=== block 1 ===
**Block 1: gate-type map**

(2 px per um)
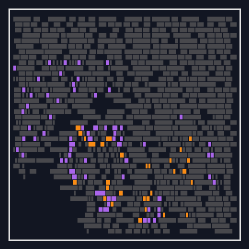
[src/rtl/cfu_initiator_li1.sv]
// CFU initiator with level-1 valid/ready handshakes on both sides.
// One host command is accepted at a time. It is issued as a CFU request, and
// the response (or a timeout error) is returned to the host. A retire counter
// and a saturating error counter are kept.
// Every output is a flop or a captured operand register, so there is no
// combinational path from any input to any output.

module cfu_initiator_li1 #(
    parameter int CFU_FUNC_ID_W   = 1,
    parameter int CFU_REQ_DATA_W  = 32,
    parameter int CFU_RESP_DATA_W = 32,
    parameter int TIMEOUT         = 64
) (
    input  logic                       clk,
    input  logic                       rst,
    // host command side
    input  logic                       cmd_valid,
    output logic                       cmd_ready,
    input  logic [CFU_FUNC_ID_W-1:0]   cmd_func_id,
    input  logic [CFU_REQ_DATA_W-1:0]  cmd_data0,
    input  logic [CFU_REQ_DATA_W-1:0]  cmd_data1,
    // host result side
    output logic                       res_valid,
    input  logic                       res_ready,
    output logic [CFU_RESP_DATA_W-1:0] res_data,
    output logic                       res_err,
    // CFU request side
    output logic                       req_valid,
    input  logic                       req_ready,
    output logic [CFU_FUNC_ID_W-1:0]   req_func_id,
    output logic [CFU_REQ_DATA_W-1:0]  req_data0,
    output logic [CFU_REQ_DATA_W-1:0]  req_data1,
    // CFU response side
    input  logic                       resp_valid,
    output logic                       resp_ready,
    input  logic [CFU_RESP_DATA_W-1:0] resp_data,
    // statistics
    output logic [15:0]                done_count,
    output logic [7:0]                 err_count
);

    typedef enum logic [1:0] {
        IDLE = 2'd0,
        REQ  = 2'd1,
        WAIT = 2'd2,
        DONE = 2'd3
    } state_t;

    // Last timer value before the timeout fires. The timer starts at 0 on the
    // first REQ cycle, so TIMEOUT cycles in REQ/WAIT elapse before DONE.
    localparam logic [15:0] TIMER_LAST = 16'(TIMEOUT - 1);

    state_t                       state_r;
    state_t                       state_next_s;

    logic [CFU_FUNC_ID_W-1:0]     func_id_r;
    logic [CFU_REQ_DATA_W-1:0]    data0_r;
    logic [CFU_REQ_DATA_W-1:0]    data1_r;
    logic [CFU_RESP_DATA_W-1:0]   res_data_r;
    logic                         res_err_r;
    logic [15:0]                  timer_r;
    logic [15:0]                  done_count_r;
    logic [7:0]                   err_count_r;

    logic                         cmd_ready_r;
    logic                         req_valid_r;
    logic                         res_valid_r;
    logic                         resp_ready_r;

    logic                         capture_s;
    logic                         retire_s;
    logic                         resp_fire_s;
    logic                         timer_expired_s;
    logic [15:0]                  timer_next_s;
    logic [CFU_RESP_DATA_W-1:0]   res_data_next_s;
    logic                         res_err_next_s;

    // Saturating increment for the 8-bit error counter.
    function automatic logic [7:0] sat_inc8(input logic [7:0] value);
        logic [7:0] result;
        if (value == 8'hFF) begin
            result = 8'hFF;
        end else begin
            result = value + 8'd1;
        end
        return result;
    endfunction

    // State register.
    always_ff @(posedge clk or posedge rst) begin
        if (rst) begin
            state_r <= IDLE;
        end else begin
            state_r <= state_next_s;
        end
    end

    // Next-state logic, plus the next values of the result and timer registers.
    always_comb begin
        state_next_s    = state_r;
        capture_s       = 1'b0;
        retire_s        = 1'b0;
        timer_next_s    = timer_r;
        res_data_next_s = res_data_r;
        res_err_next_s  = res_err_r;
        resp_fire_s     = resp_valid & resp_ready_r;
        timer_expired_s = (timer_r == TIMER_LAST);

        case (state_r)
            IDLE: begin
                // Any response seen here is a stray and is dropped.
                if (cmd_valid && cmd_ready_r) begin
                    state_next_s = REQ;
                    capture_s    = 1'b1;
                    timer_next_s = 16'd0;
                end else begin
                    state_next_s = IDLE;
                end
            end

            REQ: begin
                // A response only counts together with the request handshake
                // (zero-latency CFU). Otherwise it is dropped.
                if (req_ready && resp_fire_s) begin
                    state_next_s    = DONE;
                    res_data_next_s = resp_data;
                    res_err_next_s  = 1'b0;
                end else if (timer_expired_s) begin
                    state_next_s    = DONE;
                    res_data_next_s = '0;
                    res_err_next_s  = 1'b1;
                end else if (req_ready) begin
                    state_next_s = WAIT;
                    timer_next_s = timer_r + 16'd1;
                end else begin
                    state_next_s = REQ;
                    timer_next_s = timer_r + 16'd1;
                end
            end

            WAIT: begin
                // A response on the timeout cycle takes priority over the error.
                if (resp_fire_s) begin
                    state_next_s    = DONE;
                    res_data_next_s = resp_data;
                    res_err_next_s  = 1'b0;
                end else if (timer_expired_s) begin
                    state_next_s    = DONE;
                    res_data_next_s = '0;
                    res_err_next_s  = 1'b1;
                end else begin
                    state_next_s = WAIT;
                    timer_next_s = timer_r + 16'd1;
                end
            end

            DONE: begin
                // Late responses that follow a timeout are consumed here.
                if (res_ready) begin
                    state_next_s = IDLE;
                    retire_s     = 1'b1;
                end else begin
                    state_next_s = DONE;
                end
            end

            default: begin
                state_next_s = IDLE;
            end
        endcase
    end

    // Operand capture. The operands stay stable for the whole request.
    always_ff @(posedge clk or posedge rst) begin
        if (rst) begin
            func_id_r <= '0;
            data0_r   <= '0;
            data1_r   <= '0;
        end else if (capture_s) begin
            func_id_r <= cmd_func_id;
            data0_r   <= cmd_data0;
            data1_r   <= cmd_data1;
        end
    end

    // Result data, error flag and timeout timer.
    always_ff @(posedge clk or posedge rst) begin
        if (rst) begin
            res_data_r <= '0;
            res_err_r  <= 1'b0;
            timer_r    <= 16'd0;
        end else begin
            res_data_r <= res_data_next_s;
            res_err_r  <= res_err_next_s;
            timer_r    <= timer_next_s;
        end
    end

    // Completion counter (wraps) and timeout counter (saturates).
    always_ff @(posedge clk or posedge rst) begin
        if (rst) begin
            done_count_r <= 16'd0;
            err_count_r  <= 8'd0;
        end else if (retire_s) begin
            done_count_r <= done_count_r + 16'd1;
            if (res_err_r) begin
                err_count_r <= sat_inc8(err_count_r);
            end
        end
    end

    // Handshake flags, registered from the next state so that each one lines
    // up with the state it belongs to.
    always_ff @(posedge clk or posedge rst) begin
        if (rst) begin
            cmd_ready_r  <= 1'b1;
            req_valid_r  <= 1'b0;
            res_valid_r  <= 1'b0;
            resp_ready_r <= 1'b0;
        end else begin
            cmd_ready_r  <= (state_next_s == IDLE);
            req_valid_r  <= (state_next_s == REQ);
            res_valid_r  <= (state_next_s == DONE);
            resp_ready_r <= 1'b1;
        end
    end

    assign cmd_ready   = cmd_ready_r;
    assign req_valid   = req_valid_r;
    assign req_func_id = func_id_r;
    assign req_data0   = data0_r;
    assign req_data1   = data1_r;
    assign resp_ready  = resp_ready_r;
    assign res_valid   = res_valid_r;
    assign res_data    = res_data_r;
    assign res_err     = res_err_r;
    assign done_count  = done_count_r;
    assign err_count   = err_count_r;

endmodule
[config.mk]
export PLATFORM = sky130hd
export DESIGN_NAME = cfu_initiator_li1
export DESIGN_NICKNAME = d
export VERILOG_FILES = /design/src/rtl/cfu_initiator_li1.sv
export SDC_FILE = /design/constraint.sdc
export NUM_CORES = 1
export LEC_CHECK = 0
export CORE_UTILIZATION = 48
export CTS_CLUSTER_DIAMETER = 100
export DETAILED_ROUTE_END_ITERATION = 16
export HOLD_SLACK_MARGIN = 0.06
export PLACE_DENSITY = 0.85
export SLEW_MARGIN = 0
export SYNTH_ARGS = -nofsm -noshare
export SYNTH_HDL_FRONTEND = slang
export SYNTH_SLANG_ARGS = --single-unit
[constraint.sdc]
create_clock -name clk -period 10.4 [get_ports clk]
set_clock_uncertainty 0.1 [all_clocks]
set_input_delay 2.08 -clock clk [delete_from_list [all_inputs] [get_ports clk]]
set_output_delay 2.08 -clock clk [all_outputs]
set_load 0.03 [all_outputs]
==> GITHUB_STEP_SUMMARY <==
## PnR job results

| Metric | Value |
|---|---|
| Top Layout Cells | clkdlybuf4s50_1, dfrtp_1, nand2_1 |
| Vias in the first global route | just over 5000 |
| Crit Path Max Fanout | 25 |
| Clk slew on worst S/H paths | roughly 0.060 ns |
| Cell count of the worst reg-to-reg path | 7 |
| GR Overflow Total | 0 |
| Fa+ha+maj area frac | 0.0185 |
| Syn_area_per_cell | 11.5 um2 |
| Routability cong. | 0.812 |
| Leakage | around 0.0039 uW |
| Hold Fails Final Rpt | 0 |
| Post-synthesis cell count from yosys | approximately 530 |
| Drt drc | 0 |
| Sw Ratio | 0.392 |
| Post-synth ARST share | 1.00 |
| Max Root-Sink Buffers | 2 |
| CP Class | input pin to register |
| Dpl cell area | roughly 0.0085 mm2 |
| Status | finished clean |
| Crit path to | timer_r[15]$_DFFE_PP0P_ |
| Sink Count | roughly 140 |
| # setup viols final | 0 |
## Picture notes: 'gate-type map' of block 1
[orange] nor cells | cells: 29
[purple] aoi and oai cells | cells: 68
Commonest Layout Cell: clkdlybuf4s50_1
Post-Layout Cell Count: 937
logic share of the area: 0.261

[per-stage QoR]
step / worst slack [ns] / hold slack (ns) / std cells / power [uW] / utilization
global route: 6.28 / 0.413 / 937 / 2920 / 0.745
global placement: 6.11 / 0.364 / 906 / 2180 / 0.699
CTS: 6.49 / 0.406 / 937 / 2820 / 0.745
detailed placement: 6.04 / 0.384 / 906 / 2220 / 0.699
floorplan: 4.36 / 0.391 / 530 / 1640 / -
finish: 6.47 / 0.402 / 937 / 2800 / 0.745
[worst max-delay path: cells and delay by family]
kind	cells	cell delay, ns
buffers and inverters	1	0.49
and+or+nand+nor	1	0.60
AOI/OAI and AO/OA	3	1.00
[cell type report]
cell class / count / area, um2
clock inverters: 9 / 82.6
repair buffers: 232 / 2310
multi-input cells: 355 / 2380
inverters: 7 / 31.3
clock buffers: 22 / 484
fillers: 856 / 3110
well taps: 168 / 210
flip-flops and latches: 144 / 3600
[layer usage]
layer / share of wire / GRT usage
met3: 0.070 / 0.0842
met5: 0 / 0
met1: 0.37 / 0.305
met2: 0.53 / 0.476
met4: 0.033 / 0.129

=== block 2 ===
**Block 2: metal layers overlaid**

(1.5 px per um)
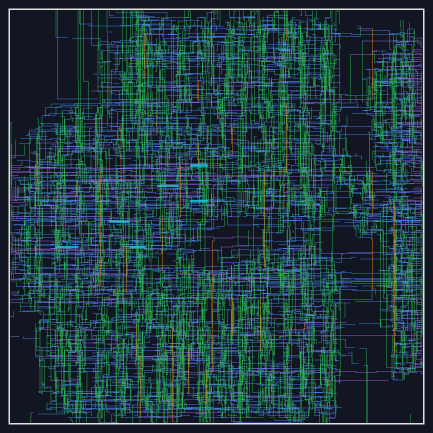
**Block 2: clock wires, drivers and flops**

(1 px per um)
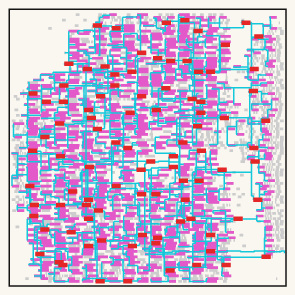
### src/rtl/ddr2_req_pkg.sv
// Shared definitions for the DDR2 request queue: FSM encoding and FIFO entry layout.
// Entry layout is {we, addr, wdata}, with wdata in the LSBs.
package ddr2_req_pkg;

    localparam logic [1:0] S_IDLE = 2'd0;
    localparam logic [1:0] S_REQ  = 2'd1;
    localparam logic [1:0] S_WAIT = 2'd2;

    function automatic int entry_w(input int aw, input int dw);
        return 1 + aw + dw;
    endfunction

    function automatic int addr_lsb(input int dw);
        return dw;
    endfunction

    function automatic int we_bit(input int aw, input int dw);
        return aw + dw;
    endfunction

endpackage

### src/rtl/ddr2_req_fifo.sv
// Synchronous FIFO with occupancy count; head is read combinationally from storage.
// A push while full is accepted only when a pop happens in the same cycle.
module ddr2_req_fifo #(
    parameter int DEPTH = 8,
    parameter int W     = 8
) (
    input  logic                   clk,
    input  logic                   rst,
    input  logic                   push,
    input  logic                   pop,
    input  logic [W-1:0]           din,
    output logic [W-1:0]           dout,
    output logic [$clog2(DEPTH):0] count,
    output logic                   full,
    output logic                   empty
);

    localparam int PW = $clog2(DEPTH);

    logic [W-1:0]  mem [DEPTH];
    logic [PW-1:0] wr_ptr;
    logic [PW-1:0] rd_ptr;
    logic          do_push;
    logic          do_pop;

    assign do_pop  = pop && !empty;
    assign do_push = push && (!full || do_pop);

    always_ff @(posedge clk) begin
        if (rst) begin
            wr_ptr <= '0;
            rd_ptr <= '0;
            count  <= '0;
        end else begin
            if (do_push) wr_ptr <= wr_ptr + 1'b1;
            if (do_pop)  rd_ptr <= rd_ptr + 1'b1;
            count <= count + (PW+1)'(do_push) - (PW+1)'(do_pop);
        end
    end

    // NOTE: storage is deliberately not reset; the pointers and count alone define validity.
    always_ff @(posedge clk) begin
        if (do_push) mem[wr_ptr] <= din;
    end

    assign dout  = mem[rd_ptr];
    assign full  = (count == (PW+1)'(DEPTH));
    assign empty = (count == '0);

endmodule

### src/rtl/ddr2_req_queue.sv
// Host request queue in front of the DDR2 controller: FIFO plus a one-at-a-time issue FSM.
// Optional abort of unacknowledged requests is enabled with the DDR2_REQ_TIMEOUT_EN macro.
module ddr2_req_queue
    import ddr2_req_pkg::*;
#(
    parameter int DEPTH   = 8,
    parameter int AW      = 26,
    parameter int DW      = 64,
    parameter int TIMEOUT = 1024
) (
    input  logic                   clk,
    input  logic                   rst,
    input  logic                   h_valid,
    output logic                   h_ready,
    input  logic                   h_we,
    input  logic [AW-1:0]          h_addr,
    input  logic [DW-1:0]          h_wdata,
    output logic                   rsp_valid,
    output logic [DW-1:0]          rsp_rdata,
    output logic [$clog2(DEPTH):0] q_count,
    output logic                   err,
    output logic [AW-1:0]          c_addr,
    output logic [DW-1:0]          c_data_in,
    output logic                   c_rd_req,
    output logic                   c_wr_req,
    input  logic                   c_rdy,
    input  logic                   c_ack,
    input  logic [DW-1:0]          c_data_out
);

    localparam int EW = entry_w(AW, DW);
    localparam int AL = addr_lsb(DW);
    localparam int WB = we_bit(AW, DW);

    if (DEPTH < 2 || (DEPTH & (DEPTH - 1)) != 0 || TIMEOUT < 1) begin : g_bad_param
        $error("ddr2_req_queue: DEPTH must be a power of 2 >= 2 and TIMEOUT >= 1");
    end

    logic [1:0]    state;
    logic [EW-1:0] head;
    logic          full;
    logic          empty;
    logic          pop;
    logic          timed_out;

    assign h_ready = !rst && !full;
    assign pop     = (state == S_IDLE) && !empty && c_rdy;

    ddr2_req_fifo #(.DEPTH(DEPTH), .W(EW)) u_fifo (
        .clk   (clk),
        .rst   (rst),
        .push  (h_valid && h_ready),
        .pop   (pop),
        .din   ({h_we, h_addr, h_wdata}),
        .dout  (head),
        .count (q_count),
        .full  (full),
        .empty (empty)
    );

`ifdef DDR2_REQ_TIMEOUT_EN
    localparam int TW = $clog2(TIMEOUT + 1);

    logic [TW-1:0] timer;
    logic          err_q;

    assign timed_out = (timer == TW'(TIMEOUT - 1));
    assign err       = err_q;

    // Timer counts completed S_REQ cycles; it is restarted by the pop that enters S_REQ.
    always_ff @(posedge clk) begin
        if (rst) begin
            timer <= '0;
            err_q <= 1'b0;
        end else if (pop) begin
            timer <= '0;
        end else if (state == S_REQ) begin
            timer <= timer + 1'b1;
            if (!c_ack && timed_out) err_q <= 1'b1;
        end
    end
`else
    assign timed_out = 1'b0;
    assign err       = 1'b0;
`endif

    always_ff @(posedge clk) begin
        if (rst) begin
            state     <= S_IDLE;
            c_rd_req  <= 1'b0;
            c_wr_req  <= 1'b0;
            c_addr    <= '0;
            c_data_in <= '0;
            rsp_valid <= 1'b0;
            rsp_rdata <= '0;
        end else begin
            rsp_valid <= 1'b0;
            case (state)
                S_IDLE: begin
                    if (pop) begin
                        c_addr    <= head[AL +: AW];
                        c_data_in <= head[DW-1:0];
                        c_wr_req  <= head[WB];
                        c_rd_req  <= !head[WB];
                        state     <= S_REQ;
                    end
                end
                S_REQ: begin
                    if (c_ack) begin
                        c_rd_req <= 1'b0;
                        c_wr_req <= 1'b0;
                        if (c_rd_req) begin
                            rsp_rdata <= c_data_out;
                            rsp_valid <= 1'b1;
                        end
                        state <= S_WAIT;
                    end else if (timed_out) begin
                        c_rd_req <= 1'b0;
                        c_wr_req <= 1'b0;
                        state    <= S_WAIT;
                    end
                end
                // c_rdy is already low when c_ack arrives, so seeing it high means the controller finished.
                S_WAIT: begin
                    if (c_rdy) state <= S_IDLE;
                end
                default: state <= S_IDLE;
            endcase
        end
    end

endmodule

### config.mk
export PLATFORM = sky130hd
export DESIGN_NAME = ddr2_req_queue
export DESIGN_NICKNAME = d
export VERILOG_FILES = /design/src/rtl/ddr2_req_pkg.sv /design/src/rtl/ddr2_req_fifo.sv /design/src/rtl/ddr2_req_queue.sv
export SDC_FILE = /design/constraint.sdc
export NUM_CORES = 1
export LEC_CHECK = 0
export CAP_MARGIN = 20
export CELL_PAD_IN_SITES_DETAIL_PLACEMENT = 1
export CELL_PAD_IN_SITES_GLOBAL_PLACEMENT = 1
export CORE_UTILIZATION = 44
export DETAILED_ROUTE_END_ITERATION = 10
export PLACE_DENSITY = 0.78
export SYNTH_ARGS = -nofsm -noshare
export SYNTH_HDL_FRONTEND = slang
export SYNTH_SLANG_ARGS = --single-unit
### constraint.sdc
create_clock -name clk -period 12.15 [get_ports clk]
set_input_delay 2.43 -clock clk [delete_from_list [all_inputs] [get_ports clk]]
set_output_delay 2.43 -clock clk [all_outputs]
set_load 0.02 [all_outputs]
==> GITHUB_STEP_SUMMARY <==
## PnR job results

| Metric | Value |
|---|---|
| Synth Instances | around 1700 |
| Met3 usage | 0.0485 |
| H-tree levels | 3 |
| Vias per cell | about 5.5 |
| Max Root-Sink Buffers | 3 |
| DRT iter0 DRCs | around 1400 |
| Cycle use final | 0.523 |
| Syn_area_per_cell | about 19 um2 |
| Max cap viols | 0 |
| Critical Path Source | rst |
| Leakage | 0.0125 uW |
| FF-to-FF Start | u_fifo.count[2]$_SDFF_PP0_ |
| Failing checks | design-rule violations |
| Diode count | 7 |
| F_max | approximately 0.16 GHz |
| Nets at Floorplan | around 1900 |
| GR Util met2 | 0.355 |
| Core box area | approximately 0.073 mm2 |
| Layout cell share with drive strength beyond 1 | 0.184 |
| Filler cell count | about 6600 |
| Vias in the first global route | 18693 |
| Crit Path Max Fanout | ~100 |
| Fin Hold WS | between 0.4 and 0.5 ns |
| VDD IR max | 0.118 mV |
| Basic Gates by Area | 0.0505 |
| Flop share of the area | 0.633 |
| Signal buf overhead | 0.0868 |
| CTS Hold Bufs | 0 |
| Unrepaired setup endpoints after global routing | false |
| Post-Layout Cell Count | approximately 3100 |
| Count of plain and timing-repair buffers in the layout | approximately 350 |
| Biggest Area Class | sequential cells |
| TritonCTS clock tree | done |
| First-pass GRT wire length | between 100000 and 150000 um |
| Inverters | 11 |
| Drt drc | 2 |
| Part of the power in combinational logic | 0.202 |
| Setup bufs post-CTS | 0 |
| Status | complete, but fails checks |
| Sink Count | 900 |
| Seq pwr share | 0.457 |
| Initial Utilization | 0.448 |
| Internal | a little under 6000 uW |
| Register share after synthesis | 0.770 |
| Slew @ Worst Pin | around 1.1 ns |
| Max reg flops | 728 |
| Logic share of the area | 0.174 |
| XOR Share, Synth | 0.00133 |
| Pwr Total | about 8100 uW |
Notes on 'metal layers overlaid' of block 2 above:
[cyan] metal 5 | wire length: 68.1 um
[orange] metal 4 | wire length: 1570 um
[blue] metal 1 | wire length: 33.6 mm
[purple] metal 3 | wire length: 5340 um
[green] metal 2 | wire length: 40.0 mm
WL/cell: 25.8 um
GRT Overall Usage: 0.212
DRT Wirelength: 80600 um

Notes on 'clock wires, drivers and flops' of block 2 above:
[magenta] flip-flops | count: 900
[red] clock drivers | count: 94
[cyan] clock wires | length: 10300 um
routed clock nets: 95
worst clock skew: 0.0240 ns
Clk Latency, worst-skew pair: 0.65 ns
clk pwr: 2750 uW
Clk pwr share: 0.340

## synth_stat cells (all sizes together), types with 2 or more instances
| master | number | area (um2) |
|---|---|---|
| xnor2 | 3 | 26.3 |
| clkbuf | 19 | 71.3 |
| o21ai | 2 | 10.0 |
| inv | 11 | 41.3 |
| xor2 | 2 | 17.5 |
| a21oi | 69 | 345 |
| nand2b | 3 | 18.8 |
| nor2 | 105 | 394 |
| mux4 | 182 | 4100 |
| nor3 | 94 | 616 |
| nand3 | 4 | 37.5 |
| buf | 84 | 564 |
| nand2 | 141 | 537 |
| edfxtp | 728 | 21900 |
| nor3b | 2 | 26.3 |
| o22ai | 90 | 563 |
| dfxtp | 172 | 3440 |
| ha | 8 | 100 |
## layout by cell type (no fill, tap or decap), types with 25 or more instances in the layout
master and n:
a21oi_1 69, buf_4 27, clkbuf_1 25, clkbuf_16 96
clkdlybuf4s50_1 320, dfxtp_1 170, edfxtp_1 728, mux4_2 182
nand2_1 140, nor2_1 102, nor3_1 61, nor3_2 33
o22ai_1 90
## worst max-delay path, cell delays in order
cell,delay (ns)
buf_6,0.73
a21oi_1,0.14
clkdlybuf4s50_1,0.60

=== block 3 ===
**Block 3: clock routing**

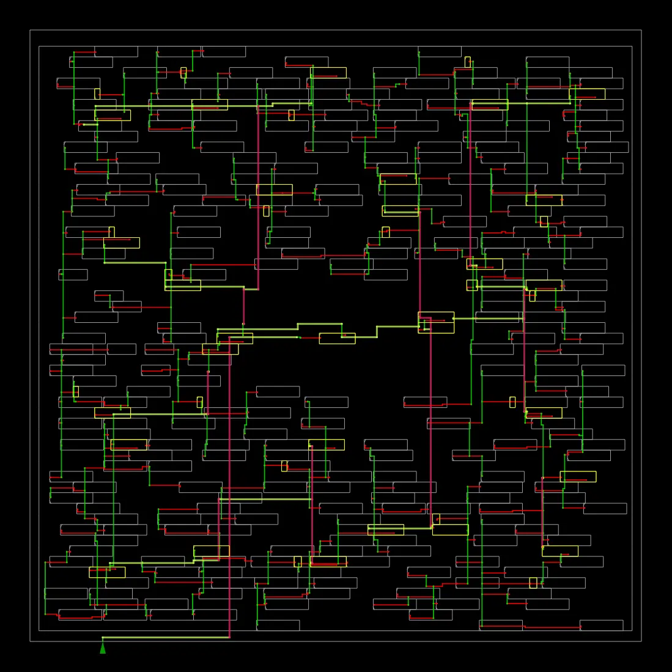
**config.mk**
```make
export PLATFORM = sky130hd
export DESIGN_NAME = bsg_word_packet_gearbox
export DESIGN_NICKNAME = d
export VERILOG_FILES = /design/src/rtl/bsg_word_packet_gearbox.sv
export SDC_FILE = /design/constraint.sdc
export NUM_CORES = 1
export LEC_CHECK = 0
export CORE_MARGIN = 2
export CORE_UTILIZATION = 42
export CTS_CLUSTER_SIZE = 24
export DETAILED_ROUTE_END_ITERATION = 8
export GPL_TIMING_DRIVEN = 0
export PLACE_DENSITY = 0.74
export SETUP_SLACK_MARGIN = 0.15
export SKIP_LAST_GASP = 1
export SYNTH_ARGS = -nofsm -noshare
export SYNTH_HDL_FRONTEND = slang
export SYNTH_SLANG_ARGS = --single-unit
```
**constraint.sdc**
```tcl
create_clock -name clk_i -period 13.93 [get_ports clk_i]
set_clock_uncertainty 0.05 [all_clocks]
set_input_delay 3.4825 -clock clk_i [delete_from_list [all_inputs] [get_ports clk_i]]
set_output_delay 3.4825 -clock clk_i [all_outputs]
set_load 0.005 [all_outputs]
```
**src/rtl/bsg_word_packet_gearbox.sv**
```systemverilog
// Width converter between 32-bit host FIFO words and packet_width_p-bit fabric packets.
// TX gathers words into a packet (word 0 in the LSBs); RX splits a packet back into words.
module bsg_word_packet_gearbox #(
  parameter int unsigned packet_width_p = 128,
  localparam int unsigned words_lp = packet_width_p / 32,
  localparam int unsigned cnt_width_lp = (words_lp > 1) ? $clog2(words_lp) : 1
) (
  input  logic                      clk_i,
  input  logic                      reset_n_i,

  input  logic                      tx_v_i,
  input  logic [31:0]               tx_data_i,
  output logic                      tx_ready_o,

  output logic                      pkt_v_o,
  output logic [packet_width_p-1:0] pkt_data_o,
  input  logic                      pkt_ready_i,

  input  logic                      pkt_v_i,
  input  logic [packet_width_p-1:0] pkt_data_i,
  output logic                      pkt_ready_o,

  output logic                      rx_v_o,
  output logic [31:0]               rx_data_o,
  input  logic                      rx_ready_i,

  output logic [cnt_width_lp-1:0]   tx_cnt_o
);

  localparam logic [cnt_width_lp-1:0] last_idx_lp = cnt_width_lp'(words_lp - 1);
  localparam logic [cnt_width_lp-1:0] one_lp      = cnt_width_lp'(1);

  typedef enum logic {StTxFill, StTxSend} tx_state_e;
  typedef enum logic {StRxIdle, StRxSend} rx_state_e;

  // ---------------------------------------------------------------- TX assembler
  tx_state_e                 tx_state_q, tx_state_d;
  logic [cnt_width_lp-1:0]   tx_cnt_q, tx_cnt_d;
  logic [packet_width_p-1:0] buf_q;
  logic                      tx_accept;

  assign tx_accept = tx_v_i & (tx_state_q == StTxFill);

  always_ff @(posedge clk_i) begin
    if (!reset_n_i) begin
      tx_state_q <= StTxFill;
      tx_cnt_q   <= '0;
    end else begin
      tx_state_q <= tx_state_d;
      tx_cnt_q   <= tx_cnt_d;
    end
  end

  // Packet buffer is deliberately not reset; only counters and states are.
  always_ff @(posedge clk_i) begin
    if (reset_n_i && tx_accept) begin
      buf_q[32*tx_cnt_q +: 32] <= tx_data_i;
    end
  end

  always_comb begin
    tx_state_d = tx_state_q;
    tx_cnt_d   = tx_cnt_q;
    unique case (tx_state_q)
      StTxFill: begin
        if (tx_v_i) begin
          if (tx_cnt_q == last_idx_lp) begin
            tx_cnt_d   = '0;
            tx_state_d = StTxSend;
          end else begin
            tx_cnt_d = tx_cnt_q + one_lp;
          end
        end
      end
      StTxSend: begin
        if (pkt_ready_i) begin
          tx_state_d = StTxFill;
        end
      end
    endcase
  end

  always_comb begin
    tx_ready_o = reset_n_i & (tx_state_q == StTxFill);
    pkt_v_o    = (tx_state_q == StTxSend);
    pkt_data_o = buf_q;
    tx_cnt_o   = tx_cnt_q;
  end

  // ---------------------------------------------------------------- RX splitter
  rx_state_e                 rx_state_q, rx_state_d;
  logic [cnt_width_lp-1:0]   rx_idx_q, rx_idx_d;
  logic [packet_width_p-1:0] rbuf_q;
  logic                      rx_accept;

  assign rx_accept = pkt_v_i & (rx_state_q == StRxIdle);

  always_ff @(posedge clk_i) begin
    if (!reset_n_i) begin
      rx_state_q <= StRxIdle;
      rx_idx_q   <= '0;
    end else begin
      rx_state_q <= rx_state_d;
      rx_idx_q   <= rx_idx_d;
    end
  end

  always_ff @(posedge clk_i) begin
    if (reset_n_i && rx_accept) begin
      rbuf_q <= pkt_data_i;
    end
  end

  always_comb begin
    rx_state_d = rx_state_q;
    rx_idx_d   = rx_idx_q;
    unique case (rx_state_q)
      StRxIdle: begin
        if (pkt_v_i) begin
          rx_idx_d   = '0;
          rx_state_d = StRxSend;
        end
      end
      StRxSend: begin
        if (rx_ready_i) begin
          if (rx_idx_q == last_idx_lp) begin
            rx_idx_d   = '0;
            rx_state_d = StRxIdle;
          end else begin
            rx_idx_d = rx_idx_q + one_lp;
          end
        end
      end
    endcase
  end

  always_comb begin
    pkt_ready_o = reset_n_i & (rx_state_q == StRxIdle);
    rx_v_o      = (rx_state_q == StRxSend);
    rx_data_o   = rbuf_q[32*rx_idx_q +: 32];
  end

endmodule

```
==> GITHUB_STEP_SUMMARY <==
## PnR job results

| Metric | Value |
|---|---|
| Status | finished clean |
| Netlist cell types | 25 |
| Slew Limit Fails | 0 |
| Sw Ratio | 0.209 |
| Hold Fails Final Rpt | 0 |
| DRT iter0 DRCs | 305 |
| Hold-critical path depth | 2 |
| Die Area | 0.0245 mm2 |
| Part of the power in combinational logic | 0.092 |
| CP dominant cell by count | clkdlybuf4s50_1 |
| Vias in the first global route | 5910 |
| Post-synth top area cell | edfxtp_1 |
| VDD IR max | between 0.08 and 0.09 mV |
| GRT Overall Usage | 0.200 |
| Critical path launch point type | input pin |
| Clk slew on worst S/H paths | approximately 0.060 ns |
| First-pass GRT wire length | roughly 36000 um |
| Yosys warnings | 0 |
| Routability cong. | a little over 0.8 |
| Unrepaired setup endpoints after global routing | false |
| Placement Setup Slack | 5.38 ns |
| Multi-input gates | just over 200 |
| Leakage | just under 0.005 uW |
| PnR worst setup slack | 5.37 ns |
| Nets at Floorplan | around 660 |
| GR Overflow Total | 0 |
| Setup tns final | 0 ns |
| Die W | 156 um |
| WL/cell | approximately 21 um |
| Drt drc | 0 |
| # setup viols final | 0 |
| Post-synth ARST share | 0 |
| I/O pin count | ~330 |
| Area share, top type | 0.787 |
| Max cap viols | 0 |
| F_max | between 0.1 and 0.15 GHz |
| Clk cell area share | 0.0563 |
| Hold/Removal Path Class | register to register |
| Core Rows | around 55 |
| Registers, synthesis | approximately 260 |
| Cell count of the worst reg-to-reg path | 6 |
| Flop share of the area | 0.547 |
| Main flop type | edfxtp_1 |
| RR Endpoint | pkt_data_o[115]$_DFFE_PP_ |
| Critical Path Source | reset_n_i |
| Placed cell count | approximately 1100 |
| Synth mux share | 0.0769 |
| CP Cell Sequence | clkdlybuf4s50_1 > clkbuf_1 > nor2b_1 > clkdlybuf4s50_1 |
| Post_cts resized | 0 |
| Worst path max stage delay | approximately 0.54 ns |
| Layout net count | about 1000 |
| Commonest Layout Cell | clkdlybuf4s50_1 |
| Syn_area_per_cell | 20.0 um2 |
| Tool warning count | 30 |
| Logic share of the area | 0.129 |
| Post-Layout Cell Count | 1154 |
About 'clock routing' of block 3:
Clock buffer cells: 36
Clk Latency, worst-skew pair: 0.53 ns
CTS Buf Count: 28
flop count: 262
Sink Count: 262

through the flow:
stage | utilization | hold WS (ns) | instance area, um2
floorplan | - | 0.486 | 9770
global placement | 0.592 | 0.516 | 13400
global route | 0.629 | 0.574 | 14300
finish | 0.629 | 0.536 | 14300
detailed placement | 0.593 | 0.526 | 13500
CTS | 0.629 | 0.529 | 14300
kinds of logic after synthesis:
logic type                 Yosys count
DFF                                262
and+or+nand+nor                    161
muxes                               35
buffers and inverters               21
adders and majority gates            6
AOI/OAI and AO/OA                    3
critical path: cells and delay by family:
kind          cells  cell delay (ns)
simple gates      1             0.18
buf+inv           3             1.37
layer usage:
| metal | global-route usage | vias to the layer above | routed length, um |
|---|---|---|---|
| met2 | 0.335 | 222 | 12700 |
| met1 | 0.257 | 2827 | 9710 |
| li1 | - | 2577 | - |
| met4 | 0.0808 | 0 | 941 |
| met5 | 0 | - | 0 |
| met3 | 0.0402 | 52 | 1430 |
power by group through the flow:
stage	clock network [uW]	logic (uW)	registers [uW]
global placement	0	156	922
finish	666	159	903
CTS	679	162	903
global route	711	170	905
floorplan	0	55.2	921
detailed placement	0	161	920

=== block 4 ===
`config.mk`:
```
export PLATFORM = sky130hd
export DESIGN_NAME = regfile_wb_arbiter
export DESIGN_NICKNAME = d
export VERILOG_FILES = /design/src/rtl/regfile_wb_pkg.sv /design/src/rtl/wb_result_fifo.sv /design/src/rtl/regfile_wb_arbiter.sv
export SDC_FILE = /design/constraint.sdc
export NUM_CORES = 1
export LEC_CHECK = 0
export ABC_AREA = 1
export CORE_MARGIN = 4
export CORE_UTILIZATION = 44
export CTS_BUF_LIST = sky130_fd_sc_hd__clkbuf_8
export CTS_CLUSTER_SIZE = 30
export DETAILED_ROUTE_END_ITERATION = 10
export PLACE_DENSITY_LB_ADDON = 0.15
export SYNTH_ARGS = -nofsm -noshare
export SYNTH_HDL_FRONTEND = slang
export SYNTH_SLANG_ARGS = --single-unit
```
`constraint.sdc`:
```
create_clock -name clk -period 5.45 [get_ports clk]
set_input_delay 1.3625 -clock clk [delete_from_list [all_inputs] [get_ports clk]]
set_output_delay 1.3625 -clock clk [all_outputs]
set_load 0.05 [all_outputs]
```
`src/rtl/regfile_wb_pkg.sv`:
```
// Shared widths, constants and payload type for the register-file writeback front end.
package regfile_wb_pkg;

   localparam int unsigned RF_DATA_W = 32;
   localparam int unsigned RF_ADDR_W = 5;

   localparam logic [RF_ADDR_W-1:0] REG_ZERO = '0;

   typedef struct packed {
      logic [RF_ADDR_W-1:0] rd;
      logic [RF_DATA_W-1:0] data;
   } wb_req_t;

endpackage

```
`src/rtl/wb_result_fifo.sv`:
```
// MDU result buffer: synchronous FIFO with occupancy count and per-entry destination match.
module wb_result_fifo
   import regfile_wb_pkg::*;
#(
   parameter int unsigned DEPTH  = 4,
   parameter int unsigned ADDR_W = RF_ADDR_W,
   parameter type entry_t        = wb_req_t,
   localparam int unsigned CNT_W = $clog2(DEPTH) + 1
) (
   input  logic              clk,
   input  logic              rst,
   input  logic              push,
   input  entry_t            push_entry,
   input  logic              pop,
   output entry_t            head,
   output logic [CNT_W-1:0]  count,
   input  logic [ADDR_W-1:0] match_rd_a,
   input  logic [ADDR_W-1:0] match_rd_b,
   output logic [DEPTH-1:0]  match_a,
   output logic [DEPTH-1:0]  match_b
);

   localparam int unsigned PTR_W = $clog2(DEPTH);

   entry_t             mem [DEPTH];
   logic [DEPTH-1:0]   occupied;
   logic [PTR_W-1:0]   rd_ptr;
   logic [PTR_W-1:0]   wr_ptr;

   // Caller never pushes when full nor pops when empty, so push/pop slots never collide.
   always_ff @(posedge clk or posedge rst) begin
      if (rst) begin
         rd_ptr   <= '0;
         wr_ptr   <= '0;
         count    <= '0;
         occupied <= '0;
      end else begin
         if (push) begin
            wr_ptr           <= wr_ptr + 1'b1;
            occupied[wr_ptr] <= 1'b1;
         end
         if (pop) begin
            rd_ptr           <= rd_ptr + 1'b1;
            occupied[rd_ptr] <= 1'b0;
         end
         count <= count + CNT_W'(push) - CNT_W'(pop);
      end
   end

   always_ff @(posedge clk) begin
      if (push) begin
         mem[wr_ptr] <= push_entry;
      end
   end

   assign head = mem[rd_ptr];

   always_comb begin
      match_a = '0;
      match_b = '0;
      for (int i = 0; i < int'(DEPTH); i++) begin
         match_a[i] = occupied[i] && (mem[i].rd == match_rd_a);
         match_b[i] = occupied[i] && (mem[i].rd == match_rd_b);
      end
   end

endmodule

```
`src/rtl/regfile_wb_arbiter.sv`:
```
// Merges pipeline WB and buffered MDU results onto the single register-file write port.
module regfile_wb_arbiter
   import regfile_wb_pkg::*;
#(
   parameter int unsigned DATA_W       = RF_DATA_W,
   parameter int unsigned ADDR_W       = RF_ADDR_W,
   parameter int unsigned FIFO_DEPTH   = 4,
   parameter int unsigned STARVE_LIMIT = 8,
   localparam int unsigned CNT_W       = $clog2(FIFO_DEPTH) + 1
) (
   input  logic              clk,
   input  logic              rst,
   input  logic              wb_valid,
   input  logic [ADDR_W-1:0] wb_rd,
   input  logic [DATA_W-1:0] wb_data,
   input  logic              mdu_valid,
   output logic              mdu_ready,
   input  logic [ADDR_W-1:0] mdu_rd,
   input  logic [DATA_W-1:0] mdu_data,
   output logic              rf_write,
   output logic [ADDR_W-1:0] rf_waddr,
   output logic [DATA_W-1:0] rf_wdata,
   input  logic [ADDR_W-1:0] rs1,
   input  logic [ADDR_W-1:0] rs2,
   output logic              rs1_pending,
   output logic              rs2_pending,
   output logic              stall_wb,
   output logic [CNT_W-1:0]  fifo_count
);

   localparam int unsigned STV_W = (STARVE_LIMIT > 1) ? $clog2(STARVE_LIMIT) : 1;

   typedef struct packed {
      logic [ADDR_W-1:0] rd;
      logic [DATA_W-1:0] data;
   } req_t;

   req_t                  fifo_in;
   req_t                  fifo_head;
   req_t                  sel;
   logic                  fifo_push;
   logic                  fifo_pop;
   logic                  fifo_busy;
   logic                  wb_take;
   logic                  sel_valid;
   logic                  starved;
   logic [FIFO_DEPTH-1:0] match_a;
   logic [FIFO_DEPTH-1:0] match_b;
   logic [STV_W-1:0]      starve_cnt;

   wb_result_fifo #(
      .DEPTH   (FIFO_DEPTH),
      .ADDR_W  (ADDR_W),
      .entry_t (req_t)
   ) u_fifo (
      .clk        (clk),
      .rst        (rst),
      .push       (fifo_push),
      .push_entry (fifo_in),
      .pop        (fifo_pop),
      .head       (fifo_head),
      .count      (fifo_count),
      .match_rd_a (rs1),
      .match_rd_b (rs2),
      .match_a    (match_a),
      .match_b    (match_b)
   );

   // Pipeline has priority; the FIFO head drains only on idle pipeline cycles.
   always_comb begin
      mdu_ready    = fifo_count < CNT_W'(FIFO_DEPTH);
      fifo_busy    = fifo_count != '0;
      wb_take      = wb_valid && (wb_rd != ADDR_W'(REG_ZERO));
      fifo_pop     = !wb_take && fifo_busy;
      fifo_push    = mdu_valid && mdu_ready && (mdu_rd != ADDR_W'(REG_ZERO));
      fifo_in.rd   = mdu_rd;
      fifo_in.data = mdu_data;
      sel_valid    = wb_take || fifo_pop;
      sel          = fifo_head;
      if (wb_take) begin
         sel.rd   = wb_rd;
         sel.data = wb_data;
      end
      starved      = wb_take && fifo_busy;
   end

   always_ff @(posedge clk or posedge rst) begin
      if (rst) begin
         rf_write <= 1'b0;
         rf_waddr <= '0;
         rf_wdata <= '0;
      end else begin
         rf_write <= sel_valid;
         if (sel_valid) begin
            rf_waddr <= sel.rd;
            rf_wdata <= sel.data;
         end
      end
   end

   // Counts consecutive blocked cycles of a waiting head; on the limit, request one bubble.
   always_ff @(posedge clk or posedge rst) begin
      if (rst) begin
         starve_cnt <= '0;
         stall_wb   <= 1'b0;
      end else if (starved) begin
         if (starve_cnt == STV_W'(STARVE_LIMIT - 1)) begin
            starve_cnt <= '0;
            stall_wb   <= 1'b1;
         end else begin
            starve_cnt <= starve_cnt + 1'b1;
            stall_wb   <= 1'b0;
         end
      end else begin
         starve_cnt <= '0;
         stall_wb   <= 1'b0;
      end
   end

   always_comb begin
      rs1_pending = (rs1 != ADDR_W'(REG_ZERO)) && ((|match_a) || (rf_write && (rf_waddr == rs1)));
      rs2_pending = (rs2 != ADDR_W'(REG_ZERO)) && ((|match_b) || (rf_write && (rf_waddr == rs2)));
   end

endmodule

```
**Block 4: clock routing**

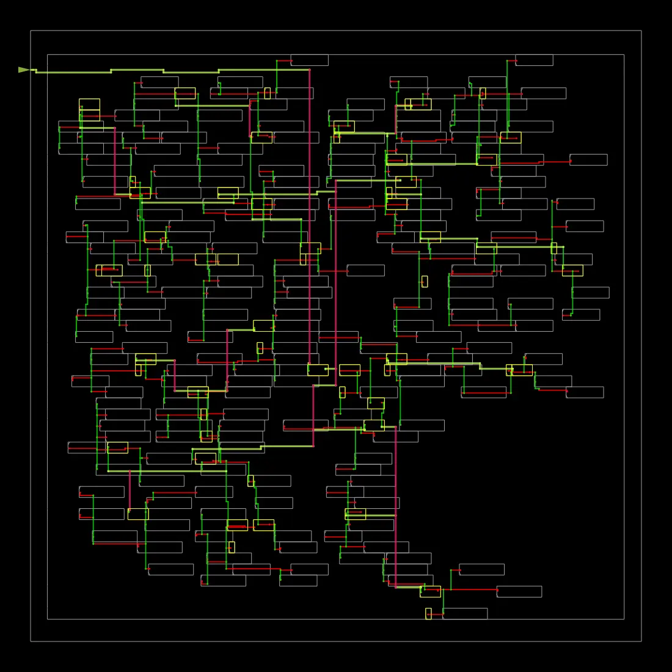
Clk Latency, worst-skew pair: 0.52 ns
flop count: 201
clk pwr: 1190 uW

**Block 4: clock wires, drivers and flops**

(2 px per um)
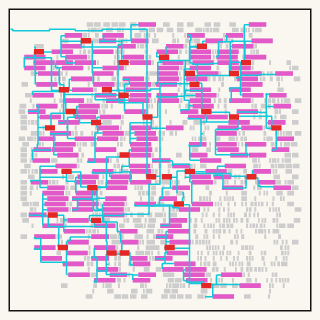
[cyan] clock wires | length: 2460 um
[red] clock drivers | count: 34
[magenta] flip-flops | count: 201
flops lie: all over the die
routed clock nets: 35
worst clock skew: 0.0209 ns
Clk pwr share: 0.212

**Block 4: gate-type map**

(2 px per um)
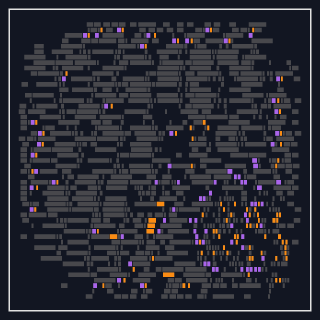
[orange] nor cells | cells: 92 | where: all over the die
[purple] aoi and oai cells | cells: 78 | where: all over the die
logic share of the area: 0.245
Post-Layout Cell Count: 1307
Commonest Layout Cell: nand2_1

==> GITHUB_STEP_SUMMARY <==
## PnR job results

| Metric | Value |
|---|---|
| Synth Instances | between 800 and 900 |
| CP dominant cell by count | nor2_1 |
| Chip Area, Yosys | a little under 0.009 mm2 |
| TritonRoute pass-1 iters | 4 |
| Die W | ~150 um |
| Root buffer cell | clkbuf_8 |
| Sink Count | about 200 |
| R2R setup slack | about 2.9 ns |
| Vias per cell | approximately 5.1 |
| Filler cell count | around 1800 |
| Drt drc | 0 |
| Final ANT Viol Nets | 0 |
| PwrDens | between 500 and 600 mW/mm2 |
| Basic Gates by Area | 0.223 |
| Critical Path Source | rs2[1] |
| Via Count | between 6000 and 7000 |
| Hold/Removal Path Class | register to register |
| CP Cell Sequence | clkdlybuf4s50_1 > inv_1 > nand2_1 > nand2_1 > nor2_1 > nand3_1 > nand3_1 > nor2_1 > nor2_1 > clkdlybuf4s50_1 |
| Worst path max stage delay | 0.81 ns |
| Crit Path Max Fanout | 8 |
| Status | finished clean |
through the flow:
stage	setup slack, ns	instance area [um2]	total power (uW)	hold slack (ns)	instances
2_1_floorplan	1.47	8880	3690	0.415	881
3_3_place_gp	0.568	10400	4430	0.431	1248
3_5_place_dp	0.561	10400	4460	0.435	1248
4_1_cts	0.558	11100	5660	0.440	1307
5_1_grt	0.386	11100	5960	0.464	1307
6_report	0.542	11100	5600	0.435	1307
final cells by class:
cell class	count	area, um2	area share
clock buffer	37	509	0.0461
clock inverter	22	93.8	0.00849
inverter	57	214	0.0194
multi-input combinational	580	2710	0.245
sequential	201	5770	0.522
tap	265	332	0.0300
timing repair buffer	145	1420	0.128
routing by layer:
metal,GRT usage,vias up,routed length [um]
li1,-,3251,-
met1,0.270,3174,9850
met2,0.335,203,10800
met3,0.0491,43,1510
met4,0.0636,4,450
met5,0,-,25
power by group:
group	total, uW	switching (uW)	internal (uW)
clock network	1190	566	624
logic	2170	1480	695
registers	2240	242	1990
worst register-to-register path, stage by stage, from the launching register on:
cell      delay [ns]
dfrtp_2         1.03
inv_2           0.68
a21oi_1         0.28
o21ai_0         0.11
nand4_1         0.21
o211ai_1        0.11

=== block 5 ===
**config.mk**
```make
export PLATFORM = sky130hd
export DESIGN_NAME = pwm_ramp_ctrl
export DESIGN_NICKNAME = d
export VERILOG_FILES = /design/src/rtl/pwm_ctrl_pkg.sv /design/src/rtl/pwm_period_timer.sv /design/src/rtl/pwm_ramp_ctrl.sv
export SDC_FILE = /design/constraint.sdc
export NUM_CORES = 1
export LEC_CHECK = 0
export CAP_MARGIN = 10
export CORE_ASPECT_RATIO = 0.6
export CORE_UTILIZATION = 44
export DETAILED_ROUTE_END_ITERATION = 7
export GPL_ROUTABILITY_DRIVEN = 0
export SETUP_SLACK_MARGIN = 0.3
export SYNTH_ARGS = -nofsm -noshare
export SYNTH_HDL_FRONTEND = slang
export SYNTH_SLANG_ARGS = --single-unit
```
**constraint.sdc**
```tcl
create_clock -name clk -period 6 [get_ports clk]
set_input_delay 1.2 -clock clk [delete_from_list [all_inputs] [get_ports clk]]
set_output_delay 1.2 -clock clk [all_outputs]
set_load 0.03 [all_outputs]
```
**src/rtl/pwm_ctrl_pkg.sv**
```systemverilog
// rtl/pwm_ctrl_pkg.sv - shared types and step helper for PWM duty ramp controllers
// Contents: ramp_state_t FSM encoding, DUTY_W_DEF default width, step_toward() saturating step.
package pwm_ctrl_pkg;

    localparam int DUTY_W_DEF = 4;

    typedef enum logic [1:0] {
        IDLE      = 2'd0,
        RAMP_UP   = 2'd1,
        RAMP_DOWN = 2'd2
    } ramp_state_t;

    // One step of size 'step' from duty toward target, clamped so it never
    // overshoots. Signed arithmetic keeps a downward step from wrapping below 0.
    function automatic logic signed [31:0] step_toward(
        input logic signed [31:0] duty,
        input logic signed [31:0] target,
        input logic signed [31:0] step
    );
        logic signed [31:0] up;
        logic signed [31:0] dn;
        up = duty + step;
        dn = duty - step;
        if (target > duty) begin
            return (up > target) ? target : up;
        end
        return (dn < target) ? target : dn;
    endfunction

endpackage

```
**src/rtl/pwm_period_timer.sv**
```systemverilog
// rtl/pwm_period_timer.sv - free-running PWM period counter with boundary strobe
// Ports: clk, rst (sync, active-high), enable (count/hold),
//        boundary (high on the last cycle of a 2**DUTY_W-cycle period while enabled).
module pwm_period_timer #(
    parameter int DUTY_W = 4
) (
    input  logic clk,
    input  logic rst,
    input  logic enable,
    output logic boundary
);

    logic [DUTY_W-1:0] period_cnt;

    always_ff @(posedge clk) begin
        if (rst) begin
            period_cnt <= '0;
        end else if (enable) begin
            period_cnt <= period_cnt + 1'b1;
        end
    end

    assign boundary = enable & (period_cnt == {DUTY_W{1'b1}});

endmodule

```
**src/rtl/pwm_ramp_ctrl.sv**
```systemverilog
// rtl/pwm_ramp_ctrl.sv - soft-start/soft-stop sequencer for the pwm duty_cycle input
// Ports: clk, rst (sync, active-high), enable (run/freeze), kill (emergency 0%),
//        tgt_valid/tgt_duty/tgt_ready (target handshake), duty_cycle (to pwm),
//        busy (ramp in progress), done (1-cycle pulse on reaching the target).
module pwm_ramp_ctrl
    import pwm_ctrl_pkg::*;
#(
    parameter int DUTY_W       = DUTY_W_DEF,
    parameter int STEP         = 1,
    parameter int RAMP_PERIODS = 2
) (
    input  logic              clk,
    input  logic              rst,
    input  logic              enable,
    input  logic              kill,
    input  logic              tgt_valid,
    input  logic [DUTY_W-1:0] tgt_duty,
    output logic              tgt_ready,
    output logic [DUTY_W-1:0] duty_cycle,
    output logic              busy,
    output logic              done
);

    localparam int PW = (RAMP_PERIODS > 1) ? $clog2(RAMP_PERIODS) : 1;
    localparam logic [PW-1:0] PER_LAST = PW'(RAMP_PERIODS - 1);

    ramp_state_t       state, state_n;
    logic [PW-1:0]     per_cnt, per_cnt_n;
    logic [DUTY_W-1:0] target, target_n;
    logic [DUTY_W-1:0] duty_n;
    logic              done_n;
    logic              boundary;

    logic signed [31:0] duty_ext;
    logic signed [31:0] tgt_ext;
    logic signed [31:0] stepped;

    pwm_period_timer #(
        .DUTY_W(DUTY_W)
    ) u_timer (
        .clk     (clk),
        .rst     (rst),
        .enable  (enable),
        .boundary(boundary)
    );

    assign duty_ext = $signed({{(32-DUTY_W){1'b0}}, duty_cycle});
    assign tgt_ext  = $signed({{(32-DUTY_W){1'b0}}, target});
    assign stepped  = step_toward(duty_ext, tgt_ext, STEP);

    assign tgt_ready = (state == IDLE) & ~kill;

    always_comb begin
        state_n   = state;
        duty_n    = duty_cycle;
        per_cnt_n = per_cnt;
        target_n  = target;
        done_n    = 1'b0;

        if (kill) begin
            // Kill wins over both accept and step; no done pulse on this path.
            state_n   = IDLE;
            duty_n    = '0;
            per_cnt_n = '0;
            target_n  = '0;
        end else begin
            case (state)
                IDLE: begin
                    if (tgt_valid) begin
                        target_n  = tgt_duty;
                        per_cnt_n = '0;
                        if (tgt_duty > duty_cycle) begin
                            state_n = RAMP_UP;
                        end else if (tgt_duty < duty_cycle) begin
                            state_n = RAMP_DOWN;
                        end else begin
                            done_n = 1'b1;
                        end
                    end
                end
                RAMP_UP, RAMP_DOWN: begin
                    // boundary already includes enable, so a frozen ramp holds here.
                    if (boundary) begin
                        if (per_cnt != PER_LAST) begin
                            per_cnt_n = per_cnt + 1'b1;
                        end else begin
                            per_cnt_n = '0;
                            duty_n    = stepped[DUTY_W-1:0];
                            if (stepped == tgt_ext) begin
                                state_n = IDLE;
                                done_n  = 1'b1;
                            end
                        end
                    end
                end
                default: begin
                    state_n = IDLE;
                end
            endcase
        end
    end

    always_ff @(posedge clk) begin
        if (rst) begin
            state      <= IDLE;
            duty_cycle <= '0;
            per_cnt    <= '0;
            target     <= '0;
            done       <= 1'b0;
            busy       <= 1'b0;
        end else begin
            state      <= state_n;
            duty_cycle <= duty_n;
            per_cnt    <= per_cnt_n;
            target     <= target_n;
            done       <= done_n;
            busy       <= (state_n != IDLE);
        end
    end

endmodule

```
**Block 5: clock routing**

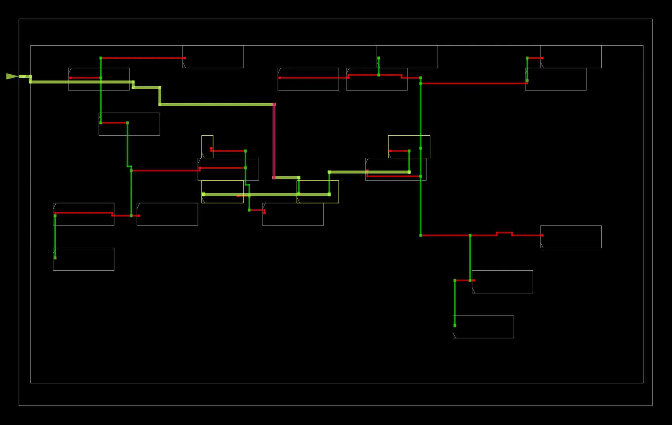
Sink Count: 17
clk pwr: 85.4 uW
CTS Buf Count: 3

==> GITHUB_STEP_SUMMARY <==
## PnR job results

| Metric | Value |
|---|---|
| Status | finished clean |
| Slew @ Worst Pin | ~0.53 ns |
| Largest net degree at the start of global routing | 11 |
| Yosys warnings | 0 |
| Initial Utilization | 0.485 |
| WL met2 | 1300 um |
| Commonest Layout Cell | ha_1 |
| Sw Ratio | 0.270 |
| Design Area, Final | around 0.0017 mm2 |
| Max cap viols | 0 |
| Routed wl met3 | 228 um |
| Post-synth EDFFs | 0 |
| CP Class | input pin to output pin |
| I/O pin count | 16 |
| H-tree levels | 1 |
| Clk Latency, worst-skew pair | approximately 0.25 ns |
**Block 5: metal layers overlaid**

(8 px per um)
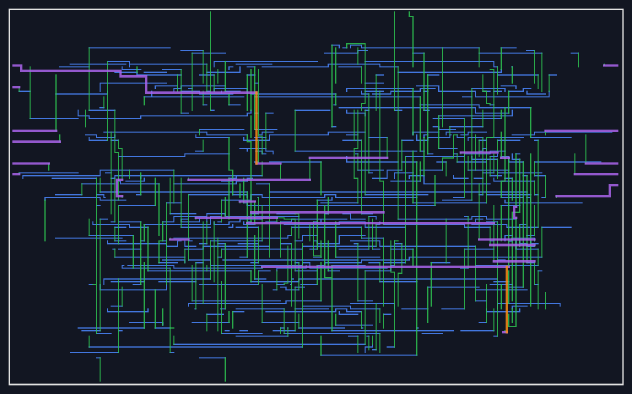
[green] metal 2 | wire length: 1300 um
[blue] metal 1 | wire length: 1820 um
[orange] metal 4 | wire length: 17.0 um
[purple] metal 3 | wire length: 228 um
Via Count: 1255
WL/cell: 14.8 um

## synth_stat cells (all sizes together) (2+ instances only)
cell / count
o22ai: 3
xnor2: 8
and3: 2
nor2: 16
o211ai: 2
a21oi: 9
nor3: 4
nand2b: 3
dfxtp: 17
nand3: 9
o31ai: 3
o211a: 2
ha: 21
inv: 17
a31oi: 3
nand2: 12
and4: 2
nand4: 2
xor2: 6
mux2i: 4
buf: 5
a21o: 2
or2: 2
a211oi: 4
o21ai: 6
## registers in the layout, summed over array words and instances (netlist names)
| name | flops |
|---|---|
| done | 1 |
| state | 2 |
| per_cnt | 1 |
| busy | 1 |
| u_timer.period_cnt | 4 |
| target | 4 |
| duty_cycle | 4 |
## worst max-delay path by stage
stage,startpoint,endpoint,slack (ns)
global placement,kill,tgt_ready,2.39
floorplan,duty_cycle[0]$_SDFFE_PP0P_,duty_cycle[1]$_SDFFE_PP0P_,2.90
global route,kill,tgt_ready,2.33
CTS,kill,tgt_ready,2.35
finish,kill,tgt_ready,2.37
detailed placement,kill,tgt_ready,2.37
## worst max-delay path, stage by stage
cell             delay [ns]
clkdlybuf4s50_1        0.43
nor2_1                 0.12
clkdlybuf4s50_1        0.68

=== block 6 ===
**Block 6: clock routing**

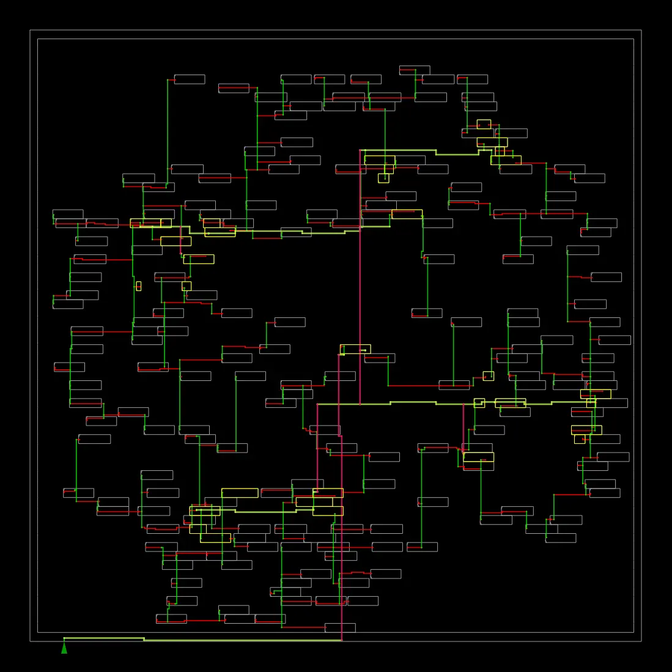
**Block 6: supply network**

(2 px per um) Pins as bars on the die edge.
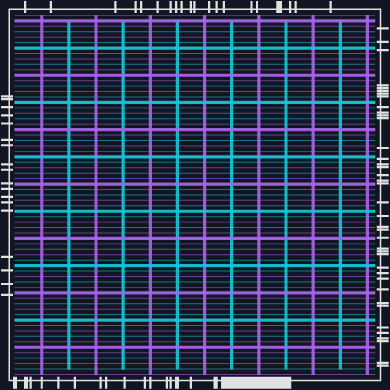
File: src/rtl/otter_iobus_timer.sv
// Machine-timer responder on the Otter external IO bus.
// Holds the 64-bit mtime/mtimecmp pair and a control register (enable + prescale divisor).
// Raises MTIP on o_intrpt[7] whenever mtime >= mtimecmp.
// Define OTTER_TIMER_MSIP_EN to add a software-interrupt register at offset 0x14, driving o_intrpt[3].
module otter_iobus_timer #(
  parameter logic [31:0] BASE_ADDR = 32'h1100_0000,
  parameter logic [31:0] CTRL_RST  = 32'h0000_0001,
  parameter int          PRESC_W   = 8
) (
  input  logic        clk,
  input  logic        rst,
  input  logic        i_iobus_re,
  input  logic        i_iobus_we,
  input  logic [3:0]  i_iobus_sel,
  input  logic [31:0] i_iobus_addr,
  input  logic [31:0] i_iobus_wdata,
  output logic [31:0] o_iobus_rdata,
  output logic        o_iobus_ack,
  output logic [31:0] o_intrpt
);

  // Word offsets within the 256-byte window
  localparam logic [5:0] OFF_MTIME_LO    = 6'h00;
  localparam logic [5:0] OFF_MTIME_HI    = 6'h01;
  localparam logic [5:0] OFF_MTIMECMP_LO = 6'h02;
  localparam logic [5:0] OFF_MTIMECMP_HI = 6'h03;
  localparam logic [5:0] OFF_CTRL        = 6'h04;
`ifdef OTTER_TIMER_MSIP_EN
  localparam logic [5:0] OFF_MSIP        = 6'h05;
`endif

  // Only EN (bit0) and the divisor field of CTRL are storage; everything else reads 0
  localparam logic [31:0] CTRL_MASK = 32'h1 | (((32'h1 << PRESC_W) - 32'h1) << 8);
  localparam logic [PRESC_W-1:0] PRESC_ONE = {{(PRESC_W-1){1'b0}}, 1'b1};

  logic [63:0]        r_mtime;
  logic [63:0]        r_mtimecmp;
  logic [31:0]        r_ctrl;
  logic [PRESC_W-1:0] r_presc;
  logic               r_mtip;
  logic               r_ack;
  logic [31:0]        r_rdata;

  logic               w_hit;
  logic [5:0]         w_off;
  logic               w_wr;
  logic               w_wrMtimeLo;
  logic               w_wrMtimeHi;
  logic               w_wrCmpLo;
  logic               w_wrCmpHi;
  logic               w_wrCtrl;
  logic               w_en;
  logic [PRESC_W-1:0] w_div;
  logic               w_tick;
  logic [31:0]        w_readData;
  logic               w_unused;

  // Replace only the byte lanes that are enabled by sel
  function automatic logic [31:0] mergeBytes(input logic [31:0] oldVal,
                                             input logic [31:0] newVal,
                                             input logic [3:0]  sel);
    logic [31:0] res;
    res = oldVal;
    for (int b = 0; b < 4; b++) begin
      if (sel[b]) res[8*b +: 8] = newVal[8*b +: 8];
    end
    return res;
  endfunction

  assign w_hit       = (i_iobus_re | i_iobus_we) && (i_iobus_addr[31:8] == BASE_ADDR[31:8]);
  assign w_off       = i_iobus_addr[7:2];
  assign w_wr        = w_hit && i_iobus_we;
  assign w_wrMtimeLo = w_wr && (w_off == OFF_MTIME_LO);
  assign w_wrMtimeHi = w_wr && (w_off == OFF_MTIME_HI);
  assign w_wrCmpLo   = w_wr && (w_off == OFF_MTIMECMP_LO);
  assign w_wrCmpHi   = w_wr && (w_off == OFF_MTIMECMP_HI);
  assign w_wrCtrl    = w_wr && (w_off == OFF_CTRL);
  assign w_en        = r_ctrl[0];
  assign w_div       = r_ctrl[8 +: PRESC_W];
  assign w_tick      = w_en && (r_presc == w_div);
  assign w_unused    = ^i_iobus_addr[1:0];

`ifdef OTTER_TIMER_MSIP_EN
  logic r_msip;
  logic w_wrMsip;
  assign w_wrMsip = w_wr && (w_off == OFF_MSIP);

  // Software interrupt pending bit; only lane 0 carries the writable bit
  always_ff @(posedge clk or negedge rst) begin
    if (!rst)                         r_msip <= 1'b0;
    else if (w_wrMsip && i_iobus_sel[0]) r_msip <= i_iobus_wdata[0];
  end

  assign o_intrpt = {24'd0, r_mtip, 3'd0, r_msip, 3'd0};
`else
  assign o_intrpt = {24'd0, r_mtip, 7'd0};
`endif

  // Register read multiplexer; unmapped offsets read as zero
  always_comb begin
    w_readData = '0;
    case (w_off)
      OFF_MTIME_LO:    w_readData = r_mtime[31:0];
      OFF_MTIME_HI:    w_readData = r_mtime[63:32];
      OFF_MTIMECMP_LO: w_readData = r_mtimecmp[31:0];
      OFF_MTIMECMP_HI: w_readData = r_mtimecmp[63:32];
      OFF_CTRL:        w_readData = r_ctrl;
`ifdef OTTER_TIMER_MSIP_EN
      OFF_MSIP:        w_readData = {31'd0, r_msip};
`endif
      default:         w_readData = '0;
    endcase
  end

  // Bus response: one registered ack per hit, read data returns the pre-write value
  always_ff @(posedge clk or negedge rst) begin
    if (!rst) begin
      r_ack   <= 1'b0;
      r_rdata <= '0;
    end else begin
      r_ack   <= w_hit;
      r_rdata <= (w_hit && i_iobus_re) ? w_readData : '0;
    end
  end

  assign o_iobus_ack   = r_ack;
  assign o_iobus_rdata = r_rdata;

  // Control register; writing it also restarts the prescaler
  always_ff @(posedge clk or negedge rst) begin
    if (!rst)          r_ctrl <= CTRL_RST & CTRL_MASK;
    else if (w_wrCtrl) r_ctrl <= mergeBytes(r_ctrl, i_iobus_wdata, i_iobus_sel) & CTRL_MASK;
  end

  // Prescaler: counts 0..DIV while enabled, wrapping on each mtime tick
  always_ff @(posedge clk or negedge rst) begin
    if (!rst)          r_presc <= '0;
    else if (w_wrCtrl) r_presc <= '0;
    else if (w_en)     r_presc <= w_tick ? '0 : r_presc + PRESC_ONE;
  end

  // mtime: a software write to either word beats the tick and blocks any carry that edge
  always_ff @(posedge clk or negedge rst) begin
    if (!rst)             r_mtime <= '0;
    else if (w_wrMtimeLo) r_mtime[31:0]  <= mergeBytes(r_mtime[31:0], i_iobus_wdata, i_iobus_sel);
    else if (w_wrMtimeHi) r_mtime[63:32] <= mergeBytes(r_mtime[63:32], i_iobus_wdata, i_iobus_sel);
    else if (w_tick)      r_mtime <= r_mtime + 64'd1;
  end

  // mtimecmp: plain byte-lane writable storage, resets to the maximum so MTIP starts low
  always_ff @(posedge clk or negedge rst) begin
    if (!rst)           r_mtimecmp <= '1;
    else if (w_wrCmpLo) r_mtimecmp[31:0]  <= mergeBytes(r_mtimecmp[31:0], i_iobus_wdata, i_iobus_sel);
    else if (w_wrCmpHi) r_mtimecmp[63:32] <= mergeBytes(r_mtimecmp[63:32], i_iobus_wdata, i_iobus_sel);
  end

  // MTIP is a registered level from the current register values
  always_ff @(posedge clk or negedge rst) begin
    if (!rst) r_mtip <= 1'b0;
    else      r_mtip <= (r_mtime >= r_mtimecmp);
  end

endmodule

File: config.mk
export PLATFORM = sky130hd
export DESIGN_NAME = otter_iobus_timer
export DESIGN_NICKNAME = d
export VERILOG_FILES = /design/src/rtl/otter_iobus_timer.sv
export SDC_FILE = /design/constraint.sdc
export NUM_CORES = 1
export LEC_CHECK = 0
export CORE_MARGIN = 2
export CORE_UTILIZATION = 35
export DETAILED_ROUTE_END_ITERATION = 6
export GPL_TIMING_DRIVEN = 0
export SLEW_MARGIN = 20
export SYNTH_ARGS = -nofsm -noshare
export SYNTH_HDL_FRONTEND = slang
export SYNTH_SLANG_ARGS = --single-unit
File: constraint.sdc
create_clock -name clk -period 2.7 [get_ports clk]
set_clock_uncertainty 0.05 [all_clocks]
set_input_delay 0.405 -clock clk [delete_from_list [all_inputs] [get_ports clk]]
set_output_delay 0.405 -clock clk [all_outputs]
set_load 0.01 [all_outputs]
==> GITHUB_STEP_SUMMARY <==
## PnR job results

| Metric | Value |
|---|---|
| Internal | 4270 uW |
| Crit Path Max Fanout | 7 |
| Initial Utilization | 0.354 |
| Seq pwr share | 0.477 |
| Hold/Removal Path Class | input pin to async pin |
| Port Buffers | 102 |
| Routability cong. | between 0.9 and 1 |
| Yosys top cell by instances | a21oi_1 |
| Initial antenna violation count | 0 |
| Max cap viols | 0 |
| F_max | between 0.3 and 0.4 GHz |
| Layout net count | 1520 |
| Unrepaired setup endpoints after global routing | true |
| Status | finished clean |
| Crit path DAT | around 3.0 ns |
| First-pass GRT wire length | ~60000 um |
| H-tree levels | 4 |
| Part of the power in combinational logic | 0.061 |
| Synth mux share | 0.110 |
| Top pwr grp | registers |
| GR Util met2 | 0.381 |
| Final ANT Viol Nets | 0 |
| Worst setup EP type | register |
| Max Root-Sink Buffers | 2 |
| Slew Limit Fails | 0 |
| Via Count | around 10000 |
| Core box area | 0.0324 mm2 |
| Post_cts resized | 19 |
| Synth-to-layout area growth | 23.1% |
| Tool warning count | 29 |
| Chip Area, Yosys | 0.0115 mm2 |
| Hold Fails Final Rpt | 0 |
| Min Tclk post-route | 2.68 ns |
| Placed cell count | roughly 1800 |
| Root buffer cell | clkbuf_16 |
| Area share, top type | 0.249 |
| TritonRoute pass-1 iters | 6 |
| DRT Wirelength | 39500 um |
| FF-to-FF Start | r_mtime[33]$_DFFE_PN0P_ |
| DRT iter0 DRCs | 1132 |
| Post-synth ARST share | 1.00 |
| Power Combinational | 341 uW |
| Synth Cell Area | approximately 0.011 mm2 |
| Yosys warnings | 0 |
| Sw Ratio | 0.242 |
| Dpl cell area | about 0.013 mm2 |
| Commonest Layout Cell | a21oi_1 |
| Basic Gates by Area | 0.150 |
| Post-synth top cells | a21oi_1, dfrtp_1, nand2_1 |
| Netlist cell types | ~64 |
| Setup bufs post-CTS | 7 |
| Post-synth EDFFs | 0 |
| Largest net degree at the start of global routing | 92 |
| Synth Instances | 1214 |
| Switching power total | approximately 1400 uW |
| WP data required | slightly above 3 ns |
| Crit path to | r_mtime[63]$_DFFE_PN0P_ |
| Die W | 185 um |
| Final core occ | 0.436 |
| Relative slew margins | 0.397 |
| Met1 GRT Util | 0.311 |
| AO/OA Area Share | 0.191 |
| RR Endpoint | r_mtime[63]$_DFFE_PN0P_ |
| Met3 usage | 0.0490 |
About 'clock routing' of block 6:
Sink Count: 179
CTS Buf Count: 17
Clk Latency, worst-skew pair: 0.46 ns
clk pwr: 2600 uW
flop count: 179

About 'supply network' of block 6:
[cyan] VDD
[purple] VSS
met1 rails: 67
rows: 66
signal pins: 137
die height: 185 um
VDD IR max: 0.473 mV

-- cell type report --
| class | instances | area, um2 |
|---|---|---|
| Buffer | 89 | 531 |
| Clock buffer | 20 | 457 |
| Clock inverter | 12 | 145 |
| Fill cell | 3186 | 18300 |
| Inverter | 86 | 323 |
| Multi-Input combinational cell | 890 | 6360 |
| Sequential cell | 179 | 4560 |
| Tap cell | 442 | 553 |
| Timing Repair Buffer | 119 | 1180 |
-- routing by layer --
metal  wire [um]  part of all wire  vias up
li1            -                 -     4812
met1       17000              0.43     5093
met2       18400              0.46      434
met3        2950             0.075       67
met4        1240             0.031        0
met5           0                 0        -
-- critical path, cell delays in order (launching register included) --
cell and delay (ns):
dfrtp_1 0.51, nand4_1 0.27, buf_4 0.22, nor4_1 0.31, nand3_1 0.14, or4_1 0.55, a21oi_1 0.34, a21boi_1 0.20
-- metrics by stage --
stage	hold slack (ns)	total power [uW]	worst slack, ns	TNS (ns)
2_1_floorplan	0.0594	2840	0.405	0
3_3_place_gp	0.498	3070	-6.65	-1118.25
3_5_place_dp	0.418	3070	-1.05	-91.24
4_1_cts	0.520	5680	0.000381	0
5_1_grt	0.539	5820	-0.00982	-0.0109
6_report	0.492	5630	0.0228	0

=== block 7 ===
**Block 7: clock wires, drivers and flops**

(2 px per um)
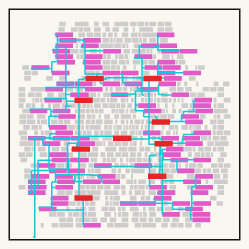
--- config.mk ---
export PLATFORM = sky130hd
export DESIGN_NAME = port_mux_cfg_flat
export DESIGN_NICKNAME = d
export VERILOG_FILES = /design/src/rtl/port_mux_cfg_if.sv /design/src/rtl/port_mux_cfg.sv /design/src/flat_wrapper.sv
export SDC_FILE = /design/constraint.sdc
export NUM_CORES = 1
export LEC_CHECK = 0
export CORE_MARGIN = 4
export CORE_UTILIZATION = 45
export DETAILED_ROUTE_END_ITERATION = 7
export GPL_ROUTABILITY_DRIVEN = 0
export PLACE_DENSITY = 0.86
export RECOVER_POWER = 50
export SLEW_MARGIN = 10
export SYNTH_ARGS = -nofsm -noshare
export SYNTH_HDL_FRONTEND = slang
export SYNTH_SLANG_ARGS = --single-unit
--- constraint.sdc ---
create_clock -name clk_in -period 3.37 [get_ports clk_in]
set_clock_uncertainty 0.05 [all_clocks]
set_input_delay 0.674 -clock clk_in [delete_from_list [all_inputs] [get_ports clk_in]]
set_output_delay 0.674 -clock clk_in [all_outputs]
set_load 0.05 [all_outputs]
--- src/rtl/port_mux_cfg_if.sv ---
// port_mux_cfg_if -- register access bus for the port mux configuration block.
//
// Signals:
//   cfg_sel   : single-cycle access strobe
//   cfg_we    : write enable, qualifies cfg_sel
//   cfg_addr  : register word index (0..3)
//   cfg_wdata : write data
//   cfg_rdata : registered read data, valid the cycle after a read strobe
//
// Modports: master drives the access, slave (the block) returns cfg_rdata.
interface port_mux_cfg_if;
  logic        cfg_sel;
  logic        cfg_we;
  logic [1:0]  cfg_addr;
  logic [31:0] cfg_wdata;
  logic [31:0] cfg_rdata;

  modport master (
    output cfg_sel,
    output cfg_we,
    output cfg_addr,
    output cfg_wdata,
    input  cfg_rdata
  );

  modport slave (
    input  cfg_sel,
    input  cfg_we,
    input  cfg_addr,
    input  cfg_wdata,
    output cfg_rdata
  );
endinterface

--- src/rtl/port_mux_cfg.sv ---
// port_mux_cfg -- pad function multiplexer for a bank of PA_WIDTH pads.
//
// Each pad is routed to GPIO, to the UART (as TX or RX pad), or disabled,
// under control of a small register file. Pad inputs are synchronised and,
// optionally, glitch filtered before they reach GPIO, UART or PINSTAT.
//
// Registers (word index):
//   0 FUNCSEL : 2 bits per pad, 00 GPIO, 01 UART, 10/11 disabled
//   1 UARTPIN : [3:0] RX pad index, [11:8] TX pad index
//   2 PINSTAT : read-only conditioned pad inputs
//   3         : reads 0
//
// Ports:
//   clk_in, rst_n                 : clock, asynchronous active-low reset
//   cfg                           : register access bus (slave modport)
//   pad_pmux_din                  : raw pad inputs
//   pmux_pad_ie/oe/dout           : pad input enable, output enable, output data
//   gpio_pad_out, gpio_pad_oe     : GPIO output data / enables
//   pad_gpio_in                   : conditioned pad inputs to GPIO
//   uart_pad_tx, pad_uart_rx      : UART transmit in, receive out
//
// Build option: define PORT_MUX_FILTER_EN to insert a FILT_LEN-cycle
// stability filter after the synchroniser.
module port_mux_cfg #(
  parameter int PA_WIDTH = 16,
  parameter int FILT_LEN = 4
) (
  input  logic                clk_in,
  input  logic                rst_n,
  port_mux_cfg_if.slave       cfg,
  input  logic [PA_WIDTH-1:0] pad_pmux_din,
  output logic [PA_WIDTH-1:0] pmux_pad_ie,
  output logic [PA_WIDTH-1:0] pmux_pad_oe,
  output logic [PA_WIDTH-1:0] pmux_pad_dout,
  input  logic [PA_WIDTH-1:0] gpio_pad_out,
  input  logic [PA_WIDTH-1:0] gpio_pad_oe,
  output logic [PA_WIDTH-1:0] pad_gpio_in,
  input  logic                uart_pad_tx,
  output logic                pad_uart_rx
);

  if (PA_WIDTH < 2 || PA_WIDTH > 16 || FILT_LEN < 2 || FILT_LEN > 15) begin : g_param_check
    $error("port_mux_cfg: PA_WIDTH or FILT_LEN out of range");
  end

  logic [2*PA_WIDTH-1:0] funcsel;
  logic [3:0]            rx_idx;
  logic [3:0]            tx_idx;
  logic [PA_WIDTH-1:0]   sync_p0;
  logic [PA_WIDTH-1:0]   sync_p1;
  logic [PA_WIDTH-1:0]   cond;
  logic [31:0]           rd_mux;
  logic                  wdata_unused;

  // Upper write-data bits are architecturally ignored for some registers.
  assign wdata_unused = ^cfg.cfg_wdata;

  always_comb begin
    rd_mux = '0;
    case (cfg.cfg_addr)
      2'd0:    rd_mux[2*PA_WIDTH-1:0] = funcsel;
      2'd1:    rd_mux[11:0] = {tx_idx, 4'b0000, rx_idx};
      2'd2:    rd_mux[PA_WIDTH-1:0] = cond;
      default: rd_mux = '0;
    endcase
  end

  // Register file and registered read port
  always_ff @(posedge clk_in or negedge rst_n) begin
    if (!rst_n) begin
      funcsel       <= '0;
      rx_idx        <= '0;
      tx_idx        <= '0;
      cfg.cfg_rdata <= '0;
    end else if (cfg.cfg_sel) begin
      if (cfg.cfg_we) begin
        case (cfg.cfg_addr)
          2'd0: funcsel <= cfg.cfg_wdata[2*PA_WIDTH-1:0];
          2'd1: begin
            rx_idx <= cfg.cfg_wdata[3:0];
            tx_idx <= cfg.cfg_wdata[11:8];
          end
          default: ;
        endcase
      end else begin
        cfg.cfg_rdata <= rd_mux;
      end
    end
  end

  // Stage p0/p1: two-flop input synchroniser
  always_ff @(posedge clk_in or negedge rst_n) begin
    if (!rst_n) begin
      sync_p0 <= '0;
      sync_p1 <= '0;
    end else begin
      sync_p0 <= pad_pmux_din;
      sync_p1 <= sync_p0;
    end
  end

`ifdef PORT_MUX_FILTER_EN
  localparam logic [3:0] FILT_LAST = 4'(FILT_LEN - 1);

  logic [PA_WIDTH-1:0] filt_p2;
  logic [3:0]          filt_cnt [PA_WIDTH];

  // Stage p2: the filtered value only follows the synchroniser once the two
  // have disagreed for FILT_LEN consecutive cycles; agreement restarts the run.
  always_ff @(posedge clk_in or negedge rst_n) begin
    if (!rst_n) begin
      filt_p2 <= '0;
      for (int i = 0; i < PA_WIDTH; i++) filt_cnt[i] <= '0;
    end else begin
      for (int i = 0; i < PA_WIDTH; i++) begin
        if (sync_p1[i] != filt_p2[i]) begin
          if (filt_cnt[i] == FILT_LAST) begin
            filt_p2[i]  <= sync_p1[i];
            filt_cnt[i] <= '0;
          end else begin
            filt_cnt[i] <= filt_cnt[i] + 4'd1;
          end
        end else begin
          filt_cnt[i] <= '0;
        end
      end
    end
  end

  assign cond = filt_p2;
`else
  assign cond = sync_p1;
`endif

  // Pad routing. TX wins when TX and RX name the same pad, and an index that
  // matches no pad in UART mode simply leaves RX idle high.
  always_comb begin
    pmux_pad_ie   = '0;
    pmux_pad_oe   = '0;
    pmux_pad_dout = '0;
    pad_gpio_in   = '0;
    pad_uart_rx   = 1'b1;
    for (int i = 0; i < PA_WIDTH; i++) begin
      case (funcsel[2*i +: 2])
        2'b00: begin
          pmux_pad_ie[i]   = 1'b1;
          pmux_pad_oe[i]   = gpio_pad_oe[i];
          pmux_pad_dout[i] = gpio_pad_out[i];
          pad_gpio_in[i]   = cond[i];
        end
        2'b01: begin
          if (tx_idx == 4'(i)) begin
            pmux_pad_oe[i]   = 1'b1;
            pmux_pad_dout[i] = uart_pad_tx;
          end else if (rx_idx == 4'(i)) begin
            pmux_pad_ie[i] = 1'b1;
            pad_gpio_in[i] = cond[i];
            pad_uart_rx    = cond[i];
          end
        end
        default: ;
      endcase
    end
  end

endmodule

--- src/flat_wrapper.sv ---
// flat-port wrapper written by rule: the top's interface ports become plain ports
module port_mux_cfg_flat 
#(
  parameter int PA_WIDTH = 16,
  parameter int FILT_LEN = 4
)
  (clk_in, rst_n, pad_pmux_din, pmux_pad_ie, pmux_pad_oe, pmux_pad_dout, gpio_pad_out, gpio_pad_oe, pad_gpio_in, uart_pad_tx, pad_uart_rx, cfg_cfg_sel, cfg_cfg_we, cfg_cfg_addr, cfg_cfg_wdata, cfg_cfg_rdata);
  port_mux_cfg_if cfg_i ();
  input  logic clk_in;
  input  logic rst_n;
  input  logic [PA_WIDTH-1:0] pad_pmux_din;
  output logic [PA_WIDTH-1:0] pmux_pad_ie;
  output logic [PA_WIDTH-1:0] pmux_pad_oe;
  output logic [PA_WIDTH-1:0] pmux_pad_dout;
  input  logic [PA_WIDTH-1:0] gpio_pad_out;
  input  logic [PA_WIDTH-1:0] gpio_pad_oe;
  output logic [PA_WIDTH-1:0] pad_gpio_in;
  input  logic uart_pad_tx;
  output logic pad_uart_rx;
  input wire logic [$bits(cfg_i.cfg_sel)-1:0] cfg_cfg_sel;
  input wire logic [$bits(cfg_i.cfg_we)-1:0] cfg_cfg_we;
  input wire logic [$bits(cfg_i.cfg_addr)-1:0] cfg_cfg_addr;
  input wire logic [$bits(cfg_i.cfg_wdata)-1:0] cfg_cfg_wdata;
  output wire logic [$bits(cfg_i.cfg_rdata)-1:0] cfg_cfg_rdata;
  assign cfg_i.cfg_sel = cfg_cfg_sel;
  assign cfg_i.cfg_we = cfg_cfg_we;
  assign cfg_i.cfg_addr = cfg_cfg_addr;
  assign cfg_i.cfg_wdata = cfg_cfg_wdata;
  assign cfg_cfg_rdata = cfg_i.cfg_rdata;
  port_mux_cfg #(.PA_WIDTH(PA_WIDTH), .FILT_LEN(FILT_LEN)) u_core (.clk_in(clk_in), .rst_n(rst_n), .cfg(cfg_i), .pad_pmux_din(pad_pmux_din), .pmux_pad_ie(pmux_pad_ie), .pmux_pad_oe(pmux_pad_oe), .pmux_pad_dout(pmux_pad_dout), .gpio_pad_out(gpio_pad_out), .gpio_pad_oe(gpio_pad_oe), .pad_gpio_in(pad_gpio_in), .uart_pad_tx(uart_pad_tx), .pad_uart_rx(pad_uart_rx));
endmodule
==> GITHUB_STEP_SUMMARY <==
## PnR job results

| Metric | Value |
|---|---|
| RR Endpoint | u_core.cfg.cfg_rdata[10]$_DFFE_PN0P_ |
| Seq pwr share | 0.363 |
| Design Area, Final | 0.00755 mm2 |
| Clk pwr share | 0.220 |
| Die Area | approximately 0.013 mm2 |
| # setup viols final | 1 |
| Fin Hold WS | 0.300 ns |
| Post-synth ARST share | 1.00 |
| Slew Limit Fails | slightly above 80 |
| Max layer used | met4 |
| Flop area | ~0.0026 mm2 |
| PnR worst setup slack | -0.0414 ns |
| Synth-to-layout area growth | 48.1% |
| Sw Ratio | 0.415 |
| Layout cell share with drive strength beyond 1 | 0.189 |
| Setup tns final | -0.0414 ns |
| Failing checks | max-capacitance violations, max-slew violations, negative setup slack |
| Wl on met1 | 6430 um |
| Synth Instances | 476 |
| CP Class | register to output pin |
| TritonCTS clock tree | done |
| Yosys top cell by instances | dfrtp_1 |
| Status | complete, but fails checks |
| Met1 GRT Util | 0.320 |
| Max cap viols | 1 |
About 'clock wires, drivers and flops' of block 7:
[magenta] flip-flops | count: 104
[red] clock drivers | count: 9
[cyan] clock wires | length: 1190 um
flops lie: all over the die
clk pwr: 1040 uW
Clk Latency, worst-skew pair: 0.35 ns

==> final cells by class <==
cell class	count	area share
timing repair buffer	199	0.274
multi-input combinational	339	0.315
sequential	104	0.345
tap	140	0.0232
inverter	4	0.00199
clock inverter	4	0.00464
clock buffer	12	0.0353
==> cells by family after synthesis <==
logic type,share of synthesized area
AND/OR/NAND/NOR,0.200
flip-flops,0.510
AND-OR/OR-AND,0.110
multiplexers,0.149
buffers and inverters,0.0304
==> flip-flops by register name, summed over array words and instances, names as in the netlist <==
| register | cells |
|---|---|
| u_core.cond | 16 |
| u_core.cfg.cfg_rdata | 32 |
| u_core.rx_idx | 4 |
| u_core.funcsel | 32 |
| u_core.tx_idx | 4 |
| u_core.sync_p0 | 16 |
==> what timing repair did <==
item / 4_1_cts / 5_1_grt
gates resized: 5 / 16
buffers inserted: 0 / 6
setup endpoints to repair: 6 / 14
pin swaps: 0 / 1
==> metrics by stage <==
stage               instances  utilization  setup WS [ns]  total power, uW
finish                    802        0.688        -0.0414             4750
global route              802        0.688        -0.0856             4920
CTS                       796        0.682         0.0146             4710
detailed placement        780        0.653          0.300             3660
global placement          780        0.653          0.372             3620
floorplan                 476            -        0.00581             2870

=== block 8 ===
**Block 8: supply network**

(4 px per um) Pins as bars on the die edge.
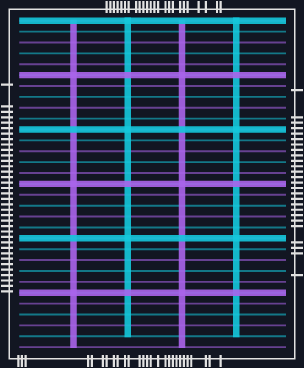
**Block 8: metal layers overlaid**

(6 px per um)
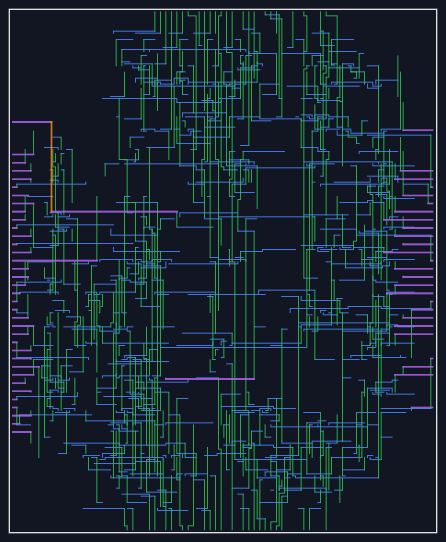
<file path="src/rtl/axi_lite_pkg.sv">
// Shared AXI4-Lite slave definitions: response codes and the slave-side FSM states.
// Used by both the read and write slave paths.
package axi_lite_pkg;

  localparam logic [1:0] RESP_OKAY   = 2'b00;
  localparam logic [1:0] RESP_EXOKAY = 2'b01;
  localparam logic [1:0] RESP_SLVERR = 2'b10;
  localparam logic [1:0] RESP_DECERR = 2'b11;

  typedef enum logic [1:0] {
    IDLE,
    RD,
    CAP,
    RESP
  } axi_state_e;

endpackage

</file>
<file path="src/rtl/axi_lite_addr_decode.sv">
// Combinational byte-address decode into a register word index plus error class.
// Shared by the read and write slave paths.
module axi_lite_addr_decode
  import axi_lite_pkg::*;
#(
  parameter int ADDR_W   = 32,
  parameter int NUM_REGS = 16,
  parameter int IDX_W    = $clog2(NUM_REGS)
) (
  input  logic [ADDR_W-1:0] addr,
  output logic [IDX_W-1:0]  idx,
  output logic [1:0]        err_resp
);

  always_comb begin
    idx      = addr[IDX_W+1:2];
    err_resp = RESP_OKAY;
    // Misalignment is reported ahead of an out-of-range address.
    if (addr[1:0] != 2'b00)
      err_resp = RESP_SLVERR;
    else if (((addr >> (IDX_W + 2)) != '0) || (32'(idx) >= NUM_REGS))
      err_resp = RESP_DECERR;
  end

endmodule

</file>
<file path="src/rtl/axi_lite_read_slave.sv">
// AXI4-Lite read slave: one AR handshake, single-cycle bank read, registered R response
// held until RREADY.
//
// state | meaning
// IDLE  | ARREADY high, waiting for an AR handshake
// RD    | reg_rd_en strobe to the bank (suppressed on a decode error)
// CAP   | capture bank data / error code into the R registers
// RESP  | RVALID high, waiting for RREADY
module axi_lite_read_slave
  import axi_lite_pkg::*;
#(
  parameter int ADDR_W   = 32,
  parameter int DATA_W   = 32,
  parameter int NUM_REGS = 16,
  localparam int IDX_W   = $clog2(NUM_REGS)
) (
  input  logic              ACLK,
  input  logic              ARESET,
  input  logic              ARVALID,
  output logic              ARREADY,
  input  logic [ADDR_W-1:0] ARADDR,
  input  logic [2:0]        ARPROT,
  output logic              RVALID,
  input  logic              RREADY,
  output logic [DATA_W-1:0] RDATA,
  output logic [1:0]        RRESP,
  output logic              reg_rd_en,
  output logic [IDX_W-1:0]  reg_addr,
  input  logic [DATA_W-1:0] reg_rdata,
  input  logic              reg_err
);

  axi_state_e        state_q, state_d;
  logic [IDX_W-1:0]  idx_q;
  logic [1:0]        dec_err_q;
  logic [2:0]        arprot_q;
  logic [IDX_W-1:0]  dec_idx;
  logic [1:0]        dec_err;
  logic              ar_hs;
  logic              unused_ok;

  axi_lite_addr_decode #(
    .ADDR_W   (ADDR_W),
    .NUM_REGS (NUM_REGS),
    .IDX_W    (IDX_W)
  ) u_decode (
    .addr     (ARADDR),
    .idx      (dec_idx),
    .err_resp (dec_err)
  );

  assign ar_hs     = ARVALID && ARREADY;
  assign reg_addr  = idx_q;
  assign reg_rd_en = (state_q == RD) && (dec_err_q == RESP_OKAY);
  // Protection bits are kept with the transaction but nothing here acts on them.
  assign unused_ok = ^arprot_q;

  always_comb begin
    state_d = state_q;
    case (state_q)
      IDLE:    if (ar_hs) state_d = RD;
      RD:      state_d = CAP;
      CAP:     state_d = RESP;
      RESP:    if (RREADY) state_d = IDLE;
      default: state_d = IDLE;
    endcase
  end

  always_ff @(posedge ACLK) begin
    if (ARESET) begin
      state_q   <= IDLE;
      ARREADY   <= 1'b0;
      RVALID    <= 1'b0;
      RDATA     <= '0;
      RRESP     <= RESP_OKAY;
      idx_q     <= '0;
      dec_err_q <= RESP_OKAY;
      arprot_q  <= '0;
    end else begin
      state_q <= state_d;
      ARREADY <= (state_d == IDLE);
      if (state_q == IDLE && ar_hs) begin
        idx_q     <= dec_idx;
        dec_err_q <= dec_err;
        arprot_q  <= ARPROT;
      end
      if (state_q == CAP) begin
        RVALID <= 1'b1;
        if (dec_err_q == RESP_OKAY) begin
          RDATA <= reg_rdata;
          RRESP <= reg_err ? RESP_SLVERR : RESP_OKAY;
        end else begin
          RDATA <= '0;
          RRESP <= dec_err_q;
        end
      end
      if (state_q == RESP && RREADY) begin
        RVALID <= 1'b0;
        RDATA  <= '0;
        RRESP  <= RESP_OKAY;
      end
    end
  end

endmodule

</file>
<file path="config.mk">
export PLATFORM = sky130hd
export DESIGN_NAME = axi_lite_read_slave
export DESIGN_NICKNAME = d
export VERILOG_FILES = /design/src/rtl/axi_lite_pkg.sv /design/src/rtl/axi_lite_addr_decode.sv /design/src/rtl/axi_lite_read_slave.sv
export SDC_FILE = /design/constraint.sdc
export NUM_CORES = 1
export LEC_CHECK = 0
export ABC_AREA = 1
export ABC_CLOCK_PERIOD_IN_PS = 1100
export CORE_AREA = 2 2 69 85
export DETAILED_ROUTE_END_ITERATION = 6
export DIE_AREA = 0 0 71 87
export GPL_TIMING_DRIVEN = 0
export MAX_ROUTING_LAYER = met4
export PLACE_DENSITY = 0.83
export SYNTH_ARGS = -nofsm -noshare
export SYNTH_HDL_FRONTEND = slang
export SYNTH_SLANG_ARGS = --single-unit
export TNS_END_PERCENT = 20
</file>
<file path="constraint.sdc">
create_clock -name ACLK -period 1.1 [get_ports ACLK]
set_clock_uncertainty 0.1 [all_clocks]
set_input_delay 0.11 -clock ACLK [delete_from_list [all_inputs] [get_ports ACLK]]
set_output_delay 0.11 -clock ACLK [all_outputs]
set_load 0.01 [all_outputs]
</file>
==> GITHUB_STEP_SUMMARY <==
## PnR job results

| Metric | Value |
|---|---|
| Status | complete, but fails checks |
| Failing checks | negative setup slack |
| Final core occ | 0.539 |
| F_max | ~0.75 GHz |
| Unrepaired setup endpoints after global routing | true |
| Setup bufs post-CTS | 1 |
| R2R setup slack | -0.24 ns |
| Post-Layout Cell Count | 408 |
| Design Area, Final | about 0.0029 mm2 |
| Initial Utilization | 0.306 |
| Port Buffers | around 110 |
| Seq pwr share | 0.495 |
| H-tree levels | 2 |
| Worst Path Buf+Inv | 3 |
| Crit path DAT | roughly 1.5 ns |
| FF-to-FF Start | state_q[1]$_SDFF_PP0_ |
| Yosys warnings | 0 |
| CP Cell Sequence | inv_2 > nor2_4 > inv_4 > nor2_8 > clkbuf_16 > nand2_1 > a21oi_1 |
| TritonRoute pass-1 iters | 5 |
| Registers, synthesis | about 44 |
| Post-synthesis cell count from yosys | ~220 |
| Initial antenna violation count | 0 |
| GR Util met2 | 0.305 |
| PnR worst setup slack | -0.238 ns |
| Min Tclk post-route | 1.34 ns |
| Chip Area, Yosys | 0.00167 mm2 |
| Cycle use final | 1.22 |
| Post-synth EDFFs | 0 |
| Post_cts resized | 98 |
| Main flop type | dfxtp_1 |
| Synth Cell Area | about 0.0017 mm2 |
| Internal | ~2600 uW |
| DRT iter0 DRCs | roughly 48 |
| Wl on met1 | between 1500 and 2000 um |
| Vias in the first global route | 1777 |
| Vias per cell | roughly 4.5 |
| Clk slew on worst S/H paths | about 0.080 ns |
| Relative slew margins | 0.854 |
| Cell count of the worst reg-to-reg path | 7 |
| Commonest Layout Cell | nand2_1 |
| Slowest-stage cell, CP | dfxtp_4 |
| # setup viols final | between 40 and 50 |
| Met3 usage | 0.0336 |
| Netlist cell types | 15 |
| Syn_area_per_cell | around 7.5 um2 |
| Synth mux share | 0 |
| Core box area | 0.00544 mm2 |
| WL met2 | about 2800 um |
| Routed wl met3 | ~250 um |
| Pwr Total | 3570 uW |
| CTS Hold Bufs | 0 |
| Die Area | 0.00618 mm2 |
| Grt peak-use layer | met2 |
| Routability cong. | slightly above 0.7 |
| Critical path launch point type | register |
| Post-synth ARST share | 0 |
| Max Root-Sink Buffers | 2 |
| Tool warning count | 32 |
| XOR Share, Synth | 0 |
| Slew @ Worst Pin | 0.218 ns |
| Root buffer cell | clkbuf_8 |
| Layout net count | 416 |
| Placement Setup Slack | -0.553 ns |
| PwrDens | between 1000 and 1500 mW/mm2 |
| Max cap viols | 0 |
| RR Endpoint | RDATA[3]$_SDFFE_PP0P_ |
| Largest net degree at the start of global routing | 13 |
| Post-DP HPWL | 3650 um |
| Basic Gates by Area | 0.285 |
Notes on 'supply network' of block 8 above:
[purple] VSS
[cyan] VDD
met5 straps: 6
rows: 30
met1 rails: 31
signal pins: 113
met4 straps: 4
VDD IR max: 0.486 mV
Die W: 71 um
die height: 87 um

Notes on 'metal layers overlaid' of block 8 above:
[green] metal 2 | wire length: 2790 um
[orange] metal 4 | wire length: 15.0 um
[purple] metal 3 | wire length: 253 um
[blue] metal 1 | wire length: 1900 um
Via Count: 1855
DRT Wirelength: 4960 um
WL/cell: 12.2 um
GRT Overall Usage: 0.159

power by group through the flow:
stage,clock [uW],combinational (uW),sequential [uW]
after floorplan,0,296,1840
after global placement,0,831,1790
after detailed placement,0,846,1800
after CTS,975,833,1760
after global routing,1030,958,1780
final,926,878,1770
registers in the layout (all words and copies together) (netlist names):
signal and cells:
RDATA 32, ARREADY 1, RVALID 1, reg_addr 4, dec_err_q 2, RRESP 2, state_q 2
Yosys cell counts, types with 2 or more instances:
library cell | count | area share
buf_6 | 3 | 0.020
nand2_1 | 76 | 0.17
nand3_1 | 4 | 0.012
nor3_1 | 3 | 0.0090
inv_1 | 6 | 0.014
a21oi_1 | 37 | 0.11
nor2_1 | 31 | 0.070
inv_2 | 2 | 0.0045
o21ai_0 | 5 | 0.015
dfxtp_1 | 44 | 0.53
buf_2 | 6 | 0.018
cell type report:
cell class	count	area [um2]
buffer	9	86.3
clock buffer	6	72.6
clock inverter	1	5.00
fill	550	2510
inverter	8	32.5
multi-input combinational	160	778
sequential	44	892
tap	64	80.1
timing repair buffer	116	986

=== block 9 ===
$ cat src/rtl/alu_mc.sv
// Registered multi-cycle ALU: single-cycle logic/arith ops plus iterative
// shift-add unsigned multiply and restoring unsigned divide with a HI word.
module alu_mc #(
  parameter int WIDTH = 32,
  parameter int CNT_W = $clog2(WIDTH + 1)
) (
  input  logic             clk,
  input  logic             rst,
  input  logic             in_valid,
  output logic             in_ready,
  input  logic [3:0]       ALUctl,
  input  logic [WIDTH-1:0] a,
  input  logic [WIDTH-1:0] b,
  input  logic             flush,
  output logic             out_valid,
  output logic [WIDTH-1:0] result,
  output logic [WIDTH-1:0] hi,
  output logic             zero,
  output logic             c_out,
  output logic             ovf,
  output logic             dz
);

  localparam logic [3:0] OP_AND  = 4'b0000;
  localparam logic [3:0] OP_OR   = 4'b0001;
  localparam logic [3:0] OP_ADD  = 4'b0010;
  localparam logic [3:0] OP_SUB  = 4'b0110;
  localparam logic [3:0] OP_SLT  = 4'b0111;
  localparam logic [3:0] OP_XOR  = 4'b1100;
  localparam logic [3:0] OP_NOR  = 4'b1101;
  localparam logic [3:0] OP_MULU = 4'b1000;
  localparam logic [3:0] OP_DIVU = 4'b1010;

  typedef enum logic [1:0] {S_IDLE = 2'd0, S_MUL = 2'd1, S_DIV = 2'd2} state_e;

  state_e               state_q, state_d;
  logic [CNT_W-1:0]     count_q, count_d;
  logic [2*WIDTH-1:0]   acc_q, acc_d;
  logic [WIDTH-1:0]     opb_q, opb_d;
  logic                 dzp_q, dzp_d;
  logic [WIDTH-1:0]     result_q, result_d, hi_q, hi_d;
  logic                 zero_q, zero_d, c_out_q, c_out_d, ovf_q, ovf_d;
  logic                 dz_q, dz_d, out_valid_q, out_valid_d;

  logic                 sub_s, sc_ovf_s, sc_c_s, add_ovf_s;
  logic [WIDTH-1:0]     b_eff_s, sc_res_s;
  logic [WIDTH:0]       sum_s, mul_sum_s, div_shift_s, div_diff_s;
  logic [2*WIDTH-1:0]   mul_acc_s, div_acc_s;

  assign in_ready = (state_q == S_IDLE) & ~flush;

  // SUB and SLT share the adder as a + ~b + 1; overflow judged on the effective operands.
  assign sub_s     = (ALUctl == OP_SUB) | (ALUctl == OP_SLT);
  assign b_eff_s   = sub_s ? ~b : b;
  assign sum_s     = {1'b0, a} + {1'b0, b_eff_s} + {{WIDTH{1'b0}}, sub_s};
  assign add_ovf_s = (a[WIDTH-1] == b_eff_s[WIDTH-1]) & (sum_s[WIDTH-1] != a[WIDTH-1]);

  // Single-cycle result and flags.
  always_comb begin
    sc_res_s = {WIDTH{1'b0}};
    sc_c_s   = 1'b0;
    sc_ovf_s = 1'b0;
    case (ALUctl)
      OP_AND: sc_res_s = a & b;
      OP_OR:  sc_res_s = a | b;
      OP_XOR: sc_res_s = a ^ b;
      OP_NOR: sc_res_s = ~(a | b);
      OP_ADD, OP_SUB: begin
        sc_res_s = sum_s[WIDTH-1:0];
        sc_c_s   = sum_s[WIDTH];
        sc_ovf_s = add_ovf_s;
      end
      OP_SLT: sc_res_s = {{(WIDTH-1){1'b0}}, sum_s[WIDTH-1] ^ add_ovf_s};
      default: sc_res_s = {WIDTH{1'b0}};
    endcase
  end

  // acc holds {partial product, remaining multiplier} or {remainder, dividend/quotient}.
  assign mul_sum_s   = {1'b0, acc_q[2*WIDTH-1:WIDTH]} +
                       (acc_q[0] ? {1'b0, opb_q} : {(WIDTH+1){1'b0}});
  assign mul_acc_s   = {mul_sum_s, acc_q[WIDTH-1:1]};
  assign div_shift_s = acc_q[2*WIDTH-1:WIDTH-1];
  assign div_diff_s  = div_shift_s - {1'b0, opb_q};
  assign div_acc_s   = div_diff_s[WIDTH] ? {div_shift_s[WIDTH-1:0], acc_q[WIDTH-2:0], 1'b0}
                                         : {div_diff_s[WIDTH-1:0], acc_q[WIDTH-2:0], 1'b1};

  // Next-state and output-register update.
  always_comb begin
    state_d     = state_q;
    count_d     = count_q;
    acc_d       = acc_q;
    opb_d       = opb_q;
    dzp_d       = dzp_q;
    result_d    = result_q;
    hi_d        = hi_q;
    zero_d      = zero_q;
    c_out_d     = c_out_q;
    ovf_d       = ovf_q;
    dz_d        = dz_q;
    out_valid_d = 1'b0;
    if (flush) begin
      state_d = S_IDLE;
      count_d = {CNT_W{1'b0}};
    end else begin
      case (state_q)
        S_IDLE: begin
          if (in_valid) begin
            case (ALUctl)
              OP_MULU: begin
                state_d = S_MUL;
                count_d = CNT_W'(WIDTH);
                acc_d   = {{WIDTH{1'b0}}, b};
                opb_d   = a;
                dzp_d   = 1'b0;
              end
              OP_DIVU: begin
                state_d = S_DIV;
                count_d = CNT_W'(WIDTH);
                acc_d   = {{WIDTH{1'b0}}, a};
                opb_d   = b;
                dzp_d   = (b == {WIDTH{1'b0}});
              end
              default: begin
                result_d    = sc_res_s;
                hi_d        = {WIDTH{1'b0}};
                zero_d      = (sc_res_s == {WIDTH{1'b0}});
                c_out_d     = sc_c_s;
                ovf_d       = sc_ovf_s;
                dz_d        = 1'b0;
                out_valid_d = 1'b1;
              end
            endcase
          end else begin
            state_d = S_IDLE;
          end
        end
        S_MUL, S_DIV: begin
          acc_d   = (state_q == S_MUL) ? mul_acc_s : div_acc_s;
          count_d = count_q - CNT_W'(1);
          if (count_q == CNT_W'(1)) begin
            state_d     = S_IDLE;
            result_d    = acc_d[WIDTH-1:0];
            hi_d        = acc_d[2*WIDTH-1:WIDTH];
            zero_d      = (acc_d[WIDTH-1:0] == {WIDTH{1'b0}});
            c_out_d     = 1'b0;
            ovf_d       = 1'b0;
            dz_d        = (state_q == S_DIV) & dzp_q;
            out_valid_d = 1'b1;
          end else begin
            state_d = state_q;
          end
        end
        default: state_d = S_IDLE;
      endcase
    end
  end

  // State and output registers.
  always_ff @(posedge clk or posedge rst) begin
    if (rst) begin
      state_q     <= S_IDLE;
      count_q     <= {CNT_W{1'b0}};
      acc_q       <= {(2*WIDTH){1'b0}};
      opb_q       <= {WIDTH{1'b0}};
      dzp_q       <= 1'b0;
      result_q    <= {WIDTH{1'b0}};
      hi_q        <= {WIDTH{1'b0}};
      zero_q      <= 1'b0;
      c_out_q     <= 1'b0;
      ovf_q       <= 1'b0;
      dz_q        <= 1'b0;
      out_valid_q <= 1'b0;
    end else begin
      state_q     <= state_d;
      count_q     <= count_d;
      acc_q       <= acc_d;
      opb_q       <= opb_d;
      dzp_q       <= dzp_d;
      result_q    <= result_d;
      hi_q        <= hi_d;
      zero_q      <= zero_d;
      c_out_q     <= c_out_d;
      ovf_q       <= ovf_d;
      dz_q        <= dz_d;
      out_valid_q <= out_valid_d;
    end
  end

  assign out_valid = out_valid_q;
  assign result    = result_q;
  assign hi        = hi_q;
  assign zero      = zero_q;
  assign c_out     = c_out_q;
  assign ovf       = ovf_q;
  assign dz        = dz_q;

endmodule

$ cat config.mk
export PLATFORM = sky130hd
export DESIGN_NAME = alu_mc
export DESIGN_NICKNAME = d
export VERILOG_FILES = /design/src/rtl/alu_mc.sv
export SDC_FILE = /design/constraint.sdc
export NUM_CORES = 1
export LEC_CHECK = 0
export CELL_PAD_IN_SITES_DETAIL_PLACEMENT = 1
export CELL_PAD_IN_SITES_GLOBAL_PLACEMENT = 2
export CORE_MARGIN = 4
export CORE_UTILIZATION = 38
export CTS_CLUSTER_SIZE = 10
export DETAILED_ROUTE_END_ITERATION = 10
export PLACE_DENSITY = 0.95
export RECOVER_POWER = 100
export SLEW_MARGIN = 20
export SYNTH_ARGS = -nofsm -noshare
export SYNTH_HDL_FRONTEND = slang
export SYNTH_SLANG_ARGS = --single-unit
export TNS_END_PERCENT = 100
$ cat constraint.sdc
create_clock -name clk -period 20.4 [get_ports clk]
set_clock_uncertainty 0.1 [all_clocks]
set_input_delay 5.1 -clock clk [delete_from_list [all_inputs] [get_ports clk]]
set_output_delay 5.1 -clock clk [all_outputs]
set_load 0.1 [all_outputs]
**Block 9: clock routing**

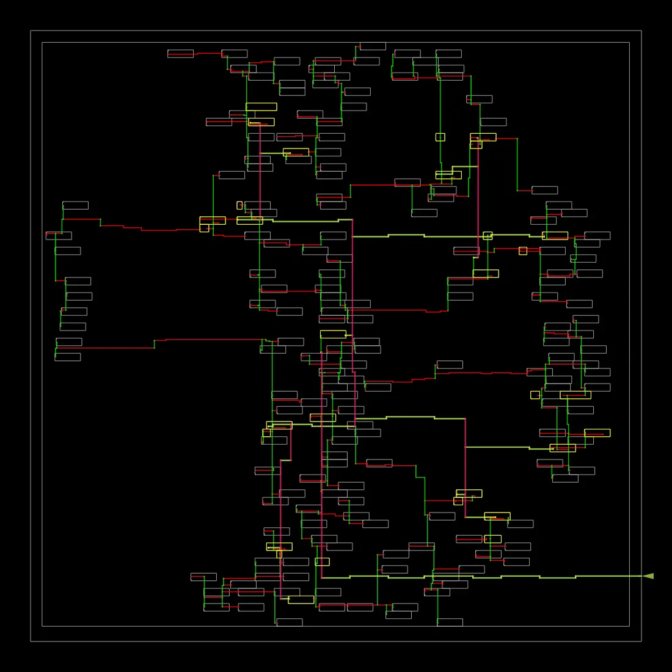
CTS Buf Count: 17
flop count: 174
Clk Latency, worst-skew pair: 0.47 ns
Clock buffer cells: 18

==> GITHUB_STEP_SUMMARY <==
## PnR job results

| Metric | Value |
|---|---|
| Nets at Floorplan | roughly 2500 |
| Max layer used | met4 |
| Relative slew margins | -1.36 |
| Main flop type | dfrtp_1 |
| Inverters | about 140 |
| Met1 GRT Util | 0.359 |
| CP top delay family | buffers and inverters |
| Slowest-stage cell, CP | clkbuf_1 |
| Crit path DAT | between 10 and 15 ns |
| Hold Fails Final Rpt | 0 |
| Flop area | 0.00435 mm2 |
| Ranking of synthesized cells by area | dfrtp_1, ha_1, o21ai_0 |
| Grt peak-use layer | met2 |
| Max cap viols | 10 |
| Synth-to-layout area growth | 14.5% |
| Worst setup EP type | register |
| CP Cell Sequence | dlygate4sd3_1 > clkinv_1 > nor3_1 > clkbuf_1 > xnor2_1 > ha_1 > a21oi_1 > o21a_1 > o21ai_0 > a211oi_1 > nor4_1 > nor3_1 > nand4b_1 > nor4_1 > nand4b_1 > o31ai_1 |
| Sink Count | 174 |
| Basic Gates by Area | 0.208 |
| Clk cell area share | 0.0307 |
| WP data required | around 21 ns |
| Synth Instances | between 2000 and 2500 |
| Failing checks | max-capacitance violations, max-slew violations |
| Max Root-Sink Buffers | 2 |
| GR Util met2 | 0.439 |
| Layout net count | 2520 |
| Placed cell count | between 2000 and 3000 |
| WL/cell | between 20 and 25 um |
| PnR worst setup slack | between 7 and 8 ns |
| Post-Layout Cell Count | between 2000 and 3000 |
| Vias in the first global route | 17453 |
| Final ANT Viol Nets | 0 |
| # setup viols final | 0 |
| Die Area | slightly below 0.05 mm2 |
| Post-synthesis cell count from yosys | 2223 |
| Biggest Area Class | combinational gates |
| Final core occ | 0.439 |
| Pwr Total | around 1500 uW |
| Post_cts resized | 0 |
| Status | complete, but fails checks |
| AO/OA Area Share | 0.269 |
| Slew Limit Fails | 596 |
| TritonRoute pass-1 iters | 5 |
| Post-synth top cells | nand2_1, o21ai_0, a21oi_1 |
| Crit Path Max Fanout | 32 |
| Dpl cell area | ~0.019 mm2 |
| Min Tclk post-route | between 10 and 15 ns |
**Block 9: supply network**

(1.5 px per um) Pins as bars on the die edge.
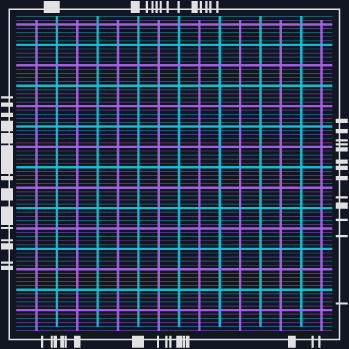
[cyan] VDD
[purple] VSS
met4 straps: 15
met1 rails: 78
met5 straps: 15
rows: 77
signal pins: 142
die height: 219 um
Die W: 219 um
VDD IR max: 0.0528 mV

path summary, 6_finish.rpt:
check                                  startpoint                      to  slack [ns]  depth (start not counted)
setup / recovery                        ALUctl[1]        zero$_DFFE_PP0P_        7.78                         16
min in group asynchronous                     rst       hi[7]$_DFFE_PP0P_        5.94                          2
hold reg to reg            result[29]$_DFFE_PP0P_  result[29]$_DFFE_PP0P_        0.38                          2
setup reg to reg           state_q[0]$_DFFE_PP0P_      hi[17]$_DFFE_PP0P_       13.81                          8
max in group asynchronous                     rst      hi[30]$_DFFE_PP0P_        9.89                          3
hold / removal             result[29]$_DFFE_PP0P_  result[29]$_DFFE_PP0P_        0.38                          2
report_power, final:
group | leakage, uW | total, uW | switching (uW) | internal, uW
Combinational | 0.00621 | 710 | 468 | 242
Sequential | 0.00226 | 462 | 62.0 | 400
Clock | 0.000288 | 350 | 164 | 186
tightest hold or removal path, delay by kind of cell, from the launching register on:
family / cells / cell delay, ns
flops: 1 / 0.35
simple gates: 2 / 0.10
flip-flops by register name (all words and copies together) (netlist names):
register / cells
acc_q: 64
c_out: 1
count_q: 6
dz: 1
dzp_q: 1
hi: 32
opb_q: 32
out_valid: 1
ovf: 1
result: 32
state_q: 2
zero: 1

=== block 10 ===
## src/rtl/alu_pkg.sv

```systemverilog
// alu_pkg -- shared definitions for alu_seq and alu_muldiv.
//   * 8-bit opcode encodings for the base and M-extension operations
//   * FSM state encoding used by the alu_seq controller
//   * opcode decode helpers (is_mop / is_signed / is_div / is_rem)
package alu_pkg;

    localparam logic [7:0] OP_ADD  = 8'h00;
    localparam logic [7:0] OP_SUB  = 8'h01;
    localparam logic [7:0] OP_AND  = 8'h02;
    localparam logic [7:0] OP_OR   = 8'h03;
    localparam logic [7:0] OP_XOR  = 8'h04;
    localparam logic [7:0] OP_INV  = 8'h05;
    localparam logic [7:0] OP_SLT  = 8'h06;
    localparam logic [7:0] OP_SLTU = 8'h07;
    localparam logic [7:0] OP_SLL  = 8'h08;
    localparam logic [7:0] OP_SRL  = 8'h09;
    localparam logic [7:0] OP_SRA  = 8'h0A;
    localparam logic [7:0] OP_MUL  = 8'h10;
    localparam logic [7:0] OP_MULH = 8'h11;
    localparam logic [7:0] OP_DIV  = 8'h12;
    localparam logic [7:0] OP_DIVU = 8'h13;
    localparam logic [7:0] OP_REM  = 8'h14;
    localparam logic [7:0] OP_REMU = 8'h15;

    typedef enum logic [1:0] {
        ST_IDLE = 2'd0,
        ST_BUSY = 2'd1,
        ST_DONE = 2'd2
    } state_t;

    // M-extension opcode (multiply or divide family)
    function automatic logic is_mop(input logic [7:0] op);
        return (op >= OP_MUL) && (op <= OP_REMU);
    endfunction

    // Operands are interpreted as two's complement
    function automatic logic is_signed(input logic [7:0] op);
        return (op == OP_MUL) || (op == OP_MULH) || (op == OP_DIV) || (op == OP_REM);
    endfunction

    // Divide family (quotient or remainder)
    function automatic logic is_div(input logic [7:0] op);
        return (op >= OP_DIV) && (op <= OP_REMU);
    endfunction

    // Remainder result rather than quotient
    function automatic logic is_rem(input logic [7:0] op);
        return (op == OP_REM) || (op == OP_REMU);
    endfunction

endpackage

```

## src/rtl/alu_muldiv.sv

```systemverilog
// alu_muldiv -- iterative WIDTH-step multiply / divide engine.
// Multiply is radix-2 shift-add, divide is restoring division; both work on
// operand magnitudes and the sign is applied to the final result.
// The first iteration is taken on the start edge itself, so o_done rises
// WIDTH-1 edges after start and the result is ready for capture on the next edge.
// Ports:
//   i_clk, i_rst_n   clock, asynchronous active-low reset
//   i_start          load operands and begin (one-cycle pulse)
//   i_op             opcode (MUL/MULH/DIV/DIVU/REM/REMU)
//   i_a, i_b         operands
//   o_done           result valid on o_result (held until next edge)
//   o_result         sign-corrected result
module alu_muldiv
    import alu_pkg::*;
#(
    parameter int WIDTH = 32
) (
    input  logic             i_clk,
    input  logic             i_rst_n,
    input  logic             i_start,
    input  logic [7:0]       i_op,
    input  logic [WIDTH-1:0] i_a,
    input  logic [WIDTH-1:0] i_b,
    output logic             o_done,
    output logic [WIDTH-1:0] o_result
);

    localparam int CNT_W = $clog2(WIDTH) + 1;

    logic [CNT_W-1:0] r_cnt;
    logic             r_busy;
    logic [WIDTH-1:0] r_hi;       // product high half / partial remainder
    logic [WIDTH-1:0] r_lo;       // multiplier -> product low half / dividend -> quotient
    logic [WIDTH-1:0] r_m;        // multiplicand / divisor magnitude
    logic             r_div;
    logic             r_rem;
    logic             r_hiword;
    logic             r_neg_q;    // negate product or quotient
    logic             r_neg_r;    // negate remainder

    logic signed [WIDTH-1:0] w_a_s;
    logic signed [WIDTH-1:0] w_b_s;
    logic             w_is_div;
    logic             w_a_neg;
    logic             w_b_neg;
    logic [WIDTH-1:0] w_a_mag;
    logic [WIDTH-1:0] w_b_mag;
    logic             w_div_cur;
    logic [WIDTH-1:0] w_hi_cur;
    logic [WIDTH-1:0] w_lo_cur;
    logic [WIDTH-1:0] w_m_cur;
    logic [WIDTH:0]   w_sum;
    logic [WIDTH:0]   w_shift;
    logic [WIDTH:0]   w_diff;
    logic [WIDTH-1:0] w_hi_nxt;
    logic [WIDTH-1:0] w_lo_nxt;
    logic             w_step;
    logic [2*WIDTH-1:0] w_prod;
    logic [WIDTH-1:0] w_quo;
    logic [WIDTH-1:0] w_remv;

    assign w_a_s    = i_a;
    assign w_b_s    = i_b;
    assign w_is_div = is_div(i_op);
    assign w_a_neg  = is_signed(i_op) && (w_a_s < 0);
    assign w_b_neg  = is_signed(i_op) && (w_b_s < 0);
    assign w_a_mag  = w_a_neg ? -i_a : i_a;
    assign w_b_mag  = w_b_neg ? -i_b : i_b;

    // On the start edge the step operates on freshly prepared operands
    assign w_div_cur = i_start ? w_is_div : r_div;
    assign w_hi_cur  = i_start ? '0 : r_hi;
    assign w_lo_cur  = i_start ? (w_is_div ? w_a_mag : w_b_mag) : r_lo;
    assign w_m_cur   = i_start ? (w_is_div ? w_b_mag : w_a_mag) : r_m;

    // Shift-add step: add multiplicand when multiplier LSB is set, shift right
    assign w_sum   = {1'b0, w_hi_cur} + (w_lo_cur[0] ? {1'b0, w_m_cur} : '0);
    // Restoring step: shift next dividend bit in, trial-subtract divisor
    assign w_shift = {w_hi_cur, w_lo_cur[WIDTH-1]};
    assign w_diff  = w_shift - {1'b0, w_m_cur};

    always_comb begin
        w_hi_nxt = w_hi_cur;
        w_lo_nxt = w_lo_cur;
        if (w_div_cur) begin
            if (!w_diff[WIDTH]) begin
                w_hi_nxt = w_diff[WIDTH-1:0];
                w_lo_nxt = {w_lo_cur[WIDTH-2:0], 1'b1};
            end else begin
                w_hi_nxt = w_shift[WIDTH-1:0];
                w_lo_nxt = {w_lo_cur[WIDTH-2:0], 1'b0};
            end
        end else begin
            w_hi_nxt = w_sum[WIDTH:1];
            w_lo_nxt = {w_sum[0], w_lo_cur[WIDTH-1:1]};
        end
    end

    assign w_step = r_busy && (r_cnt != CNT_W'(WIDTH));
    assign o_done = r_busy && (r_cnt == CNT_W'(WIDTH));

    always_ff @(posedge i_clk or negedge i_rst_n) begin
        if (!i_rst_n) begin
            r_busy <= 1'b0;
            r_cnt  <= '0;
        end else if (i_start) begin
            r_busy <= 1'b1;
            r_cnt  <= CNT_W'(1);
        end else if (o_done) begin
            r_busy <= 1'b0;
            r_cnt  <= '0;
        end else if (w_step) begin
            r_cnt  <= r_cnt + CNT_W'(1);
        end
    end

    always_ff @(posedge i_clk) begin
        if (i_start) begin
            r_hi     <= w_hi_nxt;
            r_lo     <= w_lo_nxt;
            r_m      <= w_m_cur;
            r_div    <= w_is_div;
            r_rem    <= is_rem(i_op);
            r_hiword <= (i_op == OP_MULH);
            r_neg_q  <= w_a_neg ^ w_b_neg;
            r_neg_r  <= w_a_neg;
        end else if (w_step) begin
            r_hi     <= w_hi_nxt;
            r_lo     <= w_lo_nxt;
        end
    end

    // Sign fixup: product/quotient follow sign(A)^sign(B), remainder follows sign(A)
    assign w_prod  = r_neg_q ? -{r_hi, r_lo} : {r_hi, r_lo};
    assign w_quo   = r_neg_q ? -r_lo : r_lo;
    assign w_remv  = r_neg_r ? -r_hi : r_hi;

    assign o_result = r_div    ? (r_rem ? w_remv : w_quo)
                    : r_hiword ? w_prod[2*WIDTH-1:WIDTH]
                    :            w_prod[WIDTH-1:0];

endmodule

```

## src/rtl/alu_seq.sv

```systemverilog
// alu_seq -- multi-cycle RV32-style ALU with valid/ready handshakes.
// Base ops, illegal opcodes and divide early-outs complete in one registered
// cycle; MUL/MULH/DIV/DIVU/REM/REMU run on alu_muldiv for WIDTH cycles.
// Build option: define ALU_MULDIV_EN to compile in the M ops and alu_muldiv;
// without it opcodes 0x10-0x15 are reported as illegal.
// Ports:
//   i_clk, i_rst_n     clock, asynchronous active-low reset
//   i_valid / o_ready  request handshake (o_ready only in IDLE)
//   i_alu_op, i_a, i_b opcode and operands, captured on accept
//   o_valid / i_ready  result handshake
//   o_c, o_err         result and illegal-opcode flag, held while o_valid
module alu_seq
    import alu_pkg::*;
#(
    parameter  int WIDTH = 32,
    localparam int SHW   = $clog2(WIDTH)
) (
    input  logic             i_clk,
    input  logic             i_rst_n,
    input  logic             i_valid,
    output logic             o_ready,
    input  logic [7:0]       i_alu_op,
    input  logic [WIDTH-1:0] i_a,
    input  logic [WIDTH-1:0] i_b,
    output logic             o_valid,
    input  logic             i_ready,
    output logic [WIDTH-1:0] o_c,
    output logic             o_err
);

    state_t r_state;
    state_t w_state_nxt;
    logic [WIDTH-1:0] r_c;
    logic             r_err;

    logic                    w_accept;
    logic [SHW-1:0]          w_shamt;
    logic signed [WIDTH-1:0] w_a_s;
    logic signed [WIDTH-1:0] w_b_s;
    logic [WIDTH-1:0]        w_fast_c;
    logic                    w_fast_err;
    logic                    w_use_md;
    logic                    w_md_done;
    logic [WIDTH-1:0]        w_md_result;

    assign w_accept = i_valid && (r_state == ST_IDLE);
    assign w_shamt  = i_b[SHW-1:0];
    assign w_a_s    = i_a;
    assign w_b_s    = i_b;

`ifdef ALU_MULDIV_EN
    logic w_b_zero;
    logic w_ovf;

    assign w_b_zero = (i_b == '0);
    // most-negative / -1 overflows the quotient
    assign w_ovf    = (i_a == {1'b1, {(WIDTH-1){1'b0}}}) && (i_b == '1);

    alu_muldiv #(.WIDTH(WIDTH)) u_muldiv (
        .i_clk    (i_clk),
        .i_rst_n  (i_rst_n),
        .i_start  (w_accept && w_use_md),
        .i_op     (i_alu_op),
        .i_a      (i_a),
        .i_b      (i_b),
        .o_done   (w_md_done),
        .o_result (w_md_result)
    );
`else
    assign w_md_done   = 1'b0;
    assign w_md_result = '0;
`endif

    // Single-cycle result; w_use_md routes the op to the iterative engine instead
    always_comb begin
        w_fast_c   = '0;
        w_fast_err = 1'b0;
        w_use_md   = 1'b0;
        case (i_alu_op)
            OP_ADD:  w_fast_c = i_a + i_b;
            OP_SUB:  w_fast_c = i_a - i_b;
            OP_AND:  w_fast_c = i_a & i_b;
            OP_OR:   w_fast_c = i_a | i_b;
            OP_XOR:  w_fast_c = i_a ^ i_b;
            OP_INV:  w_fast_c = ~i_a;
            OP_SLT:  w_fast_c = {{(WIDTH-1){1'b0}}, (w_a_s < w_b_s)};
            OP_SLTU: w_fast_c = {{(WIDTH-1){1'b0}}, (i_a < i_b)};
            OP_SLL:  w_fast_c = i_a << w_shamt;
            OP_SRL:  w_fast_c = i_a >> w_shamt;
            OP_SRA:  w_fast_c = w_a_s >>> w_shamt;
`ifdef ALU_MULDIV_EN
            OP_MUL, OP_MULH: w_use_md = 1'b1;
            OP_DIV, OP_DIVU, OP_REM, OP_REMU: begin
                if (w_b_zero) begin
                    w_fast_c = is_rem(i_alu_op) ? i_a : '1;
                end else if (is_signed(i_alu_op) && w_ovf) begin
                    w_fast_c = is_rem(i_alu_op) ? '0 : i_a;
                end else begin
                    w_use_md = 1'b1;
                end
            end
`endif
            default: w_fast_err = 1'b1;
        endcase
    end

    // FSM state register
    always_ff @(posedge i_clk or negedge i_rst_n) begin
        if (!i_rst_n) r_state <= ST_IDLE;
        else          r_state <= w_state_nxt;
    end

    // FSM next state
    always_comb begin
        w_state_nxt = r_state;
        case (r_state)
            ST_IDLE: if (w_accept) w_state_nxt = w_use_md ? ST_BUSY : ST_DONE;
            ST_BUSY: if (w_md_done) w_state_nxt = ST_DONE;
            ST_DONE: if (i_ready) w_state_nxt = ST_IDLE;
            default: w_state_nxt = ST_IDLE;
        endcase
    end

    // FSM outputs
    always_comb begin
        o_ready = (r_state == ST_IDLE);
        o_valid = (r_state == ST_DONE);
        o_c     = r_c;
        o_err   = r_err;
    end

    // Result register, written only on the edge that enters DONE
    always_ff @(posedge i_clk or negedge i_rst_n) begin
        if (!i_rst_n) begin
            r_c   <= '0;
            r_err <= 1'b0;
        end else if (w_accept && !w_use_md) begin
            r_c   <= w_fast_c;
            r_err <= w_fast_err;
        end else if ((r_state == ST_BUSY) && w_md_done) begin
            r_c   <= w_md_result;
            r_err <= 1'b0;
        end
    end

endmodule

```

## config.mk

```make
export PLATFORM = sky130hd
export DESIGN_NAME = alu_seq
export DESIGN_NICKNAME = d
export VERILOG_FILES = /design/src/rtl/alu_pkg.sv /design/src/rtl/alu_muldiv.sv /design/src/rtl/alu_seq.sv
export SDC_FILE = /design/constraint.sdc
export NUM_CORES = 1
export LEC_CHECK = 0
export ABC_AREA = 0
export CORE_UTILIZATION = 25
export CTS_BUF_LIST = sky130_fd_sc_hd__clkbuf_8
export DETAILED_ROUTE_END_ITERATION = 8
export GPL_TIMING_DRIVEN = 0
export SYNTH_ARGS = -nofsm -noshare
export SYNTH_HDL_FRONTEND = slang
export SYNTH_SLANG_ARGS = --single-unit
```

## constraint.sdc

```tcl
create_clock -name i_clk -period 5.59 [get_ports i_clk]
set_input_delay 0.8385 -clock i_clk [delete_from_list [all_inputs] [get_ports i_clk]]
set_output_delay 0.8385 -clock i_clk [all_outputs]
set_load 0.01 [all_outputs]
```

**Block 10: clock routing**

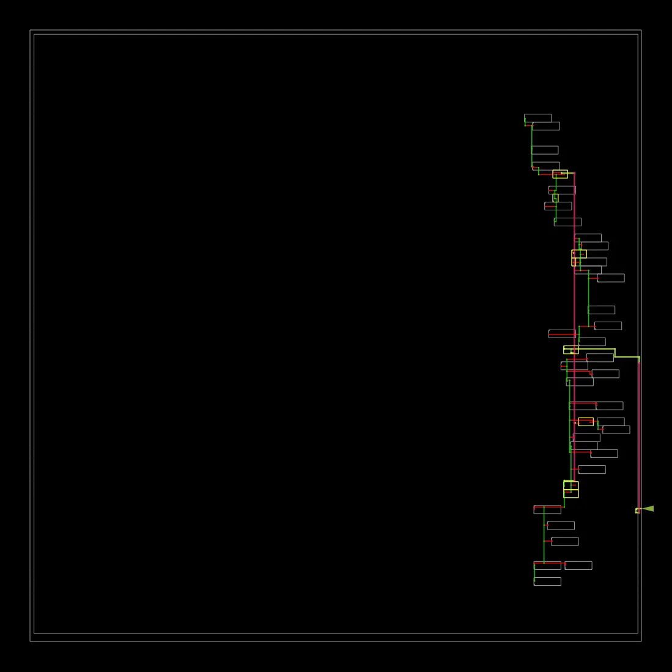
Sink Count: 34
Clk Latency, worst-skew pair: 0.30 ns
Clock buffer cells: 6

**Block 10: metal layers overlaid**

(2 px per um)
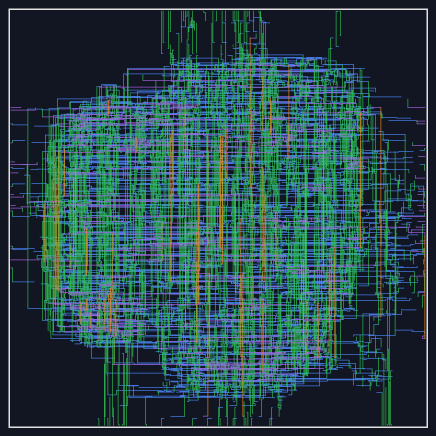
[purple] metal 3 | wire length: 5940 um
[blue] metal 1 | wire length: 26.7 mm
[orange] metal 4 | wire length: 2620 um
[green] metal 2 | wire length: 28.8 mm
WL/cell: 30.0 um
Via Count: 13456
GRT Overall Usage: 0.289
DRT Wirelength: 64100 um

==> GITHUB_STEP_SUMMARY <==
## PnR job results

| Metric | Value |
|---|---|
| Status | complete, but fails checks |
| Failing checks | max-capacitance violations |
| PnR worst setup slack | between 0.1 and 0.15 ns |
| Design Area, Final | ~0.012 mm2 |
| Core Rows | around 75 |
| Registers, synthesis | 34 |
| Worst clock skew | 0.00610 ns |
| CP top delay family | buffers and inverters |
| Wl on met1 | approximately 27000 um |
| Yosys warnings | 0 |
| Synth Instances | roughly 1500 |
| Worst setup EP type | register |
| DRT iter0 DRCs | roughly 2000 |
| Synth mux share | 0.149 |
| CTS Buf Count | 5 |
| Setup bufs post-CTS | 0 |
| Max Root-Sink Buffers | 2 |
| Max cap viols | 1 |
| Dominant kind of combinational cell | AND-OR/OR-AND gates |
| TritonRoute pass-1 iters | 6 |
**Block 10: gate-type map**

(1.5 px per um)
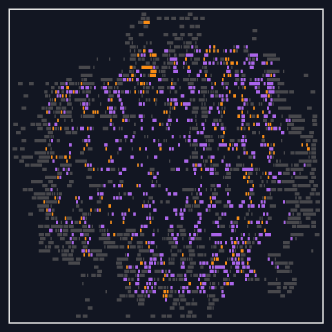
[orange] nor cells | cells: 206 | where: all over the die
[purple] aoi and oai cells | cells: 493
logic share of the area: 0.708
Post-Layout Cell Count: 2135
Commonest Layout Cell: nor2_1

final cells by class:
| class | count | area (um2) |
|---|---|---|
| Sequential cell | 34 | 851 |
| Clock inverter | 2 | 8.76 |
| Multi-Input combinational cell | 1224 | 8840 |
| Antenna cell | 1 | 2.50 |
| Inverter | 102 | 387 |
| Buffer | 118 | 558 |
| Fill cell | 4623 | 29500 |
| Clock buffer | 6 | 82.6 |
| Tap cell | 539 | 674 |
| Timing Repair Buffer | 109 | 1090 |
metrics by stage:
step	util	cells	setup TNS (ns)	hold WS (ns)	total power, uW
floorplan	-	1480	0	0.516	879
global placement	0.295	2128	-14.71	0.462	1310
detailed placement	0.295	2128	-13.13	0.477	1310
CTS	0.298	2135	0	0.494	1500
global route	0.298	2134	0	0.507	1600
finish	0.298	2135	0	0.483	1530
repair_timing:
action                                  in CTS  in global routing
gates resized                                3                  7
hold endpoints to repair                     0                  0
endpoints found under the setup margin      19                  5
power by group through the flow:
stage / clock network [uW] / logic (uW) / registers, uW
after detailed placement: 0 / 1040 / 267
after floorplan: 0 / 608 / 271
after CTS: 194 / 1040 / 262
final: 186 / 1090 / 262
after global placement: 0 / 1040 / 267
after global routing: 202 / 1140 / 263

=== block 11 ===
**Block 11: gate-type map**

(6 px per um)
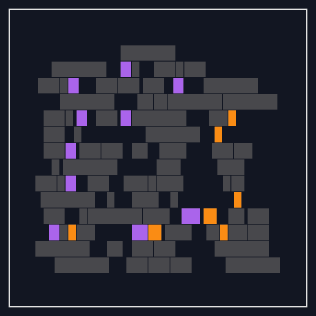
**Block 11: clock wires, drivers and flops**

(6 px per um)
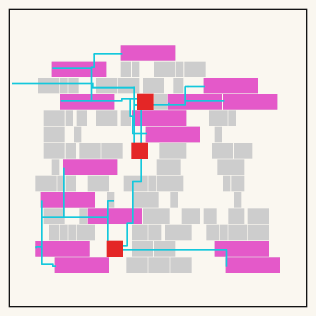
==> src/rtl/parity_serial_tx_pkg.sv <==
// Shared FSM encoding and parity-mode constants for the serial parity transmitter/receiver.
package parity_serial_tx_pkg;

    typedef enum logic [1:0] {
        IDLE   = 2'b00,
        DATA   = 2'b01,
        PARITY = 2'b10
    } state_t;

    // Parity bit makes the total number of ones in the frame even.
    localparam bit EVEN_ONES = 1'b1;

    // Parity bit to transmit given the running XOR of the data bits.
    function automatic logic parity_bit(input logic ones_odd);
        return EVEN_ONES ? ones_odd : ~ones_odd;
    endfunction

endpackage

==> src/rtl/parity_serial_tx_if.sv <==
// Load handshake and serial output bundle of the parity transmitter.
interface parity_serial_tx_if #(
    parameter int unsigned WIDTH = 8
);
    logic             start;
    logic [WIDTH-1:0] data;
    logic             ready;
    logic             x;
    logic             x_valid;
    logic             done;
    logic             ones_odd;

    modport master (
        output start, data,
        input  ready, x, x_valid, done, ones_odd
    );

    modport slave (
        input  start, data,
        output ready, x, x_valid, done, ones_odd
    );
endinterface

==> src/rtl/parity_accum.sv <==
// Running XOR of transmitted/received bits; shared by the serial parity TX and RX.
module parity_accum (
    input  logic clk,
    input  logic reset,
    input  logic clr,
    input  logic en,
    input  logic bit_in,
    output logic ones_odd
);

    // Clear has priority so a new frame always starts from zero.
    always_ff @(posedge clk or negedge reset) begin
        if (!reset) begin
            ones_odd <= 1'b0;
        end else if (clr) begin
            ones_odd <= 1'b0;
        end else if (en) begin
            ones_odd <= ones_odd ^ bit_in;
        end
    end

endmodule

==> src/rtl/parity_serial_tx.sv <==
// Parallel-load serial transmitter: WIDTH data bits followed by one even-ones parity bit.
module parity_serial_tx
    import parity_serial_tx_pkg::*;
#(
    parameter int unsigned WIDTH     = 8,
    parameter bit          MSB_FIRST = 1'b1
) (
    input  logic               clk,
    input  logic               reset,
    parity_serial_tx_if.slave  bus
);

    localparam int unsigned CNT_W = $clog2(WIDTH + 1);

    state_t             state;
    state_t             state_nxt;
    logic [WIDTH-1:0]   shreg;
    logic [CNT_W-1:0]   cnt;
    logic               head;
    logic               accept;
    logic               shift_en;
    logic               ones_odd;
    logic               ready;
    logic               x;
    logic               x_valid;
    logic               done;

    assign head     = MSB_FIRST ? shreg[WIDTH-1] : shreg[0];
    assign accept   = (state == IDLE) && bus.start;
    assign shift_en = (state == DATA);

    // State register.
    always_ff @(posedge clk or negedge reset) begin
        if (!reset) begin
            state <= IDLE;
        end else begin
            state <= state_nxt;
        end
    end

    // Shift register and bit counter; data is only sampled on acceptance.
    always_ff @(posedge clk or negedge reset) begin
        if (!reset) begin
            shreg <= '0;
            cnt   <= '0;
        end else if (accept) begin
            shreg <= bus.data;
            cnt   <= '0;
        end else if (shift_en) begin
            shreg <= MSB_FIRST ? (shreg << 1) : (shreg >> 1);
            cnt   <= cnt + CNT_W'(1);
        end
    end

    parity_accum u_accum (
        .clk      (clk),
        .reset    (reset),
        .clr      (accept),
        .en       (shift_en),
        .bit_in   (head),
        .ones_odd (ones_odd)
    );

    // Next state and outputs, decoded from registered state only.
    always_comb begin
        state_nxt = state;
        ready     = 1'b0;
        x         = 1'b0;
        x_valid   = 1'b0;
        done      = 1'b0;
        case (state)
            IDLE: begin
                ready = 1'b1;
                if (bus.start) begin
                    state_nxt = DATA;
                end
            end
            DATA: begin
                x_valid = 1'b1;
                x       = head;
                if (cnt == CNT_W'(WIDTH - 1)) begin
                    state_nxt = PARITY;
                end
            end
            PARITY: begin
                x_valid   = 1'b1;
                x         = parity_bit(ones_odd);
                done      = 1'b1;
                state_nxt = IDLE;
            end
            default: begin
                state_nxt = IDLE;
            end
        endcase
    end

    assign bus.ready    = ready;
    assign bus.x        = x;
    assign bus.x_valid  = x_valid;
    assign bus.done     = done;
    assign bus.ones_odd = ones_odd;

endmodule

==> src/flat_wrapper.sv <==
// flat-port wrapper written by rule: the top's interface ports become plain ports
module parity_serial_tx_flat import parity_serial_tx_pkg::*;
#(
    parameter int unsigned WIDTH     = 8,
    parameter bit          MSB_FIRST = 1'b1
)
  (clk, reset, bus_start, bus_data, bus_ready, bus_x, bus_x_valid, bus_done, bus_ones_odd);
  parity_serial_tx_if #(.WIDTH(WIDTH)) bus_i ();
  input  logic clk;
  input  logic reset;
  input wire logic [$bits(bus_i.start)-1:0] bus_start;
  input wire logic [$bits(bus_i.data)-1:0] bus_data;
  output wire logic [$bits(bus_i.ready)-1:0] bus_ready;
  output wire logic [$bits(bus_i.x)-1:0] bus_x;
  output wire logic [$bits(bus_i.x_valid)-1:0] bus_x_valid;
  output wire logic [$bits(bus_i.done)-1:0] bus_done;
  output wire logic [$bits(bus_i.ones_odd)-1:0] bus_ones_odd;
  assign bus_i.start = bus_start;
  assign bus_i.data = bus_data;
  assign bus_ready = bus_i.ready;
  assign bus_x = bus_i.x;
  assign bus_x_valid = bus_i.x_valid;
  assign bus_done = bus_i.done;
  assign bus_ones_odd = bus_i.ones_odd;
  parity_serial_tx #(.WIDTH(WIDTH), .MSB_FIRST(MSB_FIRST)) u_core (.clk(clk), .reset(reset), .bus(bus_i));
endmodule
==> config.mk <==
export PLATFORM = sky130hd
export DESIGN_NAME = parity_serial_tx_flat
export DESIGN_NICKNAME = d
export VERILOG_FILES = /design/src/rtl/parity_serial_tx_pkg.sv /design/src/rtl/parity_serial_tx_if.sv /design/src/rtl/parity_accum.sv /design/src/rtl/parity_serial_tx.sv /design/src/flat_wrapper.sv
export SDC_FILE = /design/constraint.sdc
export NUM_CORES = 1
export LEC_CHECK = 0
export CORE_MARGIN = 4
export CORE_UTILIZATION = 45
export CTS_CLUSTER_DIAMETER = 60
export DETAILED_ROUTE_END_ITERATION = 12
export PLACE_DENSITY = 0.72
export SYNTH_ARGS = -nofsm -noshare
export SYNTH_HDL_FRONTEND = slang
export SYNTH_SLANG_ARGS = --single-unit
==> constraint.sdc <==
create_clock -name clk -period 2.85 [get_ports clk]
set_input_delay 0.4275 -clock clk [delete_from_list [all_inputs] [get_ports clk]]
set_output_delay 0.4275 -clock clk [all_outputs]
set_load 0.005 [all_outputs]
==> GITHUB_STEP_SUMMARY <==
## PnR job results

| Metric | Value |
|---|---|
| Power Combinational | about 450 uW |
| Flop area | approximately 380 um2 |
| Critical path launch point type | register |
| DRT iter0 DRCs | 9 |
| GRT Overall Usage | 0.124 |
| Register share after synthesis | 0.489 |
| Crit path DAT | between 1.5 and 2 ns |
| Slew @ Worst Pin | 0.673 ns |
| First-pass GRT wire length | 2270 um |
| Status | finished clean |
| Synth-to-layout area growth | 22.8% |
| Layout cell share with drive strength beyond 1 | 0.0690 |
| Initial antenna violation count | 0 |
| Tap Count | 16 |
| Registers, synthesis | 15 |
| Wl on met1 | 566 um |
| Max Root-Sink Buffers | 2 |
| Internal | between 600 and 700 uW |
| Placed cell count | 99 |
| CP top delay family | buffers and inverters |
| Setup tns final | 0 ns |
| Max reg flops | 8 |
| Nets at Floorplan | about 88 |
| Seq pwr share | 0.399 |
| VDD IR max | ~0.70 mV |
| Clk pwr share | 0.123 |
| Core Rows | 14 |
| Drt drc | 0 |
| Vias in the first global route | roughly 520 |
| FF-to-FF Start | u_core.state[1]$_DFFE_PN0P_ |
| Main flop type | dfrtp_1 |
| WL/cell | 12.4 um |
| Top Layout Cells | clkdlybuf4s50_1, dfrtp_1, nand2_1 |
| TritonRoute pass-1 iters | 4 |
| I/O pin count | 16 |
| RR Endpoint | u_core.cnt[3]$_DFFE_PN0P_ |
| CP Cell Sequence | inv_1 > ha_1 > nor2b_1 > clkdlybuf4s50_1 |
| Initial Utilization | 0.493 |
| Diode count | 0 |
| Flop share of the area | 0.398 |
| Max layer used | met4 |
| Cell count of the worst reg-to-reg path | 5 |
| Tool warning count | 30 |
| Crit Path Max Fanout | 4 |
| Slew Limit Fails | 0 |
| Die height | ~50 um |
| Switching power total | between 300 and 400 uW |
| Placement Setup Slack | between 1 and 1.5 ns |
| Unrepaired setup endpoints after global routing | false |
## Picture notes: 'gate-type map' of block 11
[purple] aoi and oai cells | cells: 10
[orange] nor cells | cells: 7
logic share of the area: 0.386
Post-Layout Cell Count: 103

## Picture notes: 'clock wires, drivers and flops' of block 11
[magenta] flip-flops | count: 15
[cyan] clock wires | length: 188 um
[red] clock drivers | count: 3
routed clock nets: 4
clk pwr: 116 uW
Clk Latency, worst-skew pair: 0.27 ns

## worst max-delay path by stage
stage,start,endpoint,slack (ns),cells past startpoint
after floorplan,u_core.state[0]$_DFFE_PN0P_,u_core.state[0]$_DFFE_PN0P_,1.48,5
after CTS,u_core.state[1]$_DFFE_PN0P_,bus_x,0.71,5
after global routing,u_core.state[1]$_DFFE_PN0P_,bus_x,0.61,5
after detailed placement,u_core.state[0]$_DFFE_PN0P_,bus_x,1.03,4
final,u_core.state[0]$_DFFE_PN0P_,bus_x,0.74,4
after global placement,bus_start,u_core.shreg[0]$_DFFE_PN0P_,1.02,3
## cell families after synthesis
family,count (synthesis),synth area share
XOR/XNOR,4,0.0456
multiplexers,10,0.134
buffers and inverters,5,0.0375
AND-OR/OR-AND,10,0.0733
AND/OR/NAND/NOR,21,0.124
adder cells (fa/ha/maj),6,0.0977
flip-flops,15,0.489
## stage by stage
step | total power (uW) | instance area [um2] | utilization | hold WS, ns
final | 943 | 943 | 0.605 | 0.538
after floorplan | 703 | 768 | - | 0.132
after global placement | 825 | 917 | 0.588 | 0.518
after detailed placement | 842 | 917 | 0.588 | 0.520
after CTS | 964 | 943 | 0.605 | 0.546
after global routing | 1040 | 943 | 0.605 | 0.571

=== block 12 ===
**Block 12: clock routing**

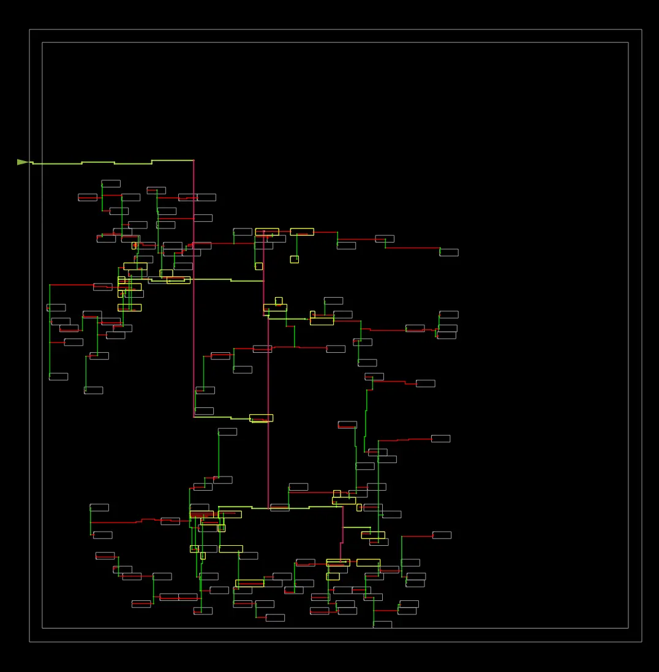
**Block 12: supply network**

(1.5 px per um) Pins as bars on the die edge.
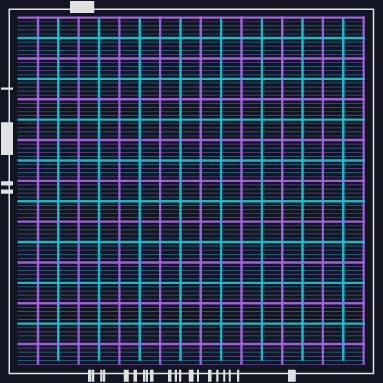
**Block 12: clock wires, drivers and flops**

(1 px per um)
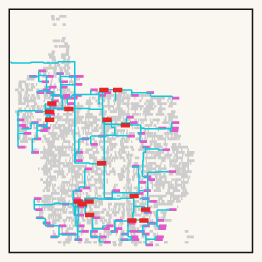
[config.mk]
export PLATFORM = sky130hd
export DESIGN_NAME = mul_digit_serial
export DESIGN_NICKNAME = d
export VERILOG_FILES = /design/src/rtl/mul_digit_serial.sv
export SDC_FILE = /design/constraint.sdc
export NUM_CORES = 1
export LEC_CHECK = 0
export CAP_MARGIN = 10
export CORE_MARGIN = 5
export CORE_UTILIZATION = 25
export DETAILED_ROUTE_END_ITERATION = 10
export SKIP_LAST_GASP = 1
export SLEW_MARGIN = 0
export SYNTH_ARGS = -nofsm -noshare
export SYNTH_HDL_FRONTEND = slang
export SYNTH_SLANG_ARGS = --single-unit
[constraint.sdc]
create_clock -name clk -period 7.8 [get_ports clk]
set_input_delay 0.78 -clock clk [delete_from_list [all_inputs] [get_ports clk]]
set_output_delay 0.78 -clock clk [all_outputs]
set_load 0.02 [all_outputs]
[src/rtl/mul_digit_serial.sv]
// ---------------------------------------------------------------------------
// mul_digit_serial
//
// Digit-serial W x W multiplier. Operand B is consumed one D-bit digit per
// BUSY cycle (least significant digit first); each digit's partial product
// A * digit is added into a 2W-bit accumulator at the digit's weight. A
// product therefore takes N = W/D cycles after acceptance. Signed operands
// are handled as magnitudes, with a single two's-complement correction on
// the final accumulator write.
//
// Optional feature (compile-time macro MUL_ACC_EN):
//   Adds port in_acc (2W bits, captured at acceptance). The result becomes
//   product + in_acc modulo 2^(2W), i.e. a multiply-accumulate. Latency and
//   handshakes are the same as for the plain multiplier.
//
// Parameters:
//   W : operand width in bits (multiple of D, at least D)
//   D : digit width in bits consumed per BUSY cycle
//
// Ports:
//   clk        : clock, all state changes on the rising edge
//   rst        : synchronous active-high reset
//   in_valid   : operands on in_a/in_b/in_signed are valid
//   in_ready   : block accepts operands this cycle (0 while rst is high)
//   in_a       : multiplicand, W bits
//   in_b       : multiplier, W bits
//   in_signed  : 1 = two's-complement operands, 0 = unsigned
//   in_acc     : (MUL_ACC_EN only) addend, 2W bits
//   out_valid  : out_p holds a completed product
//   out_ready  : consumer takes the product this cycle
//   out_p      : product (or multiply-accumulate result), 2W bits
// ---------------------------------------------------------------------------
module mul_digit_serial #(
  parameter int W = 16,
  parameter int D = 8
) (
  input  logic           clk,
  input  logic           rst,
  input  logic           in_valid,
  output logic           in_ready,
  input  logic [W-1:0]   in_a,
  input  logic [W-1:0]   in_b,
  input  logic           in_signed,
`ifdef MUL_ACC_EN
  input  logic [2*W-1:0] in_acc,
`endif
  output logic           out_valid,
  input  logic           out_ready,
  output logic [2*W-1:0] out_p
);

  localparam int N  = W / D;
  localparam int CW = (N > 1) ? $clog2(N) : 1;
  localparam int PW = 2 * W;

  typedef enum logic [1:0] {
    IDLE = 2'd0,
    BUSY = 2'd1,
    DONE = 2'd2
  } state_t;

  state_t state;
  state_t state_next;

  // Datapath registers. The multiplicand is kept pre-shifted to the weight
  // of the current digit, and the multiplier is shifted right so the digit
  // being processed always sits in the low D bits. This replaces a
  // variable barrel shift by k*D with two fixed shifts per cycle.
  logic [PW-1:0] a_sh;
  logic [W-1:0]  b_sh;
  logic          neg;
  logic [PW-1:0] acc;
  logic [CW-1:0] cnt;
`ifdef MUL_ACC_EN
  logic [PW-1:0] addend;
`endif

  // Combinational helpers
  logic          accept;
  logic          last_digit;
  logic [W-1:0]  mag_a;
  logic [W-1:0]  mag_b;
  logic [D-1:0]  digit;
  logic [PW-1:0] partial;
  logic [PW-1:0] acc_sum;
  logic [PW-1:0] signed_sum;
  logic [PW-1:0] result;

  // -------------------------------------------------------------------------
  // Handshake outputs
  // -------------------------------------------------------------------------
  // in_ready includes the DONE & out_ready term so a new operation can be
  // accepted in the same cycle the previous product is taken; this is a
  // combinational path from out_ready to in_ready.
  always_comb begin
    in_ready  = 1'b0;
    out_valid = 1'b0;
    if (!rst) begin
      in_ready  = (state == IDLE) || ((state == DONE) && out_ready);
      out_valid = (state == DONE);
    end
  end

  assign accept     = in_valid && in_ready;
  assign last_digit = (cnt == CW'(N - 1));

  // -------------------------------------------------------------------------
  // Operand conditioning at acceptance
  // -------------------------------------------------------------------------
  // The most negative value maps to itself, which read as unsigned is the
  // correct magnitude (e.g. 0x8000 -> 0x8000 for W = 16).
  assign mag_a = (in_signed && in_a[W-1]) ? (~in_a + W'(1)) : in_a;
  assign mag_b = (in_signed && in_b[W-1]) ? (~in_b + W'(1)) : in_b;

  // -------------------------------------------------------------------------
  // Per-digit arithmetic (all modulo 2^(2W))
  // -------------------------------------------------------------------------
  assign digit      = b_sh[D-1:0];
  assign partial    = a_sh * {{(PW-D){1'b0}}, digit};
  assign acc_sum    = acc + partial;
  assign signed_sum = neg ? (~acc_sum + PW'(1)) : acc_sum;

`ifdef MUL_ACC_EN
  // The addend is applied after sign correction so it adds to the signed
  // product rather than to its magnitude.
  assign result = signed_sum + addend;
`else
  assign result = signed_sum;
`endif

  // -------------------------------------------------------------------------
  // FSM: state register
  // -------------------------------------------------------------------------
  // NOTE: sequential blocks use non-blocking assignments only, so every
  // register samples values from before the edge regardless of block order.
  always_ff @(posedge clk) begin
    if (rst) begin
      state <= IDLE;
    end else begin
      state <= state_next;
    end
  end

  // -------------------------------------------------------------------------
  // FSM: next-state logic
  // -------------------------------------------------------------------------
  // NOTE: the default assignment first keeps every path assigned, so no
  // latch is inferred for state_next.
  always_comb begin
    state_next = state;
    unique case (state)
      IDLE: begin
        if (accept) begin
          state_next = BUSY;
        end
      end
      BUSY: begin
        if (last_digit) begin
          state_next = DONE;
        end
      end
      DONE: begin
        // accept implies out_ready here, so the product is handed off in
        // the same cycle the next operation starts.
        if (accept) begin
          state_next = BUSY;
        end else if (out_ready) begin
          state_next = IDLE;
        end
      end
      default: begin
        state_next = IDLE;
      end
    endcase
  end

  // -------------------------------------------------------------------------
  // Datapath registers
  // -------------------------------------------------------------------------
  always_ff @(posedge clk) begin
    if (rst) begin
      a_sh   <= '0;
      b_sh   <= '0;
      neg    <= 1'b0;
      acc    <= '0;
      cnt    <= '0;
      out_p  <= '0;
`ifdef MUL_ACC_EN
      addend <= '0;
`endif
    end else if (accept) begin
      a_sh   <= {{W{1'b0}}, mag_a};
      b_sh   <= mag_b;
      neg    <= in_signed && (in_a[W-1] ^ in_b[W-1]);
      acc    <= '0;
      cnt    <= '0;
`ifdef MUL_ACC_EN
      addend <= in_acc;
`endif
    end else if (state == BUSY) begin
      acc  <= acc_sum;
      a_sh <= a_sh << D;
      b_sh <= b_sh >> D;
      cnt  <= cnt + CW'(1);
      // out_p is only written on DONE entry, so it holds the last product
      // through the handoff and while the next operation is in progress.
      if (last_digit) begin
        out_p <= result;
      end
    end
  end

endmodule

==> GITHUB_STEP_SUMMARY <==
## PnR job results

| Metric | Value |
|---|---|
| Status | finished clean |
| Registers, synthesis | around 120 |
| Synth Instances | 1674 |
| Final ANT Viol Nets | 0 |
| Post_cts resized | 0 |
| Largest regs | a_sh: 32 flops, acc: 32 flops, out_p: 32 flops |
| Dpl cell area | between 0.01 and 0.015 mm2 |
| WL/cell | approximately 16 um |
| Post-synth EDFFs | 0 |
| Register share after synthesis | 0.173 |
| CP Class | register to register |
| Netlist cell types | 67 |
| Core Rows | roughly 85 |
| Fa+ha+maj area frac | 0.318 |
| AO/OA Area Share | 0.132 |
| Synth-to-layout area growth | 13.5% |
| Pwr Total | 1880 uW |
| Diode count | 0 |
| Worst path max stage delay | 1.06 ns |
| Chip Area, Yosys | about 0.013 mm2 |
| XOR Share, Synth | 0.0571 |
| Commonest Layout Cell | nand2_1 |
| Fin Hold WS | roughly 0.45 ns |
| Part of the power in combinational logic | 0.240 |
| Drt drc | 0 |
| Unrepaired setup endpoints after global routing | false |
| Vias in the first global route | around 12000 |
| F_max | around 0.15 GHz |
| Seq pwr share | 0.355 |
| Comb. cell area | about 0.0097 mm2 |
| Crit Path Max Fanout | 27 |
| Post-synth top area cell | fa_1 |
| Seq power | roughly 670 uW |
| Worst setup EP type | register |
| I/O pin count | around 71 |
| Core box area | 0.0535 mm2 |
| Area share, top type | 0.277 |
| GR Overflow Total | 0 |
| Worst Path Buf+Inv | 2 |
| Crit path DAT | a little over 7 ns |
| CTS Hold Bufs | 0 |
| Sw Ratio | 0.343 |
| Relative slew margins | 0.0900 |
| Post-synth ARST share | 0 |
| Slew @ Worst Pin | 1.36 ns |
| Dominant kind of combinational cell | adder cells |
| Synth mux share | 0.00531 |
| DRT Wirelength | between 30000 and 40000 um |
| Switching power total | 644 uW |
| # setup viols final | 0 |
| Layout cell share with drive strength beyond 1 | 0.0422 |
| Power Combinational | between 400 and 500 uW |
| CP Cell Sequence | and2_1 > fa_1 > fa_1 > fa_1 > inv_1 > fa_1 > inv_1 > ha_1 > a21oi_2 > o22a_1 > o211ai_1 > a221oi_1 > a2111oi_4 > a31oi_2 > nor4_2 > a41o_1 > xnor3_1 > a211oi_2 |
About 'clock routing' of block 12:
worst clock skew: 0.0107 ns
Clock buffer cells: 20
flop count: 116
Clk Latency, worst-skew pair: 0.43 ns
Sink Count: 116

About 'supply network' of block 12:
[purple] VSS
[cyan] VDD
signal pins: 71
met1 rails: 86
rows: 85
met4 straps: 17
Die W: 242 um
VDD IR max: 0.134 mV

About 'clock wires, drivers and flops' of block 12:
[red] clock drivers | count: 17
[magenta] flip-flops | count: 116
[cyan] clock wires | length: 2060 um
routed clock nets: 18
Clk pwr share: 0.405
clk pwr: 760 uW

==> final timing paths <==
kind / endpoint / slack [ns] / cells past startpoint / from
setup / recovery: out_p[31]$_SDFFE_PP0P_ / 0.99 / 18 / b_sh[6]$_SDFFE_PP0P_
hold / removal: acc[4]$_SDFFE_PP0P_ / 0.45 / 2 / acc[4]$_SDFFE_PP0P_
setup reg to reg: out_p[31]$_SDFFE_PP0P_ / 0.99 / 18 / b_sh[6]$_SDFFE_PP0P_
hold reg to reg: acc[4]$_SDFFE_PP0P_ / 0.45 / 2 / acc[4]$_SDFFE_PP0P_
==> layer usage <==
metal	up-vias	GRT usage	routed length, um
li1	5270	-	-
met1	5500	0.157	15800
met2	269	0.228	18900
met3	62	0.0169	1270
met4	0	0.0418	954
met5	-	0	0
==> layout make-up <==
class | count | share of cell area
Tap cell | 696 | 0.0571
Multi-Input combinational cell | 1191 | 0.638
Clock buffer | 20 | 0.0300
Sequential cell | 116 | 0.152
Inverter | 262 | 0.0645
Timing Repair Buffer | 82 | 0.0514
Clock inverter | 12 | 0.00690

=== block 13 ===
**Block 13: clock routing**

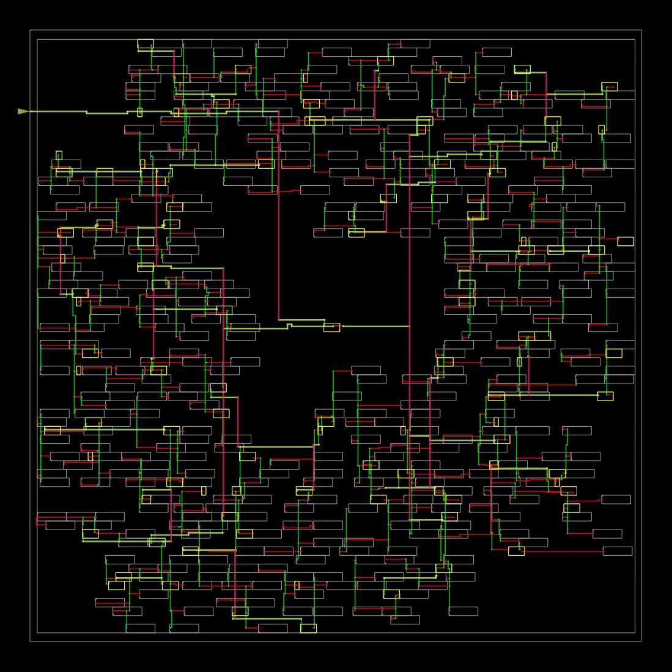
**Block 13: gate-type map**

(1.5 px per um)
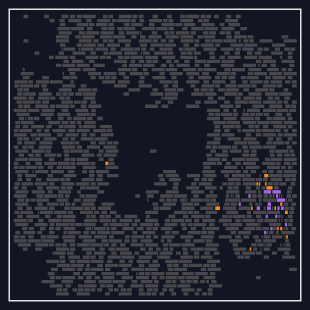
**Block 13: metal layers overlaid**

(2 px per um)
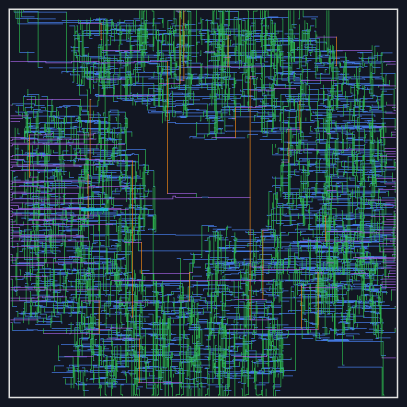
### config.mk
export PLATFORM = sky130hd
export DESIGN_NAME = dispatch_sequencer
export DESIGN_NICKNAME = d
export VERILOG_FILES = /design/src/rtl/dispatch_sequencer_pkg.sv /design/src/rtl/dispatch_sequencer_predecode_class.sv /design/src/rtl/dispatch_sequencer.sv
export SDC_FILE = /design/constraint.sdc
export NUM_CORES = 1
export LEC_CHECK = 0
export CORE_MARGIN = 2
export CORE_UTILIZATION = 48
export CTS_BUF_LIST = sky130_fd_sc_hd__clkbuf_8
export DETAILED_ROUTE_END_ITERATION = 12
export PLACE_DENSITY = 0.82
export SYNTH_ARGS = -nofsm -noshare
export SYNTH_HDL_FRONTEND = slang
export SYNTH_SLANG_ARGS = --single-unit
### constraint.sdc
create_clock -name in_clk -period 9 [get_ports in_clk]
set_clock_uncertainty 0.15 [all_clocks]
set_input_delay 1.8 -clock in_clk [delete_from_list [all_inputs] [get_ports in_clk]]
set_output_delay 1.8 -clock in_clk [all_outputs]
set_load 0.01 [all_outputs]
### src/rtl/dispatch_sequencer_pkg.sv
// dispatch_sequencer_pkg
//   Shared types and constants for the dispatch sequencer:
//   - seq_state_t  : dispatch FSM states
//   - opcode_t     : coarse instruction classes seen by predecode
//   - bit-pattern constants for LDP/STP/LDUR/STUR/HLT/BR/BLR/RET
//   - classify()   : maps a 32-bit instruction word to an opcode_t
package dispatch_sequencer_pkg;

  typedef enum logic [1:0] {
    RUN     = 2'd0,
    PAIR2   = 2'd1,
    WAIT_BR = 2'd2,
    HALTED  = 2'd3
  } seq_state_t;

  typedef enum logic [3:0] {
    OPC_OTHER = 4'd0,
    OPC_LDP   = 4'd1,
    OPC_STP   = 4'd2,
    OPC_LDUR  = 4'd3,
    OPC_STUR  = 4'd4,
    OPC_HLT   = 4'd5,
    OPC_BR    = 4'd6,
    OPC_BLR   = 4'd7,
    OPC_RET   = 4'd8
  } opcode_t;

  // Paired load/store: bits[31:22]
  localparam logic [9:0]  LDP_OP  = 10'b1010100011;
  localparam logic [9:0]  STP_OP  = 10'b1010100100;
  // Unscaled load/store: bits[31:21], with bits[11:10] == 2'b00
  localparam logic [10:0] LDUR_OP = 11'b11111000010;
  localparam logic [10:0] STUR_OP = 11'b11111000000;
  localparam logic [1:0]  UR_SUB  = 2'b00;
  // Halt: bits[31:21], with bits[4:0] == 0
  localparam logic [10:0] HLT_OP  = 11'b11010100010;
  // Indirect branches: bits[31:10], with bits[4:0] == 0
  localparam logic [21:0] BR_OP   = 22'b1101011000011111000000;
  localparam logic [21:0] BLR_OP  = 22'b1101011000111111000000;
  localparam logic [21:0] RET_OP  = 22'b1101011001011111000000;
  localparam logic [4:0]  RD_ZERO = 5'b00000;

  // The patterns are mutually exclusive, so the order of tests only
  // matters for readability.
  function automatic opcode_t classify(input logic [31:0] insn);
    opcode_t op;
    op = OPC_OTHER;
    if (insn[31:22] == LDP_OP) begin
      op = OPC_LDP;
    end else if (insn[31:22] == STP_OP) begin
      op = OPC_STP;
    end else if ((insn[31:21] == LDUR_OP) && (insn[11:10] == UR_SUB)) begin
      op = OPC_LDUR;
    end else if ((insn[31:21] == STUR_OP) && (insn[11:10] == UR_SUB)) begin
      op = OPC_STUR;
    end else if ((insn[31:21] == HLT_OP) && (insn[4:0] == RD_ZERO)) begin
      op = OPC_HLT;
    end else if ((insn[31:10] == BR_OP) && (insn[4:0] == RD_ZERO)) begin
      op = OPC_BR;
    end else if ((insn[31:10] == BLR_OP) && (insn[4:0] == RD_ZERO)) begin
      op = OPC_BLR;
    end else if ((insn[31:10] == RET_OP) && (insn[4:0] == RD_ZERO)) begin
      op = OPC_RET;
    end else begin
      op = OPC_OTHER;
    end
    return op;
  endfunction

endpackage

### src/rtl/dispatch_sequencer_predecode_class.sv
// predecode_class
//   Combinational predecode of the FIFO head instruction.
//   Ports:
//     insn    in   instruction bits [31:0]
//     is_pair out  LDP/STP (cracked into two micro-ops)
//     is_ls   out  routed to the LS reservation station
//     is_hlt  out  halt instruction
//     is_ind  out  indirect branch (BR/BLR/RET)
module predecode_class
  import dispatch_sequencer_pkg::*;
(
  input  logic [31:0] insn,
  output logic        is_pair,
  output logic        is_ls,
  output logic        is_hlt,
  output logic        is_ind
);

  opcode_t op_s;

  // Map the opcode class onto the four steering flags
  always_comb begin
    op_s    = classify(insn);
    is_pair = 1'b0;
    is_ls   = 1'b0;
    is_hlt  = 1'b0;
    is_ind  = 1'b0;
    case (op_s)
      OPC_LDP, OPC_STP: begin
        is_pair = 1'b1;
        is_ls   = 1'b1;
      end
      OPC_LDUR, OPC_STUR: begin
        is_ls = 1'b1;
      end
      OPC_HLT: begin
        is_hlt = 1'b1;
      end
      OPC_BR, OPC_BLR, OPC_RET: begin
        is_ind = 1'b1;
      end
      default: begin
        is_pair = 1'b0;
      end
    endcase
  end

endmodule

### src/rtl/dispatch_sequencer.sv
// dispatch_sequencer
//   Buffers fetched instructions in a DEPTH-entry FIFO and releases one
//   micro-op per cycle to decode when the ROB and the target reservation
//   station can accept it. LDP/STP are cracked into two micro-ops that
//   share the head entry; dispatch pauses after an indirect branch until
//   it resolves, and stops for good after HLT.
//   Ports:
//     in_clk, in_rst_n              clock, async active-low reset
//     in_fetch_valid/insnbits/pc    fetch push request
//     out_fetch_ready               FIFO accepts a push this cycle
//     in_flush                      kill all buffered work
//     in_br_resolved                outstanding indirect branch resolved
//     in_rob_ready, in_rs_*_ready   downstream capacity
//     out_dec_valid/insnbits/pc     head micro-op presented to decode
//     out_dec_uop_idx               0 = first/only, 1 = second pair half
//     out_dec_fire                  micro-op accepted this cycle
//     out_stalled                   head blocked or waiting on a branch
//     out_halted                    HLT has been dispatched
module dispatch_sequencer
  import dispatch_sequencer_pkg::*;
#(
  parameter int DEPTH  = 4,
  parameter int PC_W   = 64,
  parameter int INSN_W = 32
) (
  input  logic              in_clk,
  input  logic              in_rst_n,
  input  logic              in_fetch_valid,
  input  logic [INSN_W-1:0] in_fetch_insnbits,
  input  logic [PC_W-1:0]   in_fetch_pc,
  output logic              out_fetch_ready,
  input  logic              in_flush,
  input  logic              in_br_resolved,
  input  logic              in_rob_ready,
  input  logic              in_rs_alu_ready,
  input  logic              in_rs_ls_ready,
  output logic              out_dec_valid,
  output logic [INSN_W-1:0] out_dec_insnbits,
  output logic [PC_W-1:0]   out_dec_pc,
  output logic              out_dec_uop_idx,
  output logic              out_dec_fire,
  output logic              out_stalled,
  output logic              out_halted
);

  localparam int PTR_W = $clog2(DEPTH);
  localparam int CNT_W = PTR_W + 1;

  logic [INSN_W-1:0] insn_mem_r [DEPTH];
  logic [PC_W-1:0]   pc_mem_r   [DEPTH];
  logic [PTR_W-1:0]  wr_ptr_r;
  logic [PTR_W-1:0]  rd_ptr_r;
  logic [CNT_W-1:0]  count_r;
  seq_state_t        state_r;
  logic              halted_r;

  logic              full_s;
  logic              empty_s;
  logic              flush_s;
  logic              fetch_ready_s;
  logic              push_s;
  logic              pop_s;
  logic              dec_valid_s;
  logic              rs_ready_s;
  logic              fire_s;
  logic [INSN_W-1:0] head_insn_s;
  logic [PC_W-1:0]   head_pc_s;
  logic              is_pair_s;
  logic              is_ls_s;
  logic              is_hlt_s;
  logic              is_ind_s;

  assign full_s      = (count_r == CNT_W'(DEPTH));
  assign empty_s     = (count_r == CNT_W'(0));
  assign head_insn_s = insn_mem_r[rd_ptr_r];
  assign head_pc_s   = pc_mem_r[rd_ptr_r];

  // A halted sequencer ignores flush: only reset leaves HALTED.
  assign flush_s = in_flush & (state_r != HALTED);

  // Ready is held low during reset so fetch never pushes into a FIFO
  // that is being cleared. No push while full, even alongside a pop.
  assign fetch_ready_s = in_rst_n & ~full_s & (state_r != HALTED) & ~in_flush;
  assign push_s        = in_fetch_valid & fetch_ready_s;

  predecode_class u_predecode (
    .insn    (head_insn_s[31:0]),
    .is_pair (is_pair_s),
    .is_ls   (is_ls_s),
    .is_hlt  (is_hlt_s),
    .is_ind  (is_ind_s)
  );

  assign dec_valid_s = ~empty_s & ~in_flush & ((state_r == RUN) | (state_r == PAIR2));
  assign rs_ready_s  = is_ls_s ? in_rs_ls_ready : in_rs_alu_ready;
  assign fire_s      = dec_valid_s & in_rob_ready & rs_ready_s;
  // The first half of a pair leaves the entry at the head for the second.
  assign pop_s       = fire_s & ~((state_r == RUN) & is_pair_s);

  assign out_fetch_ready  = fetch_ready_s;
  assign out_dec_valid    = dec_valid_s;
  assign out_dec_insnbits = head_insn_s;
  assign out_dec_pc       = head_pc_s;
  assign out_dec_uop_idx  = (state_r == PAIR2);
  assign out_dec_fire     = fire_s;
  assign out_stalled      = (state_r == WAIT_BR) | (dec_valid_s & ~fire_s);
  assign out_halted       = halted_r;

  // FIFO storage, pointers and occupancy
  always_ff @(posedge in_clk or negedge in_rst_n) begin
    if (!in_rst_n) begin
      wr_ptr_r <= PTR_W'(0);
      rd_ptr_r <= PTR_W'(0);
      count_r  <= CNT_W'(0);
      for (int i = 0; i < DEPTH; i++) begin
        insn_mem_r[i] <= '0;
        pc_mem_r[i]   <= '0;
      end
    end else if (flush_s) begin
      wr_ptr_r <= PTR_W'(0);
      rd_ptr_r <= PTR_W'(0);
      count_r  <= CNT_W'(0);
    end else begin
      if (push_s) begin
        insn_mem_r[wr_ptr_r] <= in_fetch_insnbits;
        pc_mem_r[wr_ptr_r]   <= in_fetch_pc;
        wr_ptr_r             <= wr_ptr_r + PTR_W'(1);
      end
      if (pop_s) begin
        rd_ptr_r <= rd_ptr_r + PTR_W'(1);
      end
      case ({push_s, pop_s})
        2'b10:   count_r <= count_r + CNT_W'(1);
        2'b01:   count_r <= count_r - CNT_W'(1);
        default: count_r <= count_r;
      endcase
    end
  end

  // Dispatch sequencing FSM with registered halt flag
  always_ff @(posedge in_clk or negedge in_rst_n) begin
    if (!in_rst_n) begin
      state_r  <= RUN;
      halted_r <= 1'b0;
    end else if (flush_s) begin
      state_r <= RUN;
    end else begin
      case (state_r)
        RUN: begin
          if (fire_s && is_pair_s) begin
            state_r <= PAIR2;
          end else if (fire_s && is_hlt_s) begin
            state_r  <= HALTED;
            halted_r <= 1'b1;
          end else if (fire_s && is_ind_s) begin
            state_r <= WAIT_BR;
          end else begin
            state_r <= RUN;
          end
        end
        PAIR2: begin
          if (fire_s) begin
            state_r <= RUN;
          end else begin
            state_r <= PAIR2;
          end
        end
        WAIT_BR: begin
          if (in_br_resolved) begin
            state_r <= RUN;
          end else begin
            state_r <= WAIT_BR;
          end
        end
        HALTED: begin
          state_r <= HALTED;
        end
        default: begin
          state_r <= RUN;
        end
      endcase
    end
  end

endmodule

==> GITHUB_STEP_SUMMARY <==
## PnR job results

| Metric | Value |
|---|---|
| Power Combinational | 1030 uW |
| Post_cts resized | 0 |
| Sw Ratio | 0.259 |
| Netlist cell types | 43 |
| Min Tclk post-route | ~6.3 ns |
| I/O pin count | 206 |
| Critical path launch point type | register |
| Drt drc | 0 |
| Count of plain and timing-repair buffers in the layout | ~220 |
| Comb. cell area | around 0.0071 mm2 |
| Dominant kind of combinational cell | multiplexers |
| Tool warning count | 31 |
| Clk slew on worst S/H paths | roughly 0.06 ns |
| CP top delay family | buffers and inverters |
| Grt peak-use layer | met2 |
| Status | finished clean |
Notes on 'clock routing' of block 13 above:
Sink Count: 394
Clk Latency, worst-skew pair: 0.60 ns
flop count: 394
Clock buffer cells: 80

Notes on 'gate-type map' of block 13 above:
[orange] nor cells | cells: 15
[purple] aoi and oai cells | cells: 16
logic share of the area: 0.338
Post-Layout Cell Count: 1743
Commonest Layout Cell: dfrtp_1

Notes on 'metal layers overlaid' of block 13 above:
[purple] metal 3 | wire length: 2490 um
[blue] metal 1 | wire length: 15800 um
[green] metal 2 | wire length: 17400 um
[orange] metal 4 | wire length: 658 um
[cyan] metal 5 | wire length: 12.0 um
DRT Wirelength: 36400 um
Via Count: 9737

path summary, 6_finish.rpt:
check / cells after the start / to / startpoint
max in group asynchronous: 3 / pc_mem_r[27]$_DFFE_PN0P_ / in_rst_n
worst max register to register: 9 / count_r[2]$_DFFE_PN0P_ / rd_ptr_r[1]$_DFFE_PN0P_
worst max-delay path: 7 / out_dec_fire / rd_ptr_r[1]$_DFFE_PN0P_
worst min-delay path: 1 / pc_mem_r[50]$_DFFE_PN0P_ / pc_mem_r[50]$_DFFE_PN0P_
min in group asynchronous: 1 / count_r[1]$_DFFE_PN0P_ / in_rst_n
worst min register to register: 1 / pc_mem_r[50]$_DFFE_PN0P_ / pc_mem_r[50]$_DFFE_PN0P_
through the flow:
step	total power (uW)	utilization	worst slack [ns]	instance area [um2]	std cells
2_1_floorplan	2710	-	4.13	17200	1022
3_3_place_gp	3190	0.555	3.32	19700	1635
3_5_place_dp	3230	0.555	3.28	19700	1635
4_1_cts	4750	0.590	2.60	20900	1743
5_1_grt	4920	0.590	2.36	20900	1743
6_report	4680	0.590	2.65	20900	1743

=== block 14 ===
===== src/rtl/nand_adder_pkg.sv =====
// Shared definitions for the NAND-cell serial adder: state encoding and counter sizing.
// Latency: n/a (compile-time constants and a constant function only).
// Backpressure: n/a.
package nand_adder_pkg;

  // Controller state encoding, shared with anything that decodes the state.
  localparam logic [1:0] ST_IDLE = 2'd0;
  localparam logic [1:0] ST_RUN  = 2'd1;
  localparam logic [1:0] ST_DONE = 2'd2;

  typedef enum logic [1:0] {
    S_IDLE = ST_IDLE,
    S_RUN  = ST_RUN,
    S_DONE = ST_DONE
  } state_e;

  // Width of the step counter: clog2(width/step), never narrower than one bit
  // so that a single-step configuration still has a legal vector.
  function automatic int cnt_width(input int width, input int step);
    int steps;
    steps = width / step;
    return (steps <= 2) ? 1 : $clog2(steps);
  endfunction

endpackage


===== src/rtl/nand_serial_adder_fa_nand_cell.sv =====
// One-bit full adder built purely from nine two-input NAND gates.
// Latency: combinational, no state.
// Backpressure: none; pure function of a, b and ci.
module fa_nand_cell (
  input  logic a,
  input  logic b,
  input  logic ci,
  output logic s,
  output logic co
);

  logic n_ab;   // ~(a & b)
  logic n_a;    // ~(a & n_ab)
  logic n_b;    // ~(b & n_ab)
  logic x_ab;   // a ^ b
  logic n_xc;   // ~(x_ab & ci)
  logic n_x;    // ~(x_ab & n_xc)
  logic n_c;    // ~(ci & n_xc)

  // First half adder: x_ab = a ^ b, n_ab doubles as the generate term.
  nand u_g1 (n_ab, a, b);
  nand u_g2 (n_a, a, n_ab);
  nand u_g3 (n_b, b, n_ab);
  nand u_g4 (x_ab, n_a, n_b);

  // Second half adder: s = x_ab ^ ci, n_xc doubles as the propagate-carry term.
  nand u_g5 (n_xc, x_ab, ci);
  nand u_g6 (n_x, x_ab, n_xc);
  nand u_g7 (n_c, ci, n_xc);
  nand u_g8 (s, n_x, n_c);

  // Carry out = (a & b) | ((a ^ b) & ci), which is NAND of the two inverted terms.
  nand u_g9 (co, n_ab, n_xc);

endmodule


===== src/rtl/nand_serial_adder.sv =====
// Serial add/subtract of two WIDTH-bit operands, STEP bits per clock through a NAND full-adder chain.
// Latency: operands accepted at edge N give out_valid from edge N + WIDTH/STEP.
// Backpressure: in_ready only in IDLE; the result holds in DONE until out_ready is seen at an edge.
module nand_serial_adder
  import nand_adder_pkg::*;
#(
  parameter int WIDTH = 8,
  parameter int STEP  = 1
) (
  input  logic             clk,
  input  logic             rst_n,
  input  logic             in_valid,
  output logic             in_ready,
  input  logic [WIDTH-1:0] a,
  input  logic [WIDTH-1:0] b,
  input  logic             cin,
  input  logic             sub,
  output logic             out_valid,
  input  logic             out_ready,
  output logic [WIDTH-1:0] sum,
  output logic             cout,
  output logic             ovf
);

  localparam int            NSTEPS   = WIDTH / STEP;
  localparam int            CW       = cnt_width(WIDTH, STEP);
  localparam logic [CW-1:0] LAST_CNT = CW'(NSTEPS - 1);

  state_e           state_q, state_d;
  logic [WIDTH-1:0] a_q, a_d;
  logic [WIDTH-1:0] b_q, b_d;
  logic [WIDTH-1:0] sum_q, sum_d;
  logic             c_q, c_d;
  logic             cout_q, cout_d;
  logic             ovf_q, ovf_d;
  logic [CW-1:0]    cnt_q, cnt_d;

  // Ripple chain for one step: chain_c[0] is the registered carry,
  // chain_c[STEP] is the carry leaving the chunk.
  logic [STEP:0]    chain_c;
  logic [STEP-1:0]  chain_s;

  assign chain_c[0] = c_q;

  for (genvar i = 0; i < STEP; i++) begin : g_cell
    fa_nand_cell u_cell (
      .a  (a_q[i]),
      .b  (b_q[i]),
      .ci (chain_c[i]),
      .s  (chain_s[i]),
      .co (chain_c[i+1])
    );
  end

  // Next-state, datapath shifting and result capture; every _d defaults to hold.
  always_comb begin
    state_d = state_q;
    a_d     = a_q;
    b_d     = b_q;
    sum_d   = sum_q;
    c_d     = c_q;
    cout_d  = cout_q;
    ovf_d   = ovf_q;
    cnt_d   = cnt_q;

    case (state_q)
      S_IDLE: begin
        if (in_valid) begin
          // Subtraction is A + ~B + 1: invert B on entry and force the carry-in.
          a_d     = a;
          b_d     = sub ? ~b : b;
          c_d     = sub ? 1'b1 : cin;
          cnt_d   = '0;
          state_d = S_RUN;
        end
      end

      S_RUN: begin
        // New sum bits enter from the MSB side so that after NSTEPS shifts
        // the first chunk computed has reached bit 0.
        sum_d = (sum_q >> STEP) | (WIDTH'(chain_s) << (WIDTH - STEP));
        a_d   = a_q >> STEP;
        b_d   = b_q >> STEP;
        c_d   = chain_c[STEP];
        cnt_d = cnt_q + 1'b1;
        if (cnt_q == LAST_CNT) begin
          // On the last chunk the top cell is operand bit WIDTH-1, so the
          // carry into it is the one feeding the last cell of the chain.
          cout_d  = chain_c[STEP];
          ovf_d   = chain_c[STEP] ^ chain_c[STEP-1];
          state_d = S_DONE;
        end
      end

      S_DONE: begin
        if (out_ready) begin
          state_d = S_IDLE;
        end
      end

      default: begin
        state_d = S_IDLE;
      end
    endcase
  end

  // State and datapath registers; synchronous reset discards any in-flight work.
  always_ff @(posedge clk) begin
    if (!rst_n) begin
      state_q <= S_IDLE;
      a_q     <= '0;
      b_q     <= '0;
      sum_q   <= '0;
      c_q     <= 1'b0;
      cout_q  <= 1'b0;
      ovf_q   <= 1'b0;
      cnt_q   <= '0;
    end else begin
      state_q <= state_d;
      a_q     <= a_d;
      b_q     <= b_d;
      sum_q   <= sum_d;
      c_q     <= c_d;
      cout_q  <= cout_d;
      ovf_q   <= ovf_d;
      cnt_q   <= cnt_d;
    end
  end

  // Handshake outputs decode only the state register, so nothing combinational
  // reaches them from in_valid or out_ready.
  assign in_ready  = (state_q == S_IDLE);
  assign out_valid = (state_q == S_DONE);
  assign sum       = sum_q;
  assign cout      = cout_q;
  assign ovf       = ovf_q;

endmodule


===== config.mk =====
export PLATFORM = sky130hd
export DESIGN_NAME = nand_serial_adder
export DESIGN_NICKNAME = d
export VERILOG_FILES = /design/src/rtl/nand_adder_pkg.sv /design/src/rtl/nand_serial_adder_fa_nand_cell.sv /design/src/rtl/nand_serial_adder.sv
export SDC_FILE = /design/constraint.sdc
export NUM_CORES = 1
export LEC_CHECK = 0
export ABC_AREA = 1
export CAP_MARGIN = 40
export CELL_PAD_IN_SITES_DETAIL_PLACEMENT = 1
export CELL_PAD_IN_SITES_GLOBAL_PLACEMENT = 2
export CORE_MARGIN = 1.5
export CORE_UTILIZATION = 29
export DETAILED_ROUTE_END_ITERATION = 8
export PLACE_DENSITY = 0.89
export SLEW_MARGIN = 20
export SYNTH_ARGS = -nofsm -noshare
export SYNTH_HDL_FRONTEND = slang
export SYNTH_SLANG_ARGS = --single-unit

===== constraint.sdc =====
create_clock -name clk -period 2.2 [get_ports clk]
set_clock_uncertainty 0.15 [all_clocks]
set_input_delay 0.33 -clock clk [delete_from_list [all_inputs] [get_ports clk]]
set_output_delay 0.33 -clock clk [all_outputs]
set_load 0.01 [all_outputs]

**Block 14: clock routing**

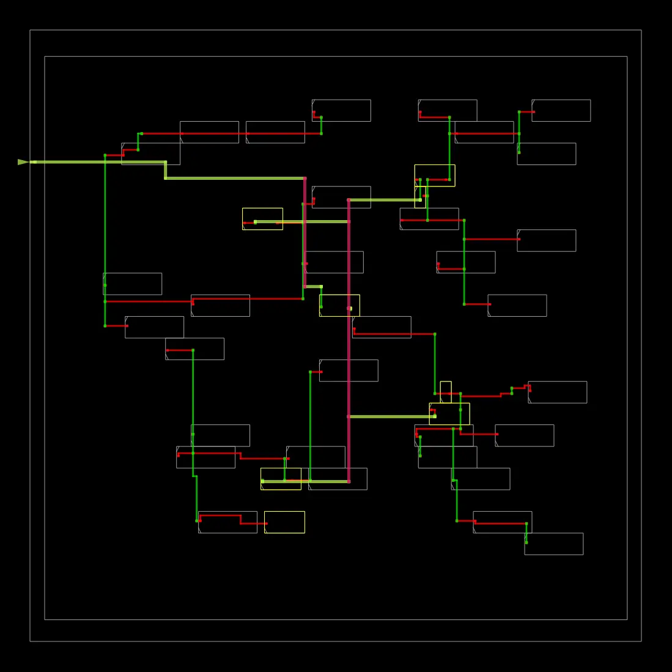
flop count: 32
CTS Buf Count: 5

**Block 14: gate-type map**

(4 px per um)
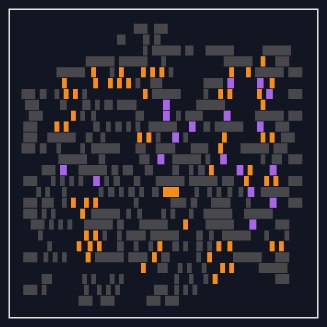
[orange] nor cells | cells: 58 | where: all over the die
[purple] aoi and oai cells | cells: 18
logic share of the area: 0.373
Post-Layout Cell Count: 346
Commonest Layout Cell: nand2_1

**Block 14: clock wires, drivers and flops**

(4 px per um)
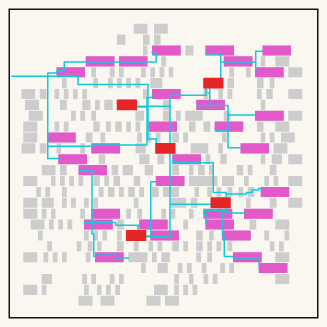
[magenta] flip-flops | count: 32
[cyan] clock wires | length: 454 um
[red] clock drivers | count: 5
routed clock nets: 6
Clk Latency, worst-skew pair: 0.28 ns
Clk pwr share: 0.342
clk pwr: 466 uW

==> GITHUB_STEP_SUMMARY <==
## PnR job results

| Metric | Value |
|---|---|
| Status | finished clean |
| GR Util met2 | 0.231 |
| Unrepaired setup endpoints after global routing | false |
| Port Buffers | 33 |
| Post-synthesis cell count from yosys | around 240 |
| DRT iter0 DRCs | roughly 49 |
| Synth Cell Area | about 0.0016 mm2 |
| Registers, synthesis | 32 |
| I/O pin count | 34 |
| Hold-critical path depth | 2 |
| WL/cell | 11.4 um |
| CP Class | register to output pin |
| DRT Wirelength | about 4000 um |
| Synth Instances | between 200 and 250 |
| Crit Path Max Fanout | 4 |
| Post_cts resized | 0 |
| Syn_area_per_cell | ~6.6 um2 |
==> power by group <==
| group | internal [uW] | switching (uW) | total (uW) | leakage, uW |
|---|---|---|---|---|
| clock | 255 | 211 | 466 | 0.0000455 |
| combinational | 117 | 132 | 248 | 0.000652 |
| sequential | 618 | 27.7 | 646 | 0.000263 |
==> stage by stage <==
| stage | hold slack, ns | util | setup WS, ns | cells | total power (uW) |
|---|---|---|---|---|---|
| 2_1_floorplan | 0.278 | - | 0.843 | 238 | 806 |
| 3_3_place_gp | 0.303 | 0.382 | 0.443 | 338 | 907 |
| 3_5_place_dp | 0.309 | 0.382 | 0.452 | 338 | 912 |
| 4_1_cts | 0.321 | 0.400 | 0.156 | 346 | 1380 |
| 5_1_grt | 0.337 | 0.400 | 0.101 | 346 | 1450 |
| 6_report | 0.319 | 0.400 | 0.170 | 346 | 1360 |
==> kinds of logic after synthesis <==
family          share of synthesized area
buf+inv                             0.105
xor+xnor                           0.0111
compound gates                     0.0571
fa+ha+maj                          0.0285
flops                               0.406
simple gates                        0.392
==> critical path: cells and delay by family (launching register included) <==
kind,cells,cell delay [ns]
buffers and inverters,2,0.68
flip-flops,1,0.41
AND/OR/NAND/NOR,1,0.18

=== block 15 ===
**Block 15: metal layers overlaid**

(8 px per um)
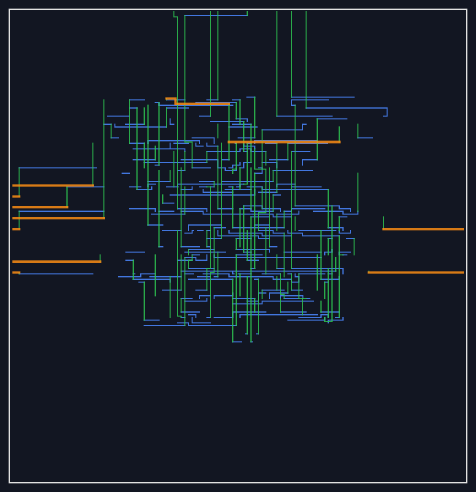
**Block 15: gate-type map**

(4 px per um)
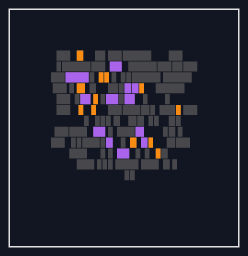
**Block 15: supply network**

(6 px per um) Pins as bars on the die edge.
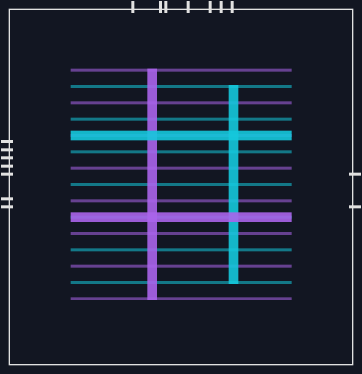
--- src/rtl/counter_param.sv ---
// Parameterised step/up/down counter with parallel load, cascade carry and wrap/saturate policy.
// Latency 1 cycle on Q/RCO/LOAD; no backpressure, ENABLE=0 or CI=0 simply freezes the count.
module counter_param #(
    parameter int WIDTH = 4,
    parameter int STEP  = 3,
    parameter bit WRAP  = 1'b1
) (
    input  logic             CLK,
    input  logic             RESET,
    input  logic             ENABLE,
    input  logic             CI,
    input  logic [1:0]       MODO,
    input  logic [WIDTH-1:0] D,
    output logic [WIDTH-1:0] Q,
    output logic             RCO,
    output logic             LOAD
);

    localparam logic [1:0] MODE_STEP = 2'b00;
    localparam logic [1:0] MODE_DOWN = 2'b01;
    localparam logic [1:0] MODE_UP   = 2'b10;
    localparam logic [1:0] MODE_LOAD = 2'b11;

    localparam logic [WIDTH:0] MAX    = {1'b0, {WIDTH{1'b1}}};
    localparam logic [WIDTH:0] STEP_X = (WIDTH+1)'(STEP);

    // One extra bit on each path exposes carry/borrow directly.
    logic [WIDTH:0] sum_step;
    logic [WIDTH:0] sum_one;
    logic [WIDTH:0] diff_one;

    assign sum_step = {1'b0, Q} + STEP_X;
    assign sum_one  = {1'b0, Q} + 1'b1;
    assign diff_one = {1'b0, Q} - 1'b1;

    logic [WIDTH-1:0] q_nxt;
    logic             rco_nxt;
    logic             load_nxt;

    always_comb begin
        q_nxt    = Q;
        rco_nxt  = 1'b0;
        load_nxt = 1'b0;
        if (ENABLE) begin
            if (MODO == MODE_LOAD) begin
                q_nxt    = D;
                load_nxt = 1'b1;
            end else if (CI) begin
                case (MODO)
                    MODE_STEP: begin
                        q_nxt = sum_step[WIDTH-1:0];
                        if (sum_step > MAX) begin
                            rco_nxt = 1'b1;
                            if (!WRAP) q_nxt = MAX[WIDTH-1:0];
                        end
                    end
                    MODE_UP: begin
                        q_nxt = sum_one[WIDTH-1:0];
                        if (sum_one[WIDTH]) begin
                            rco_nxt = 1'b1;
                            if (!WRAP) q_nxt = MAX[WIDTH-1:0];
                        end
                    end
                    MODE_DOWN: begin
                        q_nxt = diff_one[WIDTH-1:0];
                        if (diff_one[WIDTH]) begin
                            rco_nxt = 1'b1;
                            if (!WRAP) q_nxt = '0;
                        end
                    end
                    default: q_nxt = Q;
                endcase
            end
        end
    end

    always_ff @(posedge CLK) begin
        if (RESET) begin
            Q    <= '0;
            RCO  <= 1'b0;
            LOAD <= 1'b0;
        end else begin
            Q    <= q_nxt;
            RCO  <= rco_nxt;
            LOAD <= load_nxt;
        end
    end

endmodule

--- config.mk ---
export PLATFORM = sky130hd
export DESIGN_NAME = counter_param
export DESIGN_NICKNAME = d
export VERILOG_FILES = /design/src/rtl/counter_param.sv
export SDC_FILE = /design/constraint.sdc
export NUM_CORES = 1
export LEC_CHECK = 0
export ABC_AREA = 1
export CAP_MARGIN = 25
export CORE_AREA = 10 10 47 49
export CTS_CLUSTER_DIAMETER = 60
export DETAILED_ROUTE_END_ITERATION = 16
export DIE_AREA = 0 0 57 59
export GPL_ROUTABILITY_DRIVEN = 1
export GPL_TIMING_DRIVEN = 0
export PLACE_DENSITY = 0.78
export SETUP_SLACK_MARGIN = 0.05
export SLEW_MARGIN = 20
export SYNTH_ARGS = -nofsm -noshare
export SYNTH_HDL_FRONTEND = slang
export SYNTH_SLANG_ARGS = --single-unit
--- constraint.sdc ---
create_clock -name CLK -period 2.1 [get_ports CLK]
set_input_delay 0.525 -clock CLK [delete_from_list [all_inputs] [get_ports CLK]]
set_output_delay 0.525 -clock CLK [all_outputs]
set_load 0.02 [all_outputs]
==> GITHUB_STEP_SUMMARY <==
## PnR job results

| Metric | Value |
|---|---|
| Status | finished clean |
| CTS Hold Bufs | 0 |
| Critical path launch point type | register |
| Hold/Removal Path Class | register to register |
| Post-synth ARST share | 0 |
| Max cap viols | 0 |
| Final core occ | 0.545 |
| R2R setup slack | 0.58 ns |
| Chip Area, Yosys | about 570 um2 |
| Registers, synthesis | 6 |
| Min Tclk post-route | roughly 1.9 ns |
| Core Rows | 14 |
| Final ANT Viol Nets | 0 |
| PnR worst setup slack | 0.195 ns |
| Worst Path Buf+Inv | 1 |
| First-pass GRT wire length | between 2000 and 2500 um |
| CP top delay family | buffers and inverters |
| Vias in the first global route | roughly 570 |
| Crit path to | Q[3] |
| # setup viols final | 0 |
| GR Util met2 | 0.141 |
| RR Endpoint | Q[1]$_SDFFE_PP0P_ |
| Initial antenna violation count | 0 |
| Post-synth top cells | nand2_1, nor2_1, inv_1 |
| Met1 GRT Util | 0.0947 |
| Leakage | approximately 0.00036 uW |
| Tool warning count | 31 |
| Slew Limit Fails | 0 |
| Post-synth EDFFs | 0 |
| TritonCTS clock tree | done |
| Unrepaired setup endpoints after global routing | false |
| CTS Buf Count | 3 |
| Die Area | 0.00336 mm2 |
| Crit Path Max Fanout | 8 |
| DRT iter0 DRCs | 14 |
| Register share after synthesis | 0.211 |
| FF-to-FF Start | Q[0]$_SDFFE_PP0P_ |
| F_max | approximately 0.53 GHz |
| Clk slew on worst S/H paths | roughly 0.05 ns |
| Filler cell count | between 100 and 150 |
| H-tree levels | 1 |
| Crit path DAT | between 1 and 1.5 ns |
| Comb. cell area | approximately 380 um2 |
| Post-DP HPWL | roughly 1100 um |
| Post_cts resized | 0 |
| Clk Latency, worst-skew pair | 0.25 ns |
| Synth Cell Area | ~570 um2 |
| Placement Setup Slack | -0.0109 ns |
| Slowest-stage cell, CP | clkdlybuf4s50_1 |
| Hold Fails Final Rpt | 0 |
| Synth Instances | about 86 |
| Netlist cell types | 22 |
| Main flop type | dfxtp_1 |
| CP Cell Sequence | clkdlybuf4s50_1 |
| Vias per cell | about 4.8 |
| Largest net degree at the start of global routing | 11 |
| Worst setup EP type | output pin |
| HP Start | Q[3]$_SDFFE_PP0P_ |
| Relative slew margins | 0.804 |
| Post-synth top area cell | dfxtp_1 |
| Diode count | 0 |
| I/O pin count | 16 |
About 'metal layers overlaid' of block 15:
[green] metal 2 | wire length: 624 um
[blue] metal 1 | wire length: 671 um
[orange] metal 3 | wire length: 84.6 um
Via Count: 575
WL/cell: 11.5 um
GRT Overall Usage: 0.0841
DRT Wirelength: 1380 um

About 'gate-type map' of block 15:
[orange] nor cells | cells: 12
[purple] aoi and oai cells | cells: 12
Post-Layout Cell Count: 120
Commonest Layout Cell: nand2_1
logic share of the area: 0.497

About 'supply network' of block 15:
[cyan] VDD
[purple] VSS
met4 straps: 2
rows: 14
core box area: 0.00140 mm2
VDD IR max: 0.385 mV
die height: 59 um
Die W: 57 um

state kept, by name, summed over array words and instances (netlist names):
register / cells
Q: 4
LOAD: 1
RCO: 1
area by class of cell:
| type | instances | area share |
|---|---|---|
| inverters | 16 | 0.0787 |
| repair buffers | 15 | 0.197 |
| flip-flops and latches | 6 | 0.157 |
| well taps | 16 | 0.0262 |
| plain buffers | 1 | 0.0148 |
| clock buffers | 3 | 0.0295 |
| multi-input cells | 63 | 0.497 |
through the flow:
step,hold WS (ns),power [uW],instance area [um2],std cells
2_1_floorplan,0.587,223,571,86
3_3_place_gp,0.579,270,741,117
3_5_place_dp,0.582,273,741,117
4_1_cts,0.593,381,763,120
5_1_grt,0.637,406,763,120
6_report,0.597,379,763,120
cells by family after synthesis:
logic type	share of synthesized area
compound gates	0.162
flops	0.211
simple gates	0.320
fa+ha+maj	0.154
xor+xnor	0.0285
buf+inv	0.125
layer usage:
layer,up-vias,share of wire
li1,318,-
met1,244,0.49
met2,13,0.45
met3,0,0.061
met4,0,0
met5,-,0
power breakdown:
group	leakage (uW)	switching (uW)	internal, uW
logic	0.000293	76.5	64.6
clock network	0.0000138	42.6	64.7
registers	0.0000491	10.0	121
total	0.000356	129	250

=== block 16 ===
**Block 16: clock routing**

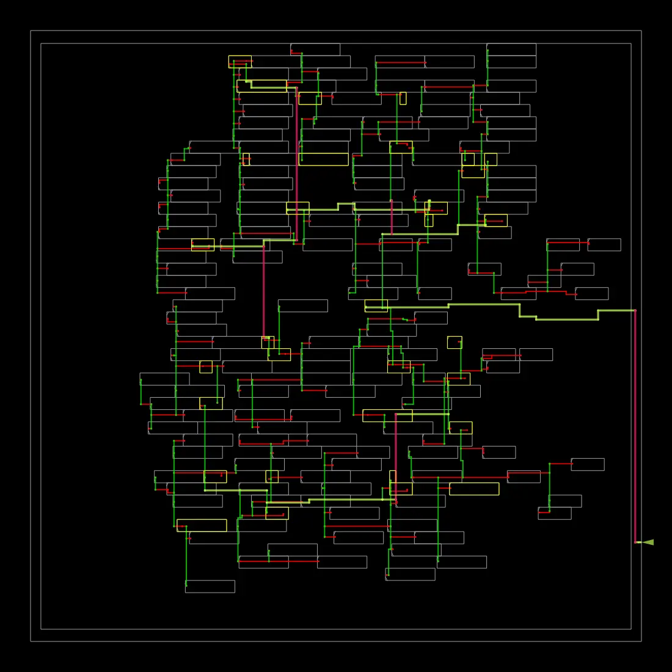
**Block 16: metal layers overlaid**

(3 px per um)
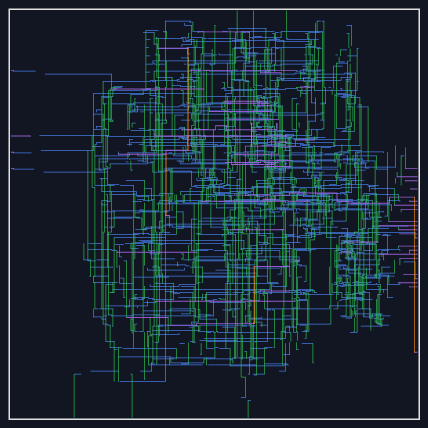
**Block 16: clock wires, drivers and flops**

(2 px per um)
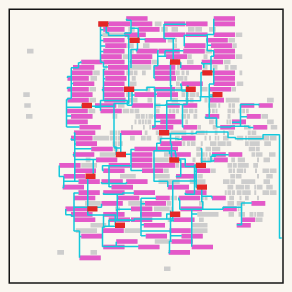
## src/rtl/sync_fifo_gen2_if.sv

```systemverilog
// sync_fifo_gen2_if
//   Handshake and status bundle for sync_fifo_gen2.
//   master : producer/consumer side (drives din, wr_en, rd_en; observes data and status)
//   slave  : FIFO side (drives dout, flags, error pulses and data_count)
//   Signals: din, wr_en, rd_en, dout, full, empty, almost_full, almost_empty,
//            overflow, underflow, data_count[ADDR_W:0]
interface sync_fifo_gen2_if #(
  parameter int DATA_WIDTH = 8,
  parameter int ADDR_W     = 4
);
  logic [DATA_WIDTH-1:0] din;
  logic                  wr_en;
  logic                  rd_en;
  logic [DATA_WIDTH-1:0] dout;
  logic                  full;
  logic                  empty;
  logic                  almost_full;
  logic                  almost_empty;
  logic                  overflow;
  logic                  underflow;
  logic [ADDR_W:0]       data_count;

  modport master (
    output din, wr_en, rd_en,
    input  dout, full, empty, almost_full, almost_empty, overflow, underflow, data_count
  );

  modport slave (
    input  din, wr_en, rd_en,
    output dout, full, empty, almost_full, almost_empty, overflow, underflow, data_count
  );
endinterface

```

## src/rtl/sync_fifo_gen2.sv

```systemverilog
// sync_fifo_gen2
//   Single-clock FIFO with standard (FWFT=0) or first-word-fall-through (FWFT=1)
//   read mode, almost-full/almost-empty thresholds and registered overflow /
//   underflow pulses. Depth is 2**ADDR_W.
//   Ports:
//     clk         clock, rising edge
//     srstn       synchronous active-low reset
//     bus         sync_fifo_gen2_if.slave (data, handshake, flags, data_count)
//     peak_count  highest data_count since reset (only with SYNC_FIFO_WATERMARK_EN)
//   Build option: define SYNC_FIFO_WATERMARK_EN to add the peak_count watermark.
module sync_fifo_gen2 #(
  parameter int DATA_WIDTH = 8,
  parameter int ADDR_W     = 4,
  parameter int FWFT       = 0,
  parameter int AFULL_TH   = 12,
  parameter int AEMPTY_TH  = 2
) (
  input  logic            clk,
  input  logic            srstn,
`ifdef SYNC_FIFO_WATERMARK_EN
  output logic [ADDR_W:0] peak_count,
`endif
  sync_fifo_gen2_if.slave bus
);

  localparam int              DEPTH    = 2 ** ADDR_W;
  localparam logic [ADDR_W:0] DEPTH_C  = DEPTH[ADDR_W:0];
  localparam logic [ADDR_W:0] AFULL_C  = AFULL_TH[ADDR_W:0];
  localparam logic [ADDR_W:0] AEMPTY_C = AEMPTY_TH[ADDR_W:0];

  logic [DATA_WIDTH-1:0] mem [DEPTH];
  logic [ADDR_W-1:0]     wr_ptr;
  logic [ADDR_W-1:0]     rd_ptr;
  logic [ADDR_W:0]       count_q;
  logic [ADDR_W:0]       count_d;
  logic                  full;
  logic                  empty;
  logic                  rd_ok;
  logic                  wr_ok;
  logic                  ovf_q;
  logic                  udf_q;

  assign full  = (count_q == DEPTH_C);
  assign empty = (count_q == '0);
  // A full FIFO still takes a write when a read frees a slot in the same cycle;
  // an empty FIFO never serves a read, even alongside a write.
  assign rd_ok = bus.rd_en & ~empty;
  assign wr_ok = bus.wr_en & (~full | rd_ok);

  always_comb begin
    count_d = count_q;
    case ({wr_ok, rd_ok})
      2'b10:   count_d = count_q + 1'b1;
      2'b01:   count_d = count_q - 1'b1;
      default: count_d = count_q;
    endcase
  end

  always_ff @(posedge clk) begin
    if (!srstn) begin
      wr_ptr  <= '0;
      rd_ptr  <= '0;
      count_q <= '0;
      ovf_q   <= 1'b0;
      udf_q   <= 1'b0;
    end else begin
      if (wr_ok) wr_ptr <= wr_ptr + 1'b1;
      if (rd_ok) rd_ptr <= rd_ptr + 1'b1;
      count_q <= count_d;
      ovf_q   <= bus.wr_en & ~wr_ok;
      udf_q   <= bus.rd_en & ~rd_ok;
    end
  end

  // Storage is deliberately not reset.
  always_ff @(posedge clk) begin
    if (srstn && wr_ok) mem[wr_ptr] <= bus.din;
  end

  generate
    if (FWFT == 0) begin : g_std
      logic [DATA_WIDTH-1:0] dout_q;
      always_ff @(posedge clk) begin
        if (!srstn)     dout_q <= '0;
        else if (rd_ok) dout_q <= mem[rd_ptr];
      end
      assign bus.dout = dout_q;
    end else begin : g_fwft
      // Head word shows combinationally; last_q remembers the most recently
      // popped word so dout holds while the FIFO sits empty.
      logic [DATA_WIDTH-1:0] last_q;
      always_ff @(posedge clk) begin
        if (!srstn)     last_q <= '0;
        else if (rd_ok) last_q <= mem[rd_ptr];
      end
      assign bus.dout = empty ? last_q : mem[rd_ptr];
    end
  endgenerate

  assign bus.full         = full;
  assign bus.empty        = empty;
  assign bus.almost_full  = (count_q >= AFULL_C);
  assign bus.almost_empty = (count_q <= AEMPTY_C);
  assign bus.overflow     = ovf_q;
  assign bus.underflow    = udf_q;
  assign bus.data_count   = count_q;

`ifdef SYNC_FIFO_WATERMARK_EN
  logic [ADDR_W:0] peak_q;
  always_ff @(posedge clk) begin
    if (!srstn)                peak_q <= '0;
    else if (count_d > peak_q) peak_q <= count_d;
  end
  assign peak_count = peak_q;
`endif

endmodule

```

## src/flat_wrapper.sv

```systemverilog
// flat-port wrapper written by rule: the top's interface ports become plain ports
module sync_fifo_gen2_flat 
#(
  parameter int DATA_WIDTH = 8,
  parameter int ADDR_W     = 4,
  parameter int FWFT       = 0,
  parameter int AFULL_TH   = 12,
  parameter int AEMPTY_TH  = 2
)
  (clk, srstn, bus_din, bus_wr_en, bus_rd_en, bus_dout, bus_full, bus_empty, bus_almost_full, bus_almost_empty, bus_overflow, bus_underflow, bus_data_count);
  sync_fifo_gen2_if #(.DATA_WIDTH(DATA_WIDTH), .ADDR_W(ADDR_W)) bus_i ();
  input  logic clk;
  input  logic srstn;
  input wire logic [$bits(bus_i.din)-1:0] bus_din;
  input wire logic [$bits(bus_i.wr_en)-1:0] bus_wr_en;
  input wire logic [$bits(bus_i.rd_en)-1:0] bus_rd_en;
  output wire logic [$bits(bus_i.dout)-1:0] bus_dout;
  output wire logic [$bits(bus_i.full)-1:0] bus_full;
  output wire logic [$bits(bus_i.empty)-1:0] bus_empty;
  output wire logic [$bits(bus_i.almost_full)-1:0] bus_almost_full;
  output wire logic [$bits(bus_i.almost_empty)-1:0] bus_almost_empty;
  output wire logic [$bits(bus_i.overflow)-1:0] bus_overflow;
  output wire logic [$bits(bus_i.underflow)-1:0] bus_underflow;
  output wire logic [$bits(bus_i.data_count)-1:0] bus_data_count;
  assign bus_i.din = bus_din;
  assign bus_i.wr_en = bus_wr_en;
  assign bus_i.rd_en = bus_rd_en;
  assign bus_dout = bus_i.dout;
  assign bus_full = bus_i.full;
  assign bus_empty = bus_i.empty;
  assign bus_almost_full = bus_i.almost_full;
  assign bus_almost_empty = bus_i.almost_empty;
  assign bus_overflow = bus_i.overflow;
  assign bus_underflow = bus_i.underflow;
  assign bus_data_count = bus_i.data_count;
  sync_fifo_gen2 #(.DATA_WIDTH(DATA_WIDTH), .ADDR_W(ADDR_W), .FWFT(FWFT), .AFULL_TH(AFULL_TH), .AEMPTY_TH(AEMPTY_TH)) u_core (.clk(clk), .srstn(srstn), .bus(bus_i));
endmodule
```

## config.mk

```make
export PLATFORM = sky130hd
export DESIGN_NAME = sync_fifo_gen2_flat
export DESIGN_NICKNAME = d
export VERILOG_FILES = /design/src/rtl/sync_fifo_gen2_if.sv /design/src/rtl/sync_fifo_gen2.sv /design/src/flat_wrapper.sv
export SDC_FILE = /design/constraint.sdc
export NUM_CORES = 1
export LEC_CHECK = 0
export ABC_CLOCK_PERIOD_IN_PS = 3280
export CORE_MARGIN = 2
export CORE_UTILIZATION = 35
export CTS_BUF_LIST = sky130_fd_sc_hd__clkbuf_4 sky130_fd_sc_hd__clkbuf_8
export CTS_CLUSTER_DIAMETER = 60
export DETAILED_ROUTE_END_ITERATION = 16
export GPL_TIMING_DRIVEN = 1
export PLACE_DENSITY = 0.63
export SLEW_MARGIN = 20
export SYNTH_ARGS = -nofsm -noshare
export SYNTH_HDL_FRONTEND = slang
export SYNTH_SLANG_ARGS = --single-unit
```

## constraint.sdc

```tcl
create_clock -name clk -period 3.28 [get_ports clk]
set_input_delay 0.492 -clock clk [delete_from_list [all_inputs] [get_ports clk]]
set_output_delay 0.492 -clock clk [all_outputs]
set_load 0.03 [all_outputs]
```

==> GITHUB_STEP_SUMMARY <==
## PnR job results

| Metric | Value |
|---|---|
| Status | finished clean |
| Setup bufs post-CTS | 0 |
| Synth Instances | between 300 and 400 |
| Post_cts resized | 0 |
| Hold Fails Final Rpt | 0 |
| CTS Hold Bufs | 0 |
| Top pwr grp | registers |
| Crit Path Max Fanout | 14 |
| Post-synth ARST share | 0 |
| Layout cell share with drive strength beyond 1 | 0.164 |
| # setup viols final | 0 |
| Hold/Removal Path Class | register to register |
| Filler cell count | approximately 1500 |
| R2R setup slack | 0.30 ns |
| TritonCTS clock tree | done |
| Clk slew on worst S/H paths | approximately 0.080 ns |
| Switching power total | roughly 1400 uW |
| WP data required | between 3 and 4 ns |
| Power Combinational | approximately 1200 uW |
| Part of the power in combinational logic | 0.236 |
| Seq pwr share | 0.452 |
| Slew Limit Fails | 0 |
| Initial Utilization | 0.356 |
| Die Area | about 0.019 mm2 |
| Tool warning count | 29 |
| Post-Layout Cell Count | roughly 670 |
| Design Area, Final | about 0.0072 mm2 |
| Routability cong. | roughly 0.81 |
| Largest net degree at the start of global routing | 26 |
| Die height | around 140 um |
| RR Endpoint | u_core.bus.data_count[4]$_SDFFE_PN0P_ |
| DRT iter0 DRCs | about 280 |
| Diode count | 0 |
| XOR Share, Synth | 0.00573 |
| I/O pin count | 31 |
| Core box area | ~0.017 mm2 |
| Yosys warnings | 0 |
| Cycle use final | 0.908 |
| VDD IR max | around 0.5 mV |
| Leakage | 0.00231 uW |
| Basic Gates by Area | 0.0602 |
| Fin Hold WS | about 0.55 ns |
| Synth-to-layout area growth | 17.8% |
| Drt drc | 0 |
| Max Root-Sink Buffers | 2 |
| Slowest-stage cell, CP | or4_1 |
| Worst hold endpoint | u_core.bus.data_count[2]$_SDFFE_PN0P_ |
| Placement Setup Slack | between 0.3 and 0.4 ns |
| Relative slew margins | 0.468 |
| HP Start | u_core.bus.data_count[2]$_SDFFE_PN0P_ |
Notes on 'clock routing' of block 16 above:
worst clock skew: 0.0131 ns
CTS Buf Count: 17
Clk Latency, worst-skew pair: 0.45 ns
Sink Count: 151

Notes on 'metal layers overlaid' of block 16 above:
[blue] metal 1 | wire length: 5400 um
[orange] metal 4 | wire length: 133 um
[purple] metal 3 | wire length: 774 um
[green] metal 2 | wire length: 6080 um
Via Count: 3393
GRT Overall Usage: 0.143
WL/cell: 18.6 um
DRT Wirelength: 12400 um

Notes on 'clock wires, drivers and flops' of block 16 above:
[cyan] clock wires | length: 1610 um
[red] clock drivers | count: 17
[magenta] flip-flops | count: 151
routed clock nets: 18
Clk pwr share: 0.312
clk pwr: 1570 uW

==> layer usage <==
| metal | global-route usage | wire length [um] | up-vias |
|---|---|---|---|
| met5 | 0 | 0 | - |
| met4 | 0.0521 | 132 | 0 |
| met3 | 0.0373 | 773 | 12 |
| met2 | 0.229 | 6080 | 103 |
| met1 | 0.189 | 5400 | 1707 |
| li1 | - | - | 1571 |
==> area by class of cell <==
type	instances	area [um2]	share of cell area
flip-flops and latches	151	4310	0.598
multi-input cells	203	1690	0.235
repair buffers	49	455	0.0633
well taps	225	282	0.0391
clock buffers	22	272	0.0377
clock inverters	10	175	0.0243
inverters	5	18.8	0.00261
==> critical path: cells and delay by family, from the launching register on <==
family	cells	cell delay, ns
AND-OR/OR-AND	5	1.22
AND/OR/NAND/NOR	2	0.80
adder cells (fa/ha/maj)	1	0.44
flip-flops	1	0.39
==> cells by family (layout without fill, tap and decap cells) <==
group / after synthesis / in the layout
xor gates and xnor gates: 4 / 4
AOI/OAI and AO/OA: 61 / 61
buffers and inverters: 25 / 86
DFF: 151 / 151
adders and majority gates: 9 / 9
and+or+nand+nor: 74 / 74
muxes: 55 / 55

=== block 17 ===
<file path="config.mk">
export PLATFORM = sky130hd
export DESIGN_NAME = rgb_palette_encoder_flat
export DESIGN_NICKNAME = d
export VERILOG_FILES = /design/src/rtl/vga_pkg.sv /design/src/rtl/rgb_palette_encoder_if.sv /design/src/rtl/rgb_l1_dist.sv /design/src/rtl/rgb_palette_encoder.sv /design/src/flat_wrapper.sv
export SDC_FILE = /design/constraint.sdc
export NUM_CORES = 1
export LEC_CHECK = 0
export ABC_AREA = 1
export ABC_CLOCK_PERIOD_IN_PS = 5700
export CAP_MARGIN = 0
export CORE_ASPECT_RATIO = 0.5
export CORE_MARGIN = 10
export CORE_UTILIZATION = 58
export DETAILED_ROUTE_END_ITERATION = 6
export HOLD_SLACK_MARGIN = 0.15
export PLACE_DENSITY = 0.92
export RECOVER_POWER = 50
export SKIP_CTS_REPAIR_TIMING = 1
export SYNTH_ARGS = -nofsm -noshare
export SYNTH_HDL_FRONTEND = slang
export SYNTH_SLANG_ARGS = --single-unit
export TNS_END_PERCENT = 10
</file>
<file path="constraint.sdc">
create_clock -name clk -period 5.7 [get_ports clk]
set_input_delay 1.71 -clock clk [delete_from_list [all_inputs] [get_ports clk]]
set_output_delay 1.71 -clock clk [all_outputs]
set_load 0.05 [all_outputs]
</file>
<file path="src/rtl/vga_pkg.sv">
// vga_pkg: constants, palette table and types shared by the VGA palette
// encoder (RGB -> index) and the palette decoder (index -> RGB).
//  CH_W     bits per colour channel; pixels are {R,G,B}, R in the MSBs
//  IDX_W    palette index width (2**IDX_W entries)
//  DIST_W   width of an L1 distance (max 3*(2**CH_W-1) must fit)
//  PALETTE  the one palette table both directions of the path use
//  enc_state_t  encoder FSM states
//  ch_absdiff   unsigned |a-b| of one colour channel
package vga_pkg;

    localparam int CH_W   = 4;
    localparam int IDX_W  = 4;
    localparam int DIST_W = 6;
    localparam int PIX_W  = 3 * CH_W;
    localparam int N_PAL  = 2 ** IDX_W;

    localparam logic [PIX_W-1:0] PALETTE [0:N_PAL-1] = '{
        12'hF00, 12'h0F0, 12'h00F, 12'hFF0,
        12'h0FF, 12'hF0F, 12'hFFF, 12'h000,
        12'h888, 12'h800, 12'h080, 12'h008,
        12'hF80, 12'h8F0, 12'h08F, 12'h90F
    };

    typedef enum logic [1:0] {
        IDLE   = 2'd0,
        SEARCH = 2'd1,
        DONE   = 2'd2
    } enc_state_t;

    function automatic logic [CH_W-1:0] ch_absdiff(input logic [CH_W-1:0] a,
                                                   input logic [CH_W-1:0] b);
        return (a >= b) ? (a - b) : (b - a);
    endfunction

endpackage

</file>
<file path="src/rtl/rgb_palette_encoder_if.sv">
// rgb_palette_encoder_if: pixel-in / index-out streaming bus of the encoder.
//  pix_valid/pix_ready/pix_rgb        : input pixel channel
//  idx_valid/idx_ready/idx/idx_dist   : result channel
// Handshake: a transfer happens on a rising clock edge where valid and ready
// are both high; a producer holds valid and its payload stable until then,
// and ready may be asserted or withdrawn at any time without side effects.
//  slave  : the encoder side (consumes pixels, produces results)
//  master : the environment side (produces pixels, consumes results)
interface rgb_palette_encoder_if;
    import vga_pkg::*;

    logic                 pix_valid;
    logic                 pix_ready;
    logic [PIX_W-1:0]     pix_rgb;
    logic                 idx_valid;
    logic                 idx_ready;
    logic [IDX_W-1:0]     idx;
    logic [DIST_W-1:0]    idx_dist;

    modport slave (
        input  pix_valid, pix_rgb, idx_ready,
        output pix_ready, idx_valid, idx, idx_dist
    );

    modport master (
        output pix_valid, pix_rgb, idx_ready,
        input  pix_ready, idx_valid, idx, idx_dist
    );

endinterface

</file>
<file path="src/rtl/rgb_l1_dist.sv">
// rgb_l1_dist: combinational L1 distance between two {R,G,B} pixels.
//  i_a, i_b : pixels (PIX_W bits each)
//  o_dist   : |dR| + |dG| + |dB|, zero-extended to DIST_W (cannot overflow)
module rgb_l1_dist
    import vga_pkg::*;
(
    input  logic [PIX_W-1:0]  i_a,
    input  logic [PIX_W-1:0]  i_b,
    output logic [DIST_W-1:0] o_dist
);

    logic [CH_W-1:0] w_dr;
    logic [CH_W-1:0] w_dg;
    logic [CH_W-1:0] w_db;

    assign w_dr = ch_absdiff(i_a[3*CH_W-1:2*CH_W], i_b[3*CH_W-1:2*CH_W]);
    assign w_dg = ch_absdiff(i_a[2*CH_W-1:CH_W],   i_b[2*CH_W-1:CH_W]);
    assign w_db = ch_absdiff(i_a[CH_W-1:0],        i_b[CH_W-1:0]);

    assign o_dist = DIST_W'(w_dr) + DIST_W'(w_dg) + DIST_W'(w_db);

endmodule

</file>
<file path="src/rtl/rgb_palette_encoder.sv">
// rgb_palette_encoder: maps a 12-bit {R,G,B} pixel to the index of the
// nearest palette colour (L1 distance, lowest index wins a tie), scanning one
// palette entry per clock.
//  clk      : system clock, rising edge
//  rst      : asynchronous, active-high reset
//  bus      : rgb_palette_encoder_if.slave (pixel in, index/distance out)
//  o_state  : current FSM state, for observation
// Optional feature (macro RGB_ENC_EARLY_EXIT_EN): stop the scan at the first
// exact match (distance 0). Results are identical either way; only the
// latency changes.
module rgb_palette_encoder
    import vga_pkg::*;
(
    input  logic                  clk,
    input  logic                  rst,
    rgb_palette_encoder_if.slave  bus,
    output enc_state_t            o_state
);

    localparam logic [IDX_W-1:0] K_LAST = '1;

    enc_state_t         r_state;
    enc_state_t         w_next_state;

    logic [IDX_W-1:0]   r_k;
    logic [PIX_W-1:0]   r_pix;
    logic [IDX_W-1:0]   r_best_idx;
    logic [DIST_W-1:0]  r_best_dist;
    logic [IDX_W-1:0]   r_idx;
    logic [DIST_W-1:0]  r_dist;

    logic               w_pix_ready;
    logic               w_accept;
    logic [DIST_W-1:0]  w_d;
    logic               w_better;
    logic [IDX_W-1:0]   w_cand_idx;
    logic [DIST_W-1:0]  w_cand_dist;
    logic               w_last;
    logic               w_exit;

    rgb_l1_dist u_dist (
        .i_a    (r_pix),
        .i_b    (PALETTE[r_k]),
        .o_dist (w_d)
    );

    // pix_ready is gated by rst so it reads 0 while reset is held even
    // though the FSM already sits in IDLE.
    assign w_pix_ready = (r_state == IDLE) && !rst;
    assign w_accept    = bus.pix_valid && w_pix_ready;

    // Strict compare: an equal distance later in the table never displaces
    // an earlier entry, so the lowest index wins ties.
    assign w_better    = (w_d < r_best_dist);
    assign w_cand_idx  = w_better ? r_k : r_best_idx;
    assign w_cand_dist = w_better ? w_d : r_best_dist;
    assign w_last      = (r_k == K_LAST);

`ifdef RGB_ENC_EARLY_EXIT_EN
    // Nothing can beat distance 0, and the first zero seen is the lowest
    // such index, so stopping here gives the same answer as a full scan.
    assign w_exit = w_last || (w_d == '0);
`else
    assign w_exit = w_last;
`endif

    always_ff @(posedge clk or posedge rst) begin
        if (rst) begin
            r_state <= IDLE;
        end else begin
            r_state <= w_next_state;
        end
    end

    always_comb begin
        w_next_state = r_state;
        case (r_state)
            IDLE:    if (w_accept)      w_next_state = SEARCH;
            SEARCH:  if (w_exit)        w_next_state = DONE;
            DONE:    if (bus.idx_ready) w_next_state = IDLE;
            default:                    w_next_state = IDLE;
        endcase
    end

    always_ff @(posedge clk or posedge rst) begin
        if (rst) begin
            r_k         <= '0;
            r_pix       <= '0;
            r_best_idx  <= '0;
            r_best_dist <= '1;
            r_idx       <= '0;
            r_dist      <= '0;
        end else begin
            case (r_state)
                IDLE: begin
                    if (w_accept) begin
                        r_pix       <= bus.pix_rgb;
                        r_k         <= '0;
                        r_best_idx  <= '0;
                        r_best_dist <= '1;
                    end
                end
                SEARCH: begin
                    r_best_idx  <= w_cand_idx;
                    r_best_dist <= w_cand_dist;
                    if (!w_last) begin
                        r_k <= r_k + 1'b1;
                    end
                    // The output registers include this cycle's compare so
                    // the result is ready the same edge DONE is entered.
                    if (w_exit) begin
                        r_idx  <= w_cand_idx;
                        r_dist <= w_cand_dist;
                    end
                end
                default: begin
                end
            endcase
        end
    end

    assign bus.pix_ready = w_pix_ready;
    assign bus.idx_valid = (r_state == DONE);
    assign bus.idx       = r_idx;
    assign bus.idx_dist  = r_dist;
    assign o_state       = r_state;

endmodule

</file>
<file path="src/flat_wrapper.sv">
// flat-port wrapper written by rule: the top's interface ports become plain ports
module rgb_palette_encoder_flat import vga_pkg::*;
  (clk, rst, o_state, bus_pix_valid, bus_pix_rgb, bus_idx_ready, bus_pix_ready, bus_idx_valid, bus_idx, bus_idx_dist);
  rgb_palette_encoder_if bus_i ();
  input  logic clk;
  input  logic rst;
  output enc_state_t o_state;
  input wire logic [$bits(bus_i.pix_valid)-1:0] bus_pix_valid;
  input wire logic [$bits(bus_i.pix_rgb)-1:0] bus_pix_rgb;
  input wire logic [$bits(bus_i.idx_ready)-1:0] bus_idx_ready;
  output wire logic [$bits(bus_i.pix_ready)-1:0] bus_pix_ready;
  output wire logic [$bits(bus_i.idx_valid)-1:0] bus_idx_valid;
  output wire logic [$bits(bus_i.idx)-1:0] bus_idx;
  output wire logic [$bits(bus_i.idx_dist)-1:0] bus_idx_dist;
  assign bus_i.pix_valid = bus_pix_valid;
  assign bus_i.pix_rgb = bus_pix_rgb;
  assign bus_i.idx_ready = bus_idx_ready;
  assign bus_pix_ready = bus_i.pix_ready;
  assign bus_idx_valid = bus_i.idx_valid;
  assign bus_idx = bus_i.idx;
  assign bus_idx_dist = bus_i.idx_dist;
  rgb_palette_encoder u_core (.clk(clk), .rst(rst), .bus(bus_i), .o_state(o_state));
endmodule
</file>
==> GITHUB_STEP_SUMMARY <==
## PnR job results

| Metric | Value |
|---|---|
| Status | complete, but fails checks |
| Failing checks | max-capacitance violations, max-slew violations |
| WP data required | between 5 and 6 ns |
| Worst path max stage delay | 0.48 ns |
| Critical Path Source | u_core.r_k[1]$_DFFE_PP0P_ |
| TritonRoute pass-1 iters | 4 |
| # setup viols final | 0 |
| Slew @ Worst Pin | 2.04 ns |
| Critical path launch point type | register |
| Max cap viols | 1 |
| Synth Cell Area | ~0.0030 mm2 |
| CTS Buf Count | 5 |
| Cell count of the worst reg-to-reg path | 28 |
| Count of plain and timing-repair buffers in the layout | 34 |
| Hold Fails Final Rpt | 0 |
| Chip Area, Yosys | ~0.0030 mm2 |
| Ranking of synthesized cells by area | dfrtp_1, ha_1, nand2_1 |
| FF-to-FF Start | u_core.r_k[1]$_DFFE_PP0P_ |
| Tool warning count | approximately 40 |
| Registers, synthesis | 38 |
| CP Class | register to register |
| Root buffer cell | clkbuf_8 |
| Port Buffers | 29 |
| Slew Limit Fails | 39 |
| RR Endpoint | u_core.r_best_idx[0]$_DFFE_PP0P_ |
| Largest net degree at the start of global routing | 39 |
| Biggest register | u_core.r_pix |
| Crit Path Max Fanout | 10 |
## placed cells by master (no fill, tap or decap), types with 3 or more instances in the layout
master	synthesis	routed
inv_2	4	4
fa_1	11	11
xnor2_1	4	4
nand2_1	98	97
o21ai_0	19	19
buf_4	1	4
nand3_1	38	38
inv_1	57	57
dfrtp_1	32	32
a21oi_1	25	25
xor2_1	9	9
clkdlybuf4s50_1	0	27
dfstp_2	6	6
ha_1	35	35
nor2_1	19	19
clkbuf_8	0	5
or2_2	3	3
## per-layer routing
layer | vias to the layer above | global-route usage | share of wire
met5 | - | 0 | 0
met3 | 8 | 0.0396 | 0.051
met4 | 0 | 0.0312 | 0.012
met2 | 60 | 0.242 | 0.45
met1 | 1121 | 0.194 | 0.48
li1 | 1282 | - | -
## logic make-up (layout without fill, tap and decap cells)
family	count (synthesis)	in the layout	synth area share
adders and majority gates	46	46	0.217
AOI/OAI and AO/OA	51	51	0.0873
muxes	4	4	0.0156
and+or+nand+nor	164	164	0.232
xor gates and xnor gates	13	13	0.0375
DFF	38	38	0.315
buffers and inverters	72	103	0.0959
## tightest hold or removal path, stage by stage, from the launching register on
cell     delay [ns]
dfrtp_1        0.35
nand2_1        0.06
nand2_1        0.05
**Block 17: metal layers overlaid**

(4 px per um)
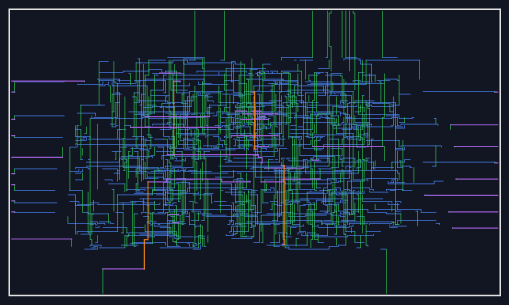
[blue] metal 1 | wire length: 3030 um
[orange] metal 4 | wire length: 75.0 um
[green] metal 2 | wire length: 2830 um
[purple] metal 3 | wire length: 321 um
WL/cell: 12.8 um
DRT Wirelength: 6260 um
Via Count: 2471
GRT Overall Usage: 0.149


=== block 18 ===
**Block 18: clock routing**

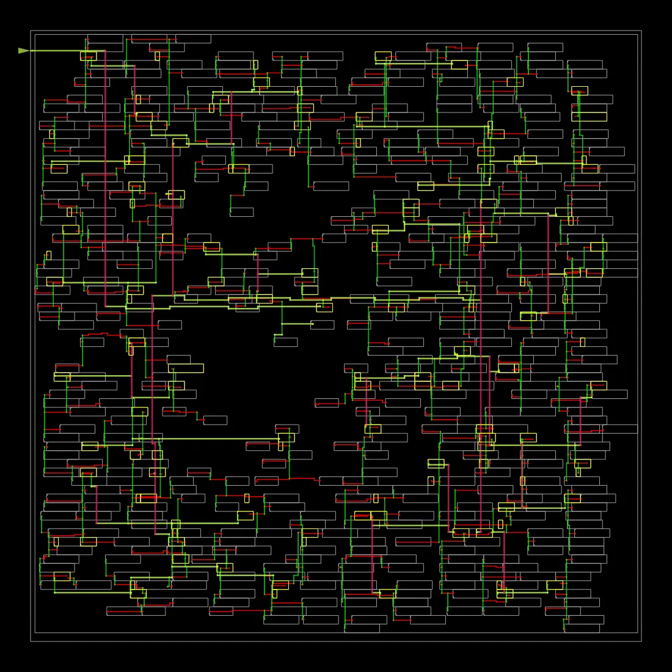
**Block 18: clock wires, drivers and flops**

(1.5 px per um)
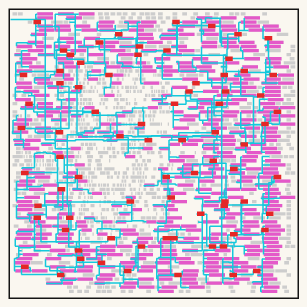
===== src/rtl/fetch_queue.sv =====
// Instruction fetch queue: issues one fetch at a time to instruction memory and
// buffers returned words in a circular buffer. A redirect flushes it and refetches.
module fetch_queue #(
  parameter int unsigned DEPTH    = 4,
  parameter logic [63:0] RESET_PC = 64'h0
) (
  input  logic                     clk,
  input  logic                     reset,
  output logic                     mem_req,
  output logic [63:0]              mem_addr,
  input  logic                     mem_resp_valid,
  input  logic [31:0]              mem_resp_instr,
  output logic                     out_valid,
  output logic [63:0]              out_pc,
  output logic [31:0]              out_instr,
  input  logic                     out_ready,
  input  logic                     redirect_valid,
  input  logic [63:0]              redirect_pc,
  output logic [$clog2(DEPTH):0]   count
);

  localparam int unsigned PtrW = $clog2(DEPTH);
  localparam logic [PtrW:0] Full = DEPTH[PtrW:0];

  typedef enum logic [1:0] {StIdle, StWait, StDiscard} state_e;

  state_e            state_q;
  logic [63:0]       fetch_pc_q;
  logic [PtrW-1:0]   rd_ptr_q, wr_ptr_q;
  logic [PtrW:0]     count_q;
  logic [63:0]       pc_mem    [DEPTH];
  logic [31:0]       instr_mem [DEPTH];
  logic              issue, push, pop;

  // Redirect outranks push and pop; reset outranks everything.
  always_comb begin
    issue = !reset && !redirect_valid && (state_q == StIdle) && (count_q != Full);
    push  = !reset && !redirect_valid && (state_q == StWait) && mem_resp_valid;
    pop   = !reset && !redirect_valid && (count_q != '0) && out_ready;
  end

  always_comb begin
    mem_req   = issue;
    mem_addr  = fetch_pc_q;
    out_valid = !reset && (count_q != '0);
    out_pc    = pc_mem[rd_ptr_q];
    out_instr = instr_mem[rd_ptr_q];
    count     = reset ? '0 : count_q;
  end

  always_ff @(posedge clk) begin
    if (push) begin
      pc_mem[wr_ptr_q]    <= fetch_pc_q;
      instr_mem[wr_ptr_q] <= mem_resp_instr;
    end
  end

  always_ff @(posedge clk) begin
    if (reset) begin
      state_q    <= StIdle;
      fetch_pc_q <= RESET_PC;
      rd_ptr_q   <= '0;
      wr_ptr_q   <= '0;
      count_q    <= '0;
    end else begin
      if (redirect_valid) begin
        fetch_pc_q <= redirect_pc;
        rd_ptr_q   <= '0;
        wr_ptr_q   <= '0;
        count_q    <= '0;
      end else begin
        if (push) begin
          wr_ptr_q   <= wr_ptr_q + 1'b1;
          fetch_pc_q <= fetch_pc_q + 64'd4;
        end
        if (pop) rd_ptr_q <= rd_ptr_q + 1'b1;
        unique case ({push, pop})
          2'b10:   count_q <= count_q + 1'b1;
          2'b01:   count_q <= count_q - 1'b1;
          default: count_q <= count_q;
        endcase
      end

      // Any response ends the outstanding fetch; it is kept only when not stale.
      unique case (state_q)
        StIdle:    if (issue) state_q <= StWait;
        StWait: begin
          if (mem_resp_valid)      state_q <= StIdle;
          else if (redirect_valid) state_q <= StDiscard;
        end
        StDiscard: if (mem_resp_valid) state_q <= StIdle;
        default:   state_q <= StIdle;
      endcase
    end
  end

endmodule


===== config.mk =====
export PLATFORM = sky130hd
export DESIGN_NAME = fetch_queue
export DESIGN_NICKNAME = d
export VERILOG_FILES = /design/src/rtl/fetch_queue.sv
export SDC_FILE = /design/constraint.sdc
export NUM_CORES = 1
export LEC_CHECK = 0
export ABC_CLOCK_PERIOD_IN_PS = 4800
export CAP_MARGIN = 20
export CORE_MARGIN = 1
export CORE_UTILIZATION = 51
export CTS_BUF_LIST = sky130_fd_sc_hd__clkbuf_8
export DETAILED_ROUTE_END_ITERATION = 7
export HOLD_SLACK_MARGIN = 0.03
export PLACE_DENSITY_LB_ADDON = 0.15
export RECOVER_POWER = 25
export SLEW_MARGIN = 10
export SYNTH_ARGS = -nofsm -noshare
export SYNTH_HDL_FRONTEND = slang
export SYNTH_SLANG_ARGS = --single-unit

===== constraint.sdc =====
create_clock -name clk -period 4.8 [get_ports clk]
set_input_delay 1.44 -clock clk [delete_from_list [all_inputs] [get_ports clk]]
set_output_delay 1.44 -clock clk [all_outputs]
set_load 0.05 [all_outputs]

==> GITHUB_STEP_SUMMARY <==
## PnR job results

| Metric | Value |
|---|---|
| PnR worst setup slack | roughly 0.41 ns |
| Yosys warnings | 0 |
| Fin Hold WS | roughly 0.5 ns |
| Core box area | approximately 0.035 mm2 |
| Synth Instances | around 1100 |
| Syn_area_per_cell | about 17 um2 |
| Main flop type | edfxtp_1 |
| Synth Cell Area | 0.0183 mm2 |
| Final ANT Viol Nets | 0 |
| Post-synth EDFFs | approximately 380 |
| Crit path to | out_instr[2] |
| GRT Overall Usage | 0.244 |
| Netlist cell types | 59 |
| Layout cell share with drive strength beyond 1 | 0.169 |
| Ranking of synthesized cells by area | edfxtp_1, mux4_2, dfxtp_1 |
| Synth-to-layout area growth | 26.2% |
| Slew @ Worst Pin | 1.06 ns |
| Worst hold endpoint | wr_ptr_q[1]$_SDFFE_PP0P_ |
| Initial antenna violation count | 3 |
| Met3 usage | 0.0636 |
| Met1 GRT Util | 0.335 |
| Tool warning count | 29 |
| Crit path depth | 3 |
| Basic Gates by Area | 0.0904 |
| Slowest-stage cell, CP | dfxtp_4 |
| Leakage | 0.00740 uW |
| Routed wl met3 | roughly 3500 um |
| Hold-critical path depth | 2 |
| Status | finished clean |
| DRT Wirelength | 44100 um |
| Post-DP HPWL | approximately 28000 um |
## Picture notes: 'clock routing' of block 18
Clock buffer cells: 87
clk pwr: 3250 uW
flop count: 459
Sink Count: 459

## Picture notes: 'clock wires, drivers and flops' of block 18
[magenta] flip-flops | count: 459
[cyan] clock wires | length: 5560 um
[red] clock drivers | count: 77
routed clock nets: 78
flops lie: all over the die
Clk Latency, worst-skew pair: 0.61 ns
worst clock skew: 0.0160 ns
Clk pwr share: 0.396

## sequential cells by signal (all words and copies together), names as in the netlist, named ones only
signal     cells
pc_mem       256
instr_mem    128
mem_addr      64
count_q        3
rd_ptr_q       2
state_q        2
wr_ptr_q       2
## where the power goes
part           switching (uW)  total [uW]  leakage [uW]  internal (uW)
Sequential                105        4470       0.00414           4370
Clock                    1490        3250      0.000845           1760
Combinational             286         478       0.00242            193
## layout make-up
type	count	area share
flip-flops and latches	459	0.563
multi-input cells	548	0.217
repair buffers	298	0.129
clock buffers	87	0.0517
well taps	461	0.0249
clock inverters	48	0.0111
inverters	14	0.00227
diodes	3	0.000324
## cell usage in the layout (no fill, tap or decap), types with 9 or more instances in the layout
master,instances
edfxtp_1,384
nand4_1,35
buf_12,9
dfxtp_1,73
o21ai_0,14
or3_1,13
mux2i_1,11
nor4_1,21
nand2_1,41
nor3_1,28
clkinv_1,10
a311oi_1,15
buf_4,21
clkdlybuf4s50_1,262
nand3_1,32
xor2_1,18
a211oi_1,22
mux4_2,96
a21oi_1,13
nor2_1,82
clkbuf_8,87
inv_1,42
xnor2_1,15

=== block 19 ===
**Block 19: supply network**

(4 px per um) Pins as bars on the die edge.
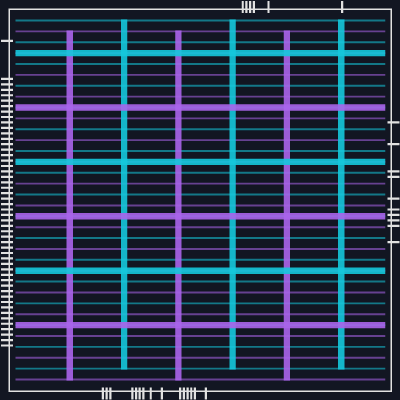
**Block 19: gate-type map**

(3 px per um)
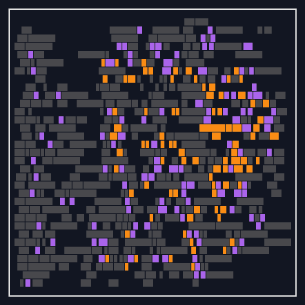
==> config.mk <==
export PLATFORM = sky130hd
export DESIGN_NAME = wb_issue_scheduler
export DESIGN_NICKNAME = d
export VERILOG_FILES = /design/src/rtl/wb_issue_scheduler.sv
export SDC_FILE = /design/constraint.sdc
export NUM_CORES = 1
export LEC_CHECK = 0
export ABC_CLOCK_PERIOD_IN_PS = 4600
export CORE_UTILIZATION = 45
export DETAILED_ROUTE_END_ITERATION = 7
export PLACE_DENSITY = 0.72
export SETUP_SLACK_MARGIN = 0.4
export SLEW_MARGIN = 20
export SYNTH_ARGS = -nofsm -noshare
export SYNTH_HDL_FRONTEND = slang
export SYNTH_SLANG_ARGS = --single-unit
==> constraint.sdc <==
create_clock -name clk -period 4.6 [get_ports clk]
set_clock_uncertainty 0.15 [all_clocks]
set_input_delay 0.69 -clock clk [delete_from_list [all_inputs] [get_ports clk]]
set_output_delay 0.69 -clock clk [all_outputs]
set_load 0.02 [all_outputs]
==> src/rtl/wb_issue_scheduler.sv <==
// Issue/write-back controller: per-register pending-write scoreboard, RAW/WAW issue gating,
// and round-robin ALU/MEM arbitration onto the single RF write port. Optional: WB_BYPASS_EN.

module wbPendCounter #(
  parameter int CNTW = 2
) (
  input  logic            clk,
  input  logic            rst,
  input  logic            inc,
  input  logic            dec,
  output logic [CNTW-1:0] cnt,
  output logic            underflow
);
  localparam logic [CNTW-1:0] CNT_MAX = '1;

  // An issue and a retire on the same register cancel out, including at zero.
  assign underflow = dec && !inc && (cnt == '0);

  always_ff @(posedge clk or negedge rst) begin
    if (!rst)                                  cnt <= '0;
    else if (inc && !dec && cnt != CNT_MAX)    cnt <= cnt + 1'b1;
    else if (dec && !inc && cnt != '0)         cnt <= cnt - 1'b1;
  end
endmodule

module wb_issue_scheduler #(
  parameter int NREG = 16,
  parameter int AW   = 4,
  parameter int DW   = 16,
  parameter int CNTW = 2
) (
  input  logic          clk,
  input  logic          rst,
  input  logic          issue_valid,
  input  logic [AW-1:0] issue_dest,
  input  logic [AW-1:0] issue_src1,
  input  logic [AW-1:0] issue_src2,
  output logic          issue_ready,
  input  logic          alu_valid,
  input  logic [AW-1:0] alu_dest,
  input  logic [DW-1:0] alu_data,
  output logic          alu_ready,
  input  logic          mem_valid,
  input  logic [AW-1:0] mem_dest,
  input  logic [DW-1:0] mem_data,
  output logic          mem_ready,
  output logic          rf_we,
  output logic [AW-1:0] rf_waddr,
  output logic [DW-1:0] rf_wdata,
  output logic          sb_err
);
  localparam logic [CNTW-1:0] CNT_MAX = '1;
  localparam logic [CNTW-1:0] CNT_ONE = CNTW'(1);

  typedef enum logic {ARB_ALU, ARB_MEM} arb_e;
  typedef struct packed {
    logic [AW-1:0] dest;
    logic [DW-1:0] data;
  } wbReq_t;

  arb_e                      rrPtr;
  wbReq_t                    grantReq;
  logic                      grantAlu, grantMem, anyGrant;
  logic                      src1Busy, src2Busy, destFull, issueAccept;
  logic [NREG-1:0][CNTW-1:0] pend;
  logic [NREG-1:0]           pendInc, pendDec, pendUnderflow;

  // Arbiter: a lone requester always wins; on contention rrPtr decides.
  always_comb begin
    grantAlu = alu_valid && (!mem_valid || rrPtr == ARB_ALU);
    grantMem = mem_valid && (!alu_valid || rrPtr == ARB_MEM);
    anyGrant = grantAlu || grantMem;
    grantReq = grantMem ? '{dest: mem_dest, data: mem_data}
                        : '{dest: alu_dest, data: alu_data};
  end

  assign alu_ready = grantAlu;
  assign mem_ready = grantMem;

  always_comb begin
    src1Busy = (pend[issue_src1] != '0);
    src2Busy = (pend[issue_src2] != '0);
`ifdef WB_BYPASS_EN
    // The last outstanding write landing this cycle is visible through RF write-through.
    if (anyGrant && pend[issue_src1] == CNT_ONE && grantReq.dest == issue_src1) src1Busy = 1'b0;
    if (anyGrant && pend[issue_src2] == CNT_ONE && grantReq.dest == issue_src2) src2Busy = 1'b0;
`endif
    destFull    = (pend[issue_dest] == CNT_MAX);
    issue_ready = !src1Busy && !src2Busy && !destFull;
    issueAccept = issue_valid && issue_ready;
  end

  for (genvar g = 0; g < NREG; g++) begin : gPend
    assign pendInc[g] = issueAccept && (issue_dest == AW'(g));
    assign pendDec[g] = anyGrant && (grantReq.dest == AW'(g));
    wbPendCounter #(.CNTW(CNTW)) uCnt (
      .clk      (clk),
      .rst      (rst),
      .inc      (pendInc[g]),
      .dec      (pendDec[g]),
      .cnt      (pend[g]),
      .underflow(pendUnderflow[g])
    );
  end

  always_ff @(posedge clk or negedge rst) begin
    if (!rst) begin
      rrPtr    <= ARB_ALU;
      rf_we    <= 1'b0;
      rf_waddr <= '0;
      rf_wdata <= '0;
      sb_err   <= 1'b0;
    end else begin
      if (alu_valid && mem_valid) rrPtr <= grantAlu ? ARB_MEM : ARB_ALU;
      rf_we <= anyGrant;
      if (anyGrant) begin
        rf_waddr <= grantReq.dest;
        rf_wdata <= grantReq.data;
      end
      if (|pendUnderflow) sb_err <= 1'b1;
    end
  end
endmodule

==> GITHUB_STEP_SUMMARY <==
## PnR job results

| Metric | Value |
|---|---|
| PnR worst setup slack | roughly 0.67 ns |
| Post-synth top cells | nand2_1, dfrtp_1, o21ai_0 |
| CTS Buf Count | 5 |
| Pwr Total | about 1700 uW |
| GR Overflow Total | 0 |
| Layout net count | around 600 |
| WP data required | about 4.7 ns |
| Count of plain and timing-repair buffers in the layout | 90 |
| DRT Wirelength | ~11000 um |
| Multi-input gates | 376 |
| Root buffer cell | clkbuf_8 |
| Yosys top cell by instances | nand2_1 |
| TritonCTS clock tree | done |
| Worst setup EP type | register |
| Routability cong. | about 0.9 |
| Nets at Floorplan | 530 |
| Initial Utilization | 0.470 |
| Max cap viols | 0 |
| Hold/Removal Path Class | input pin to async pin |
| Main flop type | dfrtp_1 |
| H-tree levels | 2 |
| Status | finished clean |
| Slowest-stage cell, CP | mux4_2 |
| Basic Gates by Area | 0.280 |
| Critical path launch point type | input pin |
| Tap Count | between 100 and 150 |
| Inverters | 14 |
| WL/cell | 17.2 um |
| Signal buf overhead | 0.179 |
| Clk pwr | roughly 280 uW |
| Part of the power in combinational logic | 0.382 |
| F_max | roughly 0.25 GHz |
| Routed wl met3 | 872 um |
## Picture notes: 'supply network' of block 19
[cyan] VDD
[purple] VSS
met4 straps: 6
met5 straps: 6
Die W: 95.1 um
VDD IR max: 0.173 mV
core box area: 0.00830 mm2
die height: 95.1 um

## Picture notes: 'gate-type map' of block 19
[purple] aoi and oai cells | cells: 113 | where: all over the die
[orange] nor cells | cells: 86
Commonest Layout Cell: clkdlybuf4s50_1
Post-Layout Cell Count: 648
logic share of the area: 0.483

==> what timing repair did <==
| item | CTS | global route |
|---|---|---|
| endpoints found under the setup margin | 0 | 1 |
| resized | 0 | 2 |
| endpoints found under the hold margin | 0 | 0 |
==> final timing paths <==
check / start / to / slack [ns] / cells after the start
max reg2reg: gPend[5].uCnt.cnt[0]$_DFFE_PN0P_ / gPend[3].uCnt.cnt[0]$_DFFE_PN0P_ / 1.26 / 10
min: rst / gPend[8].uCnt.cnt[1]$_DFFE_PN0P_ / 0.33 / 2
max in group asynchronous: rst / gPend[0].uCnt.cnt[0]$_DFFE_PN0P_ / 3.48 / 2
min reg2reg: rf_waddr[0]$_DFFE_PN0P_ / rf_waddr[0]$_DFFE_PN0P_ / 0.41 / 2
max: issue_dest[0] / gPend[3].uCnt.cnt[0]$_DFFE_PN0P_ / 0.67 / 12
min in group clk: rf_waddr[0]$_DFFE_PN0P_ / rf_waddr[0]$_DFFE_PN0P_ / 0.41 / 2
==> sequential cells by signal, summed over array words and instances (netlist names) <==
name	count
rf_wdata	16
rf_waddr	4
gPend.uCnt.cnt	32
sb_err	1
rf_we	1
rrPtr	1

=== block 20 ===
**Block 20: metal layers overlaid**

(8 px per um)
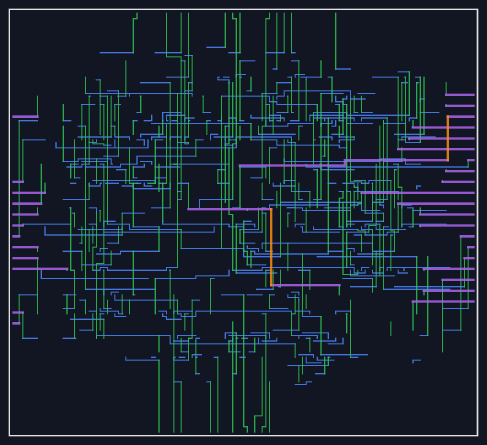
**Block 20: clock routing**

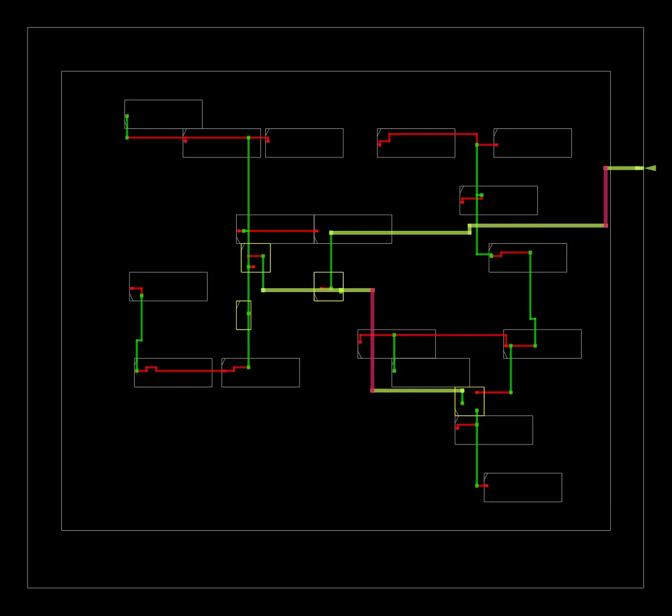
### src/rtl/logic_unit_if.sv
// Operand/function/result bundle between the ALU decoder and the registered logic unit.
interface logic_unit_if #(
  parameter int unsigned IN1_WIDTH       = 16,
  parameter int unsigned IN2_WIDTH       = 16,
  parameter int unsigned LOGIC_OUT_WIDTH = 16
);
  logic [IN1_WIDTH-1:0]       in1;
  logic [IN2_WIDTH-1:0]       in2;
  logic [1:0]                 logic_fun;
  logic                       logic_en;
  logic [LOGIC_OUT_WIDTH-1:0] logic_out;
  logic                       logic_flag;

  modport master (
    output in1, in2, logic_fun, logic_en,
    input  logic_out, logic_flag
  );

  modport slave (
    input  in1, in2, logic_fun, logic_en,
    output logic_out, logic_flag
  );
endinterface

### src/rtl/logic_unit.sv
// Registered bitwise logic unit (AND/OR/NAND/NOR) with a result-valid flag.
module logic_unit #(
  parameter int unsigned IN1_WIDTH       = 16,
  parameter int unsigned IN2_WIDTH       = 16,
  parameter int unsigned LOGIC_OUT_WIDTH = 16
) (
  input  logic         clk,
  input  logic         rst,
  logic_unit_if.slave  lu
);

  typedef enum logic [1:0] {
    FUN_AND  = 2'b00,
    FUN_OR   = 2'b01,
    FUN_NAND = 2'b10,
    FUN_NOR  = 2'b11
  } fun_e;

  logic [LOGIC_OUT_WIDTH-1:0] w_a;
  logic [LOGIC_OUT_WIDTH-1:0] w_b;
  logic [LOGIC_OUT_WIDTH-1:0] w_res;
  logic [LOGIC_OUT_WIDTH-1:0] r_out;
  logic                       r_flag;

  // Operands are zero-extended or truncated to the result width.
  assign w_a = LOGIC_OUT_WIDTH'(lu.in1);
  assign w_b = LOGIC_OUT_WIDTH'(lu.in2);

  always_comb begin
    w_res = '0;
    unique case (fun_e'(lu.logic_fun))
      FUN_AND:  w_res = w_a & w_b;
      FUN_OR:   w_res = w_a | w_b;
      FUN_NAND: w_res = ~(w_a & w_b);
      FUN_NOR:  w_res = ~(w_a | w_b);
      default:  w_res = '0;
    endcase
  end

  always_ff @(posedge clk) begin
    if (rst) begin
      r_out  <= '0;
      r_flag <= 1'b0;
    end else if (lu.logic_en) begin
      r_out  <= w_res;
      r_flag <= 1'b1;
    end else begin
      r_out  <= '0;
      r_flag <= 1'b0;
    end
  end

  assign lu.logic_out  = r_out;
  assign lu.logic_flag = r_flag;

endmodule

### src/flat_wrapper.sv
// flat-port wrapper written by rule: the top's interface ports become plain ports
module logic_unit_flat 
#(
  parameter int unsigned IN1_WIDTH       = 16,
  parameter int unsigned IN2_WIDTH       = 16,
  parameter int unsigned LOGIC_OUT_WIDTH = 16
)
  (clk, rst, lu_in1, lu_in2, lu_logic_fun, lu_logic_en, lu_logic_out, lu_logic_flag);
  logic_unit_if #(.IN1_WIDTH(IN1_WIDTH), .IN2_WIDTH(IN2_WIDTH), .LOGIC_OUT_WIDTH(LOGIC_OUT_WIDTH)) lu_i ();
  input  logic clk;
  input  logic rst;
  input wire logic [$bits(lu_i.in1)-1:0] lu_in1;
  input wire logic [$bits(lu_i.in2)-1:0] lu_in2;
  input wire logic [$bits(lu_i.logic_fun)-1:0] lu_logic_fun;
  input wire logic [$bits(lu_i.logic_en)-1:0] lu_logic_en;
  output wire logic [$bits(lu_i.logic_out)-1:0] lu_logic_out;
  output wire logic [$bits(lu_i.logic_flag)-1:0] lu_logic_flag;
  assign lu_i.in1 = lu_in1;
  assign lu_i.in2 = lu_in2;
  assign lu_i.logic_fun = lu_logic_fun;
  assign lu_i.logic_en = lu_logic_en;
  assign lu_logic_out = lu_i.logic_out;
  assign lu_logic_flag = lu_i.logic_flag;
  logic_unit #(.IN1_WIDTH(IN1_WIDTH), .IN2_WIDTH(IN2_WIDTH), .LOGIC_OUT_WIDTH(LOGIC_OUT_WIDTH)) u_core (.clk(clk), .rst(rst), .lu(lu_i));
endmodule
### config.mk
export PLATFORM = sky130hd
export DESIGN_NAME = logic_unit_flat
export DESIGN_NICKNAME = d
export VERILOG_FILES = /design/src/rtl/logic_unit_if.sv /design/src/rtl/logic_unit.sv /design/src/flat_wrapper.sv
export SDC_FILE = /design/constraint.sdc
export NUM_CORES = 1
export LEC_CHECK = 0
export ABC_AREA = 1
export CORE_ASPECT_RATIO = 0.9
export CORE_MARGIN = 3
export CORE_UTILIZATION = 41
export DETAILED_ROUTE_END_ITERATION = 16
export GPL_TIMING_DRIVEN = 0
export PLACE_DENSITY = 0.94
export SYNTH_ARGS = -nofsm -noshare
export SYNTH_HDL_FRONTEND = slang
export SYNTH_SLANG_ARGS = --single-unit
export TNS_END_PERCENT = 1
### constraint.sdc
create_clock -name clk -period 1.7 [get_ports clk]
set_input_delay 0.51 -clock clk [delete_from_list [all_inputs] [get_ports clk]]
set_output_delay 0.51 -clock clk [all_outputs]
set_load 0.05 [all_outputs]
==> GITHUB_STEP_SUMMARY <==
## PnR job results

| Metric | Value |
|---|---|
| Hold-critical path depth | 4 |
| Unrepaired setup endpoints after global routing | false |
| I/O pin count | 54 |
| Crit path depth | 1 |
| Slew @ Worst Pin | slightly above 0.5 ns |
| Tool warning count | 26 |
| DRT iter0 DRCs | 23 |
| Pwr Total | 980 uW |
| Hold/Removal Path Class | input pin to register |
| Flop share of the area | 0.216 |
| Core Rows | 16 |
| Final ANT Viol Nets | 0 |
| Syn_area_per_cell | around 5.8 um2 |
| WL met2 | around 1200 um |
| Worst hold endpoint | u_core.lu.logic_out[9]$_SDFF_PP0_ |
| Routability cong. | 0.805 |
| First-pass GRT wire length | 4050 um |
| Synth Instances | between 150 and 200 |
| Design Area, Final | around 0.0016 mm2 |
| Critical path launch point type | register |
| Flop count | 17 |
| Die height | 53.1 um |
| PwrDens | roughly 620 mW/mm2 |
| CP top delay family | buffers and inverters |
| Crit path DAT | between 1 and 1.5 ns |
| CTS Hold Bufs | 0 |
| Status | finished clean |
| Clk cell area share | 0.0167 |
| Tap Count | 27 |
| Setup bufs post-CTS | 0 |
| Power Combinational | ~340 uW |
Notes on 'metal layers overlaid' of block 20 above:
[purple] metal 3 | wire length: 183 um
[orange] metal 4 | wire length: 15.0 um
[blue] metal 1 | wire length: 1020 um
[green] metal 2 | wire length: 1220 um
Via Count: 1137
DRT Wirelength: 2440 um
GRT Overall Usage: 0.170

Notes on 'clock routing' of block 20 above:
Sink Count: 17
Clock buffer cells: 4
clk pwr: 216 uW
CTS Buf Count: 3

-- kinds of logic after synthesis --
family          after synthesis  share of synthesized area
flops                        17                      0.337
buf+inv                      40                      0.176
simple gates                105                      0.428
compound gates               12                     0.0594
-- routing by layer --
| metal | up-vias | global-route usage |
|---|---|---|
| met1 | 474 | 0.204 |
| met2 | 35 | 0.310 |
| met4 | 0 | 0.0347 |
| li1 | 624 | - |
| met5 | - | 0 |
| met3 | 4 | 0.0366 |
-- sequential cells by signal, summed over array words and instances, names as in the netlist --
register / flops
u_core.lu.logic_flag: 1
u_core.lu.logic_out: 16
-- cell usage in the layout, fill, tap and decap left out, drive strengths merged --
| master | Yosys | routed |
|---|---|---|
| nor2 | 21 | 21 |
| clkdlybuf4s15 | 0 | 5 |
| dlygate4sd2 | 0 | 12 |
| nand2 | 72 | 72 |
| clkbuf | 0 | 4 |
| a21oi | 12 | 12 |
| buf | 5 | 5 |
| nand3 | 12 | 12 |
| dfxtp | 17 | 17 |
| clkdlybuf4s50 | 0 | 35 |
| inv | 35 | 35 |

=== block 21 ===
==> src/rtl/dma_io_requester_pkg.sv <==
// Shared types for the peripheral side of the DREQ/DACK handshake.
package dma_io_requester_pkg;

    typedef enum logic {
        DMA_WRITE = 1'b0,   // I/O -> memory, device drives DB on IOR
        DMA_READ  = 1'b1    // memory -> I/O, device captures DB on IOW
    } DMA_READ_WRITE_e;

    typedef enum logic [3:0] {
        DEV_IDLE = 4'b0001,
        DEV_REQ  = 4'b0010,
        DEV_ACK  = 4'b0100,
        DEV_DONE = 4'b1000
    } DEV_STATE_e;

endpackage

==> src/rtl/dma_io_requester_fifo.sv <==
// Byte FIFO between the DMA bus and the local stream; push and pop may share a cycle.
module dma_dev_fifo #(
    parameter int DEPTH = 8,
    parameter int DW    = 8
) (
    input  logic                     clk_i,
    input  logic                     rst_i,
    input  logic                     push_i,
    input  logic [DW-1:0]            wdata_i,
    input  logic                     pop_i,
    output logic [DW-1:0]            rdata_o,
    output logic                     full_o,
    output logic                     empty_o,
    output logic [$clog2(DEPTH):0]   count_o
);
    localparam int AW = $clog2(DEPTH);
    localparam int CW = AW + 1;

    logic [DW-1:0] mem_q [DEPTH];
    logic [AW-1:0] wr_ptr_q, rd_ptr_q;
    logic [CW-1:0] count_q;
    logic          do_push, do_pop;

    assign full_o  = (count_q == CW'(DEPTH));
    assign empty_o = (count_q == '0);
    assign count_o = count_q;
    assign rdata_o = mem_q[rd_ptr_q];

    // Push into a full FIFO is refused even if a pop lands in the same cycle.
    assign do_push = push_i && !full_o;
    assign do_pop  = pop_i && !empty_o;

    always_ff @(posedge clk_i or posedge rst_i) begin
        if (rst_i) begin
            wr_ptr_q <= '0;
            rd_ptr_q <= '0;
            count_q  <= '0;
        end else begin
            if (do_push) wr_ptr_q <= wr_ptr_q + 1'b1;
            if (do_pop)  rd_ptr_q <= rd_ptr_q + 1'b1;
            count_q <= count_q + CW'(do_push) - CW'(do_pop);
        end
    end

    always_ff @(posedge clk_i) begin
        if (do_push) mem_q[wr_ptr_q] <= wdata_i;
    end

endmodule

==> src/rtl/dma_io_requester.sv <==
// DMA-capable I/O device: buffers bytes and answers the controller's DREQ/DACK/IOR/IOW cycles.
module dma_io_requester
    import dma_io_requester_pkg::*;
#(
    parameter int DEPTH = 8,
    parameter int DW    = 8
) (
    input  logic          CLK,
    input  logic          RESET,
    input  logic          enable,
    input  logic          dir,
    input  logic          demand,
    input  logic          dreq_active_low,
    input  logic          dack_active_low,
    output logic          DREQ,
    input  logic          DACK,
    input  logic          IOR_N,
    input  logic          IOW_N,
    input  logic          EOP_N,
    input  logic [DW-1:0] db_in,
    output logic [DW-1:0] db_out,
    output logic          db_oe,
    input  logic          src_valid,
    output logic          src_ready,
    input  logic [DW-1:0] src_data,
    output logic          snk_valid,
    input  logic          snk_ready,
    output logic [DW-1:0] snk_data,
    output logic          tc_seen,
    output logic          xfer_err
);
    localparam int CW = $clog2(DEPTH) + 1;

    DEV_STATE_e      state_q, state_d;
    DMA_READ_WRITE_e dir_q, dir_d, dir_eff;
    logic            demand_q, demand_d;
    logic            dreq_q, dreq_d;
    logic            ior_act_q, iow_act_q, eop_q, eop_d, err_q, err_d;
    logic [DW-1:0]   data_q, data_d;

    logic            dack_act, xfer_en, dbl, ior_strobe, iow_strobe;
    logic            rd_done, wr_done, xfer_done;
    logic            src_push, snk_pop, dma_push, dma_pop;
    logic            fifo_push, fifo_pop, fifo_full, fifo_empty;
    logic [DW-1:0]   fifo_wdata, fifo_rdata;
    logic [CW-1:0]   fifo_count, count_nxt;

    function automatic logic req_ok(input DMA_READ_WRITE_e d, input logic [CW-1:0] c);
        return (d == DMA_WRITE) ? (c != '0) : (c < CW'(DEPTH));
    endfunction

    // Direction follows the live input while idle so the local side can prefill.
    assign dir_eff  = (state_q == DEV_IDLE) ? DMA_READ_WRITE_e'(dir) : dir_q;
    assign dack_act = DACK ^ dack_active_low;
    assign xfer_en  = dack_act && (state_q != DEV_DONE);
    assign dbl      = xfer_en && !IOR_N && !IOW_N;

    // Read strobes drive the bus only while granted; a late write strobe after
    // DREQ dropped is still accounted so a full FIFO shows up as an overrun.
    assign ior_strobe = dack_act && (state_q == DEV_ACK) && (dir_eff == DMA_WRITE) && !IOR_N && IOW_N;
    assign iow_strobe = xfer_en && (dir_eff == DMA_READ) && !IOW_N && IOR_N;
    assign rd_done    = ior_act_q && IOR_N;
    assign wr_done    = iow_act_q && IOW_N;
    assign xfer_done  = (dir_q == DMA_WRITE) ? rd_done : wr_done;

    assign eop_d  = (ior_strobe || iow_strobe) ? (eop_q || !EOP_N) : 1'b0;
    assign data_d = iow_strobe ? db_in : data_q;

    assign src_ready = !fifo_full && (dir_eff == DMA_WRITE);
    assign snk_valid = !fifo_empty && (dir_eff == DMA_READ);
    assign snk_data  = fifo_rdata;
    assign src_push  = src_valid && src_ready;
    assign snk_pop   = snk_valid && snk_ready;
    assign dma_push  = wr_done && !fifo_full;
    assign dma_pop   = rd_done && !fifo_empty;

    assign fifo_push  = dma_push || src_push;
    assign fifo_wdata = dma_push ? data_q : src_data;
    assign fifo_pop   = dma_pop || snk_pop;
    assign count_nxt  = fifo_count + CW'(fifo_push) - CW'(fifo_pop);

    assign err_d = err_q || dbl || (rd_done && fifo_empty) || (wr_done && fifo_full);

    always_comb begin
        state_d  = state_q;
        dir_d    = dir_q;
        demand_d = demand_q;
        unique case (state_q)
            DEV_IDLE: begin
                if (enable && req_ok(dir_eff, fifo_count)) begin
                    state_d  = DEV_REQ;
                    dir_d    = dir_eff;
                    demand_d = demand;
                end
            end
            // Enable is ignored here: the controller expects DREQ held until DACK.
            DEV_REQ: if (dack_act) state_d = DEV_ACK;
            DEV_ACK: begin
                if (xfer_done) begin
                    if (eop_q)                                  state_d = DEV_DONE;
                    else if (demand_q && req_ok(dir_q, count_nxt)) state_d = DEV_ACK;
                    else                                        state_d = DEV_IDLE;
                end else if (!dack_act && !ior_act_q && !iow_act_q) begin
                    state_d = DEV_IDLE;
                end
            end
            DEV_DONE: if (!enable) state_d = DEV_IDLE;
            default:  state_d = DEV_IDLE;
        endcase
        dreq_d = (state_d == DEV_REQ) || (state_d == DEV_ACK);
    end

    always_ff @(posedge CLK or posedge RESET) begin
        if (RESET) begin
            state_q   <= DEV_IDLE;
            dir_q     <= DMA_WRITE;
            demand_q  <= 1'b0;
            dreq_q    <= 1'b0;
            ior_act_q <= 1'b0;
            iow_act_q <= 1'b0;
            eop_q     <= 1'b0;
            err_q     <= 1'b0;
            data_q    <= '0;
        end else begin
            state_q   <= state_d;
            dir_q     <= dir_d;
            demand_q  <= demand_d;
            dreq_q    <= dreq_d;
            ior_act_q <= ior_strobe;
            iow_act_q <= iow_strobe;
            eop_q     <= eop_d;
            err_q     <= err_d;
            data_q    <= data_d;
        end
    end

    dma_dev_fifo #(.DEPTH(DEPTH), .DW(DW)) u_fifo (
        .clk_i   (CLK),
        .rst_i   (RESET),
        .push_i  (fifo_push),
        .wdata_i (fifo_wdata),
        .pop_i   (fifo_pop),
        .rdata_o (fifo_rdata),
        .full_o  (fifo_full),
        .empty_o (fifo_empty),
        .count_o (fifo_count)
    );

    assign DREQ     = dreq_q ^ dreq_active_low;
    assign db_oe    = ior_strobe;
    assign db_out   = (ior_strobe && !fifo_empty) ? fifo_rdata : '0;
    assign tc_seen  = (state_q == DEV_DONE);
    assign xfer_err = err_q;

endmodule
==> config.mk <==
export PLATFORM = sky130hd
export DESIGN_NAME = dma_io_requester
export DESIGN_NICKNAME = d
export VERILOG_FILES = /design/src/rtl/dma_io_requester_pkg.sv /design/src/rtl/dma_io_requester_fifo.sv /design/src/rtl/dma_io_requester.sv
export SDC_FILE = /design/constraint.sdc
export NUM_CORES = 1
export LEC_CHECK = 0
export CAP_MARGIN = 20
export CORE_ASPECT_RATIO = 1.1
export CORE_MARGIN = 4
export CORE_UTILIZATION = 56
export DETAILED_ROUTE_END_ITERATION = 10
export PLACE_DENSITY = 0.78
export SYNTH_ARGS = -nofsm -noshare
export SYNTH_HDL_FRONTEND = slang
export SYNTH_SLANG_ARGS = --single-unit
==> constraint.sdc <==
create_clock -name CLK -period 4.25 [get_ports CLK]
set_input_delay 0.85 -clock CLK [delete_from_list [all_inputs] [get_ports CLK]]
set_output_delay 0.85 -clock CLK [all_outputs]
set_load 0.005 [all_outputs]
**Block 21: supply network**

(4 px per um) Pins as bars on the die edge.
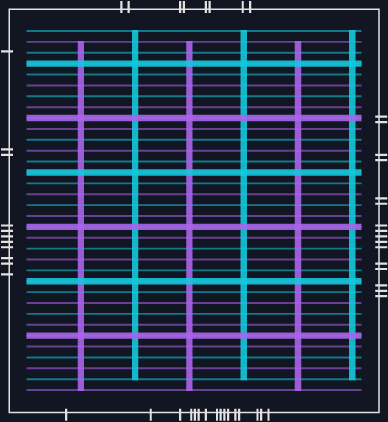
[purple] VSS
[cyan] VDD
met5 straps: 6
met1 rails: 34
met4 straps: 6
signal pins: 51
VDD IR max: 0.330 mV
core box area: 0.00751 mm2

-- per-layer routing --
metal  wire length [um]  part of all wire
met4                 68            0.0081
met2               4320              0.51
met5                  0                 0
met1               3660              0.44
met3                342             0.041
-- sequential cells by signal, indices dropped and copies added (netlist names) --
register         flops
u_fifo.mem_q        64
data_q               8
state_q              4
u_fifo.count_o       4
u_fifo.rd_ptr_q      3
u_fifo.wr_ptr_q      3
demand_q             1
dir_q                1
dreq_q               1
eop_q                1
ior_act_q            1
iow_act_q            1
xfer_err             1
-- worst paths after layout --
path	start	to	slack (ns)	cells past startpoint
hold / removal	data_q[5]$_DFFE_PP0P_	data_q[5]$_DFFE_PP0P_	0.51	1
setup / recovery	DACK	db_out[1]	0.49	7
min in group asynchronous	RESET	u_fifo.count_o[2]$_DFF_PP0_	0.87	3
setup reg to reg	state_q[0]$_DFF_PP1_	state_q[0]$_DFF_PP1_	0.90	13
hold reg to reg	data_q[5]$_DFFE_PP0P_	data_q[5]$_DFFE_PP0P_	0.51	1
max in group asynchronous	RESET	state_q[0]$_DFF_PP1_	3.06	3
==> GITHUB_STEP_SUMMARY <==
## PnR job results

| Metric | Value |
|---|---|
| Slowest-stage cell, CP | clkdlybuf4s50_1 |
| Final ANT Viol Nets | 0 |
| Drt drc | 0 |
| Part of the power in combinational logic | 0.385 |
| GRT Overall Usage | 0.195 |
| Commonest Layout Cell | edfxtp_1 |
| WL/cell | between 15 and 20 um |
| Unrepaired setup endpoints after global routing | false |
| Hold Fails Final Rpt | 0 |
| Status | finished clean |
| Initial antenna violation count | 0 |
| Post-Layout Cell Count | around 440 |
| Basic Gates by Area | 0.0955 |
| Hold/Removal Path Class | register to register |
| Grt peak-use layer | met2 |
| Worst clock skew | 0.00728 ns |
| Internal | about 2100 uW |
| Synth Instances | ~270 |
| Registers, synthesis | 93 |
| Met3 usage | 0.0418 |
| Power Combinational | ~1200 uW |
| Pwr Total | ~3100 uW |
| Filler cell count | between 500 and 600 |
| Sw Ratio | 0.326 |
| Die height | approximately 100 um |
| Cycle use final | 0.885 |
| Worst Path Buf+Inv | 3 |
| Layout net count | 371 |
| Root buffer cell | clkbuf_8 |
| Post-synth top cells | edfxtp_1, dfrtp_1, mux2_2 |
| Tap Count | 105 |
| Dominant kind of combinational cell | multiplexers |
| Diode count | 0 |
| Worst path max stage delay | roughly 0.53 ns |
| Post-synth EDFFs | around 64 |
| DRT iter0 DRCs | 88 |
| TritonCTS clock tree | done |
| Setup tns final | 0 ns |
| Placement Setup Slack | between 0.5 and 0.6 ns |
| Biggest Area Class | sequential cells |
| Layout cell share with drive strength beyond 1 | 0.266 |
| AO/OA Area Share | 0.0382 |
| Chip Area, Yosys | 0.00435 mm2 |
| CP top delay family | buffers and inverters |
| Switching power total | 1020 uW |
| Flop area | about 0.0026 mm2 |
| Slew @ Worst Pin | 0.888 ns |

=== block 22 ===
File: src/rtl/ksa_pkg.sv
// ksa_pkg: shared definitions for the word-serial Kogge-Stone add scheduler.
//   ksa_state_t - scheduler FSM states
//   KSA_W       - limb width of the shared ksa64x64 adder
//   KSA_CIN_W   - width of the ksa64x64 carry-in port
package ksa_pkg;

  typedef enum logic [1:0] {
    IDLE = 2'd0,
    RUN  = 2'd1,
    DONE = 2'd2
  } ksa_state_t;

  localparam int KSA_W     = 64;
  localparam int KSA_CIN_W = 32;

endpackage

File: src/rtl/ksa64x64.sv
// ksa64x64: combinational 64-bit Kogge-Stone adder, shared datapath element.
//   x, y  in  64  addends
//   cin   in  32  carry-in; any non-zero value counts as a carry of one
//   sum   out 64  x + y + carry-in, modulo 2^64
//   cout  out 1   carry out of bit 63
module ksa64x64
  import ksa_pkg::*;
(
  input  logic [KSA_W-1:0]     x,
  input  logic [KSA_W-1:0]     y,
  input  logic [KSA_CIN_W-1:0] cin,
  output logic [KSA_W-1:0]     sum,
  output logic                 cout
);

  logic             c0_s;
  logic [KSA_W-1:0] p0_s;
  logic [KSA_W-1:0] g_s;
  logic [KSA_W-1:0] p_s;
  logic [KSA_W-1:0] gn_s;
  logic [KSA_W-1:0] pn_s;
  logic [KSA_W:0]   c_s;

  assign c0_s = (cin != {KSA_CIN_W{1'b0}});

  // Log-depth parallel-prefix tree, then per-bit carries folding in carry-in.
  always_comb begin
    p0_s = x ^ y;
    g_s  = x & y;
    p_s  = p0_s;
    gn_s = g_s;
    pn_s = p_s;
    for (int l = 0; l < 6; l++) begin
      for (int i = 0; i < KSA_W; i++) begin
        if (i >= (1 << l)) begin
          gn_s[i] = g_s[i] | (p_s[i] & g_s[i - (1 << l)]);
          pn_s[i] = p_s[i] & p_s[i - (1 << l)];
        end else begin
          gn_s[i] = g_s[i];
          pn_s[i] = p_s[i];
        end
      end
      g_s = gn_s;
      p_s = pn_s;
    end
    c_s[0] = c0_s;
    for (int i = 0; i < KSA_W; i++) begin
      c_s[i + 1] = g_s[i] | (p_s[i] & c0_s);
    end
  end

  assign sum  = p0_s ^ c_s[KSA_W-1:0];
  assign cout = c_s[KSA_W];

endmodule

File: src/rtl/ksa_rr_arb2.sv
// ksa_rr_arb2: two-way round-robin grant with a one-bit priority register.
//   clk, rst    clock, synchronous active-high reset (prio -> 0, req0 favoured)
//   en          grants may be issued this cycle
//   req0, req1  requests
//   gnt0, gnt1  combinational grants, at most one high; a grant is a handshake
module ksa_rr_arb2 (
  input  logic clk,
  input  logic rst,
  input  logic en,
  input  logic req0,
  input  logic req1,
  output logic gnt0,
  output logic gnt1
);

  logic prio_r;

  assign gnt0 = en & req0 & (~req1 | ~prio_r);
  assign gnt1 = en & req1 & (~req0 |  prio_r);

  // Priority flips to the loser of each grant so contention strictly alternates.
  always_ff @(posedge clk) begin
    if (rst) begin
      prio_r <= 1'b0;
    end else if (gnt0 | gnt1) begin
      prio_r <= gnt0;
    end
  end

endmodule

File: src/rtl/ksa_add_sched.sv
// ksa_add_sched: shares one ksa64x64 between two requesters of WORDS-limb adds.
// Arbitrates round-robin, adds one limb per cycle LSB-first with chained carry,
// and returns the wide sum over a valid/ready response port.
//   clk, rst                  clock, synchronous active-high reset
//   req{0,1}_valid/_ready     request handshake (ready combinational, IDLE only)
//   req{0,1}_a/_b/_cin        wide operands and carry-in
//   rsp_valid/rsp_ready       response handshake
//   rsp_sum/rsp_cout/rsp_id   wide sum, top-limb carry-out, owning requester
//   busy                      operation in flight (RUN or DONE)
module ksa_add_sched
  import ksa_pkg::*;
#(
  parameter int W     = KSA_W,
  parameter int WORDS = 4,
  parameter int CW    = (WORDS > 1) ? $clog2(WORDS) : 1
) (
  input  logic                 clk,
  input  logic                 rst,
  input  logic                 req0_valid,
  output logic                 req0_ready,
  input  logic [W*WORDS-1:0]   req0_a,
  input  logic [W*WORDS-1:0]   req0_b,
  input  logic                 req0_cin,
  input  logic                 req1_valid,
  output logic                 req1_ready,
  input  logic [W*WORDS-1:0]   req1_a,
  input  logic [W*WORDS-1:0]   req1_b,
  input  logic                 req1_cin,
  output logic                 rsp_valid,
  input  logic                 rsp_ready,
  output logic [W*WORDS-1:0]   rsp_sum,
  output logic                 rsp_cout,
  output logic                 rsp_id,
  output logic                 busy
);

  ksa_state_t             state_r;
  ksa_state_t             state_s;
  logic [CW-1:0]          idx_r;
  logic                   carry_r;
  logic [W*WORDS-1:0]     opa_r;
  logic [W*WORDS-1:0]     opb_r;
  logic [W*WORDS-1:0]     sum_r;
  logic                   cout_r;
  logic                   id_r;
  logic                   gnt0_s;
  logic                   gnt1_s;
  logic                   hs_s;
  logic                   last_s;
  logic [W-1:0]           x_s;
  logic [W-1:0]           y_s;
  logic [KSA_CIN_W-1:0]   add_cin_s;
  logic [W-1:0]           add_sum_s;
  logic                   add_cout_s;

  // Grants are suppressed during reset so ready is never seen high then.
  ksa_rr_arb2 u_arb (
    .clk  (clk),
    .rst  (rst),
    .en   ((state_r == IDLE) & ~rst),
    .req0 (req0_valid),
    .req1 (req1_valid),
    .gnt0 (gnt0_s),
    .gnt1 (gnt1_s)
  );

  assign hs_s      = gnt0_s | gnt1_s;
  assign last_s    = (idx_r == CW'(WORDS - 1));
  assign x_s       = opa_r[idx_r*W +: W];
  assign y_s       = opb_r[idx_r*W +: W];
  assign add_cin_s = {{(KSA_CIN_W-1){1'b0}}, carry_r};

  ksa64x64 u_add (
    .x    (x_s),
    .y    (y_s),
    .cin  (add_cin_s),
    .sum  (add_sum_s),
    .cout (add_cout_s)
  );

  // Next-state logic.
  always_comb begin
    state_s = state_r;
    case (state_r)
      IDLE:    state_s = hs_s ? RUN : IDLE;
      RUN:     state_s = last_s ? DONE : RUN;
      DONE:    state_s = rsp_ready ? IDLE : DONE;
      default: state_s = IDLE;
    endcase
  end

  // State register.
  always_ff @(posedge clk) begin
    if (rst) begin
      state_r <= IDLE;
    end else begin
      state_r <= state_s;
    end
  end

  // Operand capture, limb-serial accumulation and result registers.
  always_ff @(posedge clk) begin
    if (rst) begin
      idx_r   <= {CW{1'b0}};
      carry_r <= 1'b0;
      opa_r   <= {(W*WORDS){1'b0}};
      opb_r   <= {(W*WORDS){1'b0}};
      sum_r   <= {(W*WORDS){1'b0}};
      cout_r  <= 1'b0;
      id_r    <= 1'b0;
    end else begin
      case (state_r)
        IDLE: begin
          if (hs_s) begin
            opa_r   <= gnt1_s ? req1_a   : req0_a;
            opb_r   <= gnt1_s ? req1_b   : req0_b;
            carry_r <= gnt1_s ? req1_cin : req0_cin;
            id_r    <= gnt1_s;
            idx_r   <= {CW{1'b0}};
          end
        end
        RUN: begin
          sum_r[idx_r*W +: W] <= add_sum_s;
          carry_r             <= add_cout_s;
          idx_r               <= idx_r + CW'(1);
          if (last_s) begin
            cout_r <= add_cout_s;
          end
        end
        DONE: begin
          // Result held until the consumer takes it.
        end
        default: begin
        end
      endcase
    end
  end

  assign req0_ready = gnt0_s;
  assign req1_ready = gnt1_s;
  assign rsp_valid  = (state_r == DONE);
  assign busy       = (state_r != IDLE);
  assign rsp_sum    = sum_r;
  assign rsp_cout   = cout_r;
  assign rsp_id     = id_r;

endmodule

File: config.mk
export PLATFORM = sky130hd
export DESIGN_NAME = ksa_add_sched
export DESIGN_NICKNAME = d
export VERILOG_FILES = /design/src/rtl/ksa_pkg.sv /design/src/rtl/ksa64x64.sv /design/src/rtl/ksa_rr_arb2.sv /design/src/rtl/ksa_add_sched.sv
export SDC_FILE = /design/constraint.sdc
export NUM_CORES = 2
export LEC_CHECK = 0
export CORE_AREA = 4 4 497 499
export CTS_CLUSTER_DIAMETER = 30
export DETAILED_ROUTE_END_ITERATION = 16
export DIE_AREA = 0 0 501 503
export PLACE_DENSITY = 0.4
export SKIP_CTS_REPAIR_TIMING = 1
export SYNTH_ARGS = -nofsm -noshare
export SYNTH_HDL_FRONTEND = slang
export SYNTH_SLANG_ARGS = --single-unit
File: constraint.sdc
create_clock -name clk -period 4.3 [get_ports clk]
set_clock_uncertainty 0.15 [all_clocks]
set_input_delay 1.29 -clock clk [delete_from_list [all_inputs] [get_ports clk]]
set_output_delay 1.29 -clock clk [all_outputs]
set_load 0.01 [all_outputs]
**Block 22: clock wires, drivers and flops**

(1 px per um)
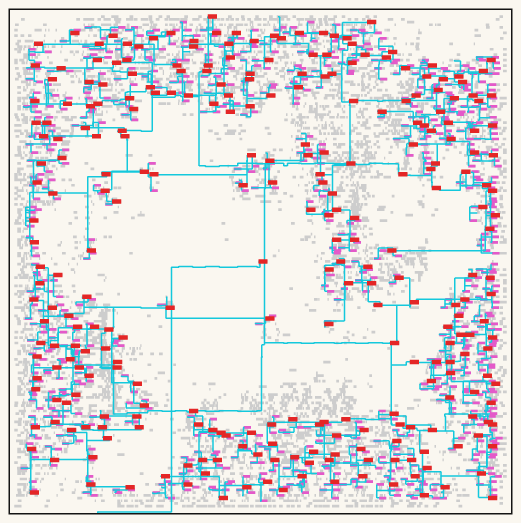
[red] clock drivers | count: 283
[cyan] clock wires | length: 17500 um
[magenta] flip-flops | count: 776
flops lie: all over the die
clk pwr: 19900 uW
Clk pwr share: 0.606
Clk Latency, worst-skew pair: 0.94 ns

==> worst min-delay path, stage by stage (launching register included) <==
cell	delay (ns)
dfxtp_1	0.30
nand2_1	0.05
a21oi_1	0.05
==> cells by family after synthesis <==
| family | count (synthesis) | synth area share |
|---|---|---|
| buf+inv | 431 | 0.0436 |
| mux | 128 | 0.0777 |
| compound gates | 1026 | 0.220 |
| flops | 776 | 0.419 |
| simple gates | 1913 | 0.201 |
| xor+xnor | 58 | 0.0139 |
| fa+ha+maj | 72 | 0.0245 |
==> where the power goes <==
| group | leakage, uW | internal [uW] | switching (uW) |
|---|---|---|---|
| Clock | 0.00455 | 14300 | 5620 |
| Sequential | 0.00633 | 7640 | 374 |
| Combinational | 0.0136 | 2340 | 2580 |
==> state kept, by name (all words and copies together), names as in the netlist <==
| signal | flops |
|---|---|
| carry_r | 1 |
| idx_r | 2 |
| opa_r | 256 |
| opb_r | 256 |
| rsp_cout | 1 |
| rsp_id | 1 |
| rsp_sum | 256 |
| state_r | 2 |
| u_arb.prio_r | 1 |
==> GITHUB_STEP_SUMMARY <==
## PnR job results

| Metric | Value |
|---|---|
| Min Tclk post-route | 4.33 ns |
| # setup viols final | 5 |
| F_max | between 0.2 and 0.25 GHz |
| Met1 GRT Util | 0.282 |
| Worst setup EP type | register |
| Hold-critical path depth | 2 |
| Status | complete, but fails checks |
| Multi-input gates | roughly 3200 |
| Post-synth top cells | nand2_1, dfxtp_1, nor2_1 |
| TritonRoute pass-1 iters | 5 |
| PnR worst setup slack | -0.0311 ns |
| Post-synthesis cell count from yosys | between 4000 and 5000 |
| Relative slew margins | 0.197 |
| Placement Setup Slack | -0.765 ns |
| Main flop type | dfxtp_1 |
| Design Area, Final | 0.0671 mm2 |
| Synth Cell Area | between 0.03 and 0.04 mm2 |
| Post-synth EDFFs | 0 |
| Netlist cell types | around 70 |
| Max layer used | met5 |
| Root buffer cell | clkbuf_16 |
| RR Endpoint | rsp_sum[239]$_SDFFE_PP0P_ |
| GR Util met2 | 0.313 |
| Failing checks | negative setup slack |
| Final ANT Viol Nets | 0 |
| Max cap viols | 0 |
| Post-Layout Cell Count | 9431 |
| Cell count of the worst reg-to-reg path | 18 |
| Fin Hold WS | between 0.3 and 0.4 ns |
| First-pass GRT wire length | ~370000 um |
| H-tree levels | 5 |
| Largest net degree at the start of global routing | about 180 |
| Via Count | 43168 |
| Yosys warnings | 0 |
| Routed wl met3 | between 20000 and 30000 um |
| Tool warning count | between 60 and 70 |
| Setup tns final | -0.113 ns |
| Clk slew on worst S/H paths | around 0.04 ns |
| Vias in the first global route | around 43000 |
| CP dominant cell by count | buf_6 |
| Crit Path Max Fanout | 5 |
| DRT iter0 DRCs | roughly 3600 |
| Post-synth top area cell | dfxtp_1 |
| WL met2 | around 120000 um |
| Flop area | 0.0155 mm2 |
| Inverters | 23 |
| Slew Limit Fails | 0 |
| Diode count | approximately 64 |
| Top Layout Cells | clkdlybuf4s50_1, nand2_1, dfxtp_1 |
| Flop count | approximately 780 |
| Unrepaired setup endpoints after global routing | true |
| Clk cell area share | 0.138 |
| Drt drc | 0 |
| Yosys top cell by instances | nand2_1 |
| R2R setup slack | -0.03 ns |
| Final core occ | 0.277 |
| GRT Overall Usage | 0.211 |
| Die Area | roughly 0.25 mm2 |
| VDD IR max | 0.314 mV |
| Logic share of the area | 0.318 |


==> notes/layouts.md <==
Pictures saved along the way, in no particular order.

Clock routing.
panel A
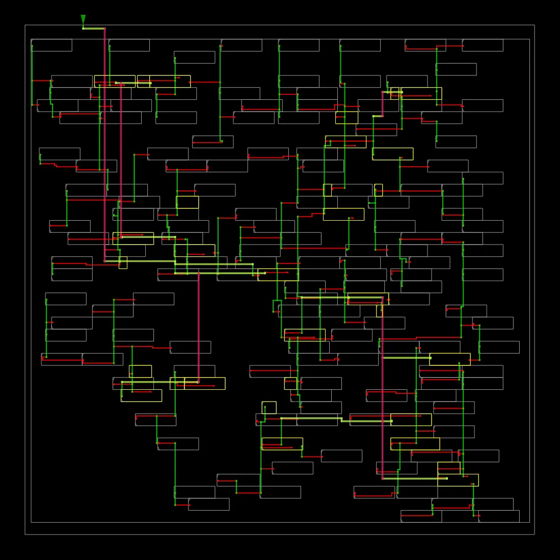
panel B
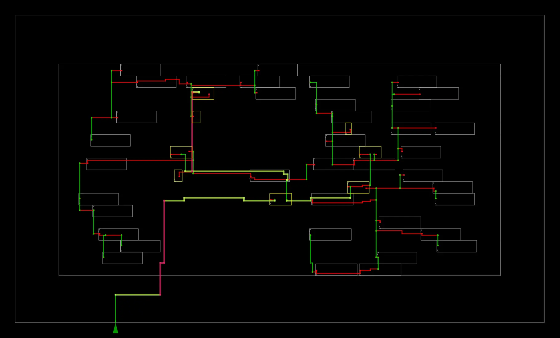
panel C
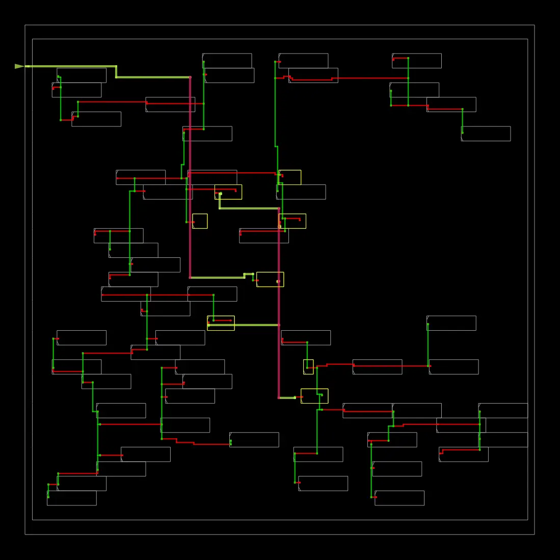
panel D
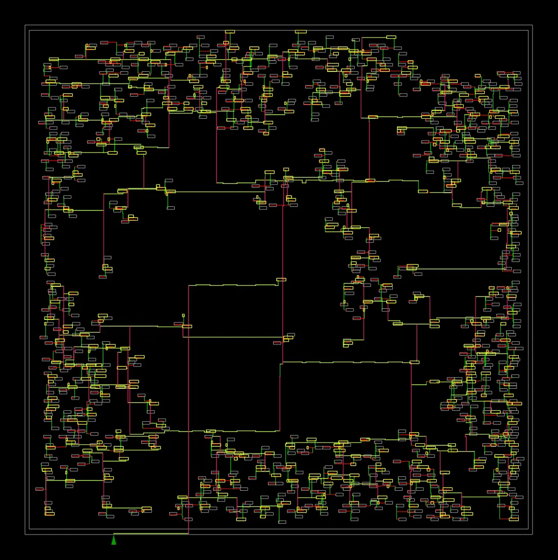
panel E
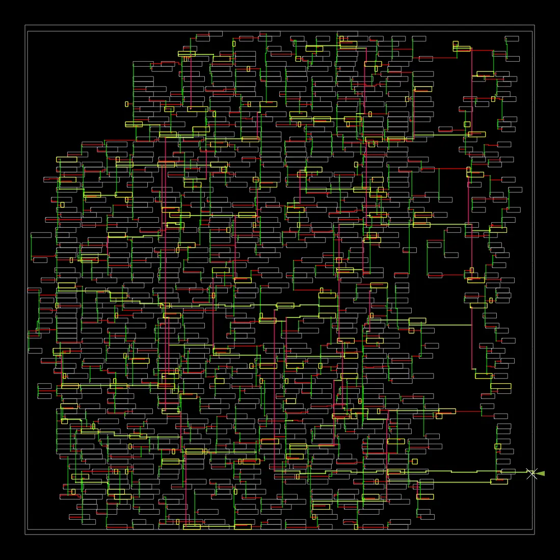
panel F
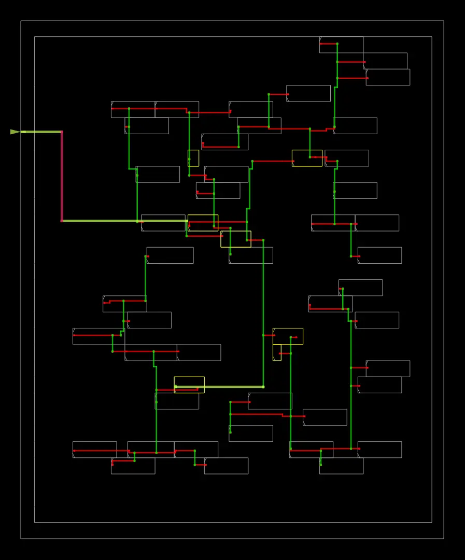
For block 1, see panel A.
For block 17, see panel B.
For block 19, see panel C.
For block 2, see panel E.
For block 22, see panel D.
For block 8, see panel F.
The one with the most sequential cells is panel E.


==> layout pictures side by side <==
Metal layers overlaid.
Plate I
(10 px per um)
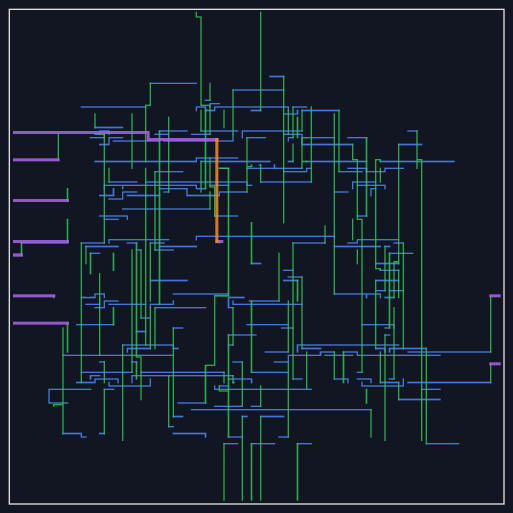
Plate II
(1 px per um)
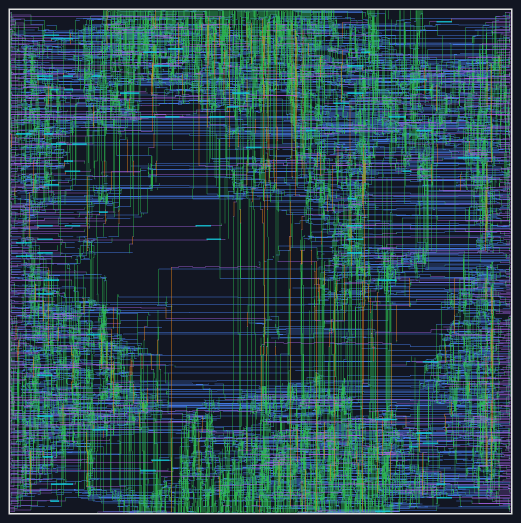
Plate III
(4 px per um)
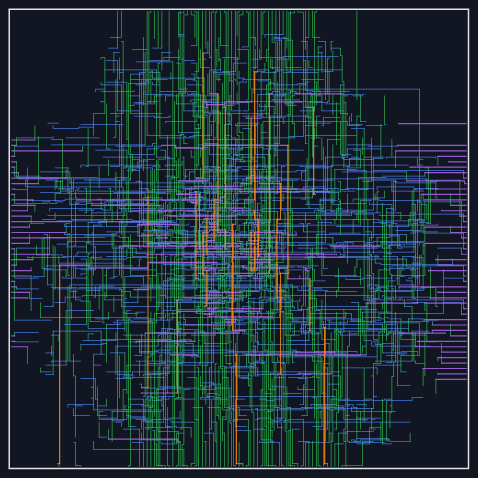
Plate IV
(2 px per um)
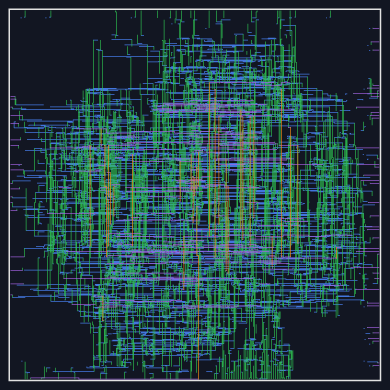
Plate V
(4 px per um)
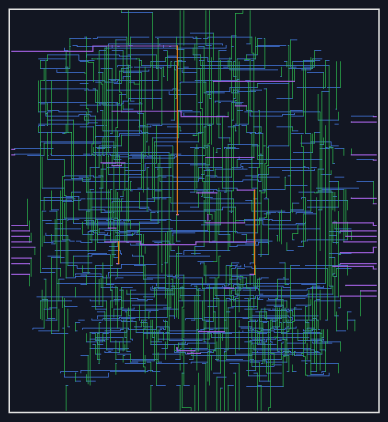
Block 7 is Plate III.
Block 21 is Plate V.
Block 11 is Plate I.
Block 22 is Plate II.
Block 6 is Plate IV.
Of these, largest die: Plate II
Of these, smallest die: Plate I

Power is estimated from default activity; no workload was simulated.
